# ---- block 1 ----
block_1/wires.png
(4 px per um) Two of the layers only.
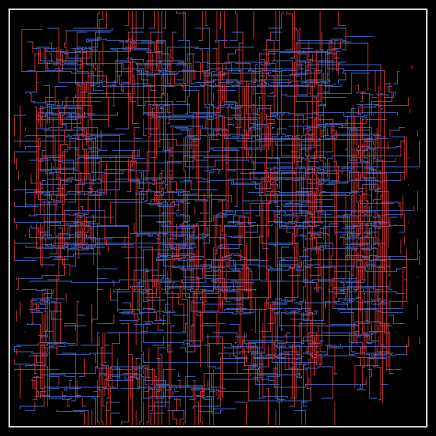

### src/rtl/dl_port_responder.sv
// Responder for the download toggle req/ack port; byte writes are paired into 16-bit backend writes.
// Latency: a buffered write is acked 1 edge after the request is seen; reads finish on the edge where mem_rdy is high.
// Backpressure: ack is withheld while the buffer drains or a backend read is in flight (mem_cs held until mem_rdy).
module dl_port_responder #(
    parameter int AW  = 23,
    parameter int TMO = 16
) (
    input  logic          clk_sys,
    input  logic          reset_n,
    input  logic          req,
    output logic          ack,
    input  logic [AW-1:0] a,
    input  logic [1:0]    ds,
    input  logic          we,
    input  logic [15:0]   d,
    output logic [15:0]   q,
    input  logic          flush,
    output logic          busy,
    output logic          mem_cs,
    output logic          mem_we,
    output logic [1:0]    mem_be,
    output logic [AW-1:0] mem_addr,
    output logic [15:0]   mem_wdata,
    input  logic [15:0]   mem_rdata,
    input  logic          mem_rdy
);

    typedef enum logic [1:0] {
        IDLE   = 2'd0,
        WFLUSH = 2'd1,
        RD     = 2'd2
    } state_t;

    // Idle timer only needs to reach TMO-1; keep at least one bit so TMO of 0 or 1 still elaborates.
    localparam int TW = (TMO > 1) ? $clog2(TMO) : 1;

    state_t          state, nxt_state;
    logic            buf_v, nxt_buf_v;
    logic [AW-1:0]   buf_addr, nxt_buf_addr;
    logic [1:0]      buf_be, nxt_buf_be;
    logic [15:0]     buf_data, nxt_buf_data;
    logic [TW-1:0]   timer, nxt_timer;

    logic            nxt_ack;
    logic [15:0]     nxt_q;
    logic            nxt_busy;
    logic            nxt_mem_cs;
    logic            nxt_mem_we;
    logic [1:0]      nxt_mem_be;
    logic [AW-1:0]   nxt_mem_addr;
    logic [15:0]     nxt_mem_wdata;

    logic            pending;
    logic            tmo_hit;
    logic            enter_wr;
    logic            enter_rd;
    logic [1:0]      merged_be;
    logic [15:0]     base_data;

    assign pending = req ^ ack;
    assign tmo_hit = (TMO > 0) && (timer == TW'(TMO - 1));

    // Next-state and next-register values; backend outputs only change when WFLUSH/RD is entered or left.
    always_comb begin
        nxt_state     = state;
        nxt_buf_v     = buf_v;
        nxt_buf_addr  = buf_addr;
        nxt_buf_be    = buf_be;
        nxt_buf_data  = buf_data;
        nxt_timer     = timer;
        nxt_ack       = ack;
        nxt_q         = q;
        nxt_mem_cs    = mem_cs;
        nxt_mem_we    = mem_we;
        nxt_mem_be    = mem_be;
        nxt_mem_addr  = mem_addr;
        nxt_mem_wdata = mem_wdata;
        enter_wr      = 1'b0;
        enter_rd      = 1'b0;
        // An empty buffer starts from zero so unwritten lanes go out as 0x00.
        merged_be     = (buf_v ? buf_be : 2'b00) | ds;
        base_data     = buf_v ? buf_data : 16'h0000;

        case (state)
            IDLE: begin
                if (pending && we) begin
                    if (ds == 2'b00) begin
                        nxt_ack = req;
                    end else if (!buf_v || (buf_addr == a)) begin
                        nxt_buf_v    = 1'b1;
                        nxt_buf_addr = a;
                        nxt_buf_be   = merged_be;
                        nxt_buf_data = {ds[1] ? d[15:8] : base_data[15:8],
                                        ds[0] ? d[7:0]  : base_data[7:0]};
                        nxt_ack      = req;
                        nxt_timer    = '0;
                        enter_wr     = (merged_be == 2'b11);
                    end else begin
                        // Different word: drain the old one, leave the request pending.
                        enter_wr = 1'b1;
                    end
                end else if (pending) begin
                    // Reads drain the buffer first so they never see stale backend data.
                    if (buf_v) begin
                        enter_wr = 1'b1;
                    end else begin
                        enter_rd = 1'b1;
                    end
                end else if (buf_v) begin
                    if (flush || tmo_hit) begin
                        enter_wr = 1'b1;
                    end else begin
                        nxt_timer = timer + TW'(1);
                    end
                end
            end
            WFLUSH: begin
                if (mem_rdy) begin
                    nxt_state  = IDLE;
                    nxt_mem_cs = 1'b0;
                    nxt_mem_we = 1'b0;
                    nxt_buf_v  = 1'b0;
                    nxt_buf_be = 2'b00;
                    nxt_timer  = '0;
                end
            end
            RD: begin
                if (mem_rdy) begin
                    nxt_state  = IDLE;
                    nxt_mem_cs = 1'b0;
                    nxt_q      = mem_rdata;
                    nxt_ack    = req;
                end
            end
            default: begin
                nxt_state = IDLE;
            end
        endcase

        if (enter_wr) begin
            nxt_state     = WFLUSH;
            nxt_mem_cs    = 1'b1;
            nxt_mem_we    = 1'b1;
            nxt_mem_be    = nxt_buf_be;
            nxt_mem_addr  = nxt_buf_addr;
            nxt_mem_wdata = nxt_buf_data;
        end else if (enter_rd) begin
            nxt_state    = RD;
            nxt_mem_cs   = 1'b1;
            nxt_mem_we   = 1'b0;
            nxt_mem_be   = 2'b11;
            nxt_mem_addr = a;
        end

        nxt_busy = (nxt_state != IDLE) | nxt_buf_v;
    end

    // State, buffer and all outputs registered; synchronous reset discards any buffered word.
    always_ff @(posedge clk_sys) begin
        if (!reset_n) begin
            state     <= IDLE;
            buf_v     <= 1'b0;
            buf_addr  <= '0;
            buf_be    <= 2'b00;
            buf_data  <= 16'h0000;
            timer     <= '0;
            ack       <= 1'b0;
            q         <= 16'h0000;
            busy      <= 1'b0;
            mem_cs    <= 1'b0;
            mem_we    <= 1'b0;
            mem_be    <= 2'b00;
            mem_addr  <= '0;
            mem_wdata <= 16'h0000;
        end else begin
            state     <= nxt_state;
            buf_v     <= nxt_buf_v;
            buf_addr  <= nxt_buf_addr;
            buf_be    <= nxt_buf_be;
            buf_data  <= nxt_buf_data;
            timer     <= nxt_timer;
            ack       <= nxt_ack;
            q         <= nxt_q;
            busy      <= nxt_busy;
            mem_cs    <= nxt_mem_cs;
            mem_we    <= nxt_mem_we;
            mem_be    <= nxt_mem_be;
            mem_addr  <= nxt_mem_addr;
            mem_wdata <= nxt_mem_wdata;
        end
    end

endmodule
### config.mk
export PLATFORM = sky130hd
export DESIGN_NAME = dl_port_responder
export DESIGN_NICKNAME = d
export VERILOG_FILES = /design/src/rtl/dl_port_responder.sv
export SDC_FILE = /design/constraint.sdc
export NUM_CORES = 1
export LEC_CHECK = 0
export CORE_UTILIZATION = 50
export DETAILED_ROUTE_END_ITERATION = 8
export GPL_TIMING_DRIVEN = 1
export HOLD_SLACK_MARGIN = 0.06
export PLACE_DENSITY_LB_ADDON = 0.2
export SETUP_SLACK_MARGIN = 0.15
export SKIP_LAST_GASP = 1
export SLEW_MARGIN = 30
export SYNTH_ARGS = -nofsm -noshare
export SYNTH_HDL_FRONTEND = slang
export SYNTH_SLANG_ARGS = --single-unit
### constraint.sdc
create_clock -name clk_sys -period 3.15 [get_ports clk_sys]
set_clock_uncertainty 0.2 [all_clocks]
set_input_delay 0.315 -clock clk_sys [delete_from_list [all_inputs] [get_ports clk_sys]]
set_output_delay 0.315 -clock clk_sys [all_outputs]
set_load 0.005 [all_outputs]
# ---- block 2 ----
--- config.mk ---
export PLATFORM = sky130hd
export DESIGN_NAME = pid_err_calc_mc
export DESIGN_NICKNAME = d
export VERILOG_FILES = /design/src/rtl/pid_err_calc_mc.sv
export SDC_FILE = /design/constraint.sdc
export NUM_CORES = 1
export LEC_CHECK = 0
export CAP_MARGIN = 20
export CORE_MARGIN = 5
export CORE_UTILIZATION = 35
export DETAILED_ROUTE_END_ITERATION = 6
export PLACE_DENSITY = 0.6
export SETUP_SLACK_MARGIN = 0.5
export SLEW_MARGIN = 25
export SYNTH_ARGS = -nofsm -noshare
export SYNTH_HDL_FRONTEND = slang
export SYNTH_SLANG_ARGS = --single-unit
--- constraint.sdc ---
create_clock -name clk -period 8.5 [get_ports clk]
set_input_delay 0.85 -clock clk [delete_from_list [all_inputs] [get_ports clk]]
set_output_delay 0.85 -clock clk [all_outputs]
set_load 0.1 [all_outputs]
--- src/rtl/pid_err_calc_mc.sv ---
// pid_err_calc_mc: per-channel PID error terms (P, clamped I, D) on one time-multiplexed datapath.
// Build option: define PID_ERR_DIFF_DERIV_EN to take D from successive errors instead of -rate.
module pid_err_calc_mc #(
  parameter int W    = 16,
  parameter int NCH  = 3,
  parameter int ILIM = 32767
) (
  input  logic             clk,
  input  logic             rst_n,
  input  logic             in_valid,
  output logic             in_ready,
  input  logic             int_clr,
  input  logic [NCH*W-1:0] tgt,
  input  logic [NCH*W-1:0] cur,
  input  logic [NCH*W-1:0] rate,
  output logic [NCH*W-1:0] err,
  output logic [NCH*W-1:0] ierr,
  output logic [NCH*W-1:0] derr,
  output logic             out_valid
);

  localparam int                  CW      = (NCH > 1) ? $clog2(NCH) : 1;
  localparam logic [CW-1:0]       CH_LAST = CW'(NCH - 1);
  localparam logic [W-1:0]        WMAX    = {1'b0, {(W-1){1'b1}}};
  localparam logic [W-1:0]        WMIN    = {1'b1, {(W-1){1'b0}}};
  localparam logic signed [W+1:0] ILIM_P  = (W+2)'(ILIM);
  localparam logic signed [W+1:0] ILIM_N  = -ILIM_P;

  typedef enum logic [1:0] {IDLE, RUN, DONE} state_t;

  state_t           state_q, state_d;
  logic [CW-1:0]    ch_q, ch_d;
  logic             out_valid_q, out_valid_d;
  logic [NCH*W-1:0] tgt_q, tgt_d, cur_q, cur_d;
  logic [W-1:0]     err_q  [NCH];
  logic [W-1:0]     err_d  [NCH];
  logic [W-1:0]     ierr_q [NCH];
  logic [W-1:0]     ierr_d [NCH];
  logic [W-1:0]     derr_q [NCH];
  logic [W-1:0]     derr_d [NCH];
  logic [W-1:0]     tgt_a  [NCH];
  logic [W-1:0]     cur_a  [NCH];
`ifdef PID_ERR_DIFF_DERIV_EN
  logic [W-1:0]     prev_e_q [NCH];
  logic [W-1:0]     prev_e_d [NCH];
  logic [W+1:0]     d_wide;
`else
  logic [NCH*W-1:0] rate_q, rate_d;
  logic [W-1:0]     rate_a [NCH];
  logic [W:0]       d_wide;
`endif

  logic [W:0]          e_wide;
  logic [W-1:0]        e_sat, d_sat, i_new, ip_ch;
  logic signed [W+1:0] i_sum;

  // Saturate a one-bit-wider value to W-bit signed range.
  function automatic logic [W-1:0] sat_w1(input logic [W:0] v);
    if (v[W] != v[W-1]) return v[W] ? WMIN : WMAX;
    return v[W-1:0];
  endfunction

  function automatic logic [W-1:0] sat_w2(input logic [W+1:0] v);
    if (v[W+1:W-1] != {3{v[W+1]}}) return v[W+1] ? WMIN : WMAX;
    return v[W-1:0];
  endfunction

  for (genvar gi = 0; gi < NCH; gi++) begin : g_pack
    assign tgt_a[gi]          = tgt_q[gi*W +: W];
    assign cur_a[gi]          = cur_q[gi*W +: W];
    assign err[gi*W +: W]     = err_q[gi];
    assign ierr[gi*W +: W]    = ierr_q[gi];
    assign derr[gi*W +: W]    = derr_q[gi];
`ifndef PID_ERR_DIFF_DERIV_EN
    assign rate_a[gi]         = rate_q[gi*W +: W];
`endif
  end

  assign in_ready  = (state_q == IDLE);
  assign out_valid = out_valid_q;

  // Shared datapath for the channel selected by ch_q.
  always_comb begin
    e_wide = {tgt_a[ch_q][W-1], tgt_a[ch_q]} - {cur_a[ch_q][W-1], cur_a[ch_q]};
    e_sat  = sat_w1(e_wide);
    ip_ch  = ierr_q[ch_q];
    i_sum  = {{2{ip_ch[W-1]}}, ip_ch} + {{2{e_sat[W-1]}}, e_sat};
    if (i_sum > ILIM_P) begin
      i_new = ILIM_P[W-1:0];
    end else if (i_sum < ILIM_N) begin
      i_new = ILIM_N[W-1:0];
    end else begin
      i_new = i_sum[W-1:0];
    end
`ifdef PID_ERR_DIFF_DERIV_EN
    d_wide = {{2{e_sat[W-1]}}, e_sat} - {{2{prev_e_q[ch_q][W-1]}}, prev_e_q[ch_q]};
    d_sat  = sat_w2(d_wide);
`else
    d_wide = '0 - {rate_a[ch_q][W-1], rate_a[ch_q]};
    d_sat  = sat_w1(d_wide);
`endif
  end

  always_comb begin
    state_d = state_q;
    ch_d    = ch_q;
    tgt_d   = tgt_q;
    cur_d   = cur_q;
    err_d   = err_q;
    ierr_d  = ierr_q;
    derr_d  = derr_q;
`ifdef PID_ERR_DIFF_DERIV_EN
    prev_e_d = prev_e_q;
`else
    rate_d   = rate_q;
`endif
    case (state_q)
      IDLE: begin
        if (in_valid) begin
          tgt_d   = tgt;
          cur_d   = cur;
`ifndef PID_ERR_DIFF_DERIV_EN
          rate_d  = rate;
`endif
          ch_d    = '0;
          state_d = RUN;
        end
      end
      RUN: begin
        err_d[ch_q]  = e_sat;
        ierr_d[ch_q] = i_new;
        derr_d[ch_q] = d_sat;
`ifdef PID_ERR_DIFF_DERIV_EN
        prev_e_d[ch_q] = e_sat;
`endif
        if (ch_q == CH_LAST) begin
          ch_d    = '0;
          state_d = DONE;
        end else begin
          ch_d = ch_q + 1'b1;
        end
      end
      DONE:    state_d = IDLE;
      default: state_d = IDLE;
    endcase
    // Clear overrides any integrator update on the same edge.
    if (int_clr) begin
      for (int k = 0; k < NCH; k++) ierr_d[k] = '0;
    end
    out_valid_d = (state_d == DONE);
  end

  always_ff @(posedge clk or negedge rst_n) begin
    if (!rst_n) begin
      state_q     <= IDLE;
      ch_q        <= '0;
      out_valid_q <= 1'b0;
      tgt_q       <= '0;
      cur_q       <= '0;
`ifndef PID_ERR_DIFF_DERIV_EN
      rate_q      <= '0;
`endif
      for (int k = 0; k < NCH; k++) begin
        err_q[k]  <= '0;
        ierr_q[k] <= '0;
        derr_q[k] <= '0;
`ifdef PID_ERR_DIFF_DERIV_EN
        prev_e_q[k] <= '0;
`endif
      end
    end else begin
      state_q     <= state_d;
      ch_q        <= ch_d;
      out_valid_q <= out_valid_d;
      tgt_q       <= tgt_d;
      cur_q       <= cur_d;
`ifndef PID_ERR_DIFF_DERIV_EN
      rate_q      <= rate_d;
`endif
      for (int k = 0; k < NCH; k++) begin
        err_q[k]  <= err_d[k];
        ierr_q[k] <= ierr_d[k];
        derr_q[k] <= derr_d[k];
`ifdef PID_ERR_DIFF_DERIV_EN
        prev_e_q[k] <= prev_e_d[k];
`endif
      end
    end
  end

endmodule

block_2/placement_by_type.png
(1 px per um)
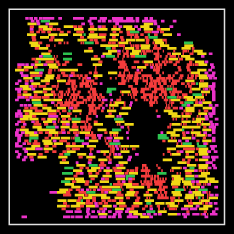
legend:
  green:
    class: clock drivers and dummy loads
    cells: 61
    share_of_their_area: 6.3%
  yellow:
    class: flops
    cells: 293
    share_of_their_area: 39%
  red:
    class: combinational and other logic
    cells: 1003
    share_of_their_area: 37%
  magenta:
    class: other buffers and delay cells
    cells: 322
    share_of_their_area: 17%

==> writeup.txt, block 2 <==
The run finished with clean final reports. The run gives 1.00 for the share of synthesized registers carrying an async set or reset. The worst register-to-register path begins at ch_q[1]$_DFFE_PN0P_. After layout, the minimum clock period comes to 7.49 ns. The non-clock buffer area fraction after layout is 0.166, and the number of iterations in the first detailed-routing pass is 4. The critical path's top delay family is AND-OR/OR-AND gates. The final timing report lists a max-slew violation count of 0. The layout contains a multi-input combinational cell count of 965. Per the placement report, the placed cell count is 2144. With the area share of xor/xnor cells in the synthesized design at 0.0169, the average via count per standard cell is 5.18. Multi-input logic area: 6810 sq um. The timing report gives the worst reg2reg path a setup slack of 1.01 ns.

For the critical path data required time, the log shows 8.92 ns. The area of the die came out at 45700 sq um. The run gives 0.297 as the met2 global-route usage. The first global-routing pass estimated 68.5 mm of wire. The top layer used by detailed routing was met5.

Proportion of layout cells with a drive suffix above 1: 0.163. The critical path runs through a total of 31 cells. The remaining routing DRC violations is 0.

The routed via count is 11500. The count of buffers added on input and output ports is 293. Sorting the synthesis cell report by count puts at the top sky130_fd_sc_hd__dfrtp_1.

The slowest stage cell on the critical path was sky130_fd_sc_hd__dfrtp_4.
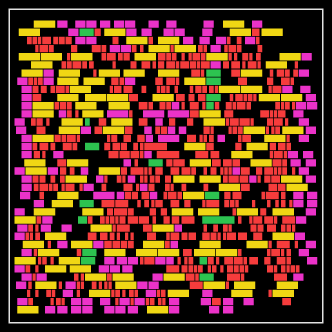
block_1/placement_by_type.png
(3 px per um)
legend:
  green:
    class: clock drivers and dummy loads
    cells: 16
    share_of_their_area: 3.2%
  magenta:
    class: other buffers and delay cells
    cells: 149
    share_of_their_area: 22%
  red:
    class: combinational and other logic
    cells: 473
    share_of_their_area: 42%
  yellow:
    class: flops
    cells: 109
    share_of_their_area: 33%

Notes on block_1/wires.png above:
legend:
  blue:
    layer: metal 1
    wire_length: 6030 um
  red:
    layer: metal 2
    wire_length: 7230 um
Via Count: 5213
all-layer global routing usage: 0.274
routed length per placed instance: 16.7 um

==> writeup.txt, block 1 <==
The clock transition at the registers of the reported paths came out at 0.10 ns. The tools report the hold-critical path endpoint as q[15]$_SDFFE_PN0P_. The count of buffers from port buffering was 123; the number of gates resized after CTS was 0.

Most instantiated logic cell after routing: sky130_fd_sc_hd__clkdlybuf4s50_1. The combined area of all synthesized cells is 5200 sq um. Sequential fraction of the synthesis area: 0.420. After filler insertion, the fill cell instance count of the layout stands at 833.

Critical path's top delay family: simple AND/OR/NAND/NOR gates. In this run the worst path has a maximum fanout of 24. The tools report the final number of hold-violating endpoints as 0. Counting instances, the worst hold path has a depth of 2. The critical path goes through clkdlybuf4s50_1, xnor2_1, nand2_1, or4b_1, buf_4, nor4_1, buf_4, o221ai_1, o2bb2ai_1. The run gives 109 for the number of flip-flops and latches in the synthesized netlist. The logic share of the area was 0.392; the area share of xor/xnor cells in the synthesized design was 0.0421. In this run the layout overhead on the synthesized area is reported as 31.5%. The clock passes through at most 2 buffers. The arithmetic-cell share of the synthesized area counting full adders, half adders and majority gates works out to 0.0120. Largest area contributor in the synthesized netlist: sky130_fd_sc_hd__dfxtp_1. The post-synth count of flops with an enable pin is 0.

The share of the clock period used by the worst path works out to 0.934. The launching element type of the critical path was a primary input. The run gives 36 for the number of rows in the core area. The flow ran to the end, and the final reports show no timing, DRC or antenna violations.

The largest registers in the layout are buf_addr (23), mem_addr (23). The synthesized area per cell came out at 8.14 sq um.

==> screenshots <==
Cell placement.
Plate I
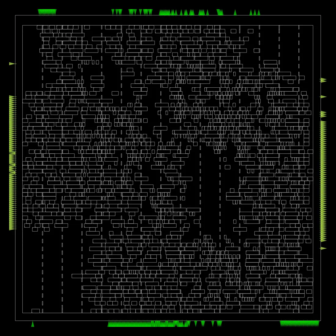
Plate II
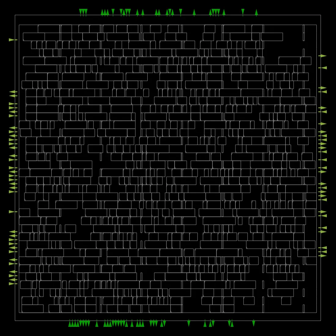
Block 1 is Plate II.
Block 2 is Plate I.
The one with the most cells is Plate I.
The one with the highest utilization is Plate II.


# ---- block 3 ----
block_3/layer_met3.png
(4 px per um)
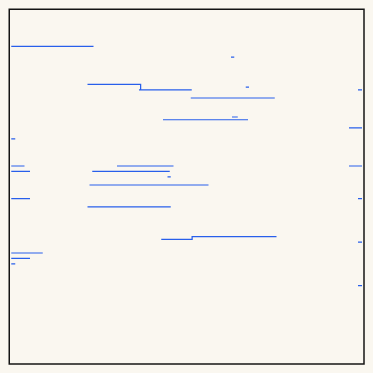

<file path="src/rtl/pakin.sv">
// pakin: packet-to-message reassembly stage.
// Collects NP = ceil((ASZ+DSZ)/PSZ) packets (LS chunk first) into one message,
// queues finished messages in an FSZ-deep FIFO and re-issues them on a
// four-phase message channel.
// Optional feature macro: NS_PAKIN_BYPASS_EN -- when defined, a message that
// completes while the FIFO and output channel are idle skips the FIFO.
`timescale 1ns/1ps

`ifndef NS_PACKET_SIZE
`define NS_PACKET_SIZE 4
`endif
`ifndef NS_MESSAGE_FIFO_SIZE
`define NS_MESSAGE_FIFO_SIZE 4
`endif
`ifndef NS_ADDRESS_SIZE
`define NS_ADDRESS_SIZE 4
`endif
`ifndef NS_DATA_SIZE
`define NS_DATA_SIZE 4
`endif

module pakin #(
   parameter int PSZ = `NS_PACKET_SIZE,
   parameter int FSZ = `NS_MESSAGE_FIFO_SIZE,
   parameter int ASZ = `NS_ADDRESS_SIZE,
   parameter int DSZ = `NS_DATA_SIZE
) (
   input  logic                 i_clk,
   input  logic                 reset,
   output logic                 ready,
   input  logic                 rcv0_req,
   input  logic [PSZ-1:0]       rcv0_pak,
   output logic                 rcv0_ack,
   output logic                 snd0_req,
   output logic [ASZ+DSZ-1:0]   snd0_msg,
   input  logic                 snd0_ack
);

   localparam int MSZ = ASZ + DSZ;
   localparam int NP  = ((MSZ + PSZ - 1) / PSZ < 1) ? 1 : (MSZ + PSZ - 1) / PSZ;
   localparam int CW  = (NP > 1) ? $clog2(NP) : 1;
   localparam int AW  = $clog2(FSZ);
   localparam int RW  = NP * PSZ;

   localparam logic [CW-1:0] LAST_SLOT = CW'(NP - 1);
   localparam logic [AW:0]   FULL_CNT  = (AW+1)'(FSZ);

   logic            ready_q, rack_q, sreq_q;
   logic            rack_d, sreq_d;
   logic [MSZ-1:0]  smsg_q, smsg_d;
   logic [CW-1:0]   cnt_q, cnt_d;
   logic [RW-1:0]   asm_q, asm_d;
   logic [AW-1:0]   head_q, head_d, tail_q, tail_d;
   logic [AW:0]     count_q, count_d;
   logic [MSZ-1:0]  mem [FSZ];

   logic full, empty, last_slot, accept, complete, pop, push, bypass;
   logic [MSZ-1:0] msg_full;

   // Accept/push/pop decisions and next-state values
   always_comb begin
      full      = (count_q == FULL_CNT);
      empty     = (count_q == '0);
      last_slot = (cnt_q == LAST_SLOT);
      // the last packet of a message needs FIFO room as of before this edge
      accept    = ready_q & rcv0_req & ~rack_q & (~last_slot | ~full);
      complete  = accept & last_slot;

      asm_d = asm_q;
      if (accept)
         asm_d[cnt_q*PSZ +: PSZ] = rcv0_pak;
      // padding bits above MSZ in the last packet are dropped here
      msg_full = asm_d[MSZ-1:0];

      pop = ~sreq_q & ~snd0_ack & ~empty;
`ifdef NS_PAKIN_BYPASS_EN
      bypass = complete & empty & ~sreq_q & ~snd0_ack;
`else
      bypass = 1'b0;
`endif
      push = complete & ~bypass;

      cnt_d = cnt_q;
      if (accept)
         cnt_d = last_slot ? '0 : cnt_q + CW'(1);

      rack_d = rack_q;
      if (accept)
         rack_d = 1'b1;
      else if (!rcv0_req)
         rack_d = 1'b0;

      sreq_d = sreq_q;
      smsg_d = smsg_q;
      if (sreq_q && snd0_ack)
         sreq_d = 1'b0;
      else if (pop) begin
         sreq_d = 1'b1;
         smsg_d = mem[head_q];
      end else if (bypass) begin
         sreq_d = 1'b1;
         smsg_d = msg_full;
      end

      head_d  = head_q + AW'(pop);
      tail_d  = tail_q + AW'(push);
      count_d = count_q + (AW+1)'(push) - (AW+1)'(pop);
   end

   // Control and datapath registers, all cleared by reset
   always_ff @(posedge i_clk or posedge reset) begin
      if (reset) begin
         ready_q <= 1'b0;
         rack_q  <= 1'b0;
         sreq_q  <= 1'b0;
         smsg_q  <= '0;
         cnt_q   <= '0;
         asm_q   <= '0;
         head_q  <= '0;
         tail_q  <= '0;
         count_q <= '0;
      end else begin
         ready_q <= 1'b1;
         rack_q  <= rack_d;
         sreq_q  <= sreq_d;
         smsg_q  <= smsg_d;
         cnt_q   <= cnt_d;
         asm_q   <= asm_d;
         head_q  <= head_d;
         tail_q  <= tail_d;
         count_q <= count_d;
      end
   end

   // FIFO storage; contents are only meaningful between the pointers
   always_ff @(posedge i_clk) begin
      if (push)
         mem[tail_q] <= msg_full;
   end

   assign ready    = ready_q;
   assign rcv0_ack = rack_q;
   assign snd0_req = sreq_q;
   assign snd0_msg = smsg_q;

endmodule
</file>
<file path="config.mk">
export PLATFORM = sky130hd
export DESIGN_NAME = pakin
export DESIGN_NICKNAME = d
export VERILOG_FILES = /design/src/rtl/pakin.sv
export SDC_FILE = /design/constraint.sdc
export NUM_CORES = 1
export LEC_CHECK = 0
export ABC_AREA = 1
export CORE_MARGIN = 3
export CORE_UTILIZATION = 39
export CTS_BUF_LIST = sky130_fd_sc_hd__clkbuf_2
export DETAILED_ROUTE_END_ITERATION = 12
export PLACE_DENSITY = 0.6
export SETUP_SLACK_MARGIN = 0.05
export SYNTH_ARGS = -nofsm -noshare
export SYNTH_HDL_FRONTEND = slang
export SYNTH_SLANG_ARGS = --single-unit
</file>
<file path="constraint.sdc">
create_clock -name i_clk -period 4.4 [get_ports i_clk]
set_input_delay 0.88 -clock i_clk [delete_from_list [all_inputs] [get_ports i_clk]]
set_output_delay 0.88 -clock i_clk [all_outputs]
set_load 0.05 [all_outputs]
</file>
# ---- block 4 ----
`src/rtl/unified_mem_arbiter.sv`:
```
// unified_mem_arbiter: shares one fixed-latency single-port memory between the fetch and data ports
module unified_mem_arbiter #(
  parameter int ADDR_WIDTH = 32,
  parameter int DATA_WIDTH = 32,
  parameter int LATENCY    = 2
) (
  input  logic                  clk,
  input  logic                  reset,
  input  logic                  if_req_i,
  input  logic [ADDR_WIDTH-1:0] if_addr_i,
  output logic [DATA_WIDTH-1:0] if_rdata_o,
  output logic                  if_ready_o,
  output logic                  if_stall_o,
  input  logic                  dm_req_i,
  input  logic                  dm_we_i,
  input  logic [ADDR_WIDTH-1:0] dm_addr_i,
  input  logic [DATA_WIDTH-1:0] dm_wdata_i,
  output logic [DATA_WIDTH-1:0] dm_rdata_o,
  output logic                  dm_ready_o,
  output logic                  dm_stall_o,
  output logic                  mem_en_o,
  output logic                  mem_we_o,
  output logic [ADDR_WIDTH-1:0] mem_addr_o,
  output logic [DATA_WIDTH-1:0] mem_wdata_o,
  input  logic [DATA_WIDTH-1:0] mem_rdata_i,
  output logic                  busy_o
);
  typedef enum logic [1:0] {S_IDLE, S_ISSUE, S_WAIT, S_DONE} state_t;
  state_t                state_q, state_d;
  logic                  owner_q, owner_d;
  logic                  last_q, last_d;
  logic                  we_q, we_d;
  logic [3:0]            cnt_q, cnt_d;
  logic [ADDR_WIDTH-1:0] addr_q, addr_d;
  logic [DATA_WIDTH-1:0] wdata_q, wdata_d;
  logic [DATA_WIDTH-1:0] if_rdata_q, if_rdata_d;
  logic [DATA_WIDTH-1:0] dm_rdata_q, dm_rdata_d;
  logic                  arb, if_elig, dm_elig, gnt, gnt_dm, fin;
  // owner 1 = DM; the port finishing in DONE sits out that cycle's arbitration, ties alternate on last grant
  always_comb begin
    arb        = state_q == S_IDLE || state_q == S_DONE;
    if_elig    = arb && if_req_i && !(state_q == S_DONE && !owner_q);
    dm_elig    = arb && dm_req_i && !(state_q == S_DONE && owner_q);
    gnt        = if_elig || dm_elig;
    gnt_dm     = dm_elig && (!if_elig || !last_q);
    fin        = state_q == S_WAIT && cnt_q == 4'd1;
    state_d    = state_q;
    owner_d    = owner_q;
    last_d     = last_q;
    we_d       = we_q;
    cnt_d      = cnt_q;
    addr_d     = addr_q;
    wdata_d    = wdata_q;
    if_rdata_d = (fin && !we_q && !owner_q) ? mem_rdata_i : if_rdata_q;
    dm_rdata_d = (fin && !we_q && owner_q) ? mem_rdata_i : dm_rdata_q;
    if (arb) begin
      state_d = gnt ? S_ISSUE : S_IDLE;
      if (gnt) begin
        owner_d = gnt_dm;
        last_d  = gnt_dm;
        we_d    = gnt_dm && dm_we_i;
        addr_d  = gnt_dm ? dm_addr_i : if_addr_i;
        wdata_d = gnt_dm ? dm_wdata_i : wdata_q;
      end
    end else if (state_q == S_ISSUE) begin
      state_d = S_WAIT;
      cnt_d   = 4'(LATENCY);
    end else begin
      state_d = fin ? S_DONE : S_WAIT;
      cnt_d   = cnt_q - 4'd1;
    end
  end
  // all state and datapath registers clear asynchronously, abandoning any transaction in flight
  always_ff @(posedge clk or negedge reset) begin
    if (!reset) begin
      state_q    <= S_IDLE;
      owner_q    <= 1'b0;
      last_q     <= 1'b0;
      we_q       <= 1'b0;
      cnt_q      <= '0;
      addr_q     <= '0;
      wdata_q    <= '0;
      if_rdata_q <= '0;
      dm_rdata_q <= '0;
    end else begin
      state_q    <= state_d;
      owner_q    <= owner_d;
      last_q     <= last_d;
      we_q       <= we_d;
      cnt_q      <= cnt_d;
      addr_q     <= addr_d;
      wdata_q    <= wdata_d;
      if_rdata_q <= if_rdata_d;
      dm_rdata_q <= dm_rdata_d;
    end
  end
  assign mem_en_o    = state_q == S_ISSUE;
  assign mem_we_o    = mem_en_o && we_q;
  assign if_ready_o  = state_q == S_DONE && !owner_q;
  assign dm_ready_o  = state_q == S_DONE && owner_q;
  assign if_stall_o  = reset && if_req_i && !if_ready_o;
  assign dm_stall_o  = reset && dm_req_i && !dm_ready_o;
  assign busy_o      = state_q != S_IDLE;
  assign mem_addr_o  = addr_q;
  assign mem_wdata_o = wdata_q;
  assign if_rdata_o  = if_rdata_q;
  assign dm_rdata_o  = dm_rdata_q;
endmodule
```
`config.mk`:
```
export PLATFORM = sky130hd
export DESIGN_NAME = unified_mem_arbiter
export DESIGN_NICKNAME = d
export VERILOG_FILES = /design/src/rtl/unified_mem_arbiter.sv
export SDC_FILE = /design/constraint.sdc
export NUM_CORES = 1
export LEC_CHECK = 0
export CAP_MARGIN = 20
export CORE_MARGIN = 10
export CORE_UTILIZATION = 46
export CTS_BUF_LIST = sky130_fd_sc_hd__clkbuf_4 sky130_fd_sc_hd__clkbuf_8
export CTS_CLUSTER_DIAMETER = 30
export DETAILED_ROUTE_END_ITERATION = 8
export MAX_ROUTING_LAYER = met4
export PLACE_DENSITY = 0.89
export SLEW_MARGIN = 5
export SYNTH_ARGS = -nofsm -noshare
export SYNTH_HDL_FRONTEND = slang
export SYNTH_SLANG_ARGS = --single-unit
```
`constraint.sdc`:
```
create_clock -name clk -period 3.55 [get_ports clk]
set_input_delay 0.71 -clock clk [delete_from_list [all_inputs] [get_ports clk]]
set_output_delay 0.71 -clock clk [all_outputs]
set_load 0.005 [all_outputs]
```
# ---- block 5 ----
==> config.mk <==
export PLATFORM = sky130hd
export DESIGN_NAME = id_ex_stage
export DESIGN_NICKNAME = d
export VERILOG_FILES = /design/src/rtl/id_ex_stage.sv
export SDC_FILE = /design/constraint.sdc
export NUM_CORES = 1
export LEC_CHECK = 0
export ABC_AREA = 1
export CORE_ASPECT_RATIO = 0.9
export CORE_MARGIN = 5
export CORE_UTILIZATION = 30
export DETAILED_ROUTE_END_ITERATION = 7
export GPL_ROUTABILITY_DRIVEN = 0
export GPL_TIMING_DRIVEN = 0
export RECOVER_POWER = 50
export SLEW_MARGIN = 15
export SYNTH_ARGS = -nofsm -noshare
export SYNTH_HDL_FRONTEND = slang
export SYNTH_SLANG_ARGS = --single-unit
==> constraint.sdc <==
create_clock -name clk -period 2.5 [get_ports clk]
set_clock_uncertainty 0.2 [all_clocks]
set_input_delay 0.625 -clock clk [delete_from_list [all_inputs] [get_ports clk]]
set_output_delay 0.625 -clock clk [all_outputs]
set_load 0.01 [all_outputs]
==> src/rtl/id_ex_stage.sv <==
// id_ex_stage: ID/EX pipeline register with load-use bubble insertion, flush, hold and a bubble counter.
module id_ex_stage #(
  parameter int DATA_W = 32,
  parameter int REG_AW = 5,
  parameter int CNT_W  = 16
) (
  input  logic              clk,
  input  logic              reset,
  input  logic              id_valid,
  input  logic [15:0]       id_muxctrl,
  input  logic [2:0]        id_memctrl,
  input  logic [4:0]        id_aluctrl,
  input  logic [REG_AW-1:0] id_rs,
  input  logic [REG_AW-1:0] id_rt,
  input  logic [REG_AW-1:0] id_dst,
  input  logic [DATA_W-1:0] id_rd1,
  input  logic [DATA_W-1:0] id_rd2,
  input  logic [DATA_W-1:0] id_imm,
  input  logic [DATA_W-1:0] id_pc,
  input  logic              flush,
  input  logic              hold,
  output logic [15:0]       ex_muxctrl,
  output logic [2:0]        ex_memctrl,
  output logic [4:0]        ex_aluctrl,
  output logic [REG_AW-1:0] ex_rs,
  output logic [REG_AW-1:0] ex_rt,
  output logic [REG_AW-1:0] ex_dst,
  output logic [DATA_W-1:0] ex_rd1,
  output logic [DATA_W-1:0] ex_rd2,
  output logic [DATA_W-1:0] ex_imm,
  output logic [DATA_W-1:0] ex_pc,
  output logic              ex_valid,
  output logic              stall_front,
  output logic [CNT_W-1:0]  bubble_cnt
);
  localparam logic [4:0] BUBBLE_ALU = 5'b01101;
  logic [15:0]       r_muxctrl;
  logic [2:0]        r_memctrl;
  logic [4:0]        r_aluctrl;
  logic [REG_AW-1:0] r_rs, r_rt, r_dst;
  logic [DATA_W-1:0] r_rd1, r_rd2, r_imm, r_pc;
  logic              r_valid;
  logic [CNT_W-1:0]  r_cnt;
  logic              w_uses_rt, w_load_use;
  assign w_uses_rt   = ~id_muxctrl[8] | id_memctrl[1];
  assign w_load_use  = r_valid & r_memctrl[2] & (r_dst != '0) & id_valid &
                       ((r_dst == id_rs) | (w_uses_rt & (r_dst == id_rt)));
  assign stall_front = hold | (w_load_use & ~flush);
  always_ff @(posedge clk) begin
    if (reset) begin
      r_muxctrl <= '0;
      r_memctrl <= '0;
      r_aluctrl <= BUBBLE_ALU;
      r_valid   <= 1'b0;
      r_rs      <= '0;
      r_rt      <= '0;
      r_dst     <= '0;
      r_rd1     <= '0;
      r_rd2     <= '0;
      r_imm     <= '0;
      r_pc      <= '0;
      r_cnt     <= '0;
    end else if (flush | (~hold & w_load_use)) begin
      r_muxctrl <= '0;
      r_memctrl <= '0;
      r_aluctrl <= BUBBLE_ALU;
      r_valid   <= 1'b0;
      if (~flush & ~&r_cnt) r_cnt <= r_cnt + 1'b1;
    end else if (~hold) begin
      r_muxctrl <= id_valid ? id_muxctrl : '0;
      r_memctrl <= id_valid ? id_memctrl : '0;
      r_aluctrl <= id_valid ? id_aluctrl : BUBBLE_ALU;
      r_valid   <= id_valid;
      r_rs      <= id_rs;
      r_rt      <= id_rt;
      r_dst     <= id_dst;
      r_rd1     <= id_rd1;
      r_rd2     <= id_rd2;
      r_imm     <= id_imm;
      r_pc      <= id_pc;
    end
  end
  assign ex_muxctrl = r_muxctrl;
  assign ex_memctrl = r_memctrl;
  assign ex_aluctrl = r_aluctrl;
  assign ex_rs      = r_rs;
  assign ex_rt      = r_rt;
  assign ex_dst     = r_dst;
  assign ex_rd1     = r_rd1;
  assign ex_rd2     = r_rd2;
  assign ex_imm     = r_imm;
  assign ex_pc      = r_pc;
  assign ex_valid   = r_valid;
  assign bubble_cnt = r_cnt;
endmodule

# ---- block 6 ----
--- src/rtl/rmii_pkg.sv ---
// rmii_pkg
//   Shared constants for the RMII byte receiver: FSM state encodings, the
//   preamble/SFD dibit values, 10 Mbps timing constants and frame length
//   width, plus a saturating increment helper for the length counter.
package rmii_pkg;

  // FSM state encodings
  typedef logic [1:0] rmii_state_t;
  localparam rmii_state_t IDLE     = 2'd0;
  localparam rmii_state_t PREAMBLE = 2'd1;
  localparam rmii_state_t DATA     = 2'd2;

  // Dibit values seen on RXD[1:0] (LSB-first 0x55 preamble, 0xD5 SFD tail)
  localparam logic [1:0] PRE_DIBIT = 2'b01;
  localparam logic [1:0] SFD_DIBIT = 2'b11;

  // 10 Mbps: one dibit lasts SLOW_DIV RMII cycles, first sample SLOW_MID in
  localparam logic [3:0] SLOW_DIV = 4'd10;
  localparam logic [3:0] SLOW_MID = 4'd4;

  localparam int FRAME_LEN_W = 11;
  localparam logic [FRAME_LEN_W-1:0] FRAME_LEN_MAX = {FRAME_LEN_W{1'b1}};

  // Increment that sticks at FRAME_LEN_MAX instead of wrapping
  function automatic logic [FRAME_LEN_W-1:0] sat_inc(input logic [FRAME_LEN_W-1:0] v);
    if (v == FRAME_LEN_MAX) begin
      sat_inc = v;
    end else begin
      sat_inc = v + {{(FRAME_LEN_W-1){1'b0}}, 1'b1};
    end
  endfunction

endpackage

--- src/rtl/rmii_rx_sampler.sv ---
// rmii_rx_sampler
//   Produces the per-dibit sample strobe for the RMII receiver.
//   Ports:
//     clk, rst      100 MHz clock, synchronous active-low reset
//     rmii_clk_i    50 MHz RMII clock, sampled as a level
//     fast_i        effective link speed (1 = 100 Mbps)
//     idle_i        receiver FSM is in IDLE
//     crs_dv_i      RMII CRS_DV
//     rearm_i       drop 10 Mbps phase lock (receiver returning to IDLE)
//     sample_o      sample strobe for this clk cycle
module rmii_rx_sampler
  import rmii_pkg::*;
(
  input  logic clk,
  input  logic rst,
  input  logic rmii_clk_i,
  input  logic fast_i,
  input  logic idle_i,
  input  logic crs_dv_i,
  input  logic rearm_i,
  output logic sample_o
);

  logic       armed_q, armed_d;
  logic [3:0] phase_q, phase_d;

  // Strobe is combinational so the FSM samples RXD in the same rmii_clk-high
  // cycle the strobe refers to, before the PHY moves to the next dibit.
  always_comb begin
    if (fast_i) begin
      sample_o = rmii_clk_i;
    end else begin
      sample_o = rmii_clk_i && armed_q && (phase_q == 4'd0);
    end
  end

  // Phase counter next state: lock onto the first CRS_DV seen in IDLE, then
  // count RMII cycles so samples land mid-symbol, one per SLOW_DIV cycles.
  always_comb begin
    armed_d = armed_q;
    phase_d = phase_q;
    if (rearm_i) begin
      armed_d = 1'b0;
      phase_d = 4'd0;
    end else if (rmii_clk_i && !fast_i) begin
      if (!armed_q) begin
        if (idle_i && crs_dv_i) begin
          armed_d = 1'b1;
          phase_d = SLOW_MID;
        end else begin
          armed_d = 1'b0;
        end
      end else if (phase_q == 4'd0) begin
        phase_d = SLOW_DIV - 4'd1;
      end else begin
        phase_d = phase_q - 4'd1;
      end
    end else begin
      phase_d = phase_q;
    end
  end

  // Phase counter registers
  always_ff @(posedge clk) begin
    if (!rst) begin
      armed_q <= 1'b0;
      phase_q <= 4'd0;
    end else begin
      armed_q <= armed_d;
      phase_q <= phase_d;
    end
  end

endmodule

--- src/rtl/rmii_recv_byte.sv ---
// rmii_recv_byte
//   Receives RMII frames, strips preamble/SFD and delivers bytes LSB-first.
//   Ports:
//     clk, rst           100 MHz clock, synchronous active-low reset
//     rmii_clk           50 MHz RMII clock (level)
//     fast_eth           1 = 100 Mbps, 0 = 10 Mbps (latched per frame)
//     rm_crs_dv          RMII CRS_DV
//     rm_rx_data         RMII RXD[1:0]
//     data / valid       received byte and its one-cycle strobe
//     sof / eof          frame start (SFD accepted) / frame end strobes
//     err                with eof: frame ended on a non-byte boundary
//     frame_len          byte count, presented with eof, saturating
//     busy               high from SFD acceptance through eof
module rmii_recv_byte
  import rmii_pkg::*;
(
  input  logic                   clk,
  input  logic                   rst,
  input  logic                   rmii_clk,
  input  logic                   fast_eth,
  input  logic                   rm_crs_dv,
  input  logic [1:0]             rm_rx_data,
  output logic [7:0]             data,
  output logic                   valid,
  output logic                   sof,
  output logic                   eof,
  output logic                   err,
  output logic [FRAME_LEN_W-1:0] frame_len,
  output logic                   busy
);

  rmii_state_t            state_q, state_d;
  logic                   fast_q, fast_d;
  logic [7:0]             sr_q, sr_d;
  logic [1:0]             dcnt_q, dcnt_d;
  logic [FRAME_LEN_W-1:0] len_q, len_d;
  logic                   low_pend_q, low_pend_d;
  logic                   crs_prev_q, crs_prev_d;
  logic [7:0]             data_q, data_d;
  logic                   valid_q, valid_d;
  logic                   sof_q, sof_d;
  logic                   eof_q, eof_d;
  logic                   err_q, err_d;
  logic [FRAME_LEN_W-1:0] frame_len_q, frame_len_d;
  logic                   busy_q, busy_d;

  logic       sample_s;
  logic       fast_eff_s;
  logic       rearm_s;
  logic [7:0] shift_s;
  logic [1:0] eff_cnt_s;

  // Speed input is live only while IDLE; a frame keeps the speed it started with
  always_comb begin
    if (state_q == IDLE) begin
      fast_eff_s = fast_eth;
    end else begin
      fast_eff_s = fast_q;
    end
  end

  rmii_rx_sampler u_sampler (
    .clk        (clk),
    .rst        (rst),
    .rmii_clk_i (rmii_clk),
    .fast_i     (fast_eff_s),
    .idle_i     (state_q == IDLE),
    .crs_dv_i   (rm_crs_dv),
    .rearm_i    (rearm_s),
    .sample_o   (sample_s)
  );

  assign shift_s   = {rm_rx_data, sr_q[7:2]};
  // A dibit accepted under a low CRS_DV may be a FIFO-drain artefact, so it
  // does not count towards the byte-alignment check.
  assign eff_cnt_s = dcnt_q - {1'b0, low_pend_q};

  // Receive FSM and datapath next state, advanced at sample points only
  always_comb begin
    state_d     = state_q;
    fast_d      = fast_q;
    sr_d        = sr_q;
    dcnt_d      = dcnt_q;
    len_d       = len_q;
    low_pend_d  = low_pend_q;
    crs_prev_d  = crs_prev_q;
    data_d      = data_q;
    valid_d     = 1'b0;
    sof_d       = 1'b0;
    eof_d       = 1'b0;
    err_d       = err_q;
    frame_len_d = frame_len_q;
    rearm_s     = 1'b0;
    if (sample_s) begin
      crs_prev_d = rm_crs_dv;
      case (state_q)
        IDLE: begin
          if (rm_crs_dv && (rm_rx_data == PRE_DIBIT)) begin
            state_d = PREAMBLE;
            fast_d  = fast_eth;
          end else if (!rm_crs_dv) begin
            rearm_s = 1'b1;
          end else begin
            state_d = IDLE;
          end
        end
        PREAMBLE: begin
          if (!rm_crs_dv || (rm_rx_data == 2'b10)) begin
            state_d = IDLE;
            rearm_s = 1'b1;
          end else if (rm_rx_data == SFD_DIBIT) begin
            state_d    = DATA;
            dcnt_d     = 2'd0;
            len_d      = {FRAME_LEN_W{1'b0}};
            low_pend_d = 1'b0;
            sof_d      = 1'b0 | 1'b1;
          end else begin
            state_d = PREAMBLE;
          end
        end
        DATA: begin
          // CRS_DV may toggle at the frame tail while the PHY drains its
          // FIFO; a low on an even dibit right after a high one is kept.
          if (rm_crs_dv || (crs_prev_q && !dcnt_q[0] && !low_pend_q)) begin
            low_pend_d = !rm_crs_dv;
            sr_d       = shift_s;
            dcnt_d     = dcnt_q + 2'd1;
            if (dcnt_q == 2'd3) begin
              data_d  = shift_s;
              valid_d = 1'b1;
              len_d   = sat_inc(len_q);
            end else begin
              valid_d = 1'b0;
            end
          end else begin
            eof_d       = 1'b1;
            err_d       = (eff_cnt_s != 2'd0);
            frame_len_d = len_q;
            state_d     = IDLE;
            rearm_s     = 1'b1;
          end
        end
        default: begin
          state_d = IDLE;
          rearm_s = 1'b1;
        end
      endcase
    end else begin
      crs_prev_d = crs_prev_q;
    end
    busy_d = (state_d == DATA) || eof_d;
  end

  // State and output registers
  always_ff @(posedge clk) begin
    if (!rst) begin
      state_q     <= IDLE;
      fast_q      <= 1'b0;
      sr_q        <= 8'd0;
      dcnt_q      <= 2'd0;
      len_q       <= {FRAME_LEN_W{1'b0}};
      low_pend_q  <= 1'b0;
      crs_prev_q  <= 1'b0;
      data_q      <= 8'd0;
      valid_q     <= 1'b0;
      sof_q       <= 1'b0;
      eof_q       <= 1'b0;
      err_q       <= 1'b0;
      frame_len_q <= {FRAME_LEN_W{1'b0}};
      busy_q      <= 1'b0;
    end else begin
      state_q     <= state_d;
      fast_q      <= fast_d;
      sr_q        <= sr_d;
      dcnt_q      <= dcnt_d;
      len_q       <= len_d;
      low_pend_q  <= low_pend_d;
      crs_prev_q  <= crs_prev_d;
      data_q      <= data_d;
      valid_q     <= valid_d;
      sof_q       <= sof_d;
      eof_q       <= eof_d;
      err_q       <= err_d;
      frame_len_q <= frame_len_d;
      busy_q      <= busy_d;
    end
  end

  assign data      = data_q;
  assign valid     = valid_q;
  assign sof       = sof_q;
  assign eof       = eof_q;
  assign err       = err_q;
  assign frame_len = frame_len_q;
  assign busy      = busy_q;

endmodule

--- config.mk ---
export PLATFORM = sky130hd
export DESIGN_NAME = rmii_recv_byte
export DESIGN_NICKNAME = d
export VERILOG_FILES = /design/src/rtl/rmii_pkg.sv /design/src/rtl/rmii_rx_sampler.sv /design/src/rtl/rmii_recv_byte.sv
export SDC_FILE = /design/constraint.sdc
export NUM_CORES = 1
export LEC_CHECK = 0
export CAP_MARGIN = 10
export CELL_PAD_IN_SITES_DETAIL_PLACEMENT = 2
export CELL_PAD_IN_SITES_GLOBAL_PLACEMENT = 2
export CORE_ASPECT_RATIO = 0.8
export CORE_MARGIN = 2
export CORE_UTILIZATION = 33
export CTS_BUF_LIST = sky130_fd_sc_hd__clkbuf_16
export CTS_CLUSTER_DIAMETER = 80
export DETAILED_ROUTE_END_ITERATION = 8
export PLACE_DENSITY = 0.74
export SLEW_MARGIN = 20
export SYNTH_ARGS = -nofsm -noshare
export SYNTH_HDL_FRONTEND = slang
export SYNTH_HIERARCHICAL = 1
export SYNTH_SLANG_ARGS = --single-unit
--- constraint.sdc ---
create_clock -name clk -period 2.8 [get_ports clk]
set_clock_uncertainty 0.05 [all_clocks]
set_input_delay 0.56 -clock clk [delete_from_list [all_inputs] [get_ports clk]]
set_output_delay 0.56 -clock clk [all_outputs]
set_load 0.05 [all_outputs]
block_4/layer_met3.png
(3 px per um)
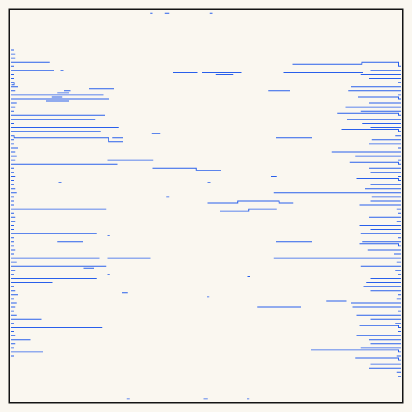
wire length on this layer: 1660 um
main direction: horizontal
final WL: 16.9 mm
Via Count: 4138

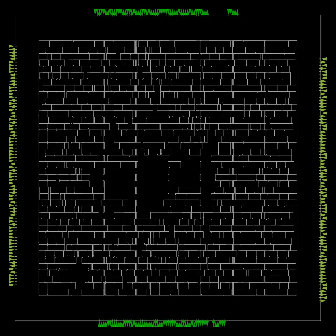
block_4/placement.png
inserted tap cell count: 147
Post-Layout Cell Count: 826
Flops: 136
site row count: 40

==> writeup.txt, block 4 <==
The run finished with clean final reports. By area, the combinational part of the netlist is dominated by multiplexers. The worst hold-check path type is primary input to asynchronous set/reset pin.

The run gives 0 for the number of gates resized after CTS. Port buffering added 267 buffers. Across all register-to-register paths, the minimum setup slack is 1.22 ns. From synthesis to final layout, the design area changed by 56.6%. The sum of net half-perimeters after detailed placement was 13.0 mm; the CTS H-tree depth was 4. The report shows a maximum critical-path fanout of 4. The logic share of the area was 0.234; the area taken by flip-flops and latches was 3400 sq um. The number of placed instances, taps included, is 795. The multi-input logic area was 2070 sq um; the final critical-path required period was 2.65 ns. Per the final timing report, the hold violations number 0. The run gives 0.201 as the global router's overall resource usage. Summed over all nets, wire length on met3 after detailed routing comes to 1.66 mm. The largest part of the power goes to combinational cells.

On the worst setup and hold paths after CTS, the clock-pin slew comes to 0.07 ns. The internal portion of the total power is 5270 uW. With the power attributed to the clock group at 1260 uW, the combined area of all synthesized cells is 5630 sq um.
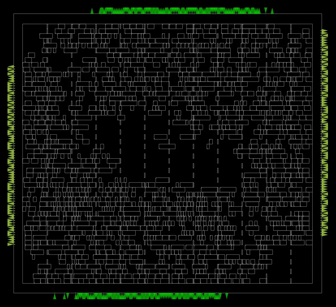
block_5/placement.png
number of filler cells placed in the layout: 2359
Post-Layout Cell Count: 1636
Seq/total area: 0.311

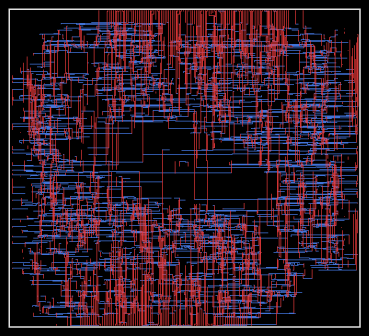
block_5/wires.png
(2 px per um) Two of the layers only.
legend:
  red:
    layer: metal 2
    wire_length: 14000 um
  blue:
    layer: metal 1
    wire_length: 12900 um

==> writeup.txt, block 5 <==
The run finished with clean final reports. Wire segments on met2 add up to 14.0 mm in the final route. The startpoint of the lowest-slack register-to-register path is ex_dst[1]$_SDFFE_PP0P_.

The maximum ir drop on the vdd rail is 428 uV, and the final setup violation count is 0. The logic depth of the worst setup path including buffers came out at 9. In this run the worst setup path begins at id_muxctrl[8]. The wire length of the first global-routing pass came out at 44.9 mm. Top logic cell family in the synthesized netlist: simple AND/OR/NAND/NOR gates. Walking the worst path, the cells encountered are dlygate4sd2_1, nand2_1, nand2_1, nor2_2, nand3_1, nand2_2, nand2_4, o21ai_2, buf_2. Per the run report, area growth between synthesis and finish was 62.7%. Yosys attributes the largest share of cell area to sky130_fd_sc_hd__dfxtp_1 50%, sky130_fd_sc_hd__nand4_1 12%, sky130_fd_sc_hd__nand2_1 11%. The tools report the minimum setup slack among reg-to-reg paths as 0.15 ns. With the count of inverters other than clock inverters in the layout at 25, the multi-input combinational gate total is 635. The logs give 0.156 for the proportion of power drawn by combinational gates and 184 for the sink count of the clock tree. In this run the critical register-to-register path is captured at ex_imm[14]$_SDFFE_PP0P_.
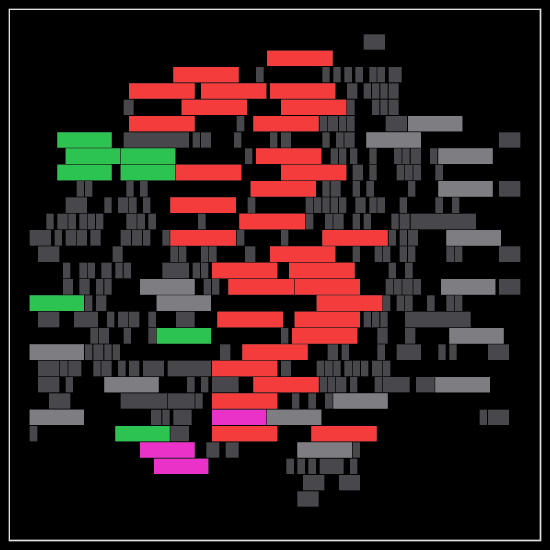
block_3/flops_by_reg.png
(6 px per um) Other sequential cells in the stronger grey, the rest of the logic in the fainter grey.
legend:
  magenta:
    signal: `count_q`
    flops: 3
  red:
    signal: `mem`
    flops: 32
  green:
    signal: `asm_q`
    flops: 8
not coloured: 16

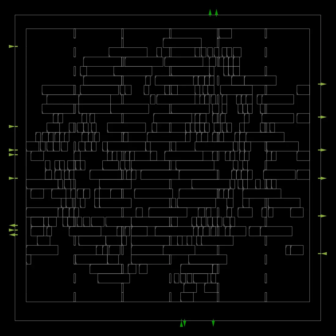
block_3/placement.png
final core area utilization: 0.465
core outline area: 6460 sq um
number of filler cells placed in the layout: 624

Notes on block_3/layer_met3.png above:
wire length on this layer: 237 um
share of all routed wire: 5.0%
longest straight run: 29.4 um
main direction: horizontal
nets with wire on the layer: 19
final WL: 4.73 mm
Via Count: 1683
met3 layer usage reported by global route: 0.0568

==> writeup.txt, block 3 <==
The non-clock inverters instantiated in the layout total 52. The antenna cell count is 0. The initial standard-cell utilization of the core came out at 0.409. The most frequent cell on the critical path is sky130_fd_sc_hd__ha_1.

Group drawing the most power: registers. After detailed routing, the wire length on met1 is 2.22 mm. After layout, the buffer instance count without clock buffers stands at 18.

The flow ran to the end, and the final reports show no timing, DRC or antenna violations. Gates resized during post-CTS repair numbered 0. The flow inserted 77 tap cells.

The power report lists the clock group at 433 uW. The share of cell area taken by muxes after synthesis is 0, and the routed length on met2 is 2.18 mm. Setup repair after global routing left no endpoint under its margin. The routed design shows a wire length per standard cell of 12.6 um. By area, flip-flops and latches come first.

The stat command in Yosys gives a chip area of 2640 sq um. For the sink count of the clock tree, the log shows 59. The met1 usage came out at 0.186.
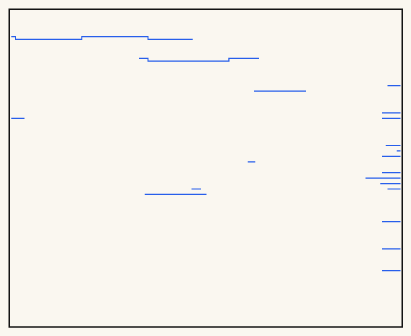
block_6/layer_met3.png
(4 px per um)
share of all routed wire: 2.6%
longest straight run: 20.2 um

==> writeup.txt, block 6 <==
The run gives 2.98 ns for the critical path data required time. The largest single stage delay on the critical path is 0.44 ns. For this run, the chip area from Yosys synthesis comes to 2330 sq um.

The run finished with clean final reports. The final hold violation count recorded for this run is 0. The buffering stage count on the worst path with inverters included came out at 1. The arithmetic-cell share of the synthesized area counting full adders, half adders and majority gates is 0.0161, and the worst setup slack after layout is 0.202 ns. Tracing the worst setup path back leads to its startpoint at u_sampler/phase_q[0]$_SDFFE_PP0P_.

The run gives 1490 uW for the total power of the final layout. Most frequently used flop master after synthesis: sky130_fd_sc_hd__dfxtp_1. The tools report the worst setup path endpoint as len_q[9]$_SDFFE_PN0P_. With the proportion of layout cells with a drive suffix above 1 at 0.0970, the post-synth tally of flip-flops with integrated enable is 0.

The final report gives the standard cell area, fillers excluded, as 2910 sq um. The die outline width was 97.9 um. Destination of the worst register-to-register timing path: len_q[9]$_SDFFE_PN0P_.

# ---- block 7 ----
block_7/wires.png
(2 px per um) Two of the layers only.
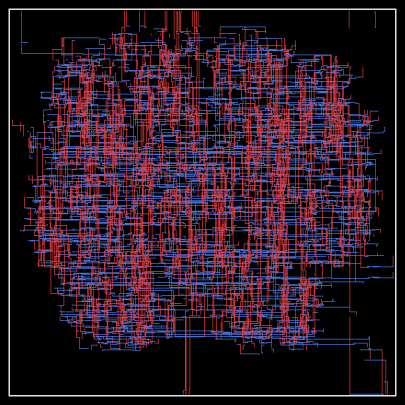

$ cat src/rtl/lcd_text_feeder_if.sv
// lcd_text_feeder_if: op bus between the text feeder and the LCD 1602A
// controller.
//   lcd_rdy     controller ready (controller -> feeder)
//   lcd_enable  one-cycle op strobe (feeder -> controller)
//   lcd_op      one-hot op code, NCOMMANDS+1 bits
//   lcd_data    character code for WRITE, 0 otherwise
// The master modport is the feeder side; the slave modport is the controller side.
interface lcd_text_feeder_if #(
  parameter int NCOMMANDS = 5
) ();
  logic                 lcd_rdy;
  logic                 lcd_enable;
  logic [NCOMMANDS:0]   lcd_op;
  logic [7:0]           lcd_data;

  modport master (
    input  lcd_rdy,
    output lcd_enable,
    output lcd_op,
    output lcd_data
  );

  modport slave (
    output lcd_rdy,
    input  lcd_enable,
    input  lcd_op,
    input  lcd_data
  );
endinterface

$ cat src/rtl/lcd_text_feeder.sv
// lcd_text_feeder: holds a 2x16 character frame buffer and replays it to the
// LCD 1602A controller as a command/character stream.
// Ports:
//   clk, rst                synchronous active-high reset
//   wr_en/wr_addr/wr_data   host buffer write; index 0-15 is line 0, 16-31 is line 1
//   refresh                 single-cycle redraw request
//   busy                    sequence in progress
//   done                    one-cycle pulse when a sequence completes
//   lcd                     controller op bus (strobe/op/data out, ready in)
// A redraw is CLEAR, 16 line-0 chars, PAD_LEN blanks (to move DDRAM from 0x10
// to 0x40), then 16 line-1 chars. The post-reset sequence is a single INIT.
module lcd_text_feeder #(
  parameter int                 NCOMMANDS    = 5,
  parameter logic [NCOMMANDS:0] OP_INIT      = 6'b000001,
  parameter logic [NCOMMANDS:0] OP_CLEAR     = 6'b000010,
  parameter logic [NCOMMANDS:0] OP_WRITE     = 6'b000100,
  parameter int                 LINE_LEN     = 16,
  parameter int                 PAD_LEN      = 24,
  parameter int                 BUSY_TIMEOUT = 8,
  parameter int                 AUTO_INIT    = 1
) (
  input  logic              clk,
  input  logic              rst,
  input  logic              wr_en,
  input  logic [4:0]        wr_addr,
  input  logic [7:0]        wr_data,
  input  logic              refresh,
  output logic              busy,
  output logic              done,
  lcd_text_feeder_if.master lcd
);

  localparam int TW = (BUSY_TIMEOUT > 1) ? $clog2(BUSY_TIMEOUT) : 1;
  localparam logic [TW-1:0] TMO_LAST = TW'(BUSY_TIMEOUT - 1);

  typedef enum logic [1:0] {ST_IDLE, ST_ISSUE, ST_WAIT_BUSY, ST_WAIT_RDY} state_e;
  typedef enum logic [2:0] {PH_INIT, PH_CLEAR, PH_L0, PH_PAD, PH_L1} phase_e;

  localparam phase_e PH_START = (AUTO_INIT != 0) ? PH_INIT : PH_CLEAR;

  state_e             state_q, state_d;
  phase_e             phase_q, phase_d;
  logic [5:0]         idx_q, idx_d;
  logic [TW-1:0]      tmo_q, tmo_d;
  logic               pending_q, pending_d;
  logic               busy_q, busy_d;
  logic               done_q, done_d;
  logic               lcd_enable_q, lcd_enable_d;
  logic [NCOMMANDS:0] lcd_op_q, lcd_op_d;
  logic [7:0]         lcd_data_q, lcd_data_d;
  logic [7:0]         buf_q [32];
  logic [7:0]         buf_d [32];

  logic               op_done_s;
  logic               last_op_s;
  logic [5:0]         phase_last_s;
  logic [NCOMMANDS:0] issue_op_s;
  logic [7:0]         issue_data_s;

  // Phase order of a sequence; INIT and L1 are terminal and fall back to CLEAR.
  function automatic phase_e next_phase(input phase_e ph);
    case (ph)
      PH_INIT:  next_phase = PH_CLEAR;
      PH_CLEAR: next_phase = PH_L0;
      PH_L0:    next_phase = PH_PAD;
      PH_PAD:   next_phase = PH_L1;
      default:  next_phase = PH_CLEAR;
    endcase
  endfunction

  // Last index of the current phase, op code and payload for the current index.
  always_comb begin
    phase_last_s = 6'd0;
    issue_op_s   = OP_WRITE;
    issue_data_s = 8'h00;
    case (phase_q)
      PH_INIT: begin
        issue_op_s = OP_INIT;
      end
      PH_CLEAR: begin
        issue_op_s = OP_CLEAR;
      end
      PH_L0: begin
        phase_last_s = 6'(LINE_LEN - 1);
        issue_data_s = buf_q[idx_q[4:0]];
      end
      PH_PAD: begin
        phase_last_s = 6'(PAD_LEN - 1);
        issue_data_s = 8'h20;
      end
      PH_L1: begin
        phase_last_s = 6'(LINE_LEN - 1);
        issue_data_s = buf_q[5'(LINE_LEN) + idx_q[4:0]];
      end
      default: begin
        phase_last_s = 6'd0;
      end
    endcase
  end

  assign last_op_s = (idx_q == phase_last_s) && ((phase_q == PH_INIT) || (phase_q == PH_L1));

  // FSM state register.
  always_ff @(posedge clk) begin
    if (rst) begin
      state_q <= ST_IDLE;
    end else begin
      state_q <= state_d;
    end
  end

  // FSM next state; an op completes on ready after busy, or on busy timeout.
  always_comb begin
    state_d   = state_q;
    op_done_s = 1'b0;
    case (state_q)
      ST_IDLE: begin
        if (pending_q || refresh) begin
          state_d = ST_ISSUE;
        end else begin
          state_d = ST_IDLE;
        end
      end
      ST_ISSUE: begin
        if (lcd.lcd_rdy) begin
          state_d = ST_WAIT_BUSY;
        end else begin
          state_d = ST_ISSUE;
        end
      end
      ST_WAIT_BUSY: begin
        if (!lcd.lcd_rdy) begin
          state_d = ST_WAIT_RDY;
        end else if (tmo_q == TMO_LAST) begin
          op_done_s = 1'b1;
          state_d   = last_op_s ? ST_IDLE : ST_ISSUE;
        end else begin
          state_d = ST_WAIT_BUSY;
        end
      end
      ST_WAIT_RDY: begin
        if (lcd.lcd_rdy) begin
          op_done_s = 1'b1;
          state_d   = last_op_s ? ST_IDLE : ST_ISSUE;
        end else begin
          state_d = ST_WAIT_RDY;
        end
      end
      default: begin
        state_d = ST_IDLE;
      end
    endcase
  end

  // FSM outputs and sequencing datapath.
  always_comb begin
    phase_d      = phase_q;
    idx_d        = idx_q;
    tmo_d        = tmo_q;
    pending_d    = pending_q;
    busy_d       = busy_q;
    done_d       = 1'b0;
    lcd_enable_d = 1'b0;
    lcd_op_d     = lcd_op_q;
    lcd_data_d   = lcd_data_q;

    // Starting a sequence consumes any pending request; further requests while
    // busy collapse into one pending redraw.
    if ((state_q == ST_IDLE) && (state_d == ST_ISSUE)) begin
      busy_d    = 1'b1;
      pending_d = 1'b0;
    end else if (busy_q && refresh) begin
      pending_d = 1'b1;
    end else begin
      pending_d = pending_q;
    end

    if ((state_q == ST_ISSUE) && lcd.lcd_rdy) begin
      lcd_enable_d = 1'b1;
      lcd_op_d     = issue_op_s;
      lcd_data_d   = issue_data_s;
      tmo_d        = '0;
    end else if ((state_q == ST_WAIT_BUSY) && lcd.lcd_rdy && !op_done_s) begin
      tmo_d = tmo_q + TW'(1);
    end else begin
      tmo_d = tmo_q;
    end

    if (op_done_s) begin
      if (idx_q == phase_last_s) begin
        idx_d   = 6'd0;
        phase_d = next_phase(phase_q);
      end else begin
        idx_d = idx_q + 6'd1;
      end
      if (last_op_s) begin
        busy_d = 1'b0;
        done_d = 1'b1;
      end else begin
        done_d = 1'b0;
      end
    end else begin
      idx_d = idx_q;
    end
  end

  // Sequencing and output registers.
  always_ff @(posedge clk) begin
    if (rst) begin
      phase_q      <= PH_START;
      idx_q        <= 6'd0;
      tmo_q        <= '0;
      pending_q    <= (AUTO_INIT != 0);
      busy_q       <= 1'b0;
      done_q       <= 1'b0;
      lcd_enable_q <= 1'b0;
      lcd_op_q     <= '0;
      lcd_data_q   <= 8'h00;
    end else begin
      phase_q      <= phase_d;
      idx_q        <= idx_d;
      tmo_q        <= tmo_d;
      pending_q    <= pending_d;
      busy_q       <= busy_d;
      done_q       <= done_d;
      lcd_enable_q <= lcd_enable_d;
      lcd_op_q     <= lcd_op_d;
      lcd_data_q   <= lcd_data_d;
    end
  end

  // Host write port; a read in the same cycle sees the previous contents.
  always_comb begin
    buf_d = buf_q;
    if (wr_en) begin
      buf_d[wr_addr] = wr_data;
    end else begin
      buf_d = buf_q;
    end
  end

  // Frame buffer storage, cleared to spaces on reset.
  always_ff @(posedge clk) begin
    if (rst) begin
      for (int i = 0; i < 32; i++) begin
        buf_q[i] <= 8'h20;
      end
    end else begin
      buf_q <= buf_d;
    end
  end

  assign busy           = busy_q;
  assign done           = done_q;
  assign lcd.lcd_enable = lcd_enable_q;
  assign lcd.lcd_op     = lcd_op_q;
  assign lcd.lcd_data   = lcd_data_q;

endmodule

$ cat src/flat_wrapper.sv
// flat-port wrapper written by rule: the top's interface ports become plain ports
module lcd_text_feeder_flat 
#(
  parameter int                 NCOMMANDS    = 5,
  parameter logic [NCOMMANDS:0] OP_INIT      = 6'b000001,
  parameter logic [NCOMMANDS:0] OP_CLEAR     = 6'b000010,
  parameter logic [NCOMMANDS:0] OP_WRITE     = 6'b000100,
  parameter int                 LINE_LEN     = 16,
  parameter int                 PAD_LEN      = 24,
  parameter int                 BUSY_TIMEOUT = 8,
  parameter int                 AUTO_INIT    = 1
)
  (clk, rst, wr_en, wr_addr, wr_data, refresh, busy, done, lcd_lcd_rdy, lcd_lcd_enable, lcd_lcd_op, lcd_lcd_data);
  lcd_text_feeder_if #(.NCOMMANDS(NCOMMANDS)) lcd_i ();
  input  logic clk;
  input  logic rst;
  input  logic wr_en;
  input  logic [4:0] wr_addr;
  input  logic [7:0] wr_data;
  input  logic refresh;
  output logic busy;
  output logic done;
  input wire logic [$bits(lcd_i.lcd_rdy)-1:0] lcd_lcd_rdy;
  output wire logic [$bits(lcd_i.lcd_enable)-1:0] lcd_lcd_enable;
  output wire logic [$bits(lcd_i.lcd_op)-1:0] lcd_lcd_op;
  output wire logic [$bits(lcd_i.lcd_data)-1:0] lcd_lcd_data;
  assign lcd_i.lcd_rdy = lcd_lcd_rdy;
  assign lcd_lcd_enable = lcd_i.lcd_enable;
  assign lcd_lcd_op = lcd_i.lcd_op;
  assign lcd_lcd_data = lcd_i.lcd_data;
  lcd_text_feeder #(.NCOMMANDS(NCOMMANDS), .OP_INIT(OP_INIT), .OP_CLEAR(OP_CLEAR), .OP_WRITE(OP_WRITE), .LINE_LEN(LINE_LEN), .PAD_LEN(PAD_LEN), .BUSY_TIMEOUT(BUSY_TIMEOUT), .AUTO_INIT(AUTO_INIT)) u_core (.clk(clk), .rst(rst), .wr_en(wr_en), .wr_addr(wr_addr), .wr_data(wr_data), .refresh(refresh), .busy(busy), .done(done), .lcd(lcd_i));
endmodule
$ cat config.mk
export PLATFORM = sky130hd
export DESIGN_NAME = lcd_text_feeder_flat
export DESIGN_NICKNAME = d
export VERILOG_FILES = /design/src/rtl/lcd_text_feeder_if.sv /design/src/rtl/lcd_text_feeder.sv /design/src/flat_wrapper.sv
export SDC_FILE = /design/constraint.sdc
export NUM_CORES = 1
export LEC_CHECK = 0
export ABC_AREA = 1
export CORE_MARGIN = 5
export CORE_UTILIZATION = 40
export CTS_BUF_LIST = sky130_fd_sc_hd__clkbuf_2
export CTS_CLUSTER_SIZE = 28
export DETAILED_ROUTE_END_ITERATION = 10
export RECOVER_POWER = 25
export SKIP_CTS_REPAIR_TIMING = 1
export SYNTH_ARGS = -nofsm -noshare
export SYNTH_HDL_FRONTEND = slang
export SYNTH_SLANG_ARGS = --single-unit
$ cat constraint.sdc
create_clock -name clk -period 4.3 [get_ports clk]
set_input_delay 0.43 -clock clk [delete_from_list [all_inputs] [get_ports clk]]
set_output_delay 0.43 -clock clk [all_outputs]
set_load 0.005 [all_outputs]
# ---- block 8 ----
<file path="src/rtl/pfr_rst_gate_pkg.sv">
// ============================================================================
// Module      : pfr_rst_gate_pkg
// Description : Shared types and constants for the PFR main reset gate.
// Revision    : 1.0 - initial release
// ============================================================================
`default_nettype none

package pfr_rst_gate_pkg;

    typedef enum logic [1:0] {
        HELD = 2'd0,
        WAIT = 2'd1,
        RUN  = 2'd2
    } rst_chan_state_e;

    // Consecutive equal samples needed before a filtered input may change.
    localparam int RST_FILT_LEN = 4;

endpackage : pfr_rst_gate_pkg

`default_nettype wire

</file>
<file path="src/rtl/pfr_rst_chan.sv">
// ============================================================================
// Module      : pfr_rst_chan
// Description : One reset-release channel: HELD/WAIT/RUN FSM with minimum
//               assertion counter and request-drop pulse.
// Revision    : 1.0 - initial release
// ============================================================================
`default_nettype none

module pfr_rst_chan
    import pfr_rst_gate_pkg::*;
#(
    parameter int MIN_ASSERT_CYCLES = 5000,
    parameter int CNT_W             = 16
) (
    input  logic            clk,
    input  logic            srst,
    input  logic            req_i,
    input  logic            release_en_i,
    output rst_chan_state_e state_o,
    output logic            rst_n_o,
    output logic            req_drop_o
);

    localparam logic [CNT_W-1:0] C_MIN = CNT_W'(MIN_ASSERT_CYCLES);

    rst_chan_state_e  state_q, state_d;
    logic [CNT_W-1:0] cnt_q, cnt_d;
    logic             drop_d, drop_q, rst_n_q;

    always_comb begin
        state_d = state_q;
        cnt_d   = cnt_q;
        drop_d  = 1'b0;
        case (state_q)
            HELD: begin
                if (cnt_q == C_MIN) state_d = WAIT;
                else                cnt_d   = cnt_q + CNT_W'(1);
            end
            WAIT: begin
                if (req_i && release_en_i) state_d = RUN;
            end
            RUN: begin
                // A request drop wins over a simultaneous PFR hold.
                if (!req_i) begin
                    state_d = HELD;
                    cnt_d   = '0;
                    drop_d  = 1'b1;
                end else if (!release_en_i) begin
                    state_d = HELD;
                    cnt_d   = '0;
                end
            end
            default: begin
                state_d = HELD;
                cnt_d   = '0;
            end
        endcase
    end

    always_ff @(posedge clk) begin
        if (srst) begin
            state_q <= HELD;
            cnt_q   <= '0;
            drop_q  <= 1'b0;
            rst_n_q <= 1'b0;
        end else begin
            state_q <= state_d;
            cnt_q   <= cnt_d;
            drop_q  <= drop_d;
            rst_n_q <= (state_d == RUN);
        end
    end

    assign state_o    = state_q;
    assign rst_n_o    = rst_n_q;
    assign req_drop_o = drop_q;

endmodule : pfr_rst_chan

`default_nettype wire

</file>
<file path="src/rtl/pfr_main_rst_gate.sv">
// ============================================================================
// Module      : pfr_main_rst_gate
// Description : Gates main-CPLD reset releases and PWROKs with PFR permission.
//               Optional input glitch filter: PFR_RST_REQ_GLITCH_FILTER_EN.
// Revision    : 1.0 - initial release
// ============================================================================
`default_nettype none

module pfr_main_rst_gate
    import pfr_rst_gate_pkg::*;
#(
    parameter int MIN_ASSERT_CYCLES = 5000,
    parameter int CNT_W             = 16,
    parameter int SYNC_STAGES       = 2
) (
    input  logic       clk,
    input  logic       srst,
    input  logic       rsmrst_req_n,
    input  logic       srst_bmc_req_n,
    input  logic       pch_pwrok_in,
    input  logic       sys_pwrok_in,
    input  logic       pch_release_en,
    input  logic       bmc_release_en,
    output logic       rst_rsmrst_n,
    output logic       rst_srst_bmc_n,
    output logic       pch_pwrok_out,
    output logic       sys_pwrok_out,
    output logic       pch_req_drop,
    output logic       bmc_req_drop,
    output logic [3:0] status
);

    localparam int C_NIN = 4;

    // Bit order: 0 PCH request, 1 BMC request, 2 PCH PWROK, 3 SYS PWROK.
    logic [C_NIN-1:0]       async_w;
    logic [SYNC_STAGES-1:0] sync_q [C_NIN];
    logic [C_NIN-1:0]       sync_w, clean_w;

    assign async_w = {sys_pwrok_in, pch_pwrok_in, srst_bmc_req_n, rsmrst_req_n};

    always_ff @(posedge clk) begin
        for (int i = 0; i < C_NIN; i++) begin
            if (srst) sync_q[i] <= '0;
            else      sync_q[i] <= {sync_q[i][SYNC_STAGES-2:0], async_w[i]};
        end
    end

    for (genvar g = 0; g < C_NIN; g++) begin : g_tap
        assign sync_w[g] = sync_q[g][SYNC_STAGES-1];
    end

`ifdef PFR_RST_REQ_GLITCH_FILTER_EN
    localparam int C_FW = $clog2(RST_FILT_LEN);

    logic [C_NIN-1:0] filt_q;
    logic [C_FW-1:0]  fcnt_q [C_NIN];

    always_ff @(posedge clk) begin
        for (int i = 0; i < C_NIN; i++) begin
            if (srst) begin
                filt_q[i] <= 1'b0;
                fcnt_q[i] <= '0;
            end else if (sync_w[i] == filt_q[i]) begin
                fcnt_q[i] <= '0;
            end else if (fcnt_q[i] == C_FW'(RST_FILT_LEN - 1)) begin
                filt_q[i] <= sync_w[i];
                fcnt_q[i] <= '0;
            end else begin
                fcnt_q[i] <= fcnt_q[i] + C_FW'(1);
            end
        end
    end

    assign clean_w = filt_q;
`else
    assign clean_w = sync_w;
`endif

    rst_chan_state_e pch_state_w, bmc_state_w;

    pfr_rst_chan #(
        .MIN_ASSERT_CYCLES (MIN_ASSERT_CYCLES),
        .CNT_W             (CNT_W)
    ) u_pch_chan (
        .clk          (clk),
        .srst         (srst),
        .req_i        (clean_w[0]),
        .release_en_i (pch_release_en),
        .state_o      (pch_state_w),
        .rst_n_o      (rst_rsmrst_n),
        .req_drop_o   (pch_req_drop)
    );

    pfr_rst_chan #(
        .MIN_ASSERT_CYCLES (MIN_ASSERT_CYCLES),
        .CNT_W             (CNT_W)
    ) u_bmc_chan (
        .clk          (clk),
        .srst         (srst),
        .req_i        (clean_w[1]),
        .release_en_i (bmc_release_en),
        .state_o      (bmc_state_w),
        .rst_n_o      (rst_srst_bmc_n),
        .req_drop_o   (bmc_req_drop)
    );

    logic pch_run_w, pch_pwrok_q, sys_pwrok_q;

    assign pch_run_w = (pch_state_w == RUN);

    // SYS PWROK chains off the registered PCH PWROK so it can never lead it,
    // and also drops directly with the PCH channel so both fall together.
    always_ff @(posedge clk) begin
        if (srst) begin
            pch_pwrok_q <= 1'b0;
            sys_pwrok_q <= 1'b0;
        end else begin
            pch_pwrok_q <= clean_w[2] & pch_run_w;
            sys_pwrok_q <= clean_w[3] & pch_pwrok_q & pch_run_w;
        end
    end

    assign pch_pwrok_out = pch_pwrok_q;
    assign sys_pwrok_out = sys_pwrok_q;
    assign status        = {pch_state_w, bmc_state_w};

endmodule : pfr_main_rst_gate

`default_nettype wire

</file>
<file path="config.mk">
export PLATFORM = sky130hd
export DESIGN_NAME = pfr_main_rst_gate
export DESIGN_NICKNAME = d
export VERILOG_FILES = /design/src/rtl/pfr_rst_gate_pkg.sv /design/src/rtl/pfr_rst_chan.sv /design/src/rtl/pfr_main_rst_gate.sv
export SDC_FILE = /design/constraint.sdc
export NUM_CORES = 1
export LEC_CHECK = 0
export CELL_PAD_IN_SITES_DETAIL_PLACEMENT = 0
export CELL_PAD_IN_SITES_GLOBAL_PLACEMENT = 1
export CORE_ASPECT_RATIO = 2
export CORE_MARGIN = 5
export CORE_UTILIZATION = 48
export DETAILED_ROUTE_END_ITERATION = 10
export PLACE_DENSITY = 0.86
export SLEW_MARGIN = 15
export SYNTH_ARGS = -nofsm -noshare
export SYNTH_HDL_FRONTEND = slang
export SYNTH_HIERARCHICAL = 1
export SYNTH_SLANG_ARGS = --single-unit
</file>
<file path="constraint.sdc">
create_clock -name clk -period 3.32 [get_ports clk]
set_input_delay 0.332 -clock clk [delete_from_list [all_inputs] [get_ports clk]]
set_output_delay 0.332 -clock clk [all_outputs]
set_load 0.005 [all_outputs]
</file>
# ---- block 9 ----
[config.mk]
export PLATFORM = sky130hd
export DESIGN_NAME = serial_subtractor_flat
export DESIGN_NICKNAME = d
export VERILOG_FILES = /design/src/rtl/serial_subtractor_if.sv /design/src/rtl/serial_subtractor.sv /design/src/flat_wrapper.sv
export SDC_FILE = /design/constraint.sdc
export NUM_CORES = 1
export LEC_CHECK = 0
export CORE_MARGIN = 8
export CORE_UTILIZATION = 30
export CTS_BUF_LIST = sky130_fd_sc_hd__clkbuf_16
export CTS_CLUSTER_DIAMETER = 60
export DETAILED_ROUTE_END_ITERATION = 6
export PLACE_DENSITY = 0.57
export SKIP_CTS_REPAIR_TIMING = 1
export SYNTH_ARGS = -nofsm -noshare
export SYNTH_HDL_FRONTEND = slang
export SYNTH_SLANG_ARGS = --single-unit
[constraint.sdc]
create_clock -name clk -period 1.7 [get_ports clk]
set_clock_uncertainty 0.1 [all_clocks]
set_input_delay 0.34 -clock clk [delete_from_list [all_inputs] [get_ports clk]]
set_output_delay 0.34 -clock clk [all_outputs]
set_load 0.05 [all_outputs]
[src/rtl/serial_subtractor_if.sv]
// Handshake and result bundle for the bit-serial subtractor.
// The requester uses master; the subtractor uses slave.
interface serial_subtractor_if #(
  parameter int WIDTH = 8
);
  logic             start;
  logic [WIDTH-1:0] a_in;
  logic [WIDTH-1:0] b_in;
  logic             busy;
  logic             done;
  logic [WIDTH-1:0] diff;
  logic             borrow;
  logic             ovf;
  logic             zero;

  modport master (
    output start,
    output a_in,
    output b_in,
    input  busy,
    input  done,
    input  diff,
    input  borrow,
    input  ovf,
    input  zero
  );

  modport slave (
    input  start,
    input  a_in,
    input  b_in,
    output busy,
    output done,
    output diff,
    output borrow,
    output ovf,
    output zero
  );
endinterface

[src/rtl/serial_subtractor.sv]
// Bit-serial LSB-first subtractor, one full-subtractor cell per cycle.
// Results are registered on the last shift and held until the next one.
module serial_subtractor #(
  parameter int WIDTH = 8
) (
  input logic          clk,
  input logic          rst_n,
  serial_subtractor_if.slave bus
);
  localparam int CW = $clog2(WIDTH);
  localparam logic [CW-1:0] LAST = CW'(WIDTH - 1);

  typedef enum logic [1:0] {
    IDLE,
    SHIFT,
    DONE
  } state_t;

  state_t state;
  state_t state_nxt;

  logic [WIDTH-1:0] a_sr;
  logic [WIDTH-1:0] b_sr;
  logic [WIDTH-1:0] d_sr;
  logic [WIDTH-1:0] d_nxt;
  logic [CW-1:0]    cnt;
  logic             br;
  logic             br_nxt;
  logic             d;
  logic             a_msb;
  logic             b_msb;
  logic             last;
  logic             busy;
  logic             done;

  logic [WIDTH-1:0] diff_q;
  logic             borrow_q;
  logic             ovf_q;
  logic             zero_q;

  assign last = (cnt == LAST);

  always_comb begin
    d      = a_sr[0] ^ b_sr[0] ^ br;
    br_nxt = (~a_sr[0] & b_sr[0])
           | (~(a_sr[0] ^ b_sr[0]) & br);
    d_nxt  = {d, d_sr[WIDTH-1:1]};
  end

  always_ff @(posedge clk or negedge rst_n) begin
    if (!rst_n) begin
      state <= IDLE;
    end else begin
      state <= state_nxt;
    end
  end

  always_comb begin
    state_nxt = state;
    busy      = 1'b0;
    done      = 1'b0;
    unique case (state)
      IDLE: begin
        if (bus.start) state_nxt = SHIFT;
      end
      SHIFT: begin
        busy = 1'b1;
        if (last) state_nxt = DONE;
      end
      DONE: begin
        done      = 1'b1;
        state_nxt = IDLE;
      end
      default: state_nxt = IDLE;
    endcase
  end

  always_ff @(posedge clk or negedge rst_n) begin
    if (!rst_n) begin
      a_sr     <= '0;
      b_sr     <= '0;
      d_sr     <= '0;
      cnt      <= '0;
      br       <= 1'b0;
      a_msb    <= 1'b0;
      b_msb    <= 1'b0;
      diff_q   <= '0;
      borrow_q <= 1'b0;
      ovf_q    <= 1'b0;
      zero_q   <= 1'b0;
    end else begin
      unique case (state)
        IDLE: begin
          if (bus.start) begin
            a_sr  <= bus.a_in;
            b_sr  <= bus.b_in;
            br    <= 1'b0;
            cnt   <= '0;
            a_msb <= bus.a_in[WIDTH-1];
            b_msb <= bus.b_in[WIDTH-1];
          end
        end
        SHIFT: begin
          a_sr <= a_sr >> 1;
          b_sr <= b_sr >> 1;
          d_sr <= d_nxt;
          br   <= br_nxt;
          cnt  <= cnt + 1'b1;
          // d_nxt already holds the complete result on the last bit
          if (last) begin
            diff_q   <= d_nxt;
            borrow_q <= br_nxt;
            zero_q   <= (d_nxt == '0);
            ovf_q    <= (a_msb != b_msb)
                     && (d_nxt[WIDTH-1] != a_msb);
          end
        end
        default: ;
      endcase
    end
  end

  assign bus.busy   = busy;
  assign bus.done   = done;
  assign bus.diff   = diff_q;
  assign bus.borrow = borrow_q;
  assign bus.ovf    = ovf_q;
  assign bus.zero   = zero_q;
endmodule
[src/flat_wrapper.sv]
// flat-port wrapper written by rule: the top's interface ports become plain ports
module serial_subtractor_flat 
#(
  parameter int WIDTH = 8
)
  (clk, rst_n, bus_start, bus_a_in, bus_b_in, bus_busy, bus_done, bus_diff, bus_borrow, bus_ovf, bus_zero);
  serial_subtractor_if #(.WIDTH(WIDTH)) bus_i ();
  input logic clk;
  input logic rst_n;
  input wire logic [$bits(bus_i.start)-1:0] bus_start;
  input wire logic [$bits(bus_i.a_in)-1:0] bus_a_in;
  input wire logic [$bits(bus_i.b_in)-1:0] bus_b_in;
  output wire logic [$bits(bus_i.busy)-1:0] bus_busy;
  output wire logic [$bits(bus_i.done)-1:0] bus_done;
  output wire logic [$bits(bus_i.diff)-1:0] bus_diff;
  output wire logic [$bits(bus_i.borrow)-1:0] bus_borrow;
  output wire logic [$bits(bus_i.ovf)-1:0] bus_ovf;
  output wire logic [$bits(bus_i.zero)-1:0] bus_zero;
  assign bus_i.start = bus_start;
  assign bus_i.a_in = bus_a_in;
  assign bus_i.b_in = bus_b_in;
  assign bus_busy = bus_i.busy;
  assign bus_done = bus_i.done;
  assign bus_diff = bus_i.diff;
  assign bus_borrow = bus_i.borrow;
  assign bus_ovf = bus_i.ovf;
  assign bus_zero = bus_i.zero;
  serial_subtractor #(.WIDTH(WIDTH)) u_core (.clk(clk), .rst_n(rst_n), .bus(bus_i));
endmodule
block_7/layer_met3.png
(2 px per um)
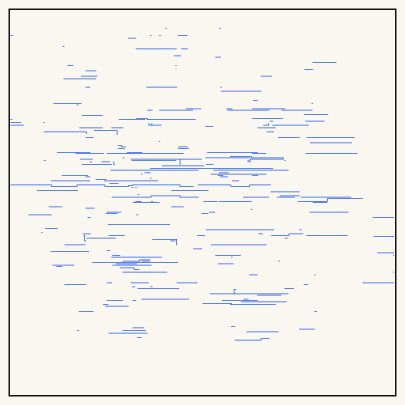
wire length on this layer: 2300 um
longest straight run: 61.2 um
share of all routed wire: 5.9%

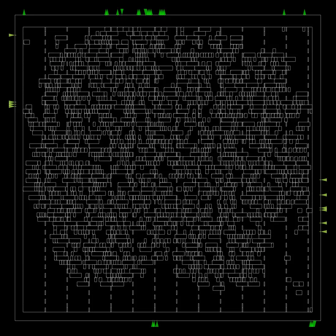
block_7/placement.png
number of filler cells placed in the layout: 3474
inserted tap cell count: 442
core outline area: 32700 sq um

Notes on block_7/wires.png above:
legend:
  red:
    layer: metal 2
    wire_length: 17300 um
  blue:
    layer: metal 1
    wire_length: 18200 um

==> writeup.txt, block 7 <==
The flow ran to the end, and the final reports show no timing, DRC or antenna violations. For the finished layout, the period the worst path requires is 2.52 ns. Per the cell usage report, the commonest logic cells after layout are 331 x sky130_fd_sc_hd__nor2_1, 291 x sky130_fd_sc_hd__o21ai_0, 283 x sky130_fd_sc_hd__dfxtp_1.

The stage delay of the slowest cell on the critical path works out to 0.99 ns. TritonCTS built the clock tree. The run gives 0.276 for the fraction of power spent switching nets. The area of the die is 37100 sq um.

Summed over all nets, wire length on met3 after detailed routing comes to 2.30 mm. The clock transition at the registers of the reported paths was 0.12 ns. Most frequent cell on the critical path: sky130_fd_sc_hd__nand2_1.

The non-clock buffer area fraction after layout was 0.0310; the number of flip-flops and latches in the synthesized netlist was 285. The internal power is 3560 uW, and the logic depth of the worst setup path including buffers is 10. The logs give 66 for the number of rows in the core area and 0.0371 for the met3 usage in global routing.

The destination of the worst register-to-register timing path is u_core.lcd.lcd_data[0]$_SDFFE_PP0P_. The layout has 209 inverters outside the clock class. sky130_fd_sc_hd__nor2_1 is the most common cell in the netlist. There are 285 flip-flops and latches.
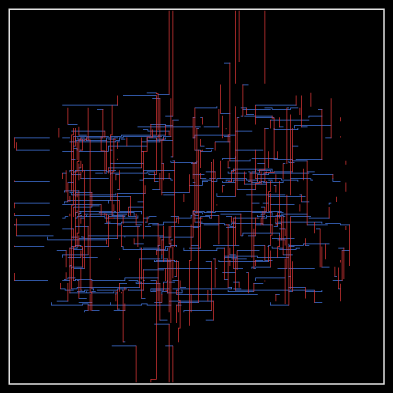
block_9/wires.png
(4 px per um) Two of the layers only.
legend:
  red:
    layer: metal 2
    wire_length: 1800 um
  blue:
    layer: metal 1
    wire_length: 1630 um
Via Count: 1300
all-layer global routing usage: 0.0965
routed length per placed instance: 13.9 um

==> writeup.txt, block 9 <==
The script extracted a total leakage power of 0.00112 uW. Detailed placement finished with a half-perimeter wire length of 2.68 mm. In the final design, more cell area goes to flip-flops and latches than to any other class. In this run the critical register-to-register path is captured at u_core.bus.diff[0]$_DFFE_PN0P_. For the placeable core region, the log shows 5850 sq um. Setup repair after global routing left no endpoint under its margin. According to the finish report, the design has a final net count of 220. The die outline width was 93.3 um; the number of violations of the max-capacitance limit was 0.

The flow ran to the end, and the final reports show no timing, DRC or antenna violations. Ranking logic cells in the layout by count gives the top entries 41 x sky130_fd_sc_hd__nand2_1, 40 x sky130_fd_sc_hd__dfrtp_1, 17 x sky130_fd_sc_hd__o21ai_0, 17 x sky130_fd_sc_hd__clkdlybuf4s50_1, 14 x sky130_fd_sc_hd__a22oi_1. Number of DRC markers after the initial detailed-route iteration: 91.

With the area fraction of the dominant cell type after synthesis at 0.586, the routed length on met2 is 1.80 mm. With the non-clock buffer area fraction after layout at 0.196, the total net switching power is 1870 uW. The tools report the wire length of the first global-routing pass as 6.51 mm.

The AND-OR/OR-AND share of the synthesized area was 0.141. Hold analysis lists the worst path endpoint as u_core.b_sr[2]$_DFFE_PN0P_. The logs give 1790 sq um for the total cell area reported by yosys after synthesis and 0.146 for the met2 global-route usage. For the highest clock frequency the design can meet, the log shows 610 MHz.

OpenROAD emitted warnings numbering 26. In this run the critical register-to-register path is launched from u_core.cnt[0]$_DFFE_PN0P_. Synthesized area per cell: 11.2 sq um. The share of synthesized registers carrying an async set or reset came out at 1.00. The cell type that accounts for the most area after synthesis is sky130_fd_sc_hd__dfrtp_1. The run gives 1050 sq um as the area taken by flip-flops and latches. Type of element capturing the critical path: a flip-flop.
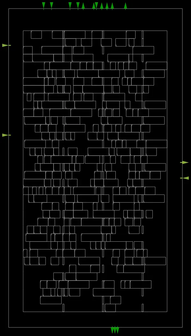
block_8/placement.png
number of filler cells placed in the layout: 470
Flops: 50
Post-Layout Cell Count: 340
final core area utilization: 0.553

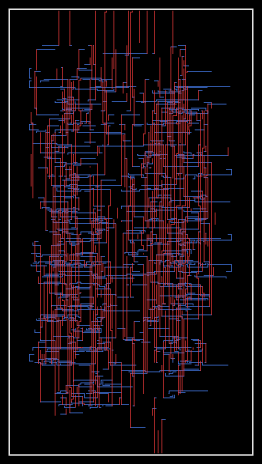
block_8/wires.png
(4 px per um) Two of the layers only.
legend:
  blue:
    layer: metal 1
    wire_length: 2120 um
  red:
    layer: metal 2
    wire_length: 3480 um

==> writeup.txt, block 8 <==
After layout, the setup clock skew is reported as 0.00941 ns. The flow ran to the end, and the final reports show no timing, DRC or antenna violations. The run gives 0.0709 for the non-clock buffer area fraction after layout. In the layout the commonest cells are 50 x sky130_fd_sc_hd__dfxtp_1, 20 x sky130_fd_sc_hd__nand4_1, 17 x sky130_fd_sc_hd__clkdlybuf4s50_1. The most critical setup path has its startpoint at u_bmc_chan/cnt_q[0]$_SDFFE_PP0P_. After clock tree synthesis, the clock-pin slew on the worst setup and hold paths is 0.09 ns.

The logs give 0.358 for the met2 global-route usage and 0 for the overflow left after global routing. Per the post-synthesis report, the number of cells in the design is 275. The logic depth of the worst setup path including buffers came out at 6. The initial standard-cell utilization of the core came out at 0.499.

The worst setup path endpoint was u_bmc_chan/cnt_q[15]$_SDFFE_PP0P_. With the final tally of max-slew violations at 0, the post-synth tally of flip-flops with integrated enable is 0. The run gives 10.8% for the area added between synthesis and finish.

The script extracted a total leakage power of 0.000939 uW. The share of cell area taken by muxes after synthesis works out to 0. After its last routability iteration, the placer logged a weighted congestion of 0.932.

The detail route stage leaves a number of antenna-violating nets equal to 0. Group drawing the most power: registers. The data arrival time reported for the critical path is 2.59 ns. After synthesis, the most frequently instantiated cells are 50 x sky130_fd_sc_hd__dfxtp_1, 20 x sky130_fd_sc_hd__nand4_1, 14 x sky130_fd_sc_hd__a31oi_1, 14 x sky130_fd_sc_hd__o21ai_0.

==> layout pictures side by side <==
Placement by cell class.
image #1
(3 px per um)
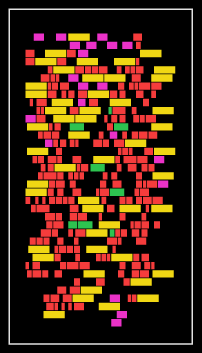
image #2
(1.5 px per um)
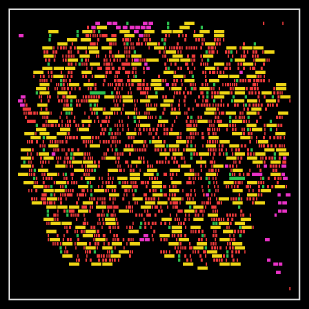
image #3
(3 px per um)
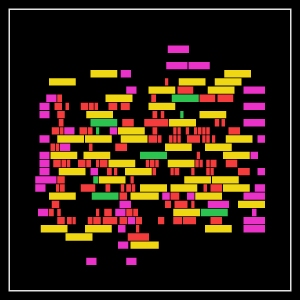
Image #1 comes from block 8.
Image #2 comes from block 7.
Image #3 comes from block 9.
- most cells: image #2


# ---- block 10 ----
block_10/placement.png
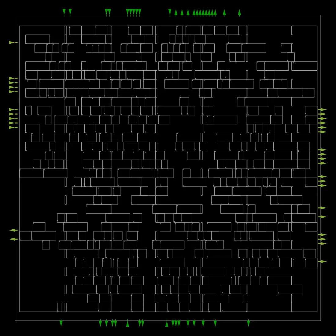

**config.mk**
```make
export PLATFORM = sky130hd
export DESIGN_NAME = pipeline_controller
export DESIGN_NICKNAME = d
export VERILOG_FILES = /design/src/rtl/pipeline_ctrl_pkg.sv /design/src/rtl/hazard_detector.sv /design/src/rtl/pipeline_controller.sv
export SDC_FILE = /design/constraint.sdc
export NUM_CORES = 1
export LEC_CHECK = 0
export CORE_UTILIZATION = 35
export CTS_CLUSTER_SIZE = 24
export DETAILED_ROUTE_END_ITERATION = 12
export GPL_ROUTABILITY_DRIVEN = 0
export PLACE_DENSITY_LB_ADDON = 0.12
export SYNTH_ARGS = -nofsm -noshare
export SYNTH_HDL_FRONTEND = slang
export SYNTH_SLANG_ARGS = --single-unit
export TNS_END_PERCENT = 5
```
**constraint.sdc**
```tcl
create_clock -name clk -period 2.7 [get_ports clk]
set_input_delay 0.675 -clock clk [delete_from_list [all_inputs] [get_ports clk]]
set_output_delay 0.675 -clock clk [all_outputs]
set_load 0.01 [all_outputs]
```
**src/rtl/pipeline_ctrl_pkg.sv**
```systemverilog
// Shared types and constants for the N-stage pipeline controller.
// Stage numbering: 0 = IF, 1 = ID, last stage = WB.
package pipeline_ctrl_pkg;

    localparam int STAGE_IF = 0;
    localparam int STAGE_ID = 1;

    // Widest register address any instance may use; narrower addresses are zero-extended.
    localparam int MAX_REG_ADDR_W = 8;

    localparam logic [MAX_REG_ADDR_W-1:0] REG_ZERO = '0;

    typedef struct packed {
        logic                      valid;
        logic [MAX_REG_ADDR_W-1:0] rd;
        logic                      wren;
    } stage_info_t;

    // What the controller does with the pipeline registers this cycle.
    typedef enum logic [2:0] {
        MODE_RESET,
        MODE_FREEZE,
        MODE_REDIRECT,
        MODE_STALL,
        MODE_RUN
    } ctrl_mode_t;

    function automatic int STAGE_WB(input int numStages);
        return numStages - 1;
    endfunction

endpackage

```
**src/rtl/hazard_detector.sv**
```systemverilog
// Combinational RAW detector: compares the ID sources against every
// in-flight destination in the supplied compare window.
module hazard_detector
    import pipeline_ctrl_pkg::*;
#(
    parameter int NUM_WIN    = 3,
    parameter int REG_ADDR_W = 5
) (
    input  stage_info_t [NUM_WIN-1:0] i_window,
    input  logic                      i_idValid,
    input  logic [REG_ADDR_W-1:0]     i_rs1Addr,
    input  logic [REG_ADDR_W-1:0]     i_rs2Addr,
    input  logic                      i_rs1Used,
    input  logic                      i_rs2Used,
    output logic                      o_hazard
);

    logic [MAX_REG_ADDR_W-1:0] w_rs1;
    logic [MAX_REG_ADDR_W-1:0] w_rs2;
    logic                      w_rs1Hit;
    logic                      w_rs2Hit;

    // x0 is hardwired, so a source of x0 can never depend on anything in flight.
    always_comb begin
        w_rs1                   = REG_ZERO;
        w_rs2                   = REG_ZERO;
        w_rs1[REG_ADDR_W-1:0]   = i_rs1Addr;
        w_rs2[REG_ADDR_W-1:0]   = i_rs2Addr;
        w_rs1Hit                = 1'b0;
        w_rs2Hit                = 1'b0;
        for (int k = 0; k < NUM_WIN; k++) begin
            if (i_window[k].valid && i_window[k].wren) begin
                if (i_window[k].rd == w_rs1) begin
                    w_rs1Hit = 1'b1;
                end
                if (i_window[k].rd == w_rs2) begin
                    w_rs2Hit = 1'b1;
                end
            end
        end
        o_hazard = i_idValid &&
                   ((i_rs1Used && (w_rs1 != REG_ZERO) && w_rs1Hit) ||
                    (i_rs2Used && (w_rs2 != REG_ZERO) && w_rs2Hit));
    end

endmodule

```
**src/rtl/pipeline_controller.sv**
```systemverilog
// Control block for an N-stage in-order pipeline: valid tracking, RAW stalls,
// redirect flushes and WB commit. Optional macro PIPELINE_CONTROLLER_WB_BYPASS_EN.
module pipeline_controller
    import pipeline_ctrl_pkg::*;
#(
    parameter int NUM_STAGES     = 5,
    parameter int REDIRECT_STAGE = 3,
    parameter int REG_ADDR_W     = 5
) (
    input  logic                  clk,
    input  logic                  reset_n,
    input  logic                  ext_stall,
    input  logic                  redirect,
    input  logic [REG_ADDR_W-1:0] id_rs1_addr,
    input  logic [REG_ADDR_W-1:0] id_rs2_addr,
    input  logic                  id_rs1_used,
    input  logic                  id_rs2_used,
    input  logic [REG_ADDR_W-1:0] id_rd_addr,
    input  logic                  id_reg_wren,
    output logic                  pc_wren,
    output logic                  pc_redirect_sel,
    output logic [NUM_STAGES-2:0] pipe_wren,
    output logic [NUM_STAGES-2:0] pipe_bubble,
    output logic [NUM_STAGES-1:0] stage_valid,
    output logic                  hazard_stall,
    output logic                  reg_commit,
    output logic [31:0]           retire_count
);

    localparam int WB      = STAGE_WB(NUM_STAGES);
    localparam int WIN_LO  = STAGE_ID + 1;
`ifdef PIPELINE_CONTROLLER_WB_BYPASS_EN
    // Write-through register file: a producer in WB is already visible to ID.
    localparam int WIN_HI  = NUM_STAGES - 2;
`else
    localparam int WIN_HI  = NUM_STAGES - 1;
`endif
    localparam int NUM_WIN = WIN_HI - WIN_LO + 1;

    logic                                r_validIf;
    logic                                r_validId;
    stage_info_t [NUM_STAGES-1:WIN_LO]   r_stage;
    logic [31:0]                         r_retireCount;

    stage_info_t [NUM_WIN-1:0]           w_window;
    stage_info_t                         w_idInfo;
    logic                                w_rawHazard;
    ctrl_mode_t                          w_mode;

    assign w_window = r_stage[WIN_HI:WIN_LO];

    hazard_detector #(
        .NUM_WIN    (NUM_WIN),
        .REG_ADDR_W (REG_ADDR_W)
    ) u_hazardDetector (
        .i_window  (w_window),
        .i_idValid (r_validId),
        .i_rs1Addr (id_rs1_addr),
        .i_rs2Addr (id_rs2_addr),
        .i_rs1Used (id_rs1_used),
        .i_rs2Used (id_rs2_used),
        .o_hazard  (w_rawHazard)
    );

    always_comb begin
        w_idInfo                    = '0;
        w_idInfo.valid              = r_validId;
        w_idInfo.rd[REG_ADDR_W-1:0] = id_rd_addr;
        w_idInfo.wren               = id_reg_wren;
    end

    // Priority: reset, external freeze, redirect, RAW stall, normal flow.
    always_comb begin
        w_mode = MODE_RUN;
        if (!reset_n) begin
            w_mode = MODE_RESET;
        end else if (ext_stall) begin
            w_mode = MODE_FREEZE;
        end else if (redirect) begin
            w_mode = MODE_REDIRECT;
        end else if (w_rawHazard) begin
            w_mode = MODE_STALL;
        end
    end

    always_comb begin
        pc_wren         = 1'b0;
        pc_redirect_sel = 1'b0;
        pipe_wren       = '0;
        pipe_bubble     = '0;
        hazard_stall    = 1'b0;
        case (w_mode)
            MODE_REDIRECT: begin
                pc_wren         = 1'b1;
                pc_redirect_sel = 1'b1;
                pipe_wren       = '1;
                for (int i = 0; i < REDIRECT_STAGE; i++) begin
                    pipe_bubble[i] = 1'b1;
                end
            end
            MODE_STALL: begin
                hazard_stall   = 1'b1;
                pipe_wren      = '1;
                pipe_wren[0]   = 1'b0;
                pipe_bubble[1] = 1'b1;
            end
            MODE_RUN: begin
                pc_wren   = 1'b1;
                pipe_wren = '1;
            end
            default: begin
            end
        endcase
    end

    assign reg_commit = reset_n & ~ext_stall & r_stage[WB].valid & r_stage[WB].wren;

    always_comb begin
        stage_valid           = '0;
        stage_valid[STAGE_IF] = r_validIf;
        stage_valid[STAGE_ID] = r_validId;
        for (int k = WIN_LO; k < NUM_STAGES; k++) begin
            stage_valid[k] = r_stage[k].valid;
        end
    end

    // IF becomes valid once the PC has been loaded sequentially; a redirect
    // load leaves it invalid for that cycle, matching the flush of stages below.
    always_ff @(posedge clk) begin
        if (!reset_n) begin
            r_validIf     <= 1'b0;
            r_validId     <= 1'b0;
            r_stage       <= '0;
            r_retireCount <= '0;
        end else begin
            if (pc_wren) begin
                r_validIf <= ~pc_redirect_sel;
            end
            if (pipe_wren[0]) begin
                r_validId <= r_validIf & ~pipe_bubble[0];
            end
            if (pipe_wren[1]) begin
                r_stage[WIN_LO] <= pipe_bubble[1] ? '0 : w_idInfo;
            end
            for (int i = WIN_LO; i < NUM_STAGES - 1; i++) begin
                if (pipe_wren[i]) begin
                    r_stage[i+1] <= pipe_bubble[i] ? '0 : r_stage[i];
                end
            end
            if (r_stage[WB].valid && !ext_stall) begin
                r_retireCount <= r_retireCount + 32'd1;
            end
        end
    end

    assign retire_count = r_retireCount;

endmodule

```
# ---- block 11 ----
**config.mk**
```make
export PLATFORM = sky130hd
export DESIGN_NAME = layer_mixer
export DESIGN_NICKNAME = d
export VERILOG_FILES = /design/src/rtl/mixer_pkg.sv /design/src/rtl/mixer_pair_det.sv /design/src/rtl/layer_mixer.sv
export SDC_FILE = /design/constraint.sdc
export NUM_CORES = 1
export LEC_CHECK = 0
export CAP_MARGIN = 20
export CORE_MARGIN = 2
export CORE_UTILIZATION = 25
export CTS_CLUSTER_SIZE = 28
export DETAILED_ROUTE_END_ITERATION = 8
export PLACE_DENSITY = 0.45
export SYNTH_ARGS = -nofsm -noshare
export SYNTH_HDL_FRONTEND = slang
export SYNTH_SLANG_ARGS = --single-unit
```
**constraint.sdc**
```tcl
create_clock -name clk_vga -period 2.8 [get_ports clk_vga]
set_clock_uncertainty 0.1 [all_clocks]
set_input_delay 0.42 -clock clk_vga [delete_from_list [all_inputs] [get_ports clk_vga]]
set_output_delay 0.42 -clock clk_vga [all_outputs]
set_load 0.005 [all_outputs]
```
**src/rtl/mixer_pkg.sv**
```systemverilog
// Shared helpers for the layer mixer: pair enumeration and the default background colour.
package mixer_pkg;

  localparam logic [31:0] BG_RGB_DEFAULT = '0;

  function automatic int unsigned pair_count(input int unsigned n);
    return n * (n - 1) / 2;
  endfunction

  // Lexicographic index of pair (i,j), i<j, among n layers.
  function automatic int unsigned pair_index(input int unsigned i, input int unsigned j,
                                             input int unsigned n);
    return i * (2 * n - i - 1) / 2 + (j - i - 1);
  endfunction

endpackage

```
**src/rtl/mixer_pair_det.sv**
```systemverilog
// One layer pair's per-frame overlap accumulator and report latch.
// Optional saturating overlap counter enabled by MIXER_HIT_COUNT_EN.
module mixer_pair_det #(
  parameter int unsigned HIT_CNT_W = 10
) (
  input  logic clk_vga,
  input  logic rst,
  input  logic hit_px,
  input  logic frame_start,
  output logic hit
`ifdef MIXER_HIT_COUNT_EN
  , output logic [HIT_CNT_W-1:0] hit_cnt
`endif
);

  logic acc;

  // A hit coinciding with frame_start belongs to the frame that is starting.
  always_ff @(posedge clk_vga) begin
    if (rst) begin
      acc <= 1'b0;
      hit <= 1'b0;
    end else if (frame_start) begin
      hit <= acc;
      acc <= hit_px;
    end else begin
      acc <= acc | hit_px;
    end
  end

`ifdef MIXER_HIT_COUNT_EN
  logic [HIT_CNT_W-1:0] cnt;

  always_ff @(posedge clk_vga) begin
    if (rst) begin
      cnt     <= '0;
      hit_cnt <= '0;
    end else if (frame_start) begin
      hit_cnt <= cnt;
      cnt     <= HIT_CNT_W'(hit_px);
    end else if (hit_px && (cnt != '1)) begin
      cnt <= cnt + HIT_CNT_W'(1);
    end
  end
`endif

endmodule

```
**src/rtl/layer_mixer.sv**
```systemverilog
// N-layer priority compositor with per-frame pairwise collision flags (2-cycle pipeline).
// Define MIXER_HIT_COUNT_EN to add saturating per-pair overlap counters on hit_cnt_o.
module layer_mixer
  import mixer_pkg::*;
#(
  parameter int unsigned      LAYERS    = 4,
  parameter int unsigned      RGB_W     = 12,
  parameter logic [RGB_W-1:0] BG_RGB    = RGB_W'(BG_RGB_DEFAULT),
  parameter int unsigned      HIT_CNT_W = 10,
  localparam int unsigned     PAIRS     = pair_count(LAYERS)
) (
  input  logic                    clk_vga,
  input  logic                    rst,
  input  logic                    disp_i,
  input  logic                    frame_start_i,
  input  logic [LAYERS*RGB_W-1:0] layer_rgb_i,
  input  logic [LAYERS-1:0]       layer_alpha_i,
  input  logic [LAYERS-1:0]       layer_en_i,
  output logic [RGB_W-1:0]        rgb_o,
  output logic                    disp_o,
  output logic [PAIRS-1:0]        hit_o,
  output logic                    hit_valid_o
`ifdef MIXER_HIT_COUNT_EN
  , output logic [PAIRS*HIT_CNT_W-1:0] hit_cnt_o
`endif
);

  logic [LAYERS*RGB_W-1:0] rgb1;
  logic [LAYERS-1:0]       a1;
  logic                    disp1;
  logic                    fs1;
  logic [RGB_W-1:0]        sel;

  always_ff @(posedge clk_vga) begin
    if (rst) begin
      rgb1        <= '0;
      a1          <= '0;
      disp1       <= 1'b0;
      fs1         <= 1'b0;
      rgb_o       <= '0;
      disp_o      <= 1'b0;
      hit_valid_o <= 1'b0;
    end else begin
      rgb1        <= layer_rgb_i;
      a1          <= layer_alpha_i & layer_en_i;
      disp1       <= disp_i;
      fs1         <= frame_start_i;
      rgb_o       <= disp1 ? sel : '0;
      disp_o      <= disp1;
      hit_valid_o <= fs1;
    end
  end

  // Scan from the lowest priority upward so the lowest opaque index wins.
  always_comb begin
    sel = BG_RGB;
    for (int unsigned k = 0; k < LAYERS; k++) begin
      if (a1[LAYERS-1-k]) sel = rgb1[(LAYERS-1-k)*RGB_W +: RGB_W];
    end
  end

  for (genvar i = 0; i < LAYERS - 1; i++) begin : g_i
    for (genvar j = i + 1; j < LAYERS; j++) begin : g_j
      localparam int unsigned P = pair_index(i, j, LAYERS);

      mixer_pair_det #(
        .HIT_CNT_W(HIT_CNT_W)
      ) u_det (
        .clk_vga     (clk_vga),
        .rst         (rst),
        .hit_px      (disp1 & a1[i] & a1[j]),
        .frame_start (fs1),
        .hit         (hit_o[P])
`ifdef MIXER_HIT_COUNT_EN
        , .hit_cnt   (hit_cnt_o[P*HIT_CNT_W +: HIT_CNT_W])
`endif
      );
    end
  end

endmodule

```
block_10/wires.png
(4 px per um) Two of the layers only.
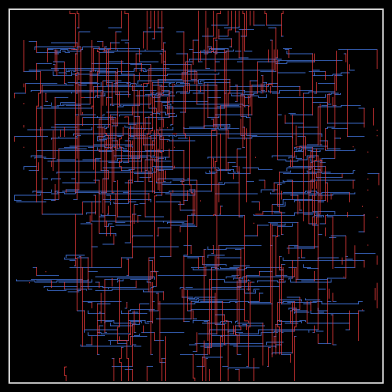
legend:
  red:
    layer: metal 2
    wire_length: 3180 um
  blue:
    layer: metal 1
    wire_length: 3350 um
final WL: 6.88 mm
routed length per placed instance: 13.8 um
Via Count: 2381
all-layer global routing usage: 0.162

Notes on block_10/placement.png above:
Flops: 55
Post-Layout Cell Count: 498

==> writeup.txt, block 10 <==
The CTS log lists the clock sinks for this run as 55. The final critical-path required period works out to 2.72 ns. The arrival time of data at the worst endpoint is listed as 2.05 ns. The proportion of power drawn by combinational gates came out at 0.105. Final setup violation count: 4. The checks that failed: negative setup slack.

The headroom to the max-slew limit is 0.643. The flow ran to the end, but the final reports show violations. The standard cell area after detailed placement is 3780 sq um. Leaving out fill and tap cells, the most frequent cell in the layout is sky130_fd_sc_hd__dfxtp_1.

Looking at the max-slew report, the worst-margin pin has a slew of 0.536 ns. The maximum number of pins on one net before global-route repair was 64; the worst setup slack after layout was -0.0235 ns. The share of the clock period used by the worst path was 1.01; the AND-OR/OR-AND share of the synthesized area was 0.0526. Once iteration 0 of detailed routing completed, the report listed 70 DRC markers. The tools report the worst setup path endpoint as hazard_stall.

The area fraction of the dominant cell type after synthesis is 0.379, and the final design utilization is 0.494. For the final number of hold-violating endpoints, the log shows 0. Of all power groups, the one with the highest power is registers.
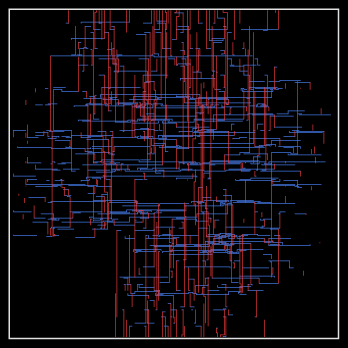
block_11/wires.png
(3 px per um) Two of the layers only.
legend:
  red:
    layer: metal 2
    wire_length: 3020 um
  blue:
    layer: metal 1
    wire_length: 2970 um
final WL: 6.44 mm
Via Count: 1853
all-layer global routing usage: 0.111
routed length per placed instance: 14.2 um

==> writeup.txt, block 11 <==
The unique cell type count in the Yosys netlist is 20. The biggest area consumer among cell classes is flip-flops and latches. The script logs the ratio of routed vias to standard cells as 4.08.

In this run the register-to-register setup slack is 0.90 ns. The initial standard-cell utilization of the core came out at 0.256. In this run the tools logged warnings totalling 26. The sequential fraction of the synthesis area was 0.578. The logs give 454 for the number of standard cells in the layout, taps in and fillers out and 1920 uW for the internal power. For reference, the critical path cell chain is nand2b_1, inv_1, nand3_1, o41ai_2. The maximum ir drop on the vdd rail was 231 uV. In the per-layer breakdown of the detailed-route log, met1 shows 2.97 mm. Setup repair after global routing left no endpoint under its margin. According to the tapcell log, the count of inserted taps is 140. In the synthesis report, Yosys lists the chip area as 2770 sq um. The run finished with clean final reports. The wire length of the first global-routing pass was 9.68 mm; the arrival time of data at the critical path endpoint was 2.01 ns.

The final max-slew violation count recorded for this run is 0. For reference, the top cells by count after synthesis are 80 x sky130_fd_sc_hd__dfxtp_1, 62 x sky130_fd_sc_hd__nor2b_1, 17 x sky130_fd_sc_hd__nor2_1. The run gives 0 for the hold buffer count at cts. The group drawing the most power is registers.

For the via count of the first global-routing pass, the log shows 1850. The arithmetic-cell share of the synthesized area counting full adders, half adders and majority gates came out at 0. The amount of wire on met3 after detailed routing came out at 349 um.

# ---- block 12 ----
block_12/layer_met3.png
(8 px per um)
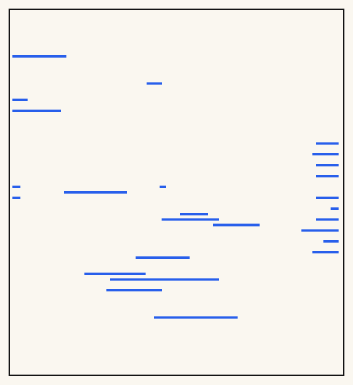

===== src/rtl/s510_cnt_gen.sv =====
// s510_cnt_gen -- prescaled 10-bit event counter with fixed-count decodes.
//
// A 3-bit prescaler cycles 0..6 while enabled. The main counter advances once
// per prescaler wrap, so it steps once every 7 enabled clocks. The main
// counter saturates at 1023. Every output is a decode of registered state
// only, so there is no path from any input to any output.
//
// Optional feature: define S510_CNT_OVF_EN to add the sticky cnt_ovf port.
// It sets on the first enabled prescaler wrap seen while the count is
// saturated. It clears only on reset or cnt_clr. When the macro is undefined,
// the port and its register do not exist.

module s510_cnt_gen (
    input  logic clock,
    input  logic reset,
    input  logic cnt_clr,
    input  logic cnt_en,
    output logic pcnt6,
    output logic cnt10,
    output logic cnt21,
    output logic cnt44,
    output logic cnt45,
    output logic cnt261,
    output logic cnt272,
    output logic cnt283,
    output logic cnt284,
    output logic cnt509,
    output logic cnt511,
    output logic cnt567,
    output logic cnt591,
`ifdef S510_CNT_OVF_EN
    output logic cnt_ovf,
`endif
    output logic cnt_sat
);

    localparam logic [2:0] PCNT_LAST = 3'd6;
    localparam logic [9:0] CNT_MAX   = 10'd1023;

    logic [2:0] pcnt;
    logic [9:0] count;
    logic       pwrap;
    logic       at_max;

    // A wrap only counts on an enabled clock. cnt_clr has priority over the
    // wrap, and that priority is applied inside the register blocks below.
    assign pwrap  = cnt_en && (pcnt == PCNT_LAST);
    assign at_max = (count == CNT_MAX);

    // Prescaler: 0..6 then back to 0. It keeps cycling even when the main
    // counter is saturated.
    always_ff @(posedge clock) begin
        if (reset) begin
            pcnt <= 3'd0;
        end else if (cnt_clr) begin
            pcnt <= 3'd0;
        end else if (cnt_en) begin
            if (pwrap) begin
                pcnt <= 3'd0;
            end else begin
                pcnt <= pcnt + 3'd1;
            end
        end
    end

    // Main counter: steps on each prescaler wrap and holds at 1023 instead of
    // wrapping to 0.
    always_ff @(posedge clock) begin
        if (reset) begin
            count <= 10'd0;
        end else if (cnt_clr) begin
            count <= 10'd0;
        end else if (pwrap && !at_max) begin
            count <= count + 10'd1;
        end
    end

`ifdef S510_CNT_OVF_EN
    logic ovf;

    // Sticky overflow flag: set by a wrap that would have taken the count
    // past 1023.
    always_ff @(posedge clock) begin
        if (reset) begin
            ovf <= 1'b0;
        end else if (cnt_clr) begin
            ovf <= 1'b0;
        end else if (pwrap && at_max) begin
            ovf <= 1'b1;
        end
    end

    assign cnt_ovf = ovf;
`endif

    // Output decodes of the registered prescaler and counter values.
    assign pcnt6   = (pcnt == PCNT_LAST);
    assign cnt10   = (count == 10'd10);
    assign cnt21   = (count == 10'd21);
    assign cnt44   = (count == 10'd44);
    assign cnt45   = (count == 10'd45);
    assign cnt261  = (count == 10'd261);
    assign cnt272  = (count == 10'd272);
    assign cnt283  = (count == 10'd283);
    assign cnt284  = (count == 10'd284);
    assign cnt509  = (count == 10'd509);
    assign cnt511  = (count == 10'd511);
    assign cnt567  = (count == 10'd567);
    assign cnt591  = (count == 10'd591);
    assign cnt_sat = at_max;

endmodule

===== config.mk =====
export PLATFORM = sky130hd
export DESIGN_NAME = s510_cnt_gen
export DESIGN_NICKNAME = d
export VERILOG_FILES = /design/src/rtl/s510_cnt_gen.sv
export SDC_FILE = /design/constraint.sdc
export NUM_CORES = 1
export LEC_CHECK = 0
export CORE_ASPECT_RATIO = 1.1
export CORE_UTILIZATION = 54
export DETAILED_ROUTE_END_ITERATION = 8
export HOLD_SLACK_MARGIN = 0.02
export MAX_ROUTING_LAYER = met4
export PLACE_DENSITY = 0.8
export SYNTH_ARGS = -nofsm -noshare
export SYNTH_HDL_FRONTEND = slang
export SYNTH_SLANG_ARGS = --single-unit

===== constraint.sdc =====
create_clock -name clock -period 3.56 [get_ports clock]
set_input_delay 1.068 -clock clock [delete_from_list [all_inputs] [get_ports clock]]
set_output_delay 1.068 -clock clock [all_outputs]
set_load 0.01 [all_outputs]

# ---- block 13 ----
### config.mk
export PLATFORM = sky130hd
export DESIGN_NAME = pc_gen
export DESIGN_NICKNAME = d
export VERILOG_FILES = /design/src/rtl/pc_pkg.sv /design/src/rtl/pc_ras.sv /design/src/rtl/pc_gen.sv
export SDC_FILE = /design/constraint.sdc
export NUM_CORES = 1
export LEC_CHECK = 0
export ABC_AREA = 0
export ABC_CLOCK_PERIOD_IN_PS = 6400
export CORE_ASPECT_RATIO = 0.9
export CORE_MARGIN = 3
export CORE_UTILIZATION = 43
export CTS_CLUSTER_DIAMETER = 80
export DETAILED_ROUTE_END_ITERATION = 8
export HOLD_SLACK_MARGIN = 0.03
export PLACE_DENSITY_LB_ADDON = 0.12
export SLEW_MARGIN = 20
export SYNTH_ARGS = -nofsm -noshare
export SYNTH_HDL_FRONTEND = slang
export SYNTH_HIERARCHICAL = 1
export SYNTH_SLANG_ARGS = --single-unit
### constraint.sdc
create_clock -name clk -period 6.4 [get_ports clk]
set_input_delay 0.64 -clock clk [delete_from_list [all_inputs] [get_ports clk]]
set_output_delay 0.64 -clock clk [all_outputs]
set_load 0.01 [all_outputs]
### src/rtl/pc_pkg.sv
// Shared definitions for the fetch-stage program-counter unit: default
// parameters and the next-PC source encoding.
package pc_pkg;

    localparam int          DEF_ADDR_W       = 32;
    localparam logic [31:0] DEF_RESET_VECTOR = 32'h0000_0000;
    localparam int          DEF_INSTR_BYTES  = 4;
    localparam int          DEF_RAS_DEPTH    = 4;

    // Alignment shift for the default instruction size.
    localparam int          ALIGN_SHIFT      = $clog2(DEF_INSTR_BYTES);

    typedef enum logic [2:0] {
        SRC_TRAP   = 3'd0,
        SRC_BRANCH = 3'd1,
        SRC_HOLD   = 3'd2,
        SRC_RAS    = 3'd3,
        SRC_SEQ    = 3'd4
    } next_src_e;

endpackage

### src/rtl/pc_ras.sv
// Circular return-address stack: push, pop, push+pop replace (tail call),
// clear, top-of-stack read and entry count. Overflow overwrites the oldest entry.
module pc_ras #(
    parameter int ADDR_W    = 32,
    parameter int RAS_DEPTH = 4
) (
    input  logic                       clk,
    input  logic                       rst,
    input  logic                       clear,
    input  logic                       push,
    input  logic                       pop,
    input  logic [ADDR_W-1:0]          wdata,
    output logic [ADDR_W-1:0]          top,
    output logic [$clog2(RAS_DEPTH):0] count
);

    localparam int             PTR_W    = $clog2(RAS_DEPTH);
    localparam logic [PTR_W:0]   CNT_FULL = (PTR_W+1)'(RAS_DEPTH);
    localparam logic [PTR_W:0]   CNT_ZERO = {(PTR_W+1){1'b0}};
    localparam logic [PTR_W:0]   CNT_ONE  = (PTR_W+1)'(1);
    localparam logic [PTR_W-1:0] PTR_ZERO = {PTR_W{1'b0}};
    localparam logic [PTR_W-1:0] PTR_ONE  = PTR_W'(1);

    logic [ADDR_W-1:0] mem_r [RAS_DEPTH];
    logic [PTR_W-1:0]  ptr_r;
    logic [PTR_W-1:0]  ptr_n_s;
    logic [PTR_W-1:0]  top_idx_s;
    logic [PTR_W-1:0]  wr_idx_s;
    logic [PTR_W:0]    count_r;
    logic [PTR_W:0]    count_n_s;
    logic              wr_en_s;
    logic              empty_s;

    assign top_idx_s = ptr_r - PTR_ONE;
    assign empty_s   = (count_r == CNT_ZERO);

    // Next pointer/count and write port selection.
    always_comb begin
        ptr_n_s   = ptr_r;
        count_n_s = count_r;
        wr_en_s   = 1'b0;
        wr_idx_s  = ptr_r;
        if (clear) begin
            ptr_n_s   = PTR_ZERO;
            count_n_s = CNT_ZERO;
        end else if (push && pop && !empty_s) begin
            // Tail call: the popped top is replaced in place.
            wr_en_s  = 1'b1;
            wr_idx_s = top_idx_s;
        end else if (push) begin
            wr_en_s   = 1'b1;
            ptr_n_s   = ptr_r + PTR_ONE;
            count_n_s = (count_r == CNT_FULL) ? count_r : (count_r + CNT_ONE);
        end else if (pop && !empty_s) begin
            ptr_n_s   = top_idx_s;
            count_n_s = count_r - CNT_ONE;
        end else begin
            ptr_n_s   = ptr_r;
            count_n_s = count_r;
        end
    end

    // Pointer and count registers.
    always_ff @(posedge clk) begin
        if (rst) begin
            ptr_r   <= PTR_ZERO;
            count_r <= CNT_ZERO;
        end else begin
            ptr_r   <= ptr_n_s;
            count_r <= count_n_s;
        end
    end

    // Entry storage; contents are only observed while count is non-zero.
    always_ff @(posedge clk) begin
        if (wr_en_s) begin
            mem_r[wr_idx_s] <= wdata;
        end
    end

    assign top   = mem_r[top_idx_s];
    assign count = count_r;

endmodule

### src/rtl/pc_gen.sv
// Fetch-stage program counter: valid/ready fetch handshake with stall,
// prioritised trap/branch redirects and return-address prediction.
module pc_gen
    import pc_pkg::*;
#(
    parameter int                ADDR_W       = DEF_ADDR_W,
    parameter logic [ADDR_W-1:0] RESET_VECTOR = ADDR_W'(DEF_RESET_VECTOR),
    parameter int                INSTR_BYTES  = DEF_INSTR_BYTES,
    parameter int                RAS_DEPTH    = DEF_RAS_DEPTH
) (
    input  logic                       clk,
    input  logic                       rst,
    input  logic                       stall,
    input  logic                       trap_valid,
    input  logic [ADDR_W-1:0]          trap_target,
    input  logic                       br_taken,
    input  logic [ADDR_W-1:0]          br_target,
    input  logic                       ras_push,
    input  logic                       ras_pop,
    input  logic                       fetch_ready,
    output logic [ADDR_W-1:0]          pc_out,
    output logic                       fetch_valid,
    output logic                       ras_empty,
    output logic [$clog2(RAS_DEPTH):0] ras_count
);

    localparam int                CNT_W      = $clog2(RAS_DEPTH) + 1;
    localparam int                ALIGN_W    = $clog2(INSTR_BYTES);
    localparam logic [ADDR_W-1:0] ALIGN_MASK = {ADDR_W{1'b1}} << ALIGN_W;
    localparam logic [ADDR_W-1:0] PC_INC     = ADDR_W'(INSTR_BYTES);

    logic              valid_r;
    logic [ADDR_W-1:0] pc_r;
    logic [ADDR_W-1:0] pc_n_s;
    logic [ADDR_W-1:0] seq_pc_s;
    logic [ADDR_W-1:0] ras_top_s;
    logic [CNT_W-1:0]  ras_count_s;
    logic              fire_s;
    logic              ras_en_s;
    next_src_e         src_s;

    assign fetch_valid = valid_r & ~stall;
    assign fire_s      = fetch_valid & fetch_ready;
    assign seq_pc_s    = pc_r + PC_INC;
    // Stack only moves on an accepted fetch that is not being redirected.
    assign ras_en_s    = fire_s & ~trap_valid & ~br_taken;

    // Next-PC source priority.
    always_comb begin
        src_s = SRC_HOLD;
        if (trap_valid) begin
            src_s = SRC_TRAP;
        end else if (br_taken) begin
            src_s = SRC_BRANCH;
        end else if (!fire_s) begin
            src_s = SRC_HOLD;
        end else if (ras_pop && !ras_empty) begin
            src_s = SRC_RAS;
        end else begin
            src_s = SRC_SEQ;
        end
    end

    // Next-PC value for the selected source.
    always_comb begin
        pc_n_s = pc_r;
        case (src_s)
            SRC_TRAP:   pc_n_s = trap_target & ALIGN_MASK;
            SRC_BRANCH: pc_n_s = br_target & ALIGN_MASK;
            SRC_HOLD:   pc_n_s = pc_r;
            SRC_RAS:    pc_n_s = ras_top_s & ALIGN_MASK;
            SRC_SEQ:    pc_n_s = seq_pc_s;
            default:    pc_n_s = pc_r;
        endcase
    end

    // PC and fetch-valid registers.
    always_ff @(posedge clk) begin
        if (rst) begin
            pc_r    <= RESET_VECTOR & ALIGN_MASK;
            valid_r <= 1'b0;
        end else begin
            pc_r    <= pc_n_s;
            valid_r <= 1'b1;
        end
    end

    pc_ras #(
        .ADDR_W    (ADDR_W),
        .RAS_DEPTH (RAS_DEPTH)
    ) u_ras (
        .clk   (clk),
        .rst   (rst),
        .clear (trap_valid),
        .push  (ras_en_s & ras_push),
        .pop   (ras_en_s & ras_pop),
        .wdata (seq_pc_s),
        .top   (ras_top_s),
        .count (ras_count_s)
    );

    assign pc_out    = pc_r;
    assign ras_count = ras_count_s;
    assign ras_empty = (ras_count_s == {CNT_W{1'b0}});

endmodule

block_12/wires.png
(8 px per um) Two of the layers only.
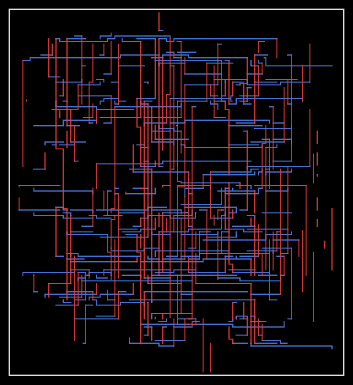
legend:
  blue:
    layer: metal 1
    wire_length: 936 um
  red:
    layer: metal 2
    wire_length: 946 um

## Picture notes: block_12/layer_met3.png
nets with wire on the layer: 23
longest straight run: 13.3 um
share of all routed wire: 5.4%
main direction: horizontal
wire length on this layer: 110 um
final WL: 2.03 mm
met3 layer usage reported by global route: 0.0357

==> writeup.txt, block 12 <==
For the worst min-delay path, the startpoint reported by OpenROAD is pcnt[2]$_SDFFE_PP0P_. Share of total power in sequential cells: 0.575. Per the detail_route report, DRC violations left total 0. Met2 global-route usage: 0.366. The run gives 1 for the CTS H-tree depth.

For this design, the CTS-stage hold fixing added 0 buffers. Per the timing report, the biggest fanout along the worst path comes to 11. Setup repair after global routing left no endpoint under its margin. The number of flip-flops under the largest register name came out at 10. The maximum ir drop on the vdd rail was 212 uV; the via count of the first global-routing pass was 748.

For this design the static power due to leakage is 0.000386 uW. The number of filler cells placed in the layout was 147. The power report lists the clock group at 96.2 uW.

The run gives 0 as the number of nets with antenna violations after detailed routing. Most instantiated logic cell after routing: sky130_fd_sc_hd__nor2_1. The headroom to the max-slew limit is 0.698. With the proportion of cell area occupied by registers at 0.236, the total negative slack is 0 ns.

The worst hold-check path type was flip-flop to flip-flop. The number of antenna violations at the first check in global routing was 0. Timing analysis after detailed placement gives a worst setup slack of 0.602 ns. The flow ran to the end, and the final reports show no timing, DRC or antenna violations. The final critical-path required period is 3.35 ns, and the y dimension of the die is 45.6 um.

TritonCTS built the clock tree.
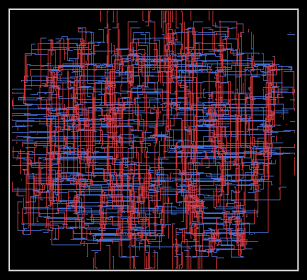
block_13/wires.png
(2 px per um) Two of the layers only.
legend:
  red:
    layer: metal 2
    wire_length: 9550 um
  blue:
    layer: metal 1
    wire_length: 9010 um
routed length per placed instance: 23.4 um
Via Count: 5155
final WL: 20.0 mm

==> writeup.txt, block 13 <==
Per the CTS log, the maximum H-tree level is 4. Hold path startpoint: pc_out[15]$_SDFFE_PP0P_. Startpoint of the most critical setup path: trap_valid.

The design has 156 sequential cells. Synthesized area per cell: 13.6 sq um. The longest incremental delay of any stage on the critical path is reported as 0.92 ns.

According to the timing report, the data required time at the worst endpoint equals 6.44 ns. According to the I/O placement log, the pin count is 109. Area added between synthesis and finish: 24.2%.

The report lists the number of standard-cell rows as 44. Per report_power, the Clock row totals 981 uW. The final setup violation count is 0. The run gives 156 for the sink count of the clock tree. The share of the clock period used by the worst path was 0.533.

With the maximum fanout count along the critical path at 30, the hold buffer count at cts is 0. The floorplan report lists the tap cell count as 207. After detailed routing, the met2 layer carries 9.55 mm of wire. The clock network area share works out to 0.0631. After floorplanning, the core was sized to cover 16400 sq um. The run gives 8520 sq um for the standard cell area after detailed placement.

The flow ran to the end, and the final reports show no timing, DRC or antenna violations. The multi-input combinational cells in the finished layout cover a total of 2800 sq um. The proportion of layout cells with a drive suffix above 1 came out at 0.146.

The library cells used most frequently in the layout, excluding fill and tap cells, are 120 x sky130_fd_sc_hd__edfxtp_1, 102 x sky130_fd_sc_hd__clkdlybuf4s50_1, 35 x sky130_fd_sc_hd__dfxtp_1. Summed over all nets, wire length on met3 after detailed routing comes to 1.17 mm. With the number of standard cells in the layout, taps in and fillers out at 856, the count of inverters other than clock inverters in the layout is 8. The logic depth of the worst setup path including buffers works out to 6. The tools report the insertion delay of the later-clocked pin in the worst-skew pair as 0.42 ns.

==> notes/layouts.md <==
Pictures saved along the way, in no particular order.

Where the registers sit.
shot_01.png
(4 px per um) Other sequential cells in the stronger grey, the rest of the logic in the fainter grey.
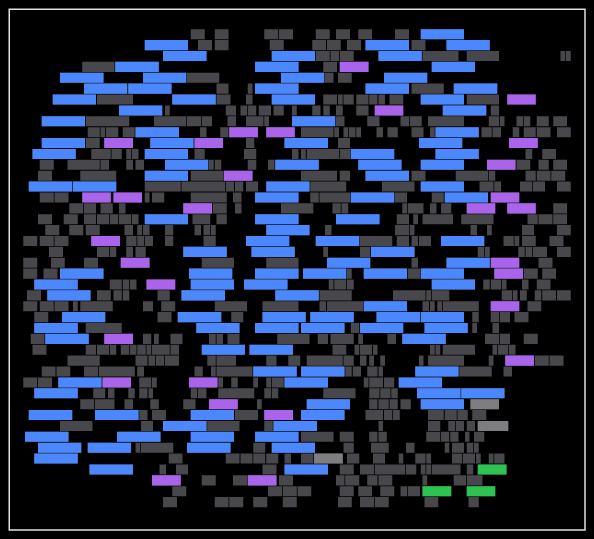
shot_02.png
(12 px per um) Other cells in grey.
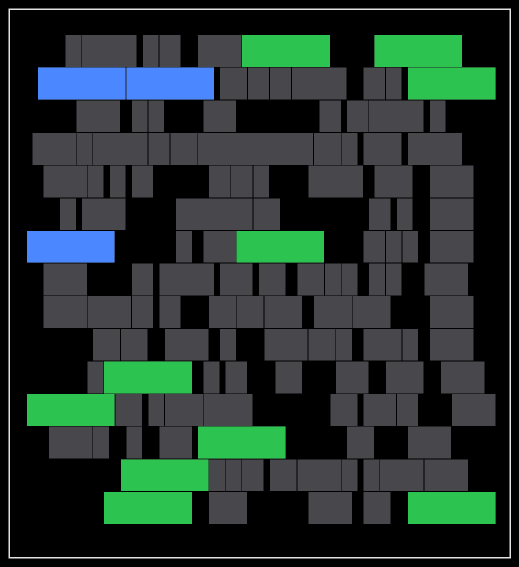
Of these, most sequential cells: shot_01.png
shot_02.png: block 12
shot_01.png: block 13


# ---- block 14 ----
block_14/flops_by_reg.png
(8 px per um) Other sequential cells in the stronger grey, the rest of the logic in the fainter grey.
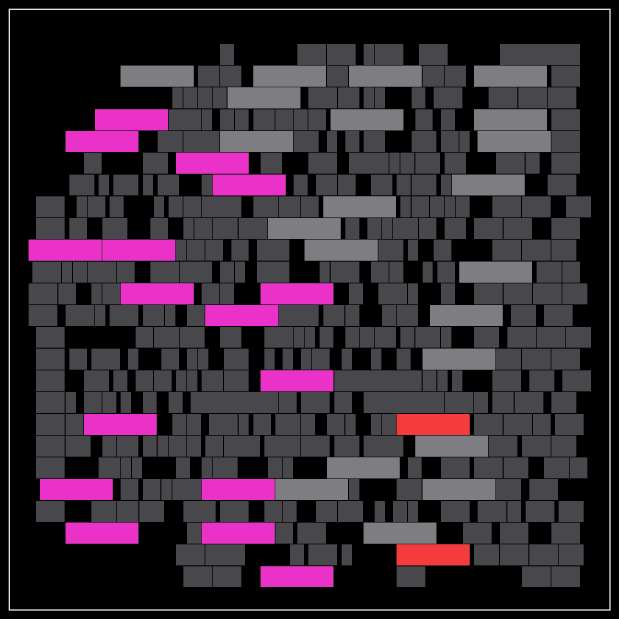

### src/rtl/cpu_run_ctrl.sv
// Run controller for the 16-bit CPU: gates execution through a clock enable
// and stops on cycle budget expiry, PC breakpoint or halt request.
module cpu_run_ctrl #(
  parameter int CNT_W          = 16,
  parameter int ADDR_W         = 16,
  parameter int DEFAULT_CYCLES = 30
) (
  input  logic              Clock,
  input  logic              Reset_n,
  input  logic              Cmd_Valid,
  output logic              Cmd_Ready,
  input  logic [1:0]        Cmd_Op,
  input  logic [CNT_W-1:0]  Cmd_Count,
  input  logic              Halt_Req,
  input  logic [ADDR_W-1:0] PC,
  input  logic              Bp_Enable,
  input  logic [ADDR_W-1:0] Bp_Addr,
  output logic              Cpu_En,
  output logic              Busy,
  output logic              Done,
  output logic [1:0]        Stop_Reason,
  output logic [CNT_W-1:0]  Cycle_Count
);

  typedef enum logic [1:0] {
    S_IDLE,
    S_FREE,
    S_RUNN
  } state_e;

  localparam logic [1:0] OP_HALT = 2'b00;
  localparam logic [1:0] OP_FREE = 2'b01;
  localparam logic [1:0] OP_RUNN = 2'b10;
  localparam logic [1:0] OP_STEP = 2'b11;

  localparam logic [1:0] RS_NONE = 2'b00;
  localparam logic [1:0] RS_CNT  = 2'b01;
  localparam logic [1:0] RS_BP   = 2'b10;
  localparam logic [1:0] RS_HALT = 2'b11;

  localparam logic [CNT_W-1:0] CNT_ONE = CNT_W'(1);
  localparam logic [CNT_W-1:0] CNT_DEF = CNT_W'(DEFAULT_CYCLES);
  localparam logic [CNT_W-1:0] CNT_MAX = '1;

  state_e           state_q, state_d;
  logic [CNT_W-1:0] remaining_q, remaining_d;
  logic [CNT_W-1:0] cycle_count_q, cycle_count_d;
  logic [1:0]       stop_reason_q, stop_reason_d;
  logic             first_q, first_d;
  logic             busy_q, busy_d;
  logic             done_q, done_d;

  logic running;
  logic bp_hit;
  logic cpu_en;
  logic idle_s;
  logic halt_s;
  logic bp_s;

  assign running = (state_q != S_IDLE);
  assign bp_hit  = Bp_Enable & (PC == Bp_Addr) & ~first_q;
  assign cpu_en  = running & ~bp_hit & ~Halt_Req;

  assign idle_s = ~running;
  assign halt_s = running & Halt_Req;
  assign bp_s   = running & ~Halt_Req & bp_hit;

  always_comb begin
    state_d       = state_q;
    remaining_d   = remaining_q;
    cycle_count_d = cycle_count_q;
    stop_reason_d = stop_reason_q;
    first_d       = first_q;
    done_d        = 1'b0;
    unique case (1'b1)
      idle_s: begin
        if (Cmd_Valid && Cmd_Op != OP_HALT) begin
          cycle_count_d = '0;
          stop_reason_d = RS_NONE;
          first_d       = 1'b1;
          case (Cmd_Op)
            OP_FREE: state_d = S_FREE;
            OP_RUNN: begin
              state_d     = S_RUNN;
              remaining_d = (Cmd_Count == '0) ? CNT_DEF : Cmd_Count;
            end
            OP_STEP: begin
              state_d     = S_RUNN;
              remaining_d = CNT_ONE;
            end
            default: state_d = S_IDLE;
          endcase
        end
      end
      halt_s: begin
        state_d       = S_IDLE;
        stop_reason_d = RS_HALT;
        done_d        = 1'b1;
      end
      bp_s: begin
        state_d       = S_IDLE;
        stop_reason_d = RS_BP;
        done_d        = 1'b1;
      end
      cpu_en: begin
        if (cycle_count_q != CNT_MAX) begin
          cycle_count_d = cycle_count_q + CNT_ONE;
        end
        first_d = 1'b0;
        if (state_q == S_RUNN) begin
          remaining_d = remaining_q - CNT_ONE;
          if (remaining_q == CNT_ONE) begin
            state_d       = S_IDLE;
            stop_reason_d = RS_CNT;
            done_d        = 1'b1;
          end
        end
      end
      default: state_d = state_q;
    endcase
    busy_d = (state_d != S_IDLE);
  end

  always_ff @(posedge Clock or negedge Reset_n) begin
    if (!Reset_n) begin
      state_q       <= S_IDLE;
      remaining_q   <= '0;
      cycle_count_q <= '0;
      stop_reason_q <= RS_NONE;
      first_q       <= 1'b0;
      busy_q        <= 1'b0;
      done_q        <= 1'b0;
    end else begin
      state_q       <= state_d;
      remaining_q   <= remaining_d;
      cycle_count_q <= cycle_count_d;
      stop_reason_q <= stop_reason_d;
      first_q       <= first_d;
      busy_q        <= busy_d;
      done_q        <= done_d;
    end
  end

  assign Cmd_Ready   = (state_q == S_IDLE);
  assign Cpu_En      = cpu_en;
  assign Busy        = busy_q;
  assign Done        = done_q;
  assign Stop_Reason = stop_reason_q;
  assign Cycle_Count = cycle_count_q;

endmodule

### config.mk
export PLATFORM = sky130hd
export DESIGN_NAME = cpu_run_ctrl
export DESIGN_NICKNAME = d
export VERILOG_FILES = /design/src/rtl/cpu_run_ctrl.sv
export SDC_FILE = /design/constraint.sdc
export NUM_CORES = 1
export LEC_CHECK = 0
export ABC_AREA = 0
export CAP_MARGIN = 20
export CORE_MARGIN = 2
export CORE_UTILIZATION = 51
export DETAILED_ROUTE_END_ITERATION = 10
export GPL_TIMING_DRIVEN = 0
export PLACE_DENSITY = 0.87
export SLEW_MARGIN = 30
export SYNTH_ARGS = -nofsm -noshare
export SYNTH_HDL_FRONTEND = slang
export SYNTH_SLANG_ARGS = --single-unit
### constraint.sdc
create_clock -name Clock -period 6.7 [get_ports Clock]
set_input_delay 1.34 -clock Clock [delete_from_list [all_inputs] [get_ports Clock]]
set_output_delay 1.34 -clock Clock [all_outputs]
set_load 0.03 [all_outputs]
# ---- block 15 ----
===== src/rtl/dmem_arbiter.sv =====
// Two-port data memory arbiter: core (port 0) and secondary master (port 1).
// Define DMEM_ARB_RR_EN for round-robin; default is fixed priority with burst limit.
module dmem_arbiter #(
    parameter int ADDR_W    = 32,
    parameter int DATA_W    = 32,
    parameter int MAX_BURST = 4
) (
    input  logic                clk,
    input  logic                reset,
    input  logic                m0_req,
    input  logic [ADDR_W-1:0]   m0_addr,
    input  logic [DATA_W-1:0]   m0_wdata,
    input  logic [DATA_W/8-1:0] m0_we,
    output logic                m0_gnt,
    output logic                m0_rvalid,
    output logic [DATA_W-1:0]   m0_rdata,
    input  logic                m1_req,
    input  logic [ADDR_W-1:0]   m1_addr,
    input  logic [DATA_W-1:0]   m1_wdata,
    input  logic [DATA_W/8-1:0] m1_we,
    output logic                m1_gnt,
    output logic                m1_rvalid,
    output logic [DATA_W-1:0]   m1_rdata,
    output logic [ADDR_W-1:0]   mem_addr,
    output logic [DATA_W-1:0]   mem_din,
    output logic [DATA_W/8-1:0] mem_we,
    input  logic [DATA_W-1:0]   mem_dout
);

    logic       last_q;
    logic       last_d;
    logic [3:0] burst_q;
    logic [3:0] burst_d;
    logic       pick1;
    logic       win1;
    logic       gnt0;
    logic       gnt1;
    logic       rd0;
    logic       rd1;

`ifdef DMEM_ARB_RR_EN
    assign pick1 = ~last_q;
`else
    localparam logic [3:0] BURST_LIM = 4'(MAX_BURST);
    assign pick1 = (burst_q == BURST_LIM);
`endif

    always_comb begin
        win1 = 1'b0;
        unique case (1'b1)
            (m0_req & ~m1_req): win1 = 1'b0;
            (~m0_req & m1_req): win1 = 1'b1;
            (m0_req & m1_req):  win1 = pick1;
            default:            win1 = 1'b0;
        endcase
    end

    assign gnt0   = m0_req & ~win1 & ~reset;
    assign gnt1   = m1_req & win1 & ~reset;
    assign m0_gnt = gnt0;
    assign m1_gnt = gnt1;
    assign rd0    = gnt0 & (m0_we == '0);
    assign rd1    = gnt1 & (m1_we == '0);

    // Idle memory side still presents port 0 so the core's address is live.
    assign mem_addr = gnt1 ? m1_addr : m0_addr;
    assign mem_din  = gnt1 ? m1_wdata : m0_wdata;

    always_comb begin
        mem_we = '0;
        if (gnt1) begin
            mem_we = m1_we;
        end else if (gnt0) begin
            mem_we = m0_we;
        end
    end

    always_comb begin
        last_d  = last_q;
        burst_d = burst_q;
        if (gnt0) begin
            last_d = 1'b0;
        end
        if (gnt1) begin
            last_d = 1'b1;
        end
`ifdef DMEM_ARB_RR_EN
        burst_d = 4'd0;
`else
        if (!m1_req || gnt1) begin
            burst_d = 4'd0;
        end else if (gnt0 && burst_q != 4'hf) begin
            burst_d = burst_q + 4'd1;
        end
`endif
    end

    always_ff @(posedge clk) begin
        if (reset) begin
            last_q    <= 1'b1;
            burst_q   <= 4'd0;
            m0_rvalid <= 1'b0;
            m1_rvalid <= 1'b0;
            m0_rdata  <= '0;
            m1_rdata  <= '0;
        end else begin
            last_q    <= last_d;
            burst_q   <= burst_d;
            m0_rvalid <= rd0;
            m1_rvalid <= rd1;
            if (rd0) begin
                m0_rdata <= mem_dout;
            end
            if (rd1) begin
                m1_rdata <= mem_dout;
            end
        end
    end

endmodule


===== config.mk =====
export PLATFORM = sky130hd
export DESIGN_NAME = dmem_arbiter
export DESIGN_NICKNAME = d
export VERILOG_FILES = /design/src/rtl/dmem_arbiter.sv
export SDC_FILE = /design/constraint.sdc
export NUM_CORES = 1
export LEC_CHECK = 0
export CAP_MARGIN = 15
export CORE_AREA = 2 2 121 123
export DETAILED_ROUTE_END_ITERATION = 16
export DIE_AREA = 0 0 123 125
export GPL_TIMING_DRIVEN = 0
export PLACE_DENSITY = 0.65
export SLEW_MARGIN = 0
export SYNTH_ARGS = -nofsm -noshare
export SYNTH_HDL_FRONTEND = slang
export SYNTH_SLANG_ARGS = --single-unit

===== constraint.sdc =====
create_clock -name clk -period 2.55 [get_ports clk]
set_clock_uncertainty 0.15 [all_clocks]
set_input_delay 0.3825 -clock clk [delete_from_list [all_inputs] [get_ports clk]]
set_output_delay 0.3825 -clock clk [all_outputs]
set_load 0.03 [all_outputs]

block_15/flops_by_reg.png
(4 px per um) Other sequential cells in the stronger grey, the rest of the logic in the fainter grey.
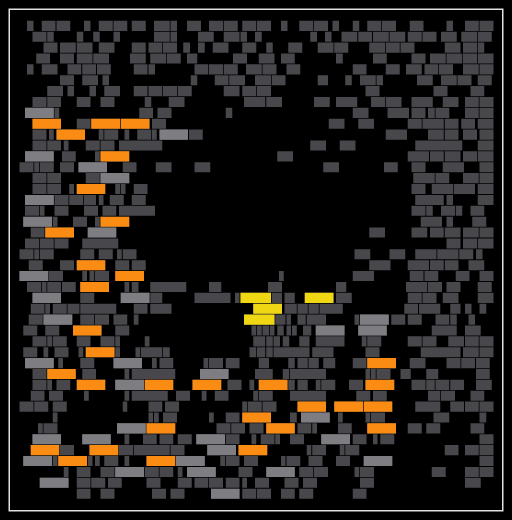
legend:
  orange:
    signal: `m0_rdata`
    flops: 32
    where: spread over the die
  yellow:
    signal: `burst_q`
    flops: 4
    where: middle
not coloured: 34
total area of sequential cells: 1400 sq um
sequential cell power: 1100 uW
Seq/total area: 0.198
final core area utilization: 0.500

==> writeup.txt, block 15 <==
After detailed routing, the met2 layer carries 8.13 mm of wire. Counting every net in the synthesized netlist gives 493. The final reports fail on negative setup slack. The tools report the headroom to the max-slew limit as 0.588.

The overflow left after global routing is 0, and the number of standard cells in the layout, taps in and fillers out is 836. With the worst setup slack after layout at -0.0449 ns, the y dimension of the die is 125 um. Combinational cells consume a total of 815 uW. From the final report, the count of setup violators was given as 34. On the reported timing paths, the clock transition at the registers reads 0.06 ns.

The most frequently used library cell after synthesis is sky130_fd_sc_hd__dfxtp_1. Prior to clock tree synthesis, the placed netlist has a worst setup slack of -1.23 ns. The run finished, with violations left.

The post-placement cell area is 6690 sq um.
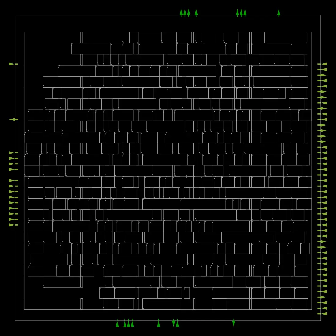
block_14/placement.png
inserted tap cell count: 67
number of filler cells placed in the layout: 359
Seq/total area: 0.275
final core area utilization: 0.743

About block_14/flops_by_reg.png:
legend:
  red:
    signal: `Stop_Reason`
    flops: 2
  magenta:
    signal: `remaining_q`
    flops: 16
not coloured: 21

==> writeup.txt, block 14 <==
The run gives 0.398 as the share of total power in sequential cells. According to the timing report, the critical path is captured at Cpu_En. On the reported timing paths, the clock transition at the registers reads 0.08 ns. The run finished with clean final reports.

The count of clock buffers in the final design is 6, and the met3 usage in global routing is 0.0616. The tools report the number of buffers created by CTS as 5. The type recorded for the worst min-delay path is flip-flop to flip-flop. Setup total negative slack on the finished layout was measured at 0 ns.

The timing report attributes the biggest portion of critical-path delay to buffers and inverters. Power attributed to the clock group is 237 uW. The clock network area share was 0.0373. The final critical-path required period is 5.16 ns. In this run the horizontal extent of the chip is 74.9 um. With the initial standard-cell utilization of the core at 0.536, the multi-input combinational gate total is 221. The y dimension of the die is 74.9 um. The run gives 0.0146 for the arithmetic-cell share of the synthesized area counting full adders, half adders and majority gates.

In this run, synthesis inferred 0 flip-flops with an integrated enable. The share of synthesized registers carrying an async set or reset is 1.00. Listed in order, past its start point the critical path passes clkdlybuf4s50_1, xor2_1, nor4_1, nand4b_1, o21ai_1, inv_2, clkbuf_1, clkdlybuf4s50_1. Power attributed to sequential cells is 345 uW. The run gives 0.236 for the non-clock buffer area fraction after layout. The cell that appears most often on the critical path is sky130_fd_sc_hd__clkdlybuf4s50_1. The tools report the pre-CTS setup slack as 1.58 ns. With the number of nets with antenna violations after detailed routing at 0, the power of the combinational group is 286 uW.

# ---- block 16 ----
block_16/placement_by_type.png
(3 px per um)
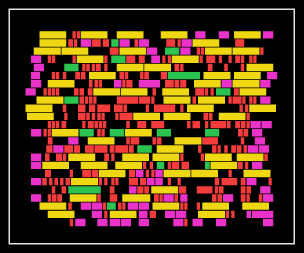

`config.mk`:
```
export PLATFORM = sky130hd
export DESIGN_NAME = cla_serial_add_ctrl
export DESIGN_NICKNAME = d
export VERILOG_FILES = /design/src/rtl/cla_pkg.sv /design/src/rtl/cla4_slice.sv /design/src/rtl/cla_serial_add_ctrl.sv
export SDC_FILE = /design/constraint.sdc
export NUM_CORES = 1
export LEC_CHECK = 0
export ABC_AREA = 1
export CAP_MARGIN = 30
export CORE_ASPECT_RATIO = 0.8
export CORE_MARGIN = 5
export CORE_UTILIZATION = 52
export CTS_CLUSTER_SIZE = 12
export DETAILED_ROUTE_END_ITERATION = 8
export GPL_ROUTABILITY_DRIVEN = 0
export PLACE_DENSITY_LB_ADDON = 0.08
export SLEW_MARGIN = 20
export SYNTH_ARGS = -nofsm -noshare
export SYNTH_HDL_FRONTEND = slang
export SYNTH_SLANG_ARGS = --single-unit
```
`constraint.sdc`:
```
create_clock -name clk -period 1.8 [get_ports clk]
set_clock_uncertainty 0.15 [all_clocks]
set_input_delay 0.27 -clock clk [delete_from_list [all_inputs] [get_ports clk]]
set_output_delay 0.27 -clock clk [all_outputs]
set_load 0.01 [all_outputs]
```
`src/rtl/cla_pkg.sv`:
```
// Shared definitions for the serial carry-lookahead adder controller and its 4-bit slice.
package cla_pkg;
  localparam int SLICE_W = 4;

  typedef enum logic [1:0] {
    IDLE = 2'd0,
    RUN  = 2'd1,
    DONE = 2'd2
  } state_t;

  // Minimum of one bit so a two-pass configuration still has a usable counter.
  function automatic int clog2(input int n);
    int r;
    r = 1;
    for (int i = 1; i < 31; i++) begin
      if ((32'sd1 <<< i) < n) r = i + 1;
      else r = r;
    end
    return r;
  endfunction
endpackage

```
`src/rtl/cla4_slice.sv`:
```
// Purely combinational 4-bit carry-lookahead adder slice.
module cla4_slice
  import cla_pkg::*;
(
  input  logic [SLICE_W-1:0] a,
  input  logic [SLICE_W-1:0] b,
  input  logic               cin,
  output logic [SLICE_W-1:0] s,
  output logic               cout
);
  logic [SLICE_W-1:0] g;
  logic [SLICE_W-1:0] p;
  logic               c1, c2, c3;

  assign g = a & b;
  assign p = a ^ b;

  assign c1   = g[0] | (p[0] & cin);
  assign c2   = g[1] | (p[1] & g[0]) | (p[1] & p[0] & cin);
  assign c3   = g[2] | (p[2] & g[1]) | (p[2] & p[1] & g[0]) | (p[2] & p[1] & p[0] & cin);
  assign cout = g[3] | (p[3] & g[2]) | (p[3] & p[2] & g[1]) | (p[3] & p[2] & p[1] & g[0])
              | (p[3] & p[2] & p[1] & p[0] & cin);

  assign s = p ^ {c3, c2, c1, cin};
endmodule

```
`src/rtl/cla_serial_add_ctrl.sv`:
```
// Nibble-serial WIDTH-bit adder built around one cla4_slice, LSB nibble first.
// Optional feature: define CLA_SUB_EN to add the sub port (a - b via ~b and carry-in 1).
module cla_serial_add_ctrl
  import cla_pkg::*;
#(
  parameter int WIDTH = 16
) (
  input  logic             clk,
  input  logic             rst_n,
  input  logic             start,
  output logic             ready,
  input  logic [WIDTH-1:0] a,
  input  logic [WIDTH-1:0] b,
  input  logic             cin,
`ifdef CLA_SUB_EN
  input  logic             sub,
`endif
  output logic             busy,
  output logic             done,
  output logic [WIDTH-1:0] sum,
  output logic             cout
);
  localparam int NIBBLES = WIDTH / SLICE_W;
  localparam int CNT_W   = clog2(NIBBLES);

  state_t                   state, next_state;
  logic [WIDTH-1:0]         opa_q, opb_q;
  logic [WIDTH-SLICE_W-1:0] sum_q;
  logic [CNT_W-1:0]         cnt;
  logic                     carry_q;
  logic [SLICE_W-1:0]       slice_s;
  logic                     slice_cout;
  logic [WIDTH-1:0]         sum_next;
  logic                     accept, last, sub_eff;

`ifdef CLA_SUB_EN
  assign sub_eff = sub;
`else
  assign sub_eff = 1'b0;
`endif

  cla4_slice u_slice (
    .a    (opa_q[SLICE_W-1:0]),
    .b    (opb_q[SLICE_W-1:0]),
    .cin  (carry_q),
    .s    (slice_s),
    .cout (slice_cout)
  );

  // sum_q only keeps the upper nibbles; the full result exists once the last slice sum arrives.
  assign sum_next = {slice_s, sum_q};
  assign accept   = start & ready;
  assign last     = (state == RUN) && (cnt == CNT_W'(NIBBLES - 1));

  // State register
  always_ff @(posedge clk or negedge rst_n) begin
    if (!rst_n) state <= IDLE;
    else        state <= next_state;
  end

  // Next-state logic
  always_comb begin
    next_state = state;
    case (state)
      IDLE:    if (start) next_state = RUN;  else next_state = IDLE;
      RUN:     if (last)  next_state = DONE; else next_state = RUN;
      DONE:    if (start) next_state = RUN;  else next_state = IDLE;
      default: next_state = IDLE;
    endcase
  end

  // Handshake outputs decoded from the state register
  always_comb begin
    ready = 1'b0;
    busy  = 1'b0;
    done  = 1'b0;
    case (state)
      IDLE:    ready = 1'b1;
      RUN:     busy  = 1'b1;
      DONE:    begin ready = 1'b1; done = 1'b1; end
      default: ready = 1'b0;
    endcase
  end

  // Operand shifting, carry chaining and result capture
  always_ff @(posedge clk or negedge rst_n) begin
    if (!rst_n) begin
      opa_q   <= {WIDTH{1'b0}};
      opb_q   <= {WIDTH{1'b0}};
      sum_q   <= {(WIDTH-SLICE_W){1'b0}};
      cnt     <= {CNT_W{1'b0}};
      carry_q <= 1'b0;
      sum     <= {WIDTH{1'b0}};
      cout    <= 1'b0;
    end else if (accept) begin
      opa_q   <= a;
      opb_q   <= sub_eff ? ~b : b;
      carry_q <= sub_eff ? 1'b1 : cin;
      cnt     <= {CNT_W{1'b0}};
    end else if (state == RUN) begin
      opa_q   <= {{SLICE_W{1'b0}}, opa_q[WIDTH-1:SLICE_W]};
      opb_q   <= {{SLICE_W{1'b0}}, opb_q[WIDTH-1:SLICE_W]};
      sum_q   <= sum_next[WIDTH-1:SLICE_W];
      carry_q <= slice_cout;
      cnt     <= cnt + CNT_W'(1);
      if (last) begin
        sum  <= sum_next;
        cout <= slice_cout;
      end
    end
  end
endmodule
```
# ---- block 17 ----
`src/rtl/sys_ctrl_rx_if.sv`:
```
// Byte-in / register-and-ALU-command-out bundle of the
// system-controller receive decoder.
interface sys_ctrl_rx_if #(
  parameter int DATA_WIDTH = 8,
  parameter int ADDR_WIDTH = 4,
  parameter int FUN_WIDTH  = 4
);

  logic [DATA_WIDTH-1:0] RX_P_DATA;
  logic                  RX_D_VLD;
  logic                  Wr_En;
  logic                  Rd_En;
  logic [ADDR_WIDTH-1:0] Address;
  logic [DATA_WIDTH-1:0] Wr_Data;
  logic                  ALU_EN;
  logic [FUN_WIDTH-1:0]  ALU_FUN;
  logic                  CLK_GATE_EN;
  logic                  Frame_Err;

  modport slave (
    input  RX_P_DATA,
    input  RX_D_VLD,
    output Wr_En,
    output Rd_En,
    output Address,
    output Wr_Data,
    output ALU_EN,
    output ALU_FUN,
    output CLK_GATE_EN,
    output Frame_Err
  );

  modport master (
    output RX_P_DATA,
    output RX_D_VLD,
    input  Wr_En,
    input  Rd_En,
    input  Address,
    input  Wr_Data,
    input  ALU_EN,
    input  ALU_FUN,
    input  CLK_GATE_EN,
    input  Frame_Err
  );

endinterface

```
`src/rtl/sys_ctrl_rx.sv`:
```
// Receive-side command-frame decoder: turns UART bytes into
// register-file write/read strobes and ALU start requests.
module sys_ctrl_rx #(
  parameter int DATA_WIDTH = 8,
  parameter int ADDR_WIDTH = 4,
  parameter int FUN_WIDTH  = 4
) (
  input  logic          CLK,
  input  logic          rst,
  sys_ctrl_rx_if.slave  bus
);

  localparam logic [2:0] IDLE    = 3'd0;
  localparam logic [2:0] WR_ADDR = 3'd1;
  localparam logic [2:0] WR_DATA = 3'd2;
  localparam logic [2:0] RD_ADDR = 3'd3;
  localparam logic [2:0] OP_A    = 3'd4;
  localparam logic [2:0] OP_B    = 3'd5;
  localparam logic [2:0] ALU_FN  = 3'd6;

  localparam logic [DATA_WIDTH-1:0] CMD_WR  = DATA_WIDTH'(8'hAA);
  localparam logic [DATA_WIDTH-1:0] CMD_RD  = DATA_WIDTH'(8'hBB);
  localparam logic [DATA_WIDTH-1:0] CMD_ALU = DATA_WIDTH'(8'hCC);
  localparam logic [DATA_WIDTH-1:0] CMD_FN  = DATA_WIDTH'(8'hDD);

  logic [2:0]            state_q,   state_d;
  logic                  wr_en_q,   wr_en_d;
  logic                  rd_en_q,   rd_en_d;
  logic [ADDR_WIDTH-1:0] addr_q,    addr_d;
  logic [DATA_WIDTH-1:0] wr_data_q, wr_data_d;
  logic                  alu_en_q,  alu_en_d;
  logic [FUN_WIDTH-1:0]  alu_fun_q, alu_fun_d;
  logic                  cg_en_q,   cg_en_d;
  logic                  ferr_q,    ferr_d;

  logic [DATA_WIDTH-1:0] rx_byte;
  logic                  rx_vld;

  assign rx_byte = bus.RX_P_DATA;
  assign rx_vld  = bus.RX_D_VLD;

  // Next-state and registered-output decode for one accepted byte
  always_comb begin
    state_d   = state_q;
    wr_en_d   = 1'b0;
    rd_en_d   = 1'b0;
    alu_en_d  = 1'b0;
    ferr_d    = 1'b0;
    addr_d    = addr_q;
    wr_data_d = wr_data_q;
    alu_fun_d = alu_fun_q;
    cg_en_d   = cg_en_q;

    // Gate drops the cycle after the ALU start pulse; a new
    // ALU command accepted on that same edge re-arms it below.
    if (alu_en_q) begin
      cg_en_d = 1'b0;
    end

    if (rx_vld) begin
      unique case (state_q)
        IDLE: begin
          unique case (1'b1)
            (rx_byte == CMD_WR): begin
              state_d = WR_ADDR;
            end
            (rx_byte == CMD_RD): begin
              state_d = RD_ADDR;
            end
            (rx_byte == CMD_ALU): begin
              state_d = OP_A;
              cg_en_d = 1'b1;
            end
            (rx_byte == CMD_FN): begin
              state_d = ALU_FN;
              cg_en_d = 1'b1;
            end
            default: begin
              ferr_d = 1'b1;
            end
          endcase
        end
        WR_ADDR: begin
          addr_d  = rx_byte[ADDR_WIDTH-1:0];
          state_d = WR_DATA;
        end
        WR_DATA: begin
          wr_data_d = rx_byte;
          wr_en_d   = 1'b1;
          state_d   = IDLE;
        end
        RD_ADDR: begin
          addr_d  = rx_byte[ADDR_WIDTH-1:0];
          rd_en_d = 1'b1;
          state_d = IDLE;
        end
        OP_A: begin
          addr_d    = '0;
          wr_data_d = rx_byte;
          wr_en_d   = 1'b1;
          state_d   = OP_B;
        end
        OP_B: begin
          addr_d    = ADDR_WIDTH'(1);
          wr_data_d = rx_byte;
          wr_en_d   = 1'b1;
          state_d   = ALU_FN;
        end
        ALU_FN: begin
          alu_fun_d = rx_byte[FUN_WIDTH-1:0];
          alu_en_d  = 1'b1;
          state_d   = IDLE;
        end
        default: begin
          state_d = IDLE;
        end
      endcase
    end
  end

  // State and output registers; reset discards any partial frame
  always_ff @(posedge CLK or posedge rst) begin
    if (rst) begin
      state_q   <= IDLE;
      wr_en_q   <= 1'b0;
      rd_en_q   <= 1'b0;
      addr_q    <= '0;
      wr_data_q <= '0;
      alu_en_q  <= 1'b0;
      alu_fun_q <= '0;
      cg_en_q   <= 1'b0;
      ferr_q    <= 1'b0;
    end else begin
      state_q   <= state_d;
      wr_en_q   <= wr_en_d;
      rd_en_q   <= rd_en_d;
      addr_q    <= addr_d;
      wr_data_q <= wr_data_d;
      alu_en_q  <= alu_en_d;
      alu_fun_q <= alu_fun_d;
      cg_en_q   <= cg_en_d;
      ferr_q    <= ferr_d;
    end
  end

  assign bus.Wr_En       = wr_en_q;
  assign bus.Rd_En       = rd_en_q;
  assign bus.Address     = addr_q;
  assign bus.Wr_Data     = wr_data_q;
  assign bus.ALU_EN      = alu_en_q;
  assign bus.ALU_FUN     = alu_fun_q;
  assign bus.CLK_GATE_EN = cg_en_q;
  assign bus.Frame_Err   = ferr_q;

endmodule

```
`src/flat_wrapper.sv`:
```
// flat-port wrapper written by rule: the top's interface ports become plain ports
module sys_ctrl_rx_flat 
#(
  parameter int DATA_WIDTH = 8,
  parameter int ADDR_WIDTH = 4,
  parameter int FUN_WIDTH  = 4
)
  (CLK, rst, bus_RX_P_DATA, bus_RX_D_VLD, bus_Wr_En, bus_Rd_En, bus_Address, bus_Wr_Data, bus_ALU_EN, bus_ALU_FUN, bus_CLK_GATE_EN, bus_Frame_Err);
  sys_ctrl_rx_if #(.DATA_WIDTH(DATA_WIDTH), .ADDR_WIDTH(ADDR_WIDTH), .FUN_WIDTH(FUN_WIDTH)) bus_i ();
  input  logic CLK;
  input  logic rst;
  input wire logic [$bits(bus_i.RX_P_DATA)-1:0] bus_RX_P_DATA;
  input wire logic [$bits(bus_i.RX_D_VLD)-1:0] bus_RX_D_VLD;
  output wire logic [$bits(bus_i.Wr_En)-1:0] bus_Wr_En;
  output wire logic [$bits(bus_i.Rd_En)-1:0] bus_Rd_En;
  output wire logic [$bits(bus_i.Address)-1:0] bus_Address;
  output wire logic [$bits(bus_i.Wr_Data)-1:0] bus_Wr_Data;
  output wire logic [$bits(bus_i.ALU_EN)-1:0] bus_ALU_EN;
  output wire logic [$bits(bus_i.ALU_FUN)-1:0] bus_ALU_FUN;
  output wire logic [$bits(bus_i.CLK_GATE_EN)-1:0] bus_CLK_GATE_EN;
  output wire logic [$bits(bus_i.Frame_Err)-1:0] bus_Frame_Err;
  assign bus_i.RX_P_DATA = bus_RX_P_DATA;
  assign bus_i.RX_D_VLD = bus_RX_D_VLD;
  assign bus_Wr_En = bus_i.Wr_En;
  assign bus_Rd_En = bus_i.Rd_En;
  assign bus_Address = bus_i.Address;
  assign bus_Wr_Data = bus_i.Wr_Data;
  assign bus_ALU_EN = bus_i.ALU_EN;
  assign bus_ALU_FUN = bus_i.ALU_FUN;
  assign bus_CLK_GATE_EN = bus_i.CLK_GATE_EN;
  assign bus_Frame_Err = bus_i.Frame_Err;
  sys_ctrl_rx #(.DATA_WIDTH(DATA_WIDTH), .ADDR_WIDTH(ADDR_WIDTH), .FUN_WIDTH(FUN_WIDTH)) u_core (.CLK(CLK), .rst(rst), .bus(bus_i));
endmodule
```
`config.mk`:
```
export PLATFORM = sky130hd
export DESIGN_NAME = sys_ctrl_rx_flat
export DESIGN_NICKNAME = d
export VERILOG_FILES = /design/src/rtl/sys_ctrl_rx_if.sv /design/src/rtl/sys_ctrl_rx.sv /design/src/flat_wrapper.sv
export SDC_FILE = /design/constraint.sdc
export NUM_CORES = 1
export LEC_CHECK = 0
export CAP_MARGIN = 25
export CORE_UTILIZATION = 45
export DETAILED_ROUTE_END_ITERATION = 6
export MAX_ROUTING_LAYER = met4
export PLACE_DENSITY = 0.81
export SYNTH_ARGS = -nofsm -noshare
export SYNTH_HDL_FRONTEND = slang
export SYNTH_SLANG_ARGS = --single-unit
```
`constraint.sdc`:
```
create_clock -name CLK -period 1.6 [get_ports CLK]
set_input_delay 0.16 -clock CLK [delete_from_list [all_inputs] [get_ports CLK]]
set_output_delay 0.16 -clock CLK [all_outputs]
set_load 0.1 [all_outputs]
```

==> notes/layouts.md <==
Pictures saved along the way, in no particular order.

Where the registers sit.
(a)
(12 px per um) Other sequential cells in the stronger grey, the rest of the logic in the fainter grey.
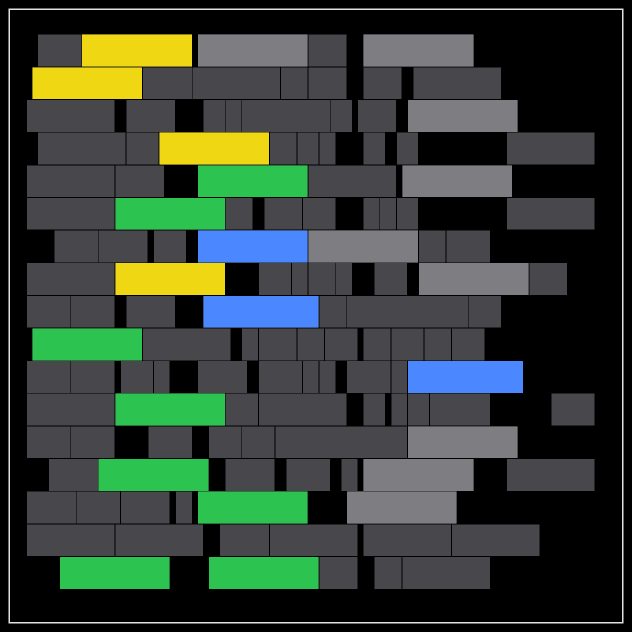
(b)
(6 px per um) Other sequential cells in the stronger grey, the rest of the logic in the fainter grey.
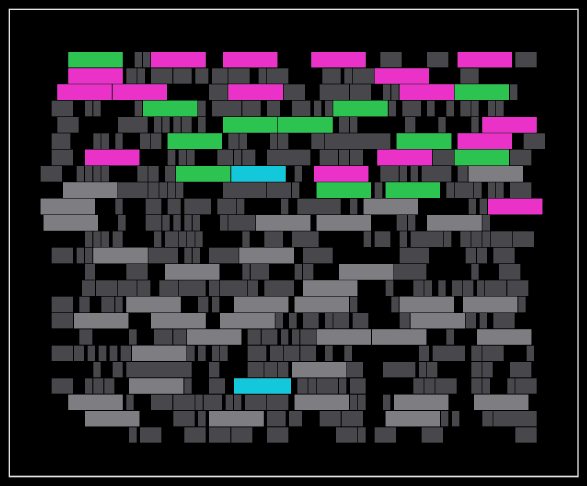
Of these, most sequential cells: (b)
(b) comes from block 16.
(a) comes from block 17.

Key to (a):
legend:
  yellow:
    signal: `u_core.bus.ALU_FUN`
    flops: 4
    where: top left
  green:
    signal: `u_core.bus.Wr_Data`
    flops: 8
  blue:
    signal: `u_core.state_q`
    flops: 3
not coloured: 9

block_17/placement.png
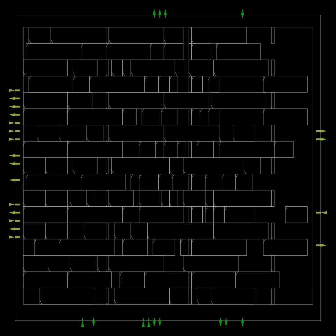
Post-Layout Cell Count: 155
Flops: 24

==> writeup.txt, block 17 <==
The run finished with clean final reports. The final design utilization was 0.773. The average via count per standard cell was 5.49; the logic depth of the worst setup path including buffers was 3. TritonCTS built the clock tree. AND-OR/OR-AND share of the synthesized area: 0.132. The logs give 2 for the maximum root-to-sink buffer count and 0 for the remaining routing DRC violations. The routed design shows a wire length per standard cell of 17.2 um. The proportion of cell area occupied by registers came out at 0.349. The critical setup path kind was flip-flop to flip-flop. The multi-input logic area is 437 sq um.

The final worst clock skew was 0.0181 ns. Among all stages on the critical path, the largest delay is contributed by sky130_fd_sc_hd__dfrtp_2. The cell sequence reported for the critical path is nor2b_4, a32oi_4, mux2_2.

The run gives 139 for the number of nets in the layout. The biggest slice of the area belongs to flip-flops and latches. STA classifies the critical path startpoint as a flip-flop. The tools report the initial standard-cell utilization of the core as 0.483.

The run gives 51.0 um for the y dimension of the die. The register with the most flip-flops in the layout has 8 of them. The met3 usage in global routing is 0.0268. In this run, synthesis inferred 0 flip-flops with an integrated enable.
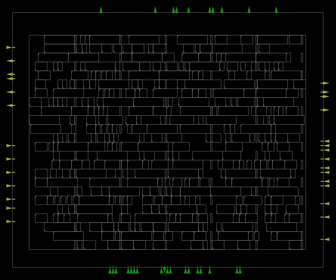
block_16/placement.png
Seq/total area: 0.433
inserted tap cell count: 78

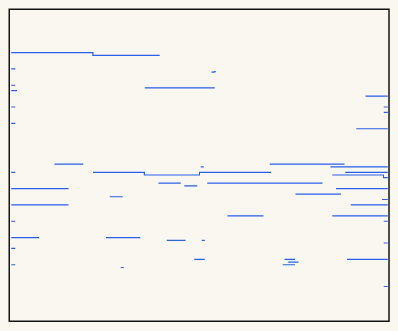
block_16/layer_met3.png
(4 px per um)
longest straight run: 28.5 um
wire length on this layer: 351 um
main direction: horizontal
nets with wire on the layer: 41

About block_16/placement_by_type.png:
legend:
  magenta:
    class: other buffers and delay cells
    cells: 65
    share_of_their_area: 17%
  yellow:
    class: flops
    cells: 66
    share_of_their_area: 44%
  green:
    class: clock drivers and dummy loads
    cells: 16
    share_of_their_area: 6.1%
  red:
    class: combinational and other logic
    cells: 230
    share_of_their_area: 32%

==> writeup.txt, block 16 <==
The run finished with clean final reports. The most instantiated logic cell after routing was sky130_fd_sc_hd__nand2_1. The run gives 2324 for the via count of the first global-routing pass. The run gives 0 ns as the total negative slack. The routed design shows a wire length per standard cell of 13.7 um.

The worst setup path endpoint was sum[11]. Measured in cells, the most critical reg-to-reg path has a length of 5.

As logged by OpenROAD, the buffers inserted on ports number 55. The run gives 1 for the logic depth of the worst setup path including buffers. Setup repair after global routing left no endpoint under its margin. The run gives 0.0638 for the met3 usage in global routing. Looking at the critical path, the single cell with the biggest stage delay is sky130_fd_sc_hd__clkdlybuf4s50_1. Per the run report, area growth between synthesis and finish was 28.5%. CTS placed an instance of sky130_fd_sc_hd__clkbuf_8 at the clock tree root. The arithmetic-cell share of the synthesized area counting full adders, half adders and majority gates is 0.0278.

The worst hold path terminates at sum[1]$_DFFE_PN0P_. The most critical hold endpoint after final layout shows a slack of 0.326 ns. The run gives 0 for the final number of hold-violating endpoints. Counting instances in the post-synthesis netlist gives the leading cell types as 82 x sky130_fd_sc_hd__nand2_1, 66 x sky130_fd_sc_hd__dfrtp_1, 37 x sky130_fd_sc_hd__inv_1. The final layout report lists a non-clock buffer count of 65.

The final tally of max-slew violations was 0; the net count after synthesis was 352. The path class of the tightest hold or removal check is flip-flop to flip-flop. Leaving out buffers and inverters, the combinational logic in the layout accounts for 1040 sq um. Once detailed placement completed, the half-perimeter wirelength came to 4.30 mm. The headroom to the max-slew limit came out at 0.772.

The run gives 0.159 for the basic-gate share of the synthesized area counting and, or, nand and nor cells.

# ---- block 18 ----
<file path="config.mk">
export PLATFORM = sky130hd
export DESIGN_NAME = ptw
export DESIGN_NICKNAME = d
export VERILOG_FILES = /design/src/rtl/ptw.sv
export SDC_FILE = /design/constraint.sdc
export NUM_CORES = 1
export LEC_CHECK = 0
export CAP_MARGIN = 30
export CORE_MARGIN = 10
export CORE_UTILIZATION = 37
export CTS_CLUSTER_SIZE = 16
export DETAILED_ROUTE_END_ITERATION = 8
export PLACE_DENSITY = 0.78
export SETUP_SLACK_MARGIN = 0.05
export SYNTH_ARGS = -nofsm -noshare
export SYNTH_HDL_FRONTEND = slang
export SYNTH_SLANG_ARGS = --single-unit
</file>
<file path="constraint.sdc">
create_clock -name clk -period 1.6 [get_ports clk]
set_input_delay 0.4 -clock clk [delete_from_list [all_inputs] [get_ports clk]]
set_output_delay 0.4 -clock clk [all_outputs]
set_load 0.01 [all_outputs]
</file>
<file path="src/rtl/ptw.sv">
// ptw: Sv32 page-table walker; fetches L1/L0 PTEs and refills the TLB via re-lookup then write.
// Optional PTW_AD_CHECK_EN: fault on leaf PTEs whose accessed bit is clear.
module ptw (
  input  logic        clk,
  input  logic        reset_n,
  input  logic        walk_req,
  input  logic [8:0]  walk_asid,
  input  logic [19:0] walk_vaddr,
  input  logic [16:0] satp_ppn,
  output logic        walk_ready,
  output logic        walk_done,
  output logic        walk_fault,
  output logic        mem_req,
  output logic [26:0] mem_addr,
  input  logic        mem_gnt,
  input  logic        mem_rvalid,
  input  logic [31:0] mem_rdata,
  output logic        tlb_read_req,
  output logic [8:0]  tlb_read_asid,
  output logic [19:0] tlb_read_addr,
  output logic        tlb_write_req,
  output logic        tlb_write_super,
  output logic [10:0] tlb_write_tag,
  output logic [8:0]  tlb_write_asid,
  output logic [16:0] tlb_write_ppn,
  output logic [7:0]  tlb_write_flags
);
  typedef enum logic [2:0] {IDLE, L1_REQ, L1_WAIT, L0_REQ, L0_WAIT, TLB_RD, TLB_WR, DONE} state_t;
  state_t r_state, w_next;
  logic [8:0]  r_asid;
  logic [19:0] r_vaddr;
  logic [16:0] r_satp, r_ppn;
  logic [7:0]  r_flags;
  logic        r_super, r_fault;
  logic        w_l1, w_rx, w_inv, w_leaf, w_mis, w_ad, w_fault, w_wr, w_unused;
  assign w_l1   = r_state == L1_WAIT;
  assign w_rx   = (w_l1 || r_state == L0_WAIT) && mem_rvalid;
  assign w_inv  = !mem_rdata[0] || (!mem_rdata[1] && mem_rdata[2]) || (|mem_rdata[31:27]);
  assign w_leaf = mem_rdata[1] || mem_rdata[3];
  assign w_mis  = |mem_rdata[19:10];
`ifdef PTW_AD_CHECK_EN
  assign w_ad = !mem_rdata[6];
`else
  assign w_ad = 1'b0;
`endif
  // A pointer is only legal at level 1; superpages must be 4 MiB aligned.
  assign w_fault  = w_inv || (w_leaf ? ((w_l1 && w_mis) || w_ad) : !w_l1);
  assign w_unused = ^mem_rdata[9:8];
  always_comb begin
    w_next = r_state;
    unique case (r_state)
      IDLE:    w_next = walk_req ? L1_REQ : IDLE;
      L1_REQ:  w_next = mem_gnt ? L1_WAIT : L1_REQ;
      L1_WAIT: w_next = !mem_rvalid ? L1_WAIT : w_fault ? DONE : w_leaf ? TLB_RD : L0_REQ;
      L0_REQ:  w_next = mem_gnt ? L0_WAIT : L0_REQ;
      L0_WAIT: w_next = !mem_rvalid ? L0_WAIT : w_fault ? DONE : TLB_RD;
      TLB_RD:  w_next = TLB_WR;
      TLB_WR:  w_next = DONE;
      DONE:    w_next = IDLE;
      default: w_next = IDLE;
    endcase
  end
  always_ff @(posedge clk or negedge reset_n) begin
    if (!reset_n) begin
      r_state <= IDLE;
      r_asid  <= '0;
      r_vaddr <= '0;
      r_satp  <= '0;
      r_ppn   <= '0;
      r_flags <= '0;
      r_super <= 1'b0;
      r_fault <= 1'b0;
    end else begin
      r_state <= w_next;
      if (r_state == IDLE && walk_req) begin
        r_asid  <= walk_asid;
        r_vaddr <= walk_vaddr;
        r_satp  <= satp_ppn;
        r_fault <= 1'b0;
      end
      if (w_rx) begin
        r_ppn   <= mem_rdata[26:10];
        r_flags <= mem_rdata[7:0];
        r_super <= w_l1;
        r_fault <= w_fault;
      end
    end
  end
  assign w_wr            = r_state == TLB_WR;
  assign walk_ready      = r_state == IDLE;
  assign walk_done       = r_state == DONE;
  assign walk_fault      = walk_done && r_fault;
  assign mem_req         = r_state == L1_REQ || r_state == L0_REQ;
  assign mem_addr        = r_state == L1_REQ ? {r_satp, r_vaddr[19:10]} :
                           r_state == L0_REQ ? {r_ppn, r_vaddr[9:0]} : '0;
  assign tlb_read_req    = r_state == TLB_RD;
  assign tlb_read_asid   = r_asid;
  assign tlb_read_addr   = r_vaddr;
  assign tlb_write_req   = w_wr;
  assign tlb_write_super = w_wr && r_super;
  assign tlb_write_tag   = w_wr ? r_vaddr[19:9] : '0;
  assign tlb_write_asid  = w_wr ? r_asid : '0;
  assign tlb_write_ppn   = !w_wr ? '0 : r_super ? {r_ppn[16:10], 10'd0} : r_ppn;
  assign tlb_write_flags = w_wr ? r_flags : '0;
endmodule

</file>
# ---- block 19 ----
<file path="config.mk">
export PLATFORM = sky130hd
export DESIGN_NAME = fb_frame_writer
export DESIGN_NICKNAME = d
export VERILOG_FILES = /design/src/rtl/fb_pkg.sv /design/src/rtl/fb_pixel_packer.sv /design/src/rtl/fb_frame_writer.sv
export SDC_FILE = /design/constraint.sdc
export NUM_CORES = 1
export LEC_CHECK = 0
export CAP_MARGIN = 20
export CORE_UTILIZATION = 51
export DETAILED_ROUTE_END_ITERATION = 8
export PLACE_DENSITY = 0.86
export SETUP_SLACK_MARGIN = 0.15
export SYNTH_ARGS = -nofsm -noshare
export SYNTH_HDL_FRONTEND = slang
export SYNTH_SLANG_ARGS = --single-unit
</file>
<file path="constraint.sdc">
create_clock -name i_clk -period 2.5 [get_ports i_clk]
set_input_delay 0.5 -clock i_clk [delete_from_list [all_inputs] [get_ports i_clk]]
set_output_delay 0.5 -clock i_clk [all_outputs]
set_load 0.02 [all_outputs]
</file>
<file path="src/rtl/fb_pkg.sv">
// Shared constants and FSM state type for the framebuffer writer.
// Frame geometry, pixel packing and framebuffer word-address width.
package fb_pkg;

  localparam int H_RES         = 800;
  localparam int V_RES         = 600;
  localparam int PIX_W         = 8;
  localparam int PIX_PER_WORD  = 4;
  localparam int WORDS_PER_ROW = H_RES / PIX_PER_WORD;
  localparam int FB_WORDS      = H_RES * V_RES / PIX_PER_WORD;
  localparam int ADDR_W        = 17;

  typedef enum logic [1:0] {
    IDLE,
    RUN,
    DRAIN,
    DONE
  } fb_state_t;

endpackage

</file>
<file path="src/rtl/fb_pixel_packer.sv">
// Packs in-order pixel results into 32-bit words and writes them out.
// Ports: clear/res_* in, res_ready/wr_* out, last_wr pulses on final write.
module fb_pixel_packer
  import fb_pkg::*;
#(
  parameter int WORDS = FB_WORDS,
  parameter int AW    = ADDR_W
) (
  input  logic             clk,
  input  logic             rst_n,
  input  logic             clear,
  input  logic             res_valid,
  input  logic [PIX_W-1:0] res_pix,
  output logic             res_ready,
  output logic             wr_en,
  input  logic             wr_ready,
  output logic [AW-1:0]    wr_addr,
  output logic [31:0]      wr_data,
  output logic             last_wr
);

  localparam logic [AW-1:0] LAST = AW'(WORDS - 1);
  localparam logic [AW-1:0] PRE  = AW'(WORDS - 2);

  logic               armed;
  logic [1:0]         lane;
  logic [3*PIX_W-1:0] acc;
  logic               wr_fire;
  logic               res_fire;
  logic               load;
  logic               final_load;

  // armed drops once the frame's last word is assembled so that
  // stray results beyond the frame are never taken.
  assign res_ready  = armed & ~(wr_en & ~wr_ready);
  assign wr_fire    = wr_en & wr_ready;
  assign res_fire   = res_valid & res_ready;
  assign load       = res_fire & (lane == 2'd3);
  // A load with wr_en set implies that write retires this cycle.
  assign final_load = load &
    (wr_en ? (wr_addr == PRE) : (wr_addr == LAST));
  assign last_wr    = wr_fire & (wr_addr == LAST);

  always_ff @(posedge clk) begin
    if (!rst_n) begin
      armed   <= 1'b0;
      lane    <= 2'd0;
      acc     <= '0;
      wr_en   <= 1'b0;
      wr_addr <= '0;
      wr_data <= '0;
    end else if (clear) begin
      armed   <= 1'b1;
      lane    <= 2'd0;
      wr_addr <= '0;
    end else begin
      if (res_fire) begin
        lane <= lane + 2'd1;
        if (lane != 2'd3)
          acc[lane*PIX_W +: PIX_W] <= res_pix;
      end
      if (final_load)
        armed <= 1'b0;
      if (wr_fire)
        wr_addr <= (wr_addr == LAST) ? '0 : wr_addr + AW'(1);
      if (load) begin
        wr_en   <= 1'b1;
        wr_data <= {res_pix, acc};
      end else if (wr_fire) begin
        wr_en <= 1'b0;
      end
    end
  end

endmodule

</file>
<file path="src/rtl/fb_frame_writer.sv">
// Raster-scan coordinate generator and frame FSM for the framebuffer.
// Ports: start/busy/done control, req_* to engine, res_* back, wr_* to memory.
module fb_frame_writer
  import fb_pkg::*;
#(
  parameter int FRAME_W = H_RES,
  parameter int FRAME_H = V_RES,
  parameter int WADDR_W = ADDR_W
) (
  input  logic               i_clk,
  input  logic               i_rst_n,
  input  logic               i_start,
  output logic               o_busy,
  output logic               o_done,
  output logic               o_req_valid,
  input  logic               i_req_ready,
  output logic [15:0]        o_req_x,
  output logic [15:0]        o_req_y,
  input  logic               i_res_valid,
  output logic               o_res_ready,
  input  logic [PIX_W-1:0]   i_res_pix,
  output logic               o_wr_en,
  input  logic               i_wr_ready,
  output logic [WADDR_W-1:0] o_wr_addr,
  output logic [31:0]        o_wr_data
);

  localparam int WORDS = FRAME_W * FRAME_H / PIX_PER_WORD;
  localparam logic [15:0] X_LAST = 16'(FRAME_W - 1);
  localparam logic [15:0] Y_LAST = 16'(FRAME_H - 1);

  fb_state_t state;
  fb_state_t next;
  logic      req_fire;
  logic      last_px;
  logic      start_ok;
  logic      last_wr;

  assign req_fire = o_req_valid & i_req_ready;
  assign last_px  = (o_req_x == X_LAST) & (o_req_y == Y_LAST);
  assign start_ok = (state == IDLE) & i_start;

  always_ff @(posedge i_clk) begin
    if (!i_rst_n) state <= IDLE;
    else          state <= next;
  end

  always_comb begin
    next        = state;
    o_req_valid = 1'b0;
    o_busy      = 1'b0;
    o_done      = 1'b0;
    unique case (state)
      IDLE: if (i_start) next = RUN;
      RUN: begin
        o_req_valid = 1'b1;
        o_busy      = 1'b1;
        if (req_fire && last_px) next = DRAIN;
      end
      DRAIN: begin
        o_busy = 1'b1;
        if (last_wr) next = DONE;
      end
      DONE: begin
        o_done = 1'b1;
        next   = IDLE;
      end
      default: next = IDLE;
    endcase
  end

  always_ff @(posedge i_clk) begin
    if (!i_rst_n) begin
      o_req_x <= '0;
      o_req_y <= '0;
    end else if (start_ok) begin
      o_req_x <= '0;
      o_req_y <= '0;
    end else if (req_fire) begin
      if (o_req_x == X_LAST) begin
        o_req_x <= '0;
        o_req_y <= (o_req_y == Y_LAST) ? '0 : o_req_y + 16'd1;
      end else begin
        o_req_x <= o_req_x + 16'd1;
      end
    end
  end

  fb_pixel_packer #(
    .WORDS(WORDS),
    .AW   (WADDR_W)
  ) u_packer (
    .clk      (i_clk),
    .rst_n    (i_rst_n),
    .clear    (start_ok),
    .res_valid(i_res_valid),
    .res_pix  (i_res_pix),
    .res_ready(o_res_ready),
    .wr_en    (o_wr_en),
    .wr_ready (i_wr_ready),
    .wr_addr  (o_wr_addr),
    .wr_data  (o_wr_data),
    .last_wr  (last_wr)
  );

endmodule

</file>
# ---- block 20 ----
--- src/rtl/riscv_writeback_stage_pkg.sv ---
// Shared configuration for the writeback stage: datapath width, result-source
// codes and load funct3 encodings.
package riscv_writeback_stage_pkg;

  localparam int XLEN = 32;

  typedef enum logic [1:0] {
    WB_ALU  = 2'd0,
    WB_LOAD = 2'd1,
    WB_PC4  = 2'd2,
    WB_ALT  = 2'd3
  } wb_sel_e;

  localparam logic [2:0] F3_LB  = 3'b000;
  localparam logic [2:0] F3_LH  = 3'b001;
  localparam logic [2:0] F3_LW  = 3'b010;
  localparam logic [2:0] F3_LBU = 3'b100;
  localparam logic [2:0] F3_LHU = 3'b101;

endpackage

--- src/rtl/riscv_writeback_stage_if.sv ---
// Memory-stage to writeback-stage instruction handoff with valid/ready.
interface riscv_writeback_stage_if;
  import riscv_writeback_stage_pkg::*;

  logic            mem_valid;
  logic            mem_ready;
  logic            rd_wen;
  logic [4:0]      rd_addr;
  wb_sel_e         wb_sel;
  logic [2:0]      funct3;
  logic [XLEN-1:0] alu_result;
  logic [XLEN-1:0] pc_plus4;
  logic [XLEN-1:0] load_data;

  modport master (
    output mem_valid, rd_wen, rd_addr, wb_sel, funct3, alu_result, pc_plus4, load_data,
    input  mem_ready
  );

  modport slave (
    input  mem_valid, rd_wen, rd_addr, wb_sel, funct3, alu_result, pc_plus4, load_data,
    output mem_ready
  );

endinterface

--- src/rtl/riscv_load_align.sv ---
// Combinational load extraction: selects byte/halfword/word from an aligned
// memory word, extends it, and flags misaligned or illegal load encodings.
module riscv_load_align
  import riscv_writeback_stage_pkg::*;
(
  input  logic [2:0]      funct3,
  input  logic [1:0]      offset,
  input  logic [XLEN-1:0] word,
  output logic [XLEN-1:0] data,
  output logic            fault
);

  function automatic logic [XLEN-1:0] ext8(input logic [7:0] b, input logic sgn);
    logic signed [XLEN-1:0] s;
    s = $signed(b);
    return sgn ? s : {{(XLEN-8){1'b0}}, b};
  endfunction

  function automatic logic [XLEN-1:0] ext16(input logic [15:0] h, input logic sgn);
    logic signed [XLEN-1:0] s;
    s = $signed(h);
    return sgn ? s : {{(XLEN-16){1'b0}}, h};
  endfunction

  logic [7:0]  byte_sel;
  logic [15:0] half_sel;

  always_comb begin
    byte_sel = word[{offset, 3'b000} +: 8];
    half_sel = offset[1] ? word[31:16] : word[15:0];
    data     = '0;
    fault    = 1'b0;
    unique case (funct3)
      F3_LB:   data = ext8(byte_sel, 1'b1);
      F3_LBU:  data = ext8(byte_sel, 1'b0);
      F3_LH: begin
        data  = ext16(half_sel, 1'b1);
        fault = offset[0];
      end
      F3_LHU: begin
        data  = ext16(half_sel, 1'b0);
        fault = offset[0];
      end
      F3_LW: begin
        data  = word;
        fault = (offset != 2'b00);
      end
      default: fault = 1'b1;
    endcase
  end

endmodule

--- src/rtl/riscv_writeback_stage.sv ---
// RV32I writeback stage: result select, registered single-cycle register-file
// write (also the forwarding source), load-fault pulse and retire counter.
module riscv_writeback_stage
  import riscv_writeback_stage_pkg::*;
(
  input  logic                  i_clk,
  input  logic                  i_rstn,
  riscv_writeback_stage_if.slave mem,
  input  logic                  i_wb_stall,
  input  logic                  i_flush,
  output logic                  o_regfile_rd_wen,
  output logic [4:0]            o_regfile_rd_addr,
  output logic [XLEN-1:0]       o_regfile_rd_data,
  output logic                  o_fwd_valid,
  output logic                  o_load_fault,
  output logic [63:0]           o_instret
);

  logic            accept;
  logic            retire;
  logic [XLEN-1:0] load_val;
  logic            align_fault;
  logic            fault;
  logic [XLEN-1:0] result;

  logic            vld_p0;
  logic [4:0]      addr_p0;
  logic [XLEN-1:0] data_p0;
  logic            fault_p0;
  logic [63:0]     instret_p0;

  riscv_load_align u_load_align (
    .funct3 (mem.funct3),
    .offset (mem.alu_result[1:0]),
    .word   (mem.load_data),
    .data   (load_val),
    .fault  (align_fault)
  );

  assign mem.mem_ready = ~i_wb_stall;
  assign accept        = mem.mem_valid & ~i_wb_stall;
  assign retire        = accept & ~i_flush;
  assign fault         = (mem.wb_sel == WB_LOAD) & align_fault;

  always_comb begin
    result = mem.alu_result;
    unique case (mem.wb_sel)
      WB_LOAD: result = load_val;
      WB_PC4:  result = mem.pc_plus4;
      default: result = mem.alu_result;
    endcase
  end

  // Stage p0: output register; every non-retiring edge loads a bubble so a
  // write is presented for exactly one cycle and never repeated on stall.
  always_ff @(posedge i_clk or negedge i_rstn) begin
    if (!i_rstn) begin
      vld_p0     <= 1'b0;
      addr_p0    <= '0;
      data_p0    <= '0;
      fault_p0   <= 1'b0;
      instret_p0 <= '0;
    end else if (retire) begin
      vld_p0     <= mem.rd_wen & (mem.rd_addr != 5'd0) & ~fault;
      addr_p0    <= mem.rd_addr;
      data_p0    <= result;
      fault_p0   <= fault;
      instret_p0 <= instret_p0 + 64'd1;
    end else begin
      vld_p0     <= 1'b0;
      addr_p0    <= '0;
      data_p0    <= '0;
      fault_p0   <= 1'b0;
    end
  end

  assign o_regfile_rd_wen  = vld_p0;
  assign o_regfile_rd_addr = addr_p0;
  assign o_regfile_rd_data = data_p0;
  assign o_fwd_valid       = vld_p0;
  assign o_load_fault      = fault_p0;
  assign o_instret         = instret_p0;

endmodule
--- src/flat_wrapper.sv ---
// flat-port wrapper written by rule: the top's interface ports become plain ports
module riscv_writeback_stage_flat import riscv_writeback_stage_pkg::*;
  (i_clk, i_rstn, i_wb_stall, i_flush, o_regfile_rd_wen, o_regfile_rd_addr, o_regfile_rd_data, o_fwd_valid, o_load_fault, o_instret, mem_mem_valid, mem_rd_wen, mem_rd_addr, mem_wb_sel, mem_funct3, mem_alu_result, mem_pc_plus4, mem_load_data, mem_mem_ready);
  riscv_writeback_stage_if mem_i ();
  input  logic i_clk;
  input  logic i_rstn;
  input  logic i_wb_stall;
  input  logic i_flush;
  output logic o_regfile_rd_wen;
  output logic [4:0] o_regfile_rd_addr;
  output logic [XLEN-1:0] o_regfile_rd_data;
  output logic o_fwd_valid;
  output logic o_load_fault;
  output logic [63:0] o_instret;
  input wire logic [$bits(mem_i.mem_valid)-1:0] mem_mem_valid;
  input wire logic [$bits(mem_i.rd_wen)-1:0] mem_rd_wen;
  input wire logic [$bits(mem_i.rd_addr)-1:0] mem_rd_addr;
  input wire logic [$bits(mem_i.wb_sel)-1:0] mem_wb_sel;
  input wire logic [$bits(mem_i.funct3)-1:0] mem_funct3;
  input wire logic [$bits(mem_i.alu_result)-1:0] mem_alu_result;
  input wire logic [$bits(mem_i.pc_plus4)-1:0] mem_pc_plus4;
  input wire logic [$bits(mem_i.load_data)-1:0] mem_load_data;
  output wire logic [$bits(mem_i.mem_ready)-1:0] mem_mem_ready;
  assign mem_i.mem_valid = mem_mem_valid;
  assign mem_i.rd_wen = mem_rd_wen;
  assign mem_i.rd_addr = mem_rd_addr;
  assign mem_i.wb_sel = mem_wb_sel;
  assign mem_i.funct3 = mem_funct3;
  assign mem_i.alu_result = mem_alu_result;
  assign mem_i.pc_plus4 = mem_pc_plus4;
  assign mem_i.load_data = mem_load_data;
  assign mem_mem_ready = mem_i.mem_ready;
  riscv_writeback_stage u_core (.i_clk(i_clk), .i_rstn(i_rstn), .mem(mem_i), .i_wb_stall(i_wb_stall), .i_flush(i_flush), .o_regfile_rd_wen(o_regfile_rd_wen), .o_regfile_rd_addr(o_regfile_rd_addr), .o_regfile_rd_data(o_regfile_rd_data), .o_fwd_valid(o_fwd_valid), .o_load_fault(o_load_fault), .o_instret(o_instret));
endmodule
--- config.mk ---
export PLATFORM = sky130hd
export DESIGN_NAME = riscv_writeback_stage_flat
export DESIGN_NICKNAME = d
export VERILOG_FILES = /design/src/rtl/riscv_writeback_stage_pkg.sv /design/src/rtl/riscv_writeback_stage_if.sv /design/src/rtl/riscv_load_align.sv /design/src/rtl/riscv_writeback_stage.sv /design/src/flat_wrapper.sv
export SDC_FILE = /design/constraint.sdc
export NUM_CORES = 1
export LEC_CHECK = 0
export CORE_UTILIZATION = 40
export CTS_BUF_LIST = sky130_fd_sc_hd__clkbuf_2
export CTS_CLUSTER_SIZE = 10
export DETAILED_ROUTE_END_ITERATION = 7
export PLACE_DENSITY = 0.76
export SYNTH_ARGS = -nofsm -noshare
export SYNTH_HDL_FRONTEND = slang
export SYNTH_SLANG_ARGS = --single-unit
--- constraint.sdc ---
create_clock -name i_clk -period 2.7 [get_ports i_clk]
set_input_delay 0.81 -clock i_clk [delete_from_list [all_inputs] [get_ports i_clk]]
set_output_delay 0.81 -clock i_clk [all_outputs]
set_load 0.005 [all_outputs]
block_20/flops_by_reg.png
(4 px per um) Other sequential cells in the stronger grey, the rest of the logic in the fainter grey.
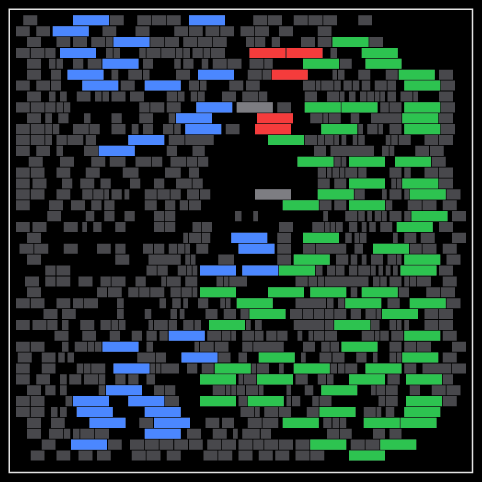
legend:
  blue:
    signal: `u_core.o_regfile_rd_data`
    flops: 32
  red:
    signal: `u_core.o_regfile_rd_addr`
    flops: 5
    where: top middle
  green:
    signal: `u_core.o_instret`
    flops: 64
not coloured: 2
Seq/total area: 0.321
sequential cell power: 1650 uW
total area of sequential cells: 2580 sq um
final core area utilization: 0.639

==> writeup.txt, block 20 <==
By area, buffers come first. Most instantiated logic cell after routing: sky130_fd_sc_hd__clkdlybuf4s50_1. Looking at the worst setup and hold paths, the clock pins of their registers show a slew of 0.28 ns.

The run gives 4972 for the via count of the first global-routing pass. The run gives 0.325 for the non-clock buffer area fraction after layout. Clock skew on the completed layout was measured at 0.0240 ns.

The iteration count recorded for the first detailed-route pass is 5. For the proportion of power drawn by combinational gates, the log shows 0.202. The Yosys step of the flow raised 0 warnings. The tools report the destination of the worst register-to-register timing path as u_core.o_instret[52]$_DFFE_PN0P_. For the combinational group, total power comes out at 635 uW. After detailed routing, no signal wire sits above met4.

The launching element type of the critical path was a primary input. Routability-driven placement finished with a final weighted congestion of 0.947. Setup repair after global routing left no endpoint under its margin.

The number of sequential storage elements is 103. The logic depth of the worst setup path including buffers is 4. In this run the deepest clock path goes through 2 buffers.

Ranked by instance count, the synthesized netlist is headed by 103 x sky130_fd_sc_hd__dfrtp_1, 32 x sky130_fd_sc_hd__xor2_1, 31 x sky130_fd_sc_hd__nor2_1, 31 x sky130_fd_sc_hd__xnor2_1, 30 x sky130_fd_sc_hd__nand2_1. The startpoint of the lowest-slack register-to-register path is u_core.o_instret[27]$_DFFE_PN0P_. The placement stage leaves a total instance area of 7870 sq um.

The root buffer cell chosen for the clock tree is sky130_fd_sc_hd__clkbuf_2. The floorplan step set the die width to 115 um. The tools report the total setup buffers inserted after CTS as 0. The flow ran to the end, and the final reports show no timing, DRC or antenna violations. Static timing analysis puts the maximum clock frequency at 399 MHz. The share of synthesized registers carrying an async set or reset was 1.00.
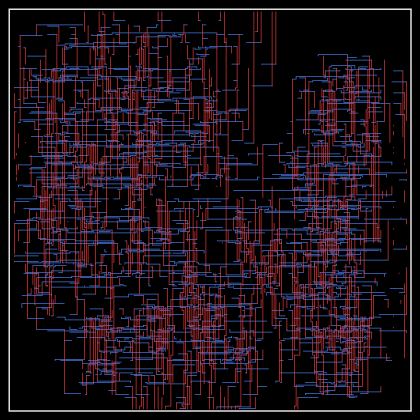
block_19/wires.png
(4 px per um) Two of the layers only.
legend:
  red:
    layer: metal 2
    wire_length: 5770 um
  blue:
    layer: metal 1
    wire_length: 4910 um
final WL: 11.4 mm
routed length per placed instance: 14.0 um
all-layer global routing usage: 0.236

==> writeup.txt, block 19 <==
The met3 usage in global routing is 0.0557. Launching element type of the critical path: a primary input. The basic-gate share of the synthesized area counting and, or, nand and nor cells came out at 0.281. The proportion of layout cells with a drive suffix above 1 works out to 0.0658. The largest registers in the layout are u_packer.wr_data (32), u_packer.acc (24), u_packer.wr_addr (17).

Counting stages on the worst path, the most repeated cell is sky130_fd_sc_hd__clkdlybuf4s50_1. The run gives 0 for the number of antenna violations at the first check in global routing. The run finished with clean final reports.

Max-cap violations in this run came to 0. Buffers placed on the I/O ports in this run total 99. In this run the deepest clock path goes through 2 buffers. For this run the detailed placement stage logged an HPWL of 8.20 mm. The tools report the hold-critical path endpoint as u_packer.wr_data[0]$_SDFFE_PN0P_.

Largest area contributor in the synthesized netlist: sky130_fd_sc_hd__dfxtp_1. The clock network area share is 0.0349, and the multi-input logic area is 2520 sq um. In this run the remaining antenna-violating nets after routing total 0. The layout has 736 filler cells. The register with the most flip-flops was u_packer.wr_data.

Hold path startpoint: u_packer.wr_data[0]$_SDFFE_PN0P_. By instance count after routing, the leading logic cell type is sky130_fd_sc_hd__dfxtp_1.
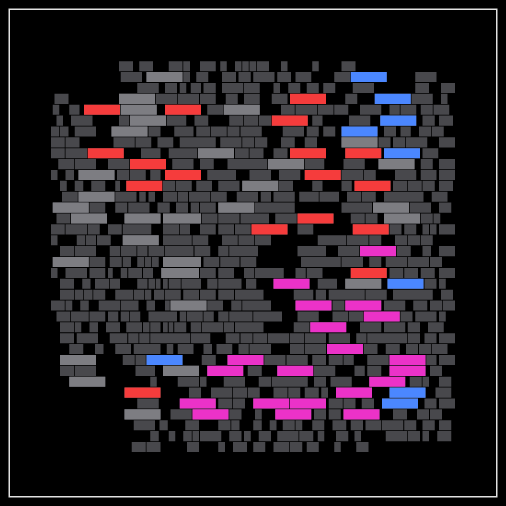
block_18/flops_by_reg.png
(4 px per um) Other sequential cells in the stronger grey, the rest of the logic in the fainter grey.
legend:
  red:
    signal: `r_ppn`
    flops: 17
  blue:
    signal: `tlb_read_asid`
    flops: 9
  magenta:
    signal: `tlb_read_addr`
    flops: 20
not coloured: 30
total area of sequential cells: 1910 sq um
sequential cell power: 3740 uW

==> writeup.txt, block 18 <==
The checks that failed: negative setup slack. With the met3 usage in global routing at 0.0707, the worst setup slack after layout is -0.581 ns. The run finished, with violations left. Per the power-grid run, VDD falls by no more than 1010 uV. The run gives 13900 uW for the total power of the final layout. The most frequently used flop master after synthesis was sky130_fd_sc_hd__dfrtp_1. STA classifies the critical path endpoint as an output pin. The share of the clock period used by the worst path is 1.36, and the average via count per standard cell is 4.95.

The clock tree has to reach 76 sinks. In this run the tools logged warnings totalling 31. The detailed router placed 3448 vias in this run. The total detailed-routing wirelength is 15.2 mm, and the final setup violation count is 146. The power report lists the combinational group at 8730 uW. On the final layout, the worst hold slack is 0.513 ns.

# ---- block 21 ----
block_21/placement.png
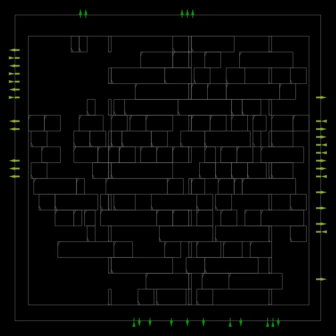

<file path="config.mk">
export PLATFORM = sky130hd
export DESIGN_NAME = fifo_ctrl_module_flat
export DESIGN_NICKNAME = d
export VERILOG_FILES = /design/src/rtl/fifo_ctrl_module_if.sv /design/src/rtl/fifo_ctrl_module.sv /design/src/flat_wrapper.sv
export SDC_FILE = /design/constraint.sdc
export NUM_CORES = 1
export LEC_CHECK = 0
export CAP_MARGIN = 0
export CORE_MARGIN = 2
export CORE_UTILIZATION = 35
export CTS_CLUSTER_DIAMETER = 200
export DETAILED_ROUTE_END_ITERATION = 6
export PLACE_DENSITY = 0.74
export SLEW_MARGIN = 30
export SYNTH_ARGS = -nofsm -noshare
export SYNTH_HDL_FRONTEND = slang
export SYNTH_SLANG_ARGS = --single-unit
</file>
<file path="constraint.sdc">
create_clock -name clk -period 2.6 [get_ports clk]
set_clock_uncertainty 0.05 [all_clocks]
set_input_delay 0.65 -clock clk [delete_from_list [all_inputs] [get_ports clk]]
set_output_delay 0.65 -clock clk [all_outputs]
set_load 0.1 [all_outputs]
</file>
<file path="src/rtl/fifo_ctrl_module_if.sv">
// Request/status bundle between a producer/consumer pair and the FIFO control stage.
// The master side issues requests; the slave side (the controller) drives RAM controls and flags.
interface fifo_ctrl_module_if #(
  parameter int DW     = 8,
  parameter int AW     = 3,
  parameter int RAM_AW = 4
);
  logic              wr_req;
  logic [DW-1:0]     wr_data;
  logic              rd_req;
  logic              clr_err;
  logic              write_signal;
  logic [RAM_AW-1:0] write_addr;
  logic [DW-1:0]     data_in;
  logic              read_signal;
  logic [RAM_AW-1:0] read_addr;
  logic              rd_valid;
  logic [AW:0]       count;
  logic              full;
  logic              empty;
  logic              almost_full;
  logic              almost_empty;
  logic              overflow;
  logic              underflow;

  modport master (
    output wr_req, wr_data, rd_req, clr_err,
    input  write_signal, write_addr, data_in, read_signal, read_addr, rd_valid,
    input  count, full, empty, almost_full, almost_empty, overflow, underflow
  );

  modport slave (
    input  wr_req, wr_data, rd_req, clr_err,
    output write_signal, write_addr, data_in, read_signal, read_addr, rd_valid,
    output count, full, empty, almost_full, almost_empty, overflow, underflow
  );
endinterface

</file>
<file path="src/rtl/fifo_ctrl_module.sv">
// FIFO control stage for an 8-entry dual-address RAM: accepts requests, drives RAM
// write/read strobes and addresses, and tracks occupancy, level flags and sticky errors.
module fifo_ctrl_module #(
  parameter int DW       = 8,
  parameter int DEPTH    = 8,
  parameter int AW       = 3,
  parameter int RAM_AW   = 4,
  parameter int AF_LEVEL = 6,
  parameter int AE_LEVEL = 2
) (
  input  logic               clk,
  input  logic               rst_n,
  fifo_ctrl_module_if.slave  bus
);

  localparam logic [AW:0] DEPTH_C = (AW+1)'(DEPTH);
  localparam logic [AW:0] AF_C    = (AW+1)'(AF_LEVEL);
  localparam logic [AW:0] AE_C    = (AW+1)'(AE_LEVEL);

  logic [AW-1:0] wr_ptr_reg, wr_ptr_next;
  logic [AW-1:0] rd_ptr_reg, rd_ptr_next;
  logic [AW:0]   count_reg, count_next;
  logic          rd_valid_reg;
  logic          overflow_reg, overflow_next;
  logic          underflow_reg, underflow_next;

  logic full, empty, rd_acc, wr_acc;

  assign full  = (count_reg == DEPTH_C);
  assign empty = (count_reg == '0);

  // A write into a full FIFO is only safe when the same cycle frees a slot.
  // Strobes are qualified with rst_n so the RAM sees nothing while reset is held.
  assign rd_acc = bus.rd_req & ~empty & rst_n;
  assign wr_acc = bus.wr_req & (~full | rd_acc) & rst_n;

  always_comb begin
    wr_ptr_next    = wr_ptr_reg;
    rd_ptr_next    = rd_ptr_reg;
    count_next     = count_reg;
    overflow_next  = overflow_reg;
    underflow_next = underflow_reg;

    if (wr_acc) wr_ptr_next = wr_ptr_reg + 1'b1;
    if (rd_acc) rd_ptr_next = rd_ptr_reg + 1'b1;

    case ({wr_acc, rd_acc})
      2'b10:   count_next = count_reg + 1'b1;
      2'b01:   count_next = count_reg - 1'b1;
      default: count_next = count_reg;
    endcase

    // Clear first so a coincident error event takes priority.
    if (bus.clr_err) begin
      overflow_next  = 1'b0;
      underflow_next = 1'b0;
    end
    if (bus.wr_req & ~wr_acc) overflow_next  = 1'b1;
    if (bus.rd_req & empty)   underflow_next = 1'b1;
  end

  always_ff @(posedge clk or negedge rst_n) begin
    if (!rst_n) begin
      wr_ptr_reg    <= '0;
      rd_ptr_reg    <= '0;
      count_reg     <= '0;
      rd_valid_reg  <= 1'b0;
      overflow_reg  <= 1'b0;
      underflow_reg <= 1'b0;
    end else begin
      wr_ptr_reg    <= wr_ptr_next;
      rd_ptr_reg    <= rd_ptr_next;
      count_reg     <= count_next;
      rd_valid_reg  <= rd_acc;
      overflow_reg  <= overflow_next;
      underflow_reg <= underflow_next;
    end
  end

  assign bus.write_signal = wr_acc;
  assign bus.read_signal  = rd_acc;
  assign bus.data_in      = bus.wr_data;
  assign bus.write_addr   = {{(RAM_AW-AW){1'b0}}, wr_ptr_reg};
  assign bus.read_addr    = {{(RAM_AW-AW){1'b0}}, rd_ptr_reg};
  assign bus.rd_valid     = rd_valid_reg;
  assign bus.count        = count_reg;
  assign bus.full         = full;
  assign bus.empty        = empty;
  assign bus.almost_full  = (count_reg >= AF_C);
  assign bus.almost_empty = (count_reg <= AE_C);
  assign bus.overflow     = overflow_reg;
  assign bus.underflow    = underflow_reg;

endmodule
</file>
<file path="src/flat_wrapper.sv">
// flat-port wrapper written by rule: the top's interface ports become plain ports
module fifo_ctrl_module_flat 
#(
  parameter int DW       = 8,
  parameter int DEPTH    = 8,
  parameter int AW       = 3,
  parameter int RAM_AW   = 4,
  parameter int AF_LEVEL = 6,
  parameter int AE_LEVEL = 2
)
  (clk, rst_n, bus_wr_req, bus_wr_data, bus_rd_req, bus_clr_err, bus_write_signal, bus_write_addr, bus_data_in, bus_read_signal, bus_read_addr, bus_rd_valid, bus_count, bus_full, bus_empty, bus_almost_full, bus_almost_empty, bus_overflow, bus_underflow);
  fifo_ctrl_module_if #(.DW(DW), .AW(AW), .RAM_AW(RAM_AW)) bus_i ();
  input  logic clk;
  input  logic rst_n;
  input wire logic [$bits(bus_i.wr_req)-1:0] bus_wr_req;
  input wire logic [$bits(bus_i.wr_data)-1:0] bus_wr_data;
  input wire logic [$bits(bus_i.rd_req)-1:0] bus_rd_req;
  input wire logic [$bits(bus_i.clr_err)-1:0] bus_clr_err;
  output wire logic [$bits(bus_i.write_signal)-1:0] bus_write_signal;
  output wire logic [$bits(bus_i.write_addr)-1:0] bus_write_addr;
  output wire logic [$bits(bus_i.data_in)-1:0] bus_data_in;
  output wire logic [$bits(bus_i.read_signal)-1:0] bus_read_signal;
  output wire logic [$bits(bus_i.read_addr)-1:0] bus_read_addr;
  output wire logic [$bits(bus_i.rd_valid)-1:0] bus_rd_valid;
  output wire logic [$bits(bus_i.count)-1:0] bus_count;
  output wire logic [$bits(bus_i.full)-1:0] bus_full;
  output wire logic [$bits(bus_i.empty)-1:0] bus_empty;
  output wire logic [$bits(bus_i.almost_full)-1:0] bus_almost_full;
  output wire logic [$bits(bus_i.almost_empty)-1:0] bus_almost_empty;
  output wire logic [$bits(bus_i.overflow)-1:0] bus_overflow;
  output wire logic [$bits(bus_i.underflow)-1:0] bus_underflow;
  assign bus_i.wr_req = bus_wr_req;
  assign bus_i.wr_data = bus_wr_data;
  assign bus_i.rd_req = bus_rd_req;
  assign bus_i.clr_err = bus_clr_err;
  assign bus_write_signal = bus_i.write_signal;
  assign bus_write_addr = bus_i.write_addr;
  assign bus_data_in = bus_i.data_in;
  assign bus_read_signal = bus_i.read_signal;
  assign bus_read_addr = bus_i.read_addr;
  assign bus_rd_valid = bus_i.rd_valid;
  assign bus_count = bus_i.count;
  assign bus_full = bus_i.full;
  assign bus_empty = bus_i.empty;
  assign bus_almost_full = bus_i.almost_full;
  assign bus_almost_empty = bus_i.almost_empty;
  assign bus_overflow = bus_i.overflow;
  assign bus_underflow = bus_i.underflow;
  fifo_ctrl_module #(.DW(DW), .DEPTH(DEPTH), .AW(AW), .RAM_AW(RAM_AW), .AF_LEVEL(AF_LEVEL), .AE_LEVEL(AE_LEVEL)) u_core (.clk(clk), .rst_n(rst_n), .bus(bus_i));
endmodule
</file>
# ---- block 22 ----
[config.mk]
export PLATFORM = sky130hd
export DESIGN_NAME = rx_demapper
export DESIGN_NICKNAME = d
export VERILOG_FILES = /design/src/rtl/rx_demapper_pkg.sv /design/src/rtl/rx_demapper_fifo.sv /design/src/rtl/rx_demapper.sv
export SDC_FILE = /design/constraint.sdc
export NUM_CORES = 1
export LEC_CHECK = 0
export ABC_AREA = 1
export CELL_PAD_IN_SITES_DETAIL_PLACEMENT = 1
export CELL_PAD_IN_SITES_GLOBAL_PLACEMENT = 1
export CORE_MARGIN = 2
export CORE_UTILIZATION = 48
export CTS_CLUSTER_SIZE = 16
export DETAILED_ROUTE_END_ITERATION = 10
export PLACE_DENSITY_LB_ADDON = 0.1
export SLEW_MARGIN = 20
export SYNTH_ARGS = -nofsm -noshare
export SYNTH_HDL_FRONTEND = slang
export SYNTH_SLANG_ARGS = --single-unit
export TNS_END_PERCENT = 100
[constraint.sdc]
create_clock -name clk -period 37.9 [get_ports clk]
set_input_delay 7.58 -clock clk [delete_from_list [all_inputs] [get_ports clk]]
set_output_delay 7.58 -clock clk [all_outputs]
set_load 0.01 [all_outputs]
[src/rtl/rx_demapper_pkg.sv]
// rx_demapper_pkg: sample/lane geometry shared by the RX demapper and the TX mapper.
package rx_demapper_pkg;
  localparam int SAMPLE_W = 16;
  localparam int LANE_W = 32;
  localparam int N_CONV = 4;
  localparam int SAMPLES_PER_CONV = 4;
  localparam int LANES_PER_CONV = 2;
  localparam int BYTE_W = SAMPLE_W / 2;
  localparam int N_LANES = N_CONV * LANES_PER_CONV;
  localparam int CONV_W = SAMPLE_W * SAMPLES_PER_CONV;
  localparam int WORD_W = CONV_W * N_CONV;
  localparam int ADC0_LO = 3 * CONV_W;
  localparam int ADC1_LO = 2 * CONV_W;
  localparam int ADC2_LO = CONV_W;
  localparam int ADC3_LO = 0;
  // converter 0 owns the top slot of the output word
  function automatic int slot_lo(input int c);
    return (N_CONV - 1 - c) * CONV_W;
  endfunction
endpackage

[src/rtl/rx_demapper_fifo.sv]
// sync_fifo_fwft: show-ahead synchronous FIFO; dout reads zero while empty.
module sync_fifo_fwft #(
  parameter int WIDTH = 256,
  parameter int DEPTH = 4
) (
  input  logic                     clk,
  input  logic                     rst,
  input  logic                     push,
  input  logic                     pop,
  input  logic [WIDTH-1:0]         din,
  output logic                     full,
  output logic                     empty,
  output logic [WIDTH-1:0]         dout,
  output logic [$clog2(DEPTH):0]   count
);
  localparam int AW = $clog2(DEPTH);
  localparam int CW = AW + 1;
  logic [WIDTH-1:0] mem [DEPTH];
  logic [AW-1:0] wr_ptr, rd_ptr;
  assign empty = count == '0;
  assign full = count == CW'(DEPTH);
  assign dout = empty ? '0 : mem[rd_ptr];
  always_ff @(posedge clk)
    if (push) mem[wr_ptr] <= din;
  always_ff @(posedge clk) begin
    if (rst) begin
      wr_ptr <= '0;
      rd_ptr <= '0;
      count <= '0;
    end else begin
      if (push) wr_ptr <= wr_ptr + 1'b1;
      if (pop) rd_ptr <= rd_ptr + 1'b1;
      count <= count + CW'(push) - CW'(pop);
    end
  end
endmodule

[src/rtl/rx_demapper.sv]
// rx_demapper: rebuild byte-split JESD lanes into a 256-bit converter word and stream it out.
module rx_demapper
  import rx_demapper_pkg::*;
#(
  parameter int FIFO_DEPTH = 4,
  parameter int CNT_W = 16
) (
  input  logic                clk,
  input  logic                rst,
  input  logic [127:0]        data_in0,
  input  logic [127:0]        data_in1,
  input  logic                data_in_valid,
  input  logic                rx_enable,
  output logic [255:0]        data_out,
  output logic                data_out_valid,
  input  logic                data_out_ready,
  input  logic                stats_clear,
  output logic [CNT_W-1:0]    drop_count,
  output logic                overflow,
  output logic [15:0]         adc0_sample0_ila,
  output logic [15:0]         adc1_sample0_ila,
  output logic [15:0]         adc2_sample0_ila,
  output logic [15:0]         adc3_sample0_ila
);
  localparam int CW = $clog2(FIFO_DEPTH) + 1;
  logic [N_LANES*LANE_W-1:0] lanes;
  logic [WORD_W-1:0] word, s1_data;
  logic s1_valid, full, empty, push, pop, drop;
  logic [CW-1:0] count;
  assign lanes = {data_in1, data_in0};
  // even lane of a pair carries the sample MSBs, odd lane the LSBs
  always_comb begin
    word = '0;
    for (int c = 0; c < N_CONV; c++)
      for (int k = 0; k < SAMPLES_PER_CONV; k++)
        word[slot_lo(c) + SAMPLE_W*k +: SAMPLE_W] =
          {lanes[LANE_W*LANES_PER_CONV*c + BYTE_W*k +: BYTE_W],
           lanes[LANE_W*(LANES_PER_CONV*c + 1) + BYTE_W*k +: BYTE_W]};
  end
  always_ff @(posedge clk) begin
    if (rst) begin
      s1_valid <= 1'b0;
      s1_data <= '0;
    end else begin
      s1_valid <= data_in_valid & rx_enable;
      if (data_in_valid & rx_enable) s1_data <= word;
    end
  end
  assign pop = !empty & data_out_ready;
  assign push = s1_valid & (!full | pop);
  assign drop = s1_valid & full & !pop;
  assign data_out_valid = count != '0;
  sync_fifo_fwft #(.WIDTH(WORD_W), .DEPTH(FIFO_DEPTH)) u_fifo (
    .clk(clk), .rst(rst), .push(push), .pop(pop), .din(s1_data),
    .full(full), .empty(empty), .dout(data_out), .count(count)
  );
  // a drop coinciding with a clear leaves a count of one
  always_ff @(posedge clk) begin
    if (rst) begin
      drop_count <= '0;
      overflow <= 1'b0;
    end else if (drop) begin
      drop_count <= stats_clear ? CNT_W'(1) : (&drop_count ? drop_count : drop_count + 1'b1);
      overflow <= 1'b1;
    end else if (stats_clear) begin
      drop_count <= '0;
      overflow <= 1'b0;
    end
  end
  assign adc0_sample0_ila = s1_data[ADC0_LO +: SAMPLE_W];
  assign adc1_sample0_ila = s1_data[ADC1_LO +: SAMPLE_W];
  assign adc2_sample0_ila = s1_data[ADC2_LO +: SAMPLE_W];
  assign adc3_sample0_ila = s1_data[ADC3_LO +: SAMPLE_W];
endmodule

# ---- block 23 ----
--- config.mk ---
export PLATFORM = sky130hd
export DESIGN_NAME = im_boot_loader
export DESIGN_NICKNAME = d
export VERILOG_FILES = /design/src/rtl/im_boot_loader.sv
export SDC_FILE = /design/constraint.sdc
export NUM_CORES = 1
export LEC_CHECK = 0
export CORE_MARGIN = 2
export CORE_UTILIZATION = 35
export CTS_BUF_LIST = sky130_fd_sc_hd__clkbuf_4
export CTS_CLUSTER_DIAMETER = 40
export DETAILED_ROUTE_END_ITERATION = 16
export GPL_TIMING_DRIVEN = 0
export HOLD_SLACK_MARGIN = 0.12
export PLACE_DENSITY = 0.71
export SYNTH_ARGS = -nofsm -noshare
export SYNTH_HDL_FRONTEND = slang
export SYNTH_SLANG_ARGS = --single-unit
--- constraint.sdc ---
create_clock -name Clock -period 2.82 [get_ports Clock]
set_input_delay 0.564 -clock Clock [delete_from_list [all_inputs] [get_ports Clock]]
set_output_delay 0.564 -clock Clock [all_outputs]
set_load 0.01 [all_outputs]
--- src/rtl/im_boot_loader.sv ---
// im_boot_loader: serial boot loader for the TinyComp core.
// Receives a framed image (sync, 16-bit word count, little-endian words,
// 8-bit additive checksum) from the rs232 RX stream, writes it into
// instruction memory from address 0, and holds the CPU in reset until a
// frame with a matching checksum has been loaded. While the CPU is held
// the loader owns the IM write port and the RX read strobe; otherwise
// both pass straight through from the CPU.
`timescale 1ns/1ps

module im_boot_loader #(
    parameter logic [7:0]  SYNC_BYTE = 8'hA5,
    parameter int unsigned MAX_WORDS = 1024,
    parameter bit          BOOT_HOLD = 1'b1
) (
    input  logic        Clock,
    input  logic        Reset_n,
    input  logic        Start,
    input  logic        charReady,
    input  logic [7:0]  RXchar,
    output logic        RxRead,
    input  logic        CpuReadRX,
    input  logic        CpuWe,
    input  logic [9:0]  CpuAddr,
    input  logic [31:0] CpuDin,
    output logic        ImWe,
    output logic [9:0]  ImAddr,
    output logic [31:0] ImDin,
    output logic        CpuReset,
    output logic        Done,
    output logic        Error
);

    typedef enum logic [2:0] {
        IDLE,
        LEN_LO,
        LEN_HI,
        DATA,
        WRITE,
        CSUM,
        RUN
    } state_t;

    localparam state_t      RESET_STATE = BOOT_HOLD ? IDLE : RUN;
    localparam logic [15:0] MAX_LEN     = 16'(MAX_WORDS);

    state_t      state;
    state_t      state_next;

    logic        hold;
    logic        receiving;
    logic        ld_rd;       // loader read strobe, also the byte-capture enable
    logic        rd_guard;    // a read was issued last cycle; charReady is stale

    logic [15:0] len;
    logic [15:0] new_len;
    logic        len_bad;
    logic [10:0] idx;
    logic [10:0] idx_inc;
    logic        last_word;
    logic [1:0]  byte_cnt;
    logic [31:0] word;
    logic [7:0]  csum;
    logic        csum_ok;

    logic        done_q;
    logic        error_q;
    logic        cpu_reset_q;

    assign hold      = (state != RUN);
    assign receiving = (state == IDLE) || (state == LEN_LO) || (state == LEN_HI) ||
                       (state == DATA) || (state == CSUM);
    assign ld_rd     = receiving && charReady && !rd_guard;

    assign new_len   = {RXchar, len[7:0]};
    assign len_bad   = (new_len == 16'd0) || (new_len > MAX_LEN);
    assign idx_inc   = idx + 11'd1;
    assign last_word = ({5'd0, idx_inc} == len);
    assign csum_ok   = (RXchar == csum);

    assign CpuReset  = cpu_reset_q;
    assign Done      = done_q;
    assign Error     = error_q;

    // State register.
    always_ff @(posedge Clock or negedge Reset_n) begin
        // NOTE: clocked state uses non-blocking assignments so every register
        // samples pre-edge values regardless of block evaluation order.
        if (!Reset_n) begin
            state <= RESET_STATE;
        end else begin
            state <= state_next;
        end
    end

    // Next-state logic: framing, length validation and checksum decision.
    always_comb begin
        // NOTE: default first so every path assigns state_next; a missing
        // branch would otherwise infer a latch.
        state_next = state;
        case (state)
            IDLE:    if (ld_rd && (RXchar == SYNC_BYTE)) state_next = LEN_LO;
            LEN_LO:  if (ld_rd) state_next = LEN_HI;
            LEN_HI:  if (ld_rd) state_next = len_bad ? IDLE : DATA;
            DATA:    if (ld_rd && (byte_cnt == 2'd3)) state_next = WRITE;
            WRITE:   state_next = last_word ? CSUM : DATA;
            CSUM:    if (ld_rd) state_next = csum_ok ? RUN : IDLE;
            RUN:     if (Start) state_next = IDLE;
            default: state_next = RESET_STATE;
        endcase
    end

    // Loader datapath: length, word assembly, index, checksum and status flags.
    always_ff @(posedge Clock or negedge Reset_n) begin
        if (!Reset_n) begin
            rd_guard    <= 1'b0;
            len         <= 16'd0;
            idx         <= 11'd0;
            byte_cnt    <= 2'd0;
            word        <= 32'd0;
            csum        <= 8'd0;
            done_q      <= 1'b0;
            error_q     <= 1'b0;
            cpu_reset_q <= BOOT_HOLD;
        end else begin
            rd_guard    <= RxRead;
            cpu_reset_q <= (state_next != RUN);
            error_q     <= ld_rd && (((state == LEN_HI) && len_bad) ||
                                     ((state == CSUM) && !csum_ok));
            case (state)
                LEN_LO: begin
                    if (ld_rd) len[7:0] <= RXchar;
                end
                LEN_HI: begin
                    if (ld_rd) begin
                        len[15:8] <= RXchar;
                        idx       <= 11'd0;
                        csum      <= 8'd0;
                        byte_cnt  <= 2'd0;
                    end
                end
                DATA: begin
                    if (ld_rd) begin
                        word     <= {RXchar, word[31:8]};
                        csum     <= csum + RXchar;
                        byte_cnt <= byte_cnt + 2'd1;
                    end
                end
                WRITE: begin
                    idx <= idx_inc;
                end
                CSUM: begin
                    if (ld_rd) done_q <= csum_ok;
                end
                RUN: begin
                    if (Start) done_q <= 1'b0;
                end
                default: begin
                end
            endcase
        end
    end

    // Shared-port arbitration: loader owns IM write and RX strobe while holding.
    always_comb begin
        RxRead = CpuReadRX;
        ImWe   = CpuWe;
        ImAddr = CpuAddr;
        ImDin  = CpuDin;
        if (hold) begin
            RxRead = ld_rd;
            ImWe   = (state == WRITE);
            ImAddr = idx[9:0];
            ImDin  = word;
        end
    end

endmodule


==> notes/layouts.md <==
Pictures saved along the way, in no particular order.

Placement by cell class.
panel A
(6 px per um)
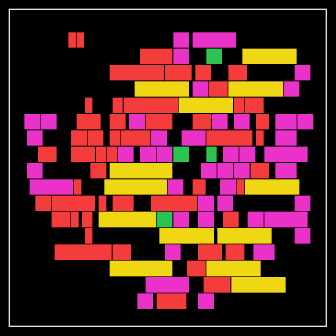
panel B
(2 px per um)
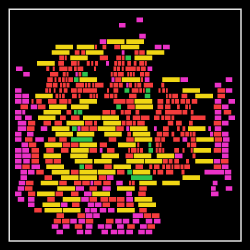
panel C
(1 px per um)
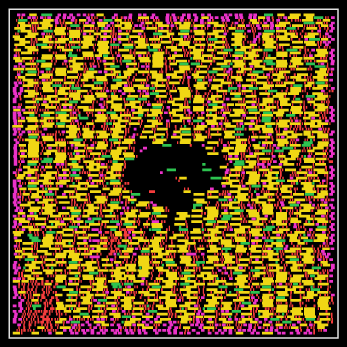
block 21 -> panel A
block 23 -> panel B
block 22 -> panel C
Of these, most sequential cells: panel C

Key to panel C:
legend:
  magenta:
    class: other buffers and delay cells
    cells: 639
    share_of_their_area: 11%
  green:
    class: clock drivers and dummy loads
    cells: 257
    share_of_their_area: 7.9%
  red:
    class: combinational and other logic
    cells: 2770
    share_of_their_area: 20%
  yellow:
    class: flops
    cells: 1307
    share_of_their_area: 61%

block_23/wires.png
(3 px per um) Two of the layers only.
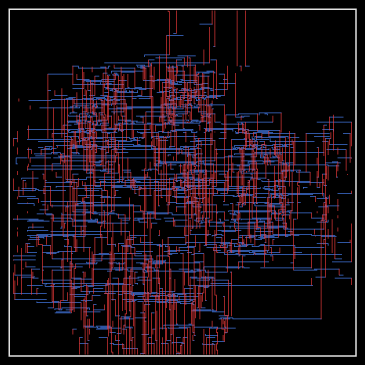
legend:
  blue:
    layer: metal 1
    wire_length: 4780 um
  red:
    layer: metal 2
    wire_length: 5220 um
routed length per placed instance: 16.3 um
final WL: 10.7 mm

==> writeup.txt, block 23 <==
The area share of xor/xnor cells in the synthesized design is 0.0481. Post-CTS repair ended up resizing 15 cells. The share of synthesized registers carrying an async set or reset is 1.00, and the post-synth tally of flip-flops with integrated enable is 0.

Area fraction of the dominant cell type after synthesis: 0.435. The flow ran to the end, and the final reports show no timing, DRC or antenna violations. Adding up every negative setup slack in the final design gives 0 ns. The worst setup slack after layout came out at 0.0643 ns. The most frequently used flop master after synthesis was sky130_fd_sc_hd__dfrtp_1. The sequential fraction of the synthesis area is 0.441. The placement report lists the number of port buffers as 101. The worst setup path is of the flip-flop to output pin kind. The floorplan step set the die width to 115 um. The tools report the highest clock frequency the design can meet as 363 MHz. The sink count of the clock tree came out at 76. Clock tree synthesis selected as its root buffer the cell sky130_fd_sc_hd__clkbuf_4. The register with the most flip-flops in the layout has 32 of them. For the headroom to the max-slew limit, the log shows 0.590.

Across all layers, the routed design uses 3463 vias. The logs give 0.63 ns for the minimum setup slack among reg-to-reg paths and 3471 for the via count of the first global-routing pass. The number of filler cells placed in the layout is 1104.

Counting tap cells, the placed design contains a total of 635 instances. The cell count after synthesis came out at 386. The initial standard-cell utilization of the core came out at 0.359. The final layout report lists a non-clock buffer count of 127. STA puts the critical path data required time at 2.26 ns.

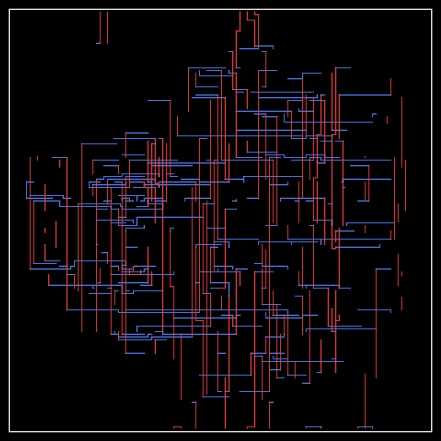
block_21/wires.png
(8 px per um) Two of the layers only.
legend:
  blue:
    layer: metal 1
    wire_length: 712 um
  red:
    layer: metal 2
    wire_length: 985 um
routed length per placed instance: 13.3 um
Via Count: 670
final WL: 1.84 mm
all-layer global routing usage: 0.146

Notes on block_21/placement.png above:
Seq/total area: 0.263
inserted tap cell count: 28

==> writeup.txt, block 21 <==
The run finished with clean final reports. According to the floorplan log, the row count is 17. The count of instantiated cells in the yosys netlist was 74. The critical path's top delay family is simple AND/OR/NAND/NOR gates. The most instantiated logic cell after routing is sky130_fd_sc_hd__buf_4. Worst hold path cell count: 1. Synthesis produced a netlist whose cell count is 74. Relative to the synthesized area, the layout overhead comes to 55.5%.

Among all flip-flop cells after synthesis, the most frequent one is sky130_fd_sc_hd__dfrtp_1. STA lists the startpoint of the worst hold path as u_core.wr_ptr_reg[2]$_DFFE_PN0P_. With the number of flip-flops and latches in the synthesized netlist at 13, the number of nets with antenna violations after detailed routing is 0. The count of inverters other than clock inverters in the layout works out to 7.

The tools report the number of filler cells placed in the layout as 197. On the worst setup and hold paths after CTS, the clock-pin slew comes to 0.08 ns. STA reports a reg2reg setup slack of 0.05 ns. The run gives 0.393 for the area fraction of the dominant cell type after synthesis. The maximum root-to-sink buffer count was 2; the stage delay of the slowest cell on the critical path was 0.55 ns. The met1 usage was 0.152.

The clock buffers instantiated in the layout total 3. TritonCTS created 3 clock buffers. The top logic cell family in the synthesized netlist is buffers and inverters.
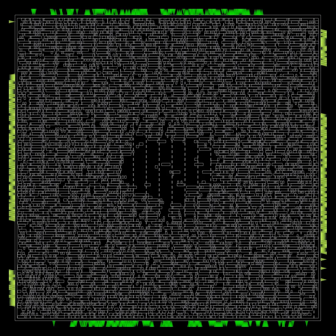
block_22/placement.png
inserted tap cell count: 1380
Flops: 1307

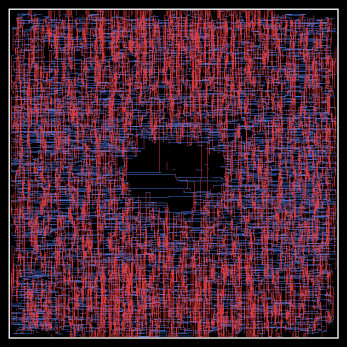
block_22/wires.png
(1 px per um) Two of the layers only.
legend:
  blue:
    layer: metal 1
    wire_length: 59.4 mm
  red:
    layer: metal 2
    wire_length: 74.5 mm
all-layer global routing usage: 0.272
Via Count: 35000
routed length per placed instance: 23.1 um
final WL: 147 mm

==> writeup.txt, block 22 <==
The clock arrives with 0.0349 ns of skew. Worst setup path endpoint: data_out[132]. The run gives 0 as the remaining routing DRC violations.

The logs give 0 for the final tally of max-slew violations and 2298 for the number of DRC markers after the initial detailed-route iteration. The longest incremental delay of any stage on the critical path is reported as 0.81 ns. The basic-gate share of the synthesized area counting and, or, nand and nor cells was 0.128; the number of buffers created by CTS was 139.

With the proportion of cell area occupied by registers at 0.594, the total negative slack is 0 ns. The count of inverters other than clock inverters in the layout is 42. The first global-routing pass estimated 221 mm of wire.

The run gives 6094 for the count of placed standard cells including taps. Yosys attributes the largest share of cell area to sky130_fd_sc_hd__edfxtp_1 61%, sky130_fd_sc_hd__nor2_1 12%, sky130_fd_sc_hd__dfxtp_1 11%. The final timing report counts setup violations totalling 0. The most frequently used flop master after synthesis is sky130_fd_sc_hd__edfxtp_1. The run finished with clean final reports. Number of gates resized after CTS: 0.

The worst hold path was traced through 2 stages. The clock reaches the later pin of the worst-skew pair after 0.75 ns. The run gives 1307 for the sink count of the clock tree. The endpoint identified for the worst register-to-register timing path is u_fifo.mem[3][131]$_DFFE_PP_. According to the cell report, the number of logic gates is 2728. The run gives 81.6 MHz for the highest clock frequency the design can meet.

For the count of clock buffers in the final design, the log shows 197. The register with the most flip-flops is u_fifo.mem. The amount of wire on met3 after detailed routing is 8.04 mm.


==> gallery <==
Placement by cell class.
picture 1
(2 px per um)
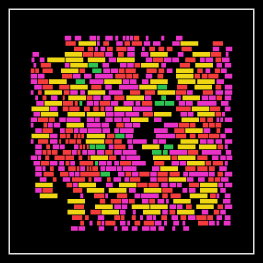
picture 2
(3 px per um)
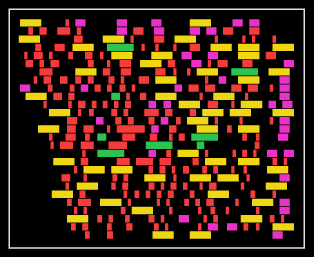
picture 3
(2 px per um)
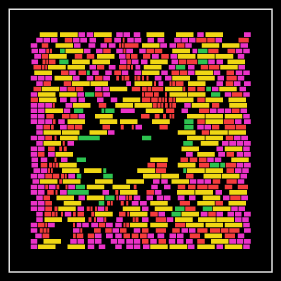
picture 4
(3 px per um)
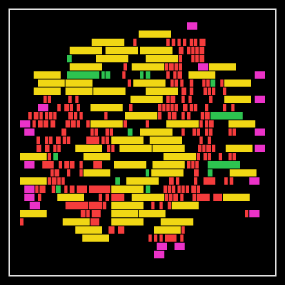
picture 5
(6 px per um)
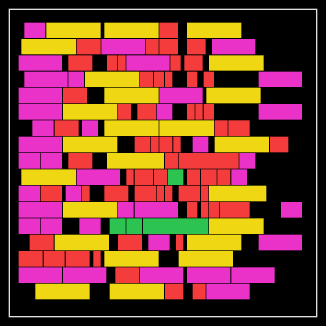
picture 6
(2 px per um)
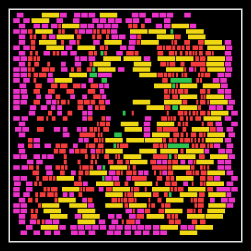
Block 4 is picture 3.
Block 20 is picture 6.
Block 17 is picture 5.
Block 3 is picture 4.
Block 18 is picture 1.
Block 6 is picture 2.


## Gallery

Metal layers overlaid.
panel A
(3 px per um) Two of the layers only.
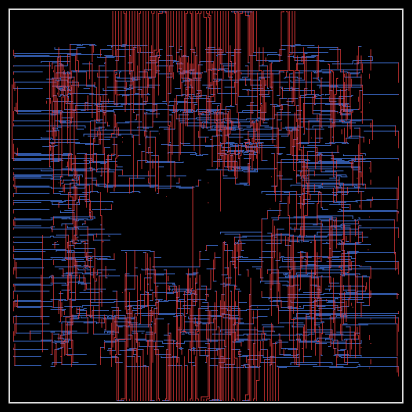
panel B
(4 px per um) Two of the layers only.
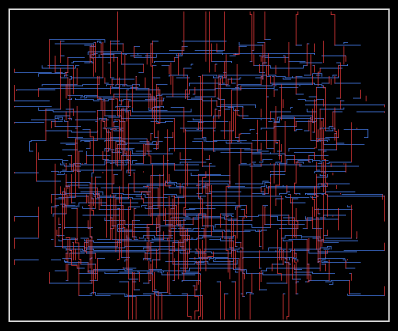
panel C
(3 px per um) Two of the layers only.
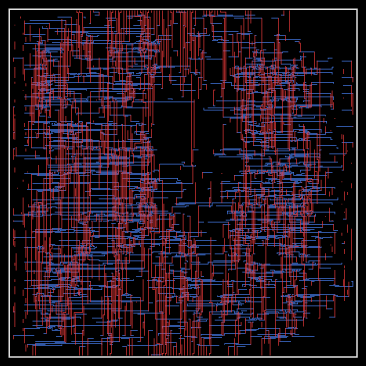
panel D
(2 px per um) Two of the layers only.
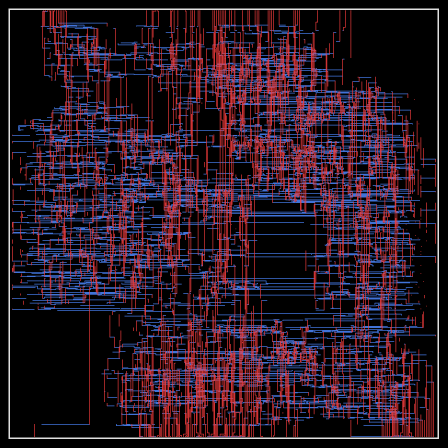
panel E
(8 px per um) Two of the layers only.
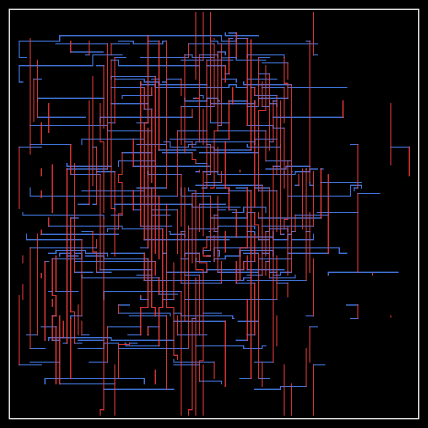
panel F
(4 px per um) Two of the layers only.
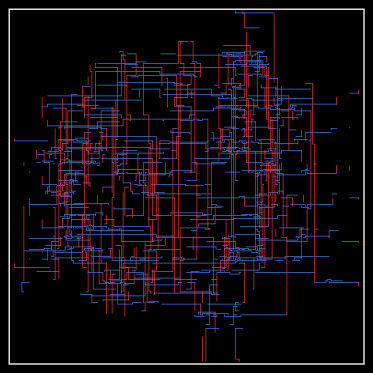
Block 20 is panel C.
Block 3 is panel F.
Block 17 is panel E.
Block 2 is panel D.
Block 16 is panel B.
Block 4 is panel A.
- least wire: panel E
- most wire: panel D

Power is estimated from default activity; no workload was simulated.
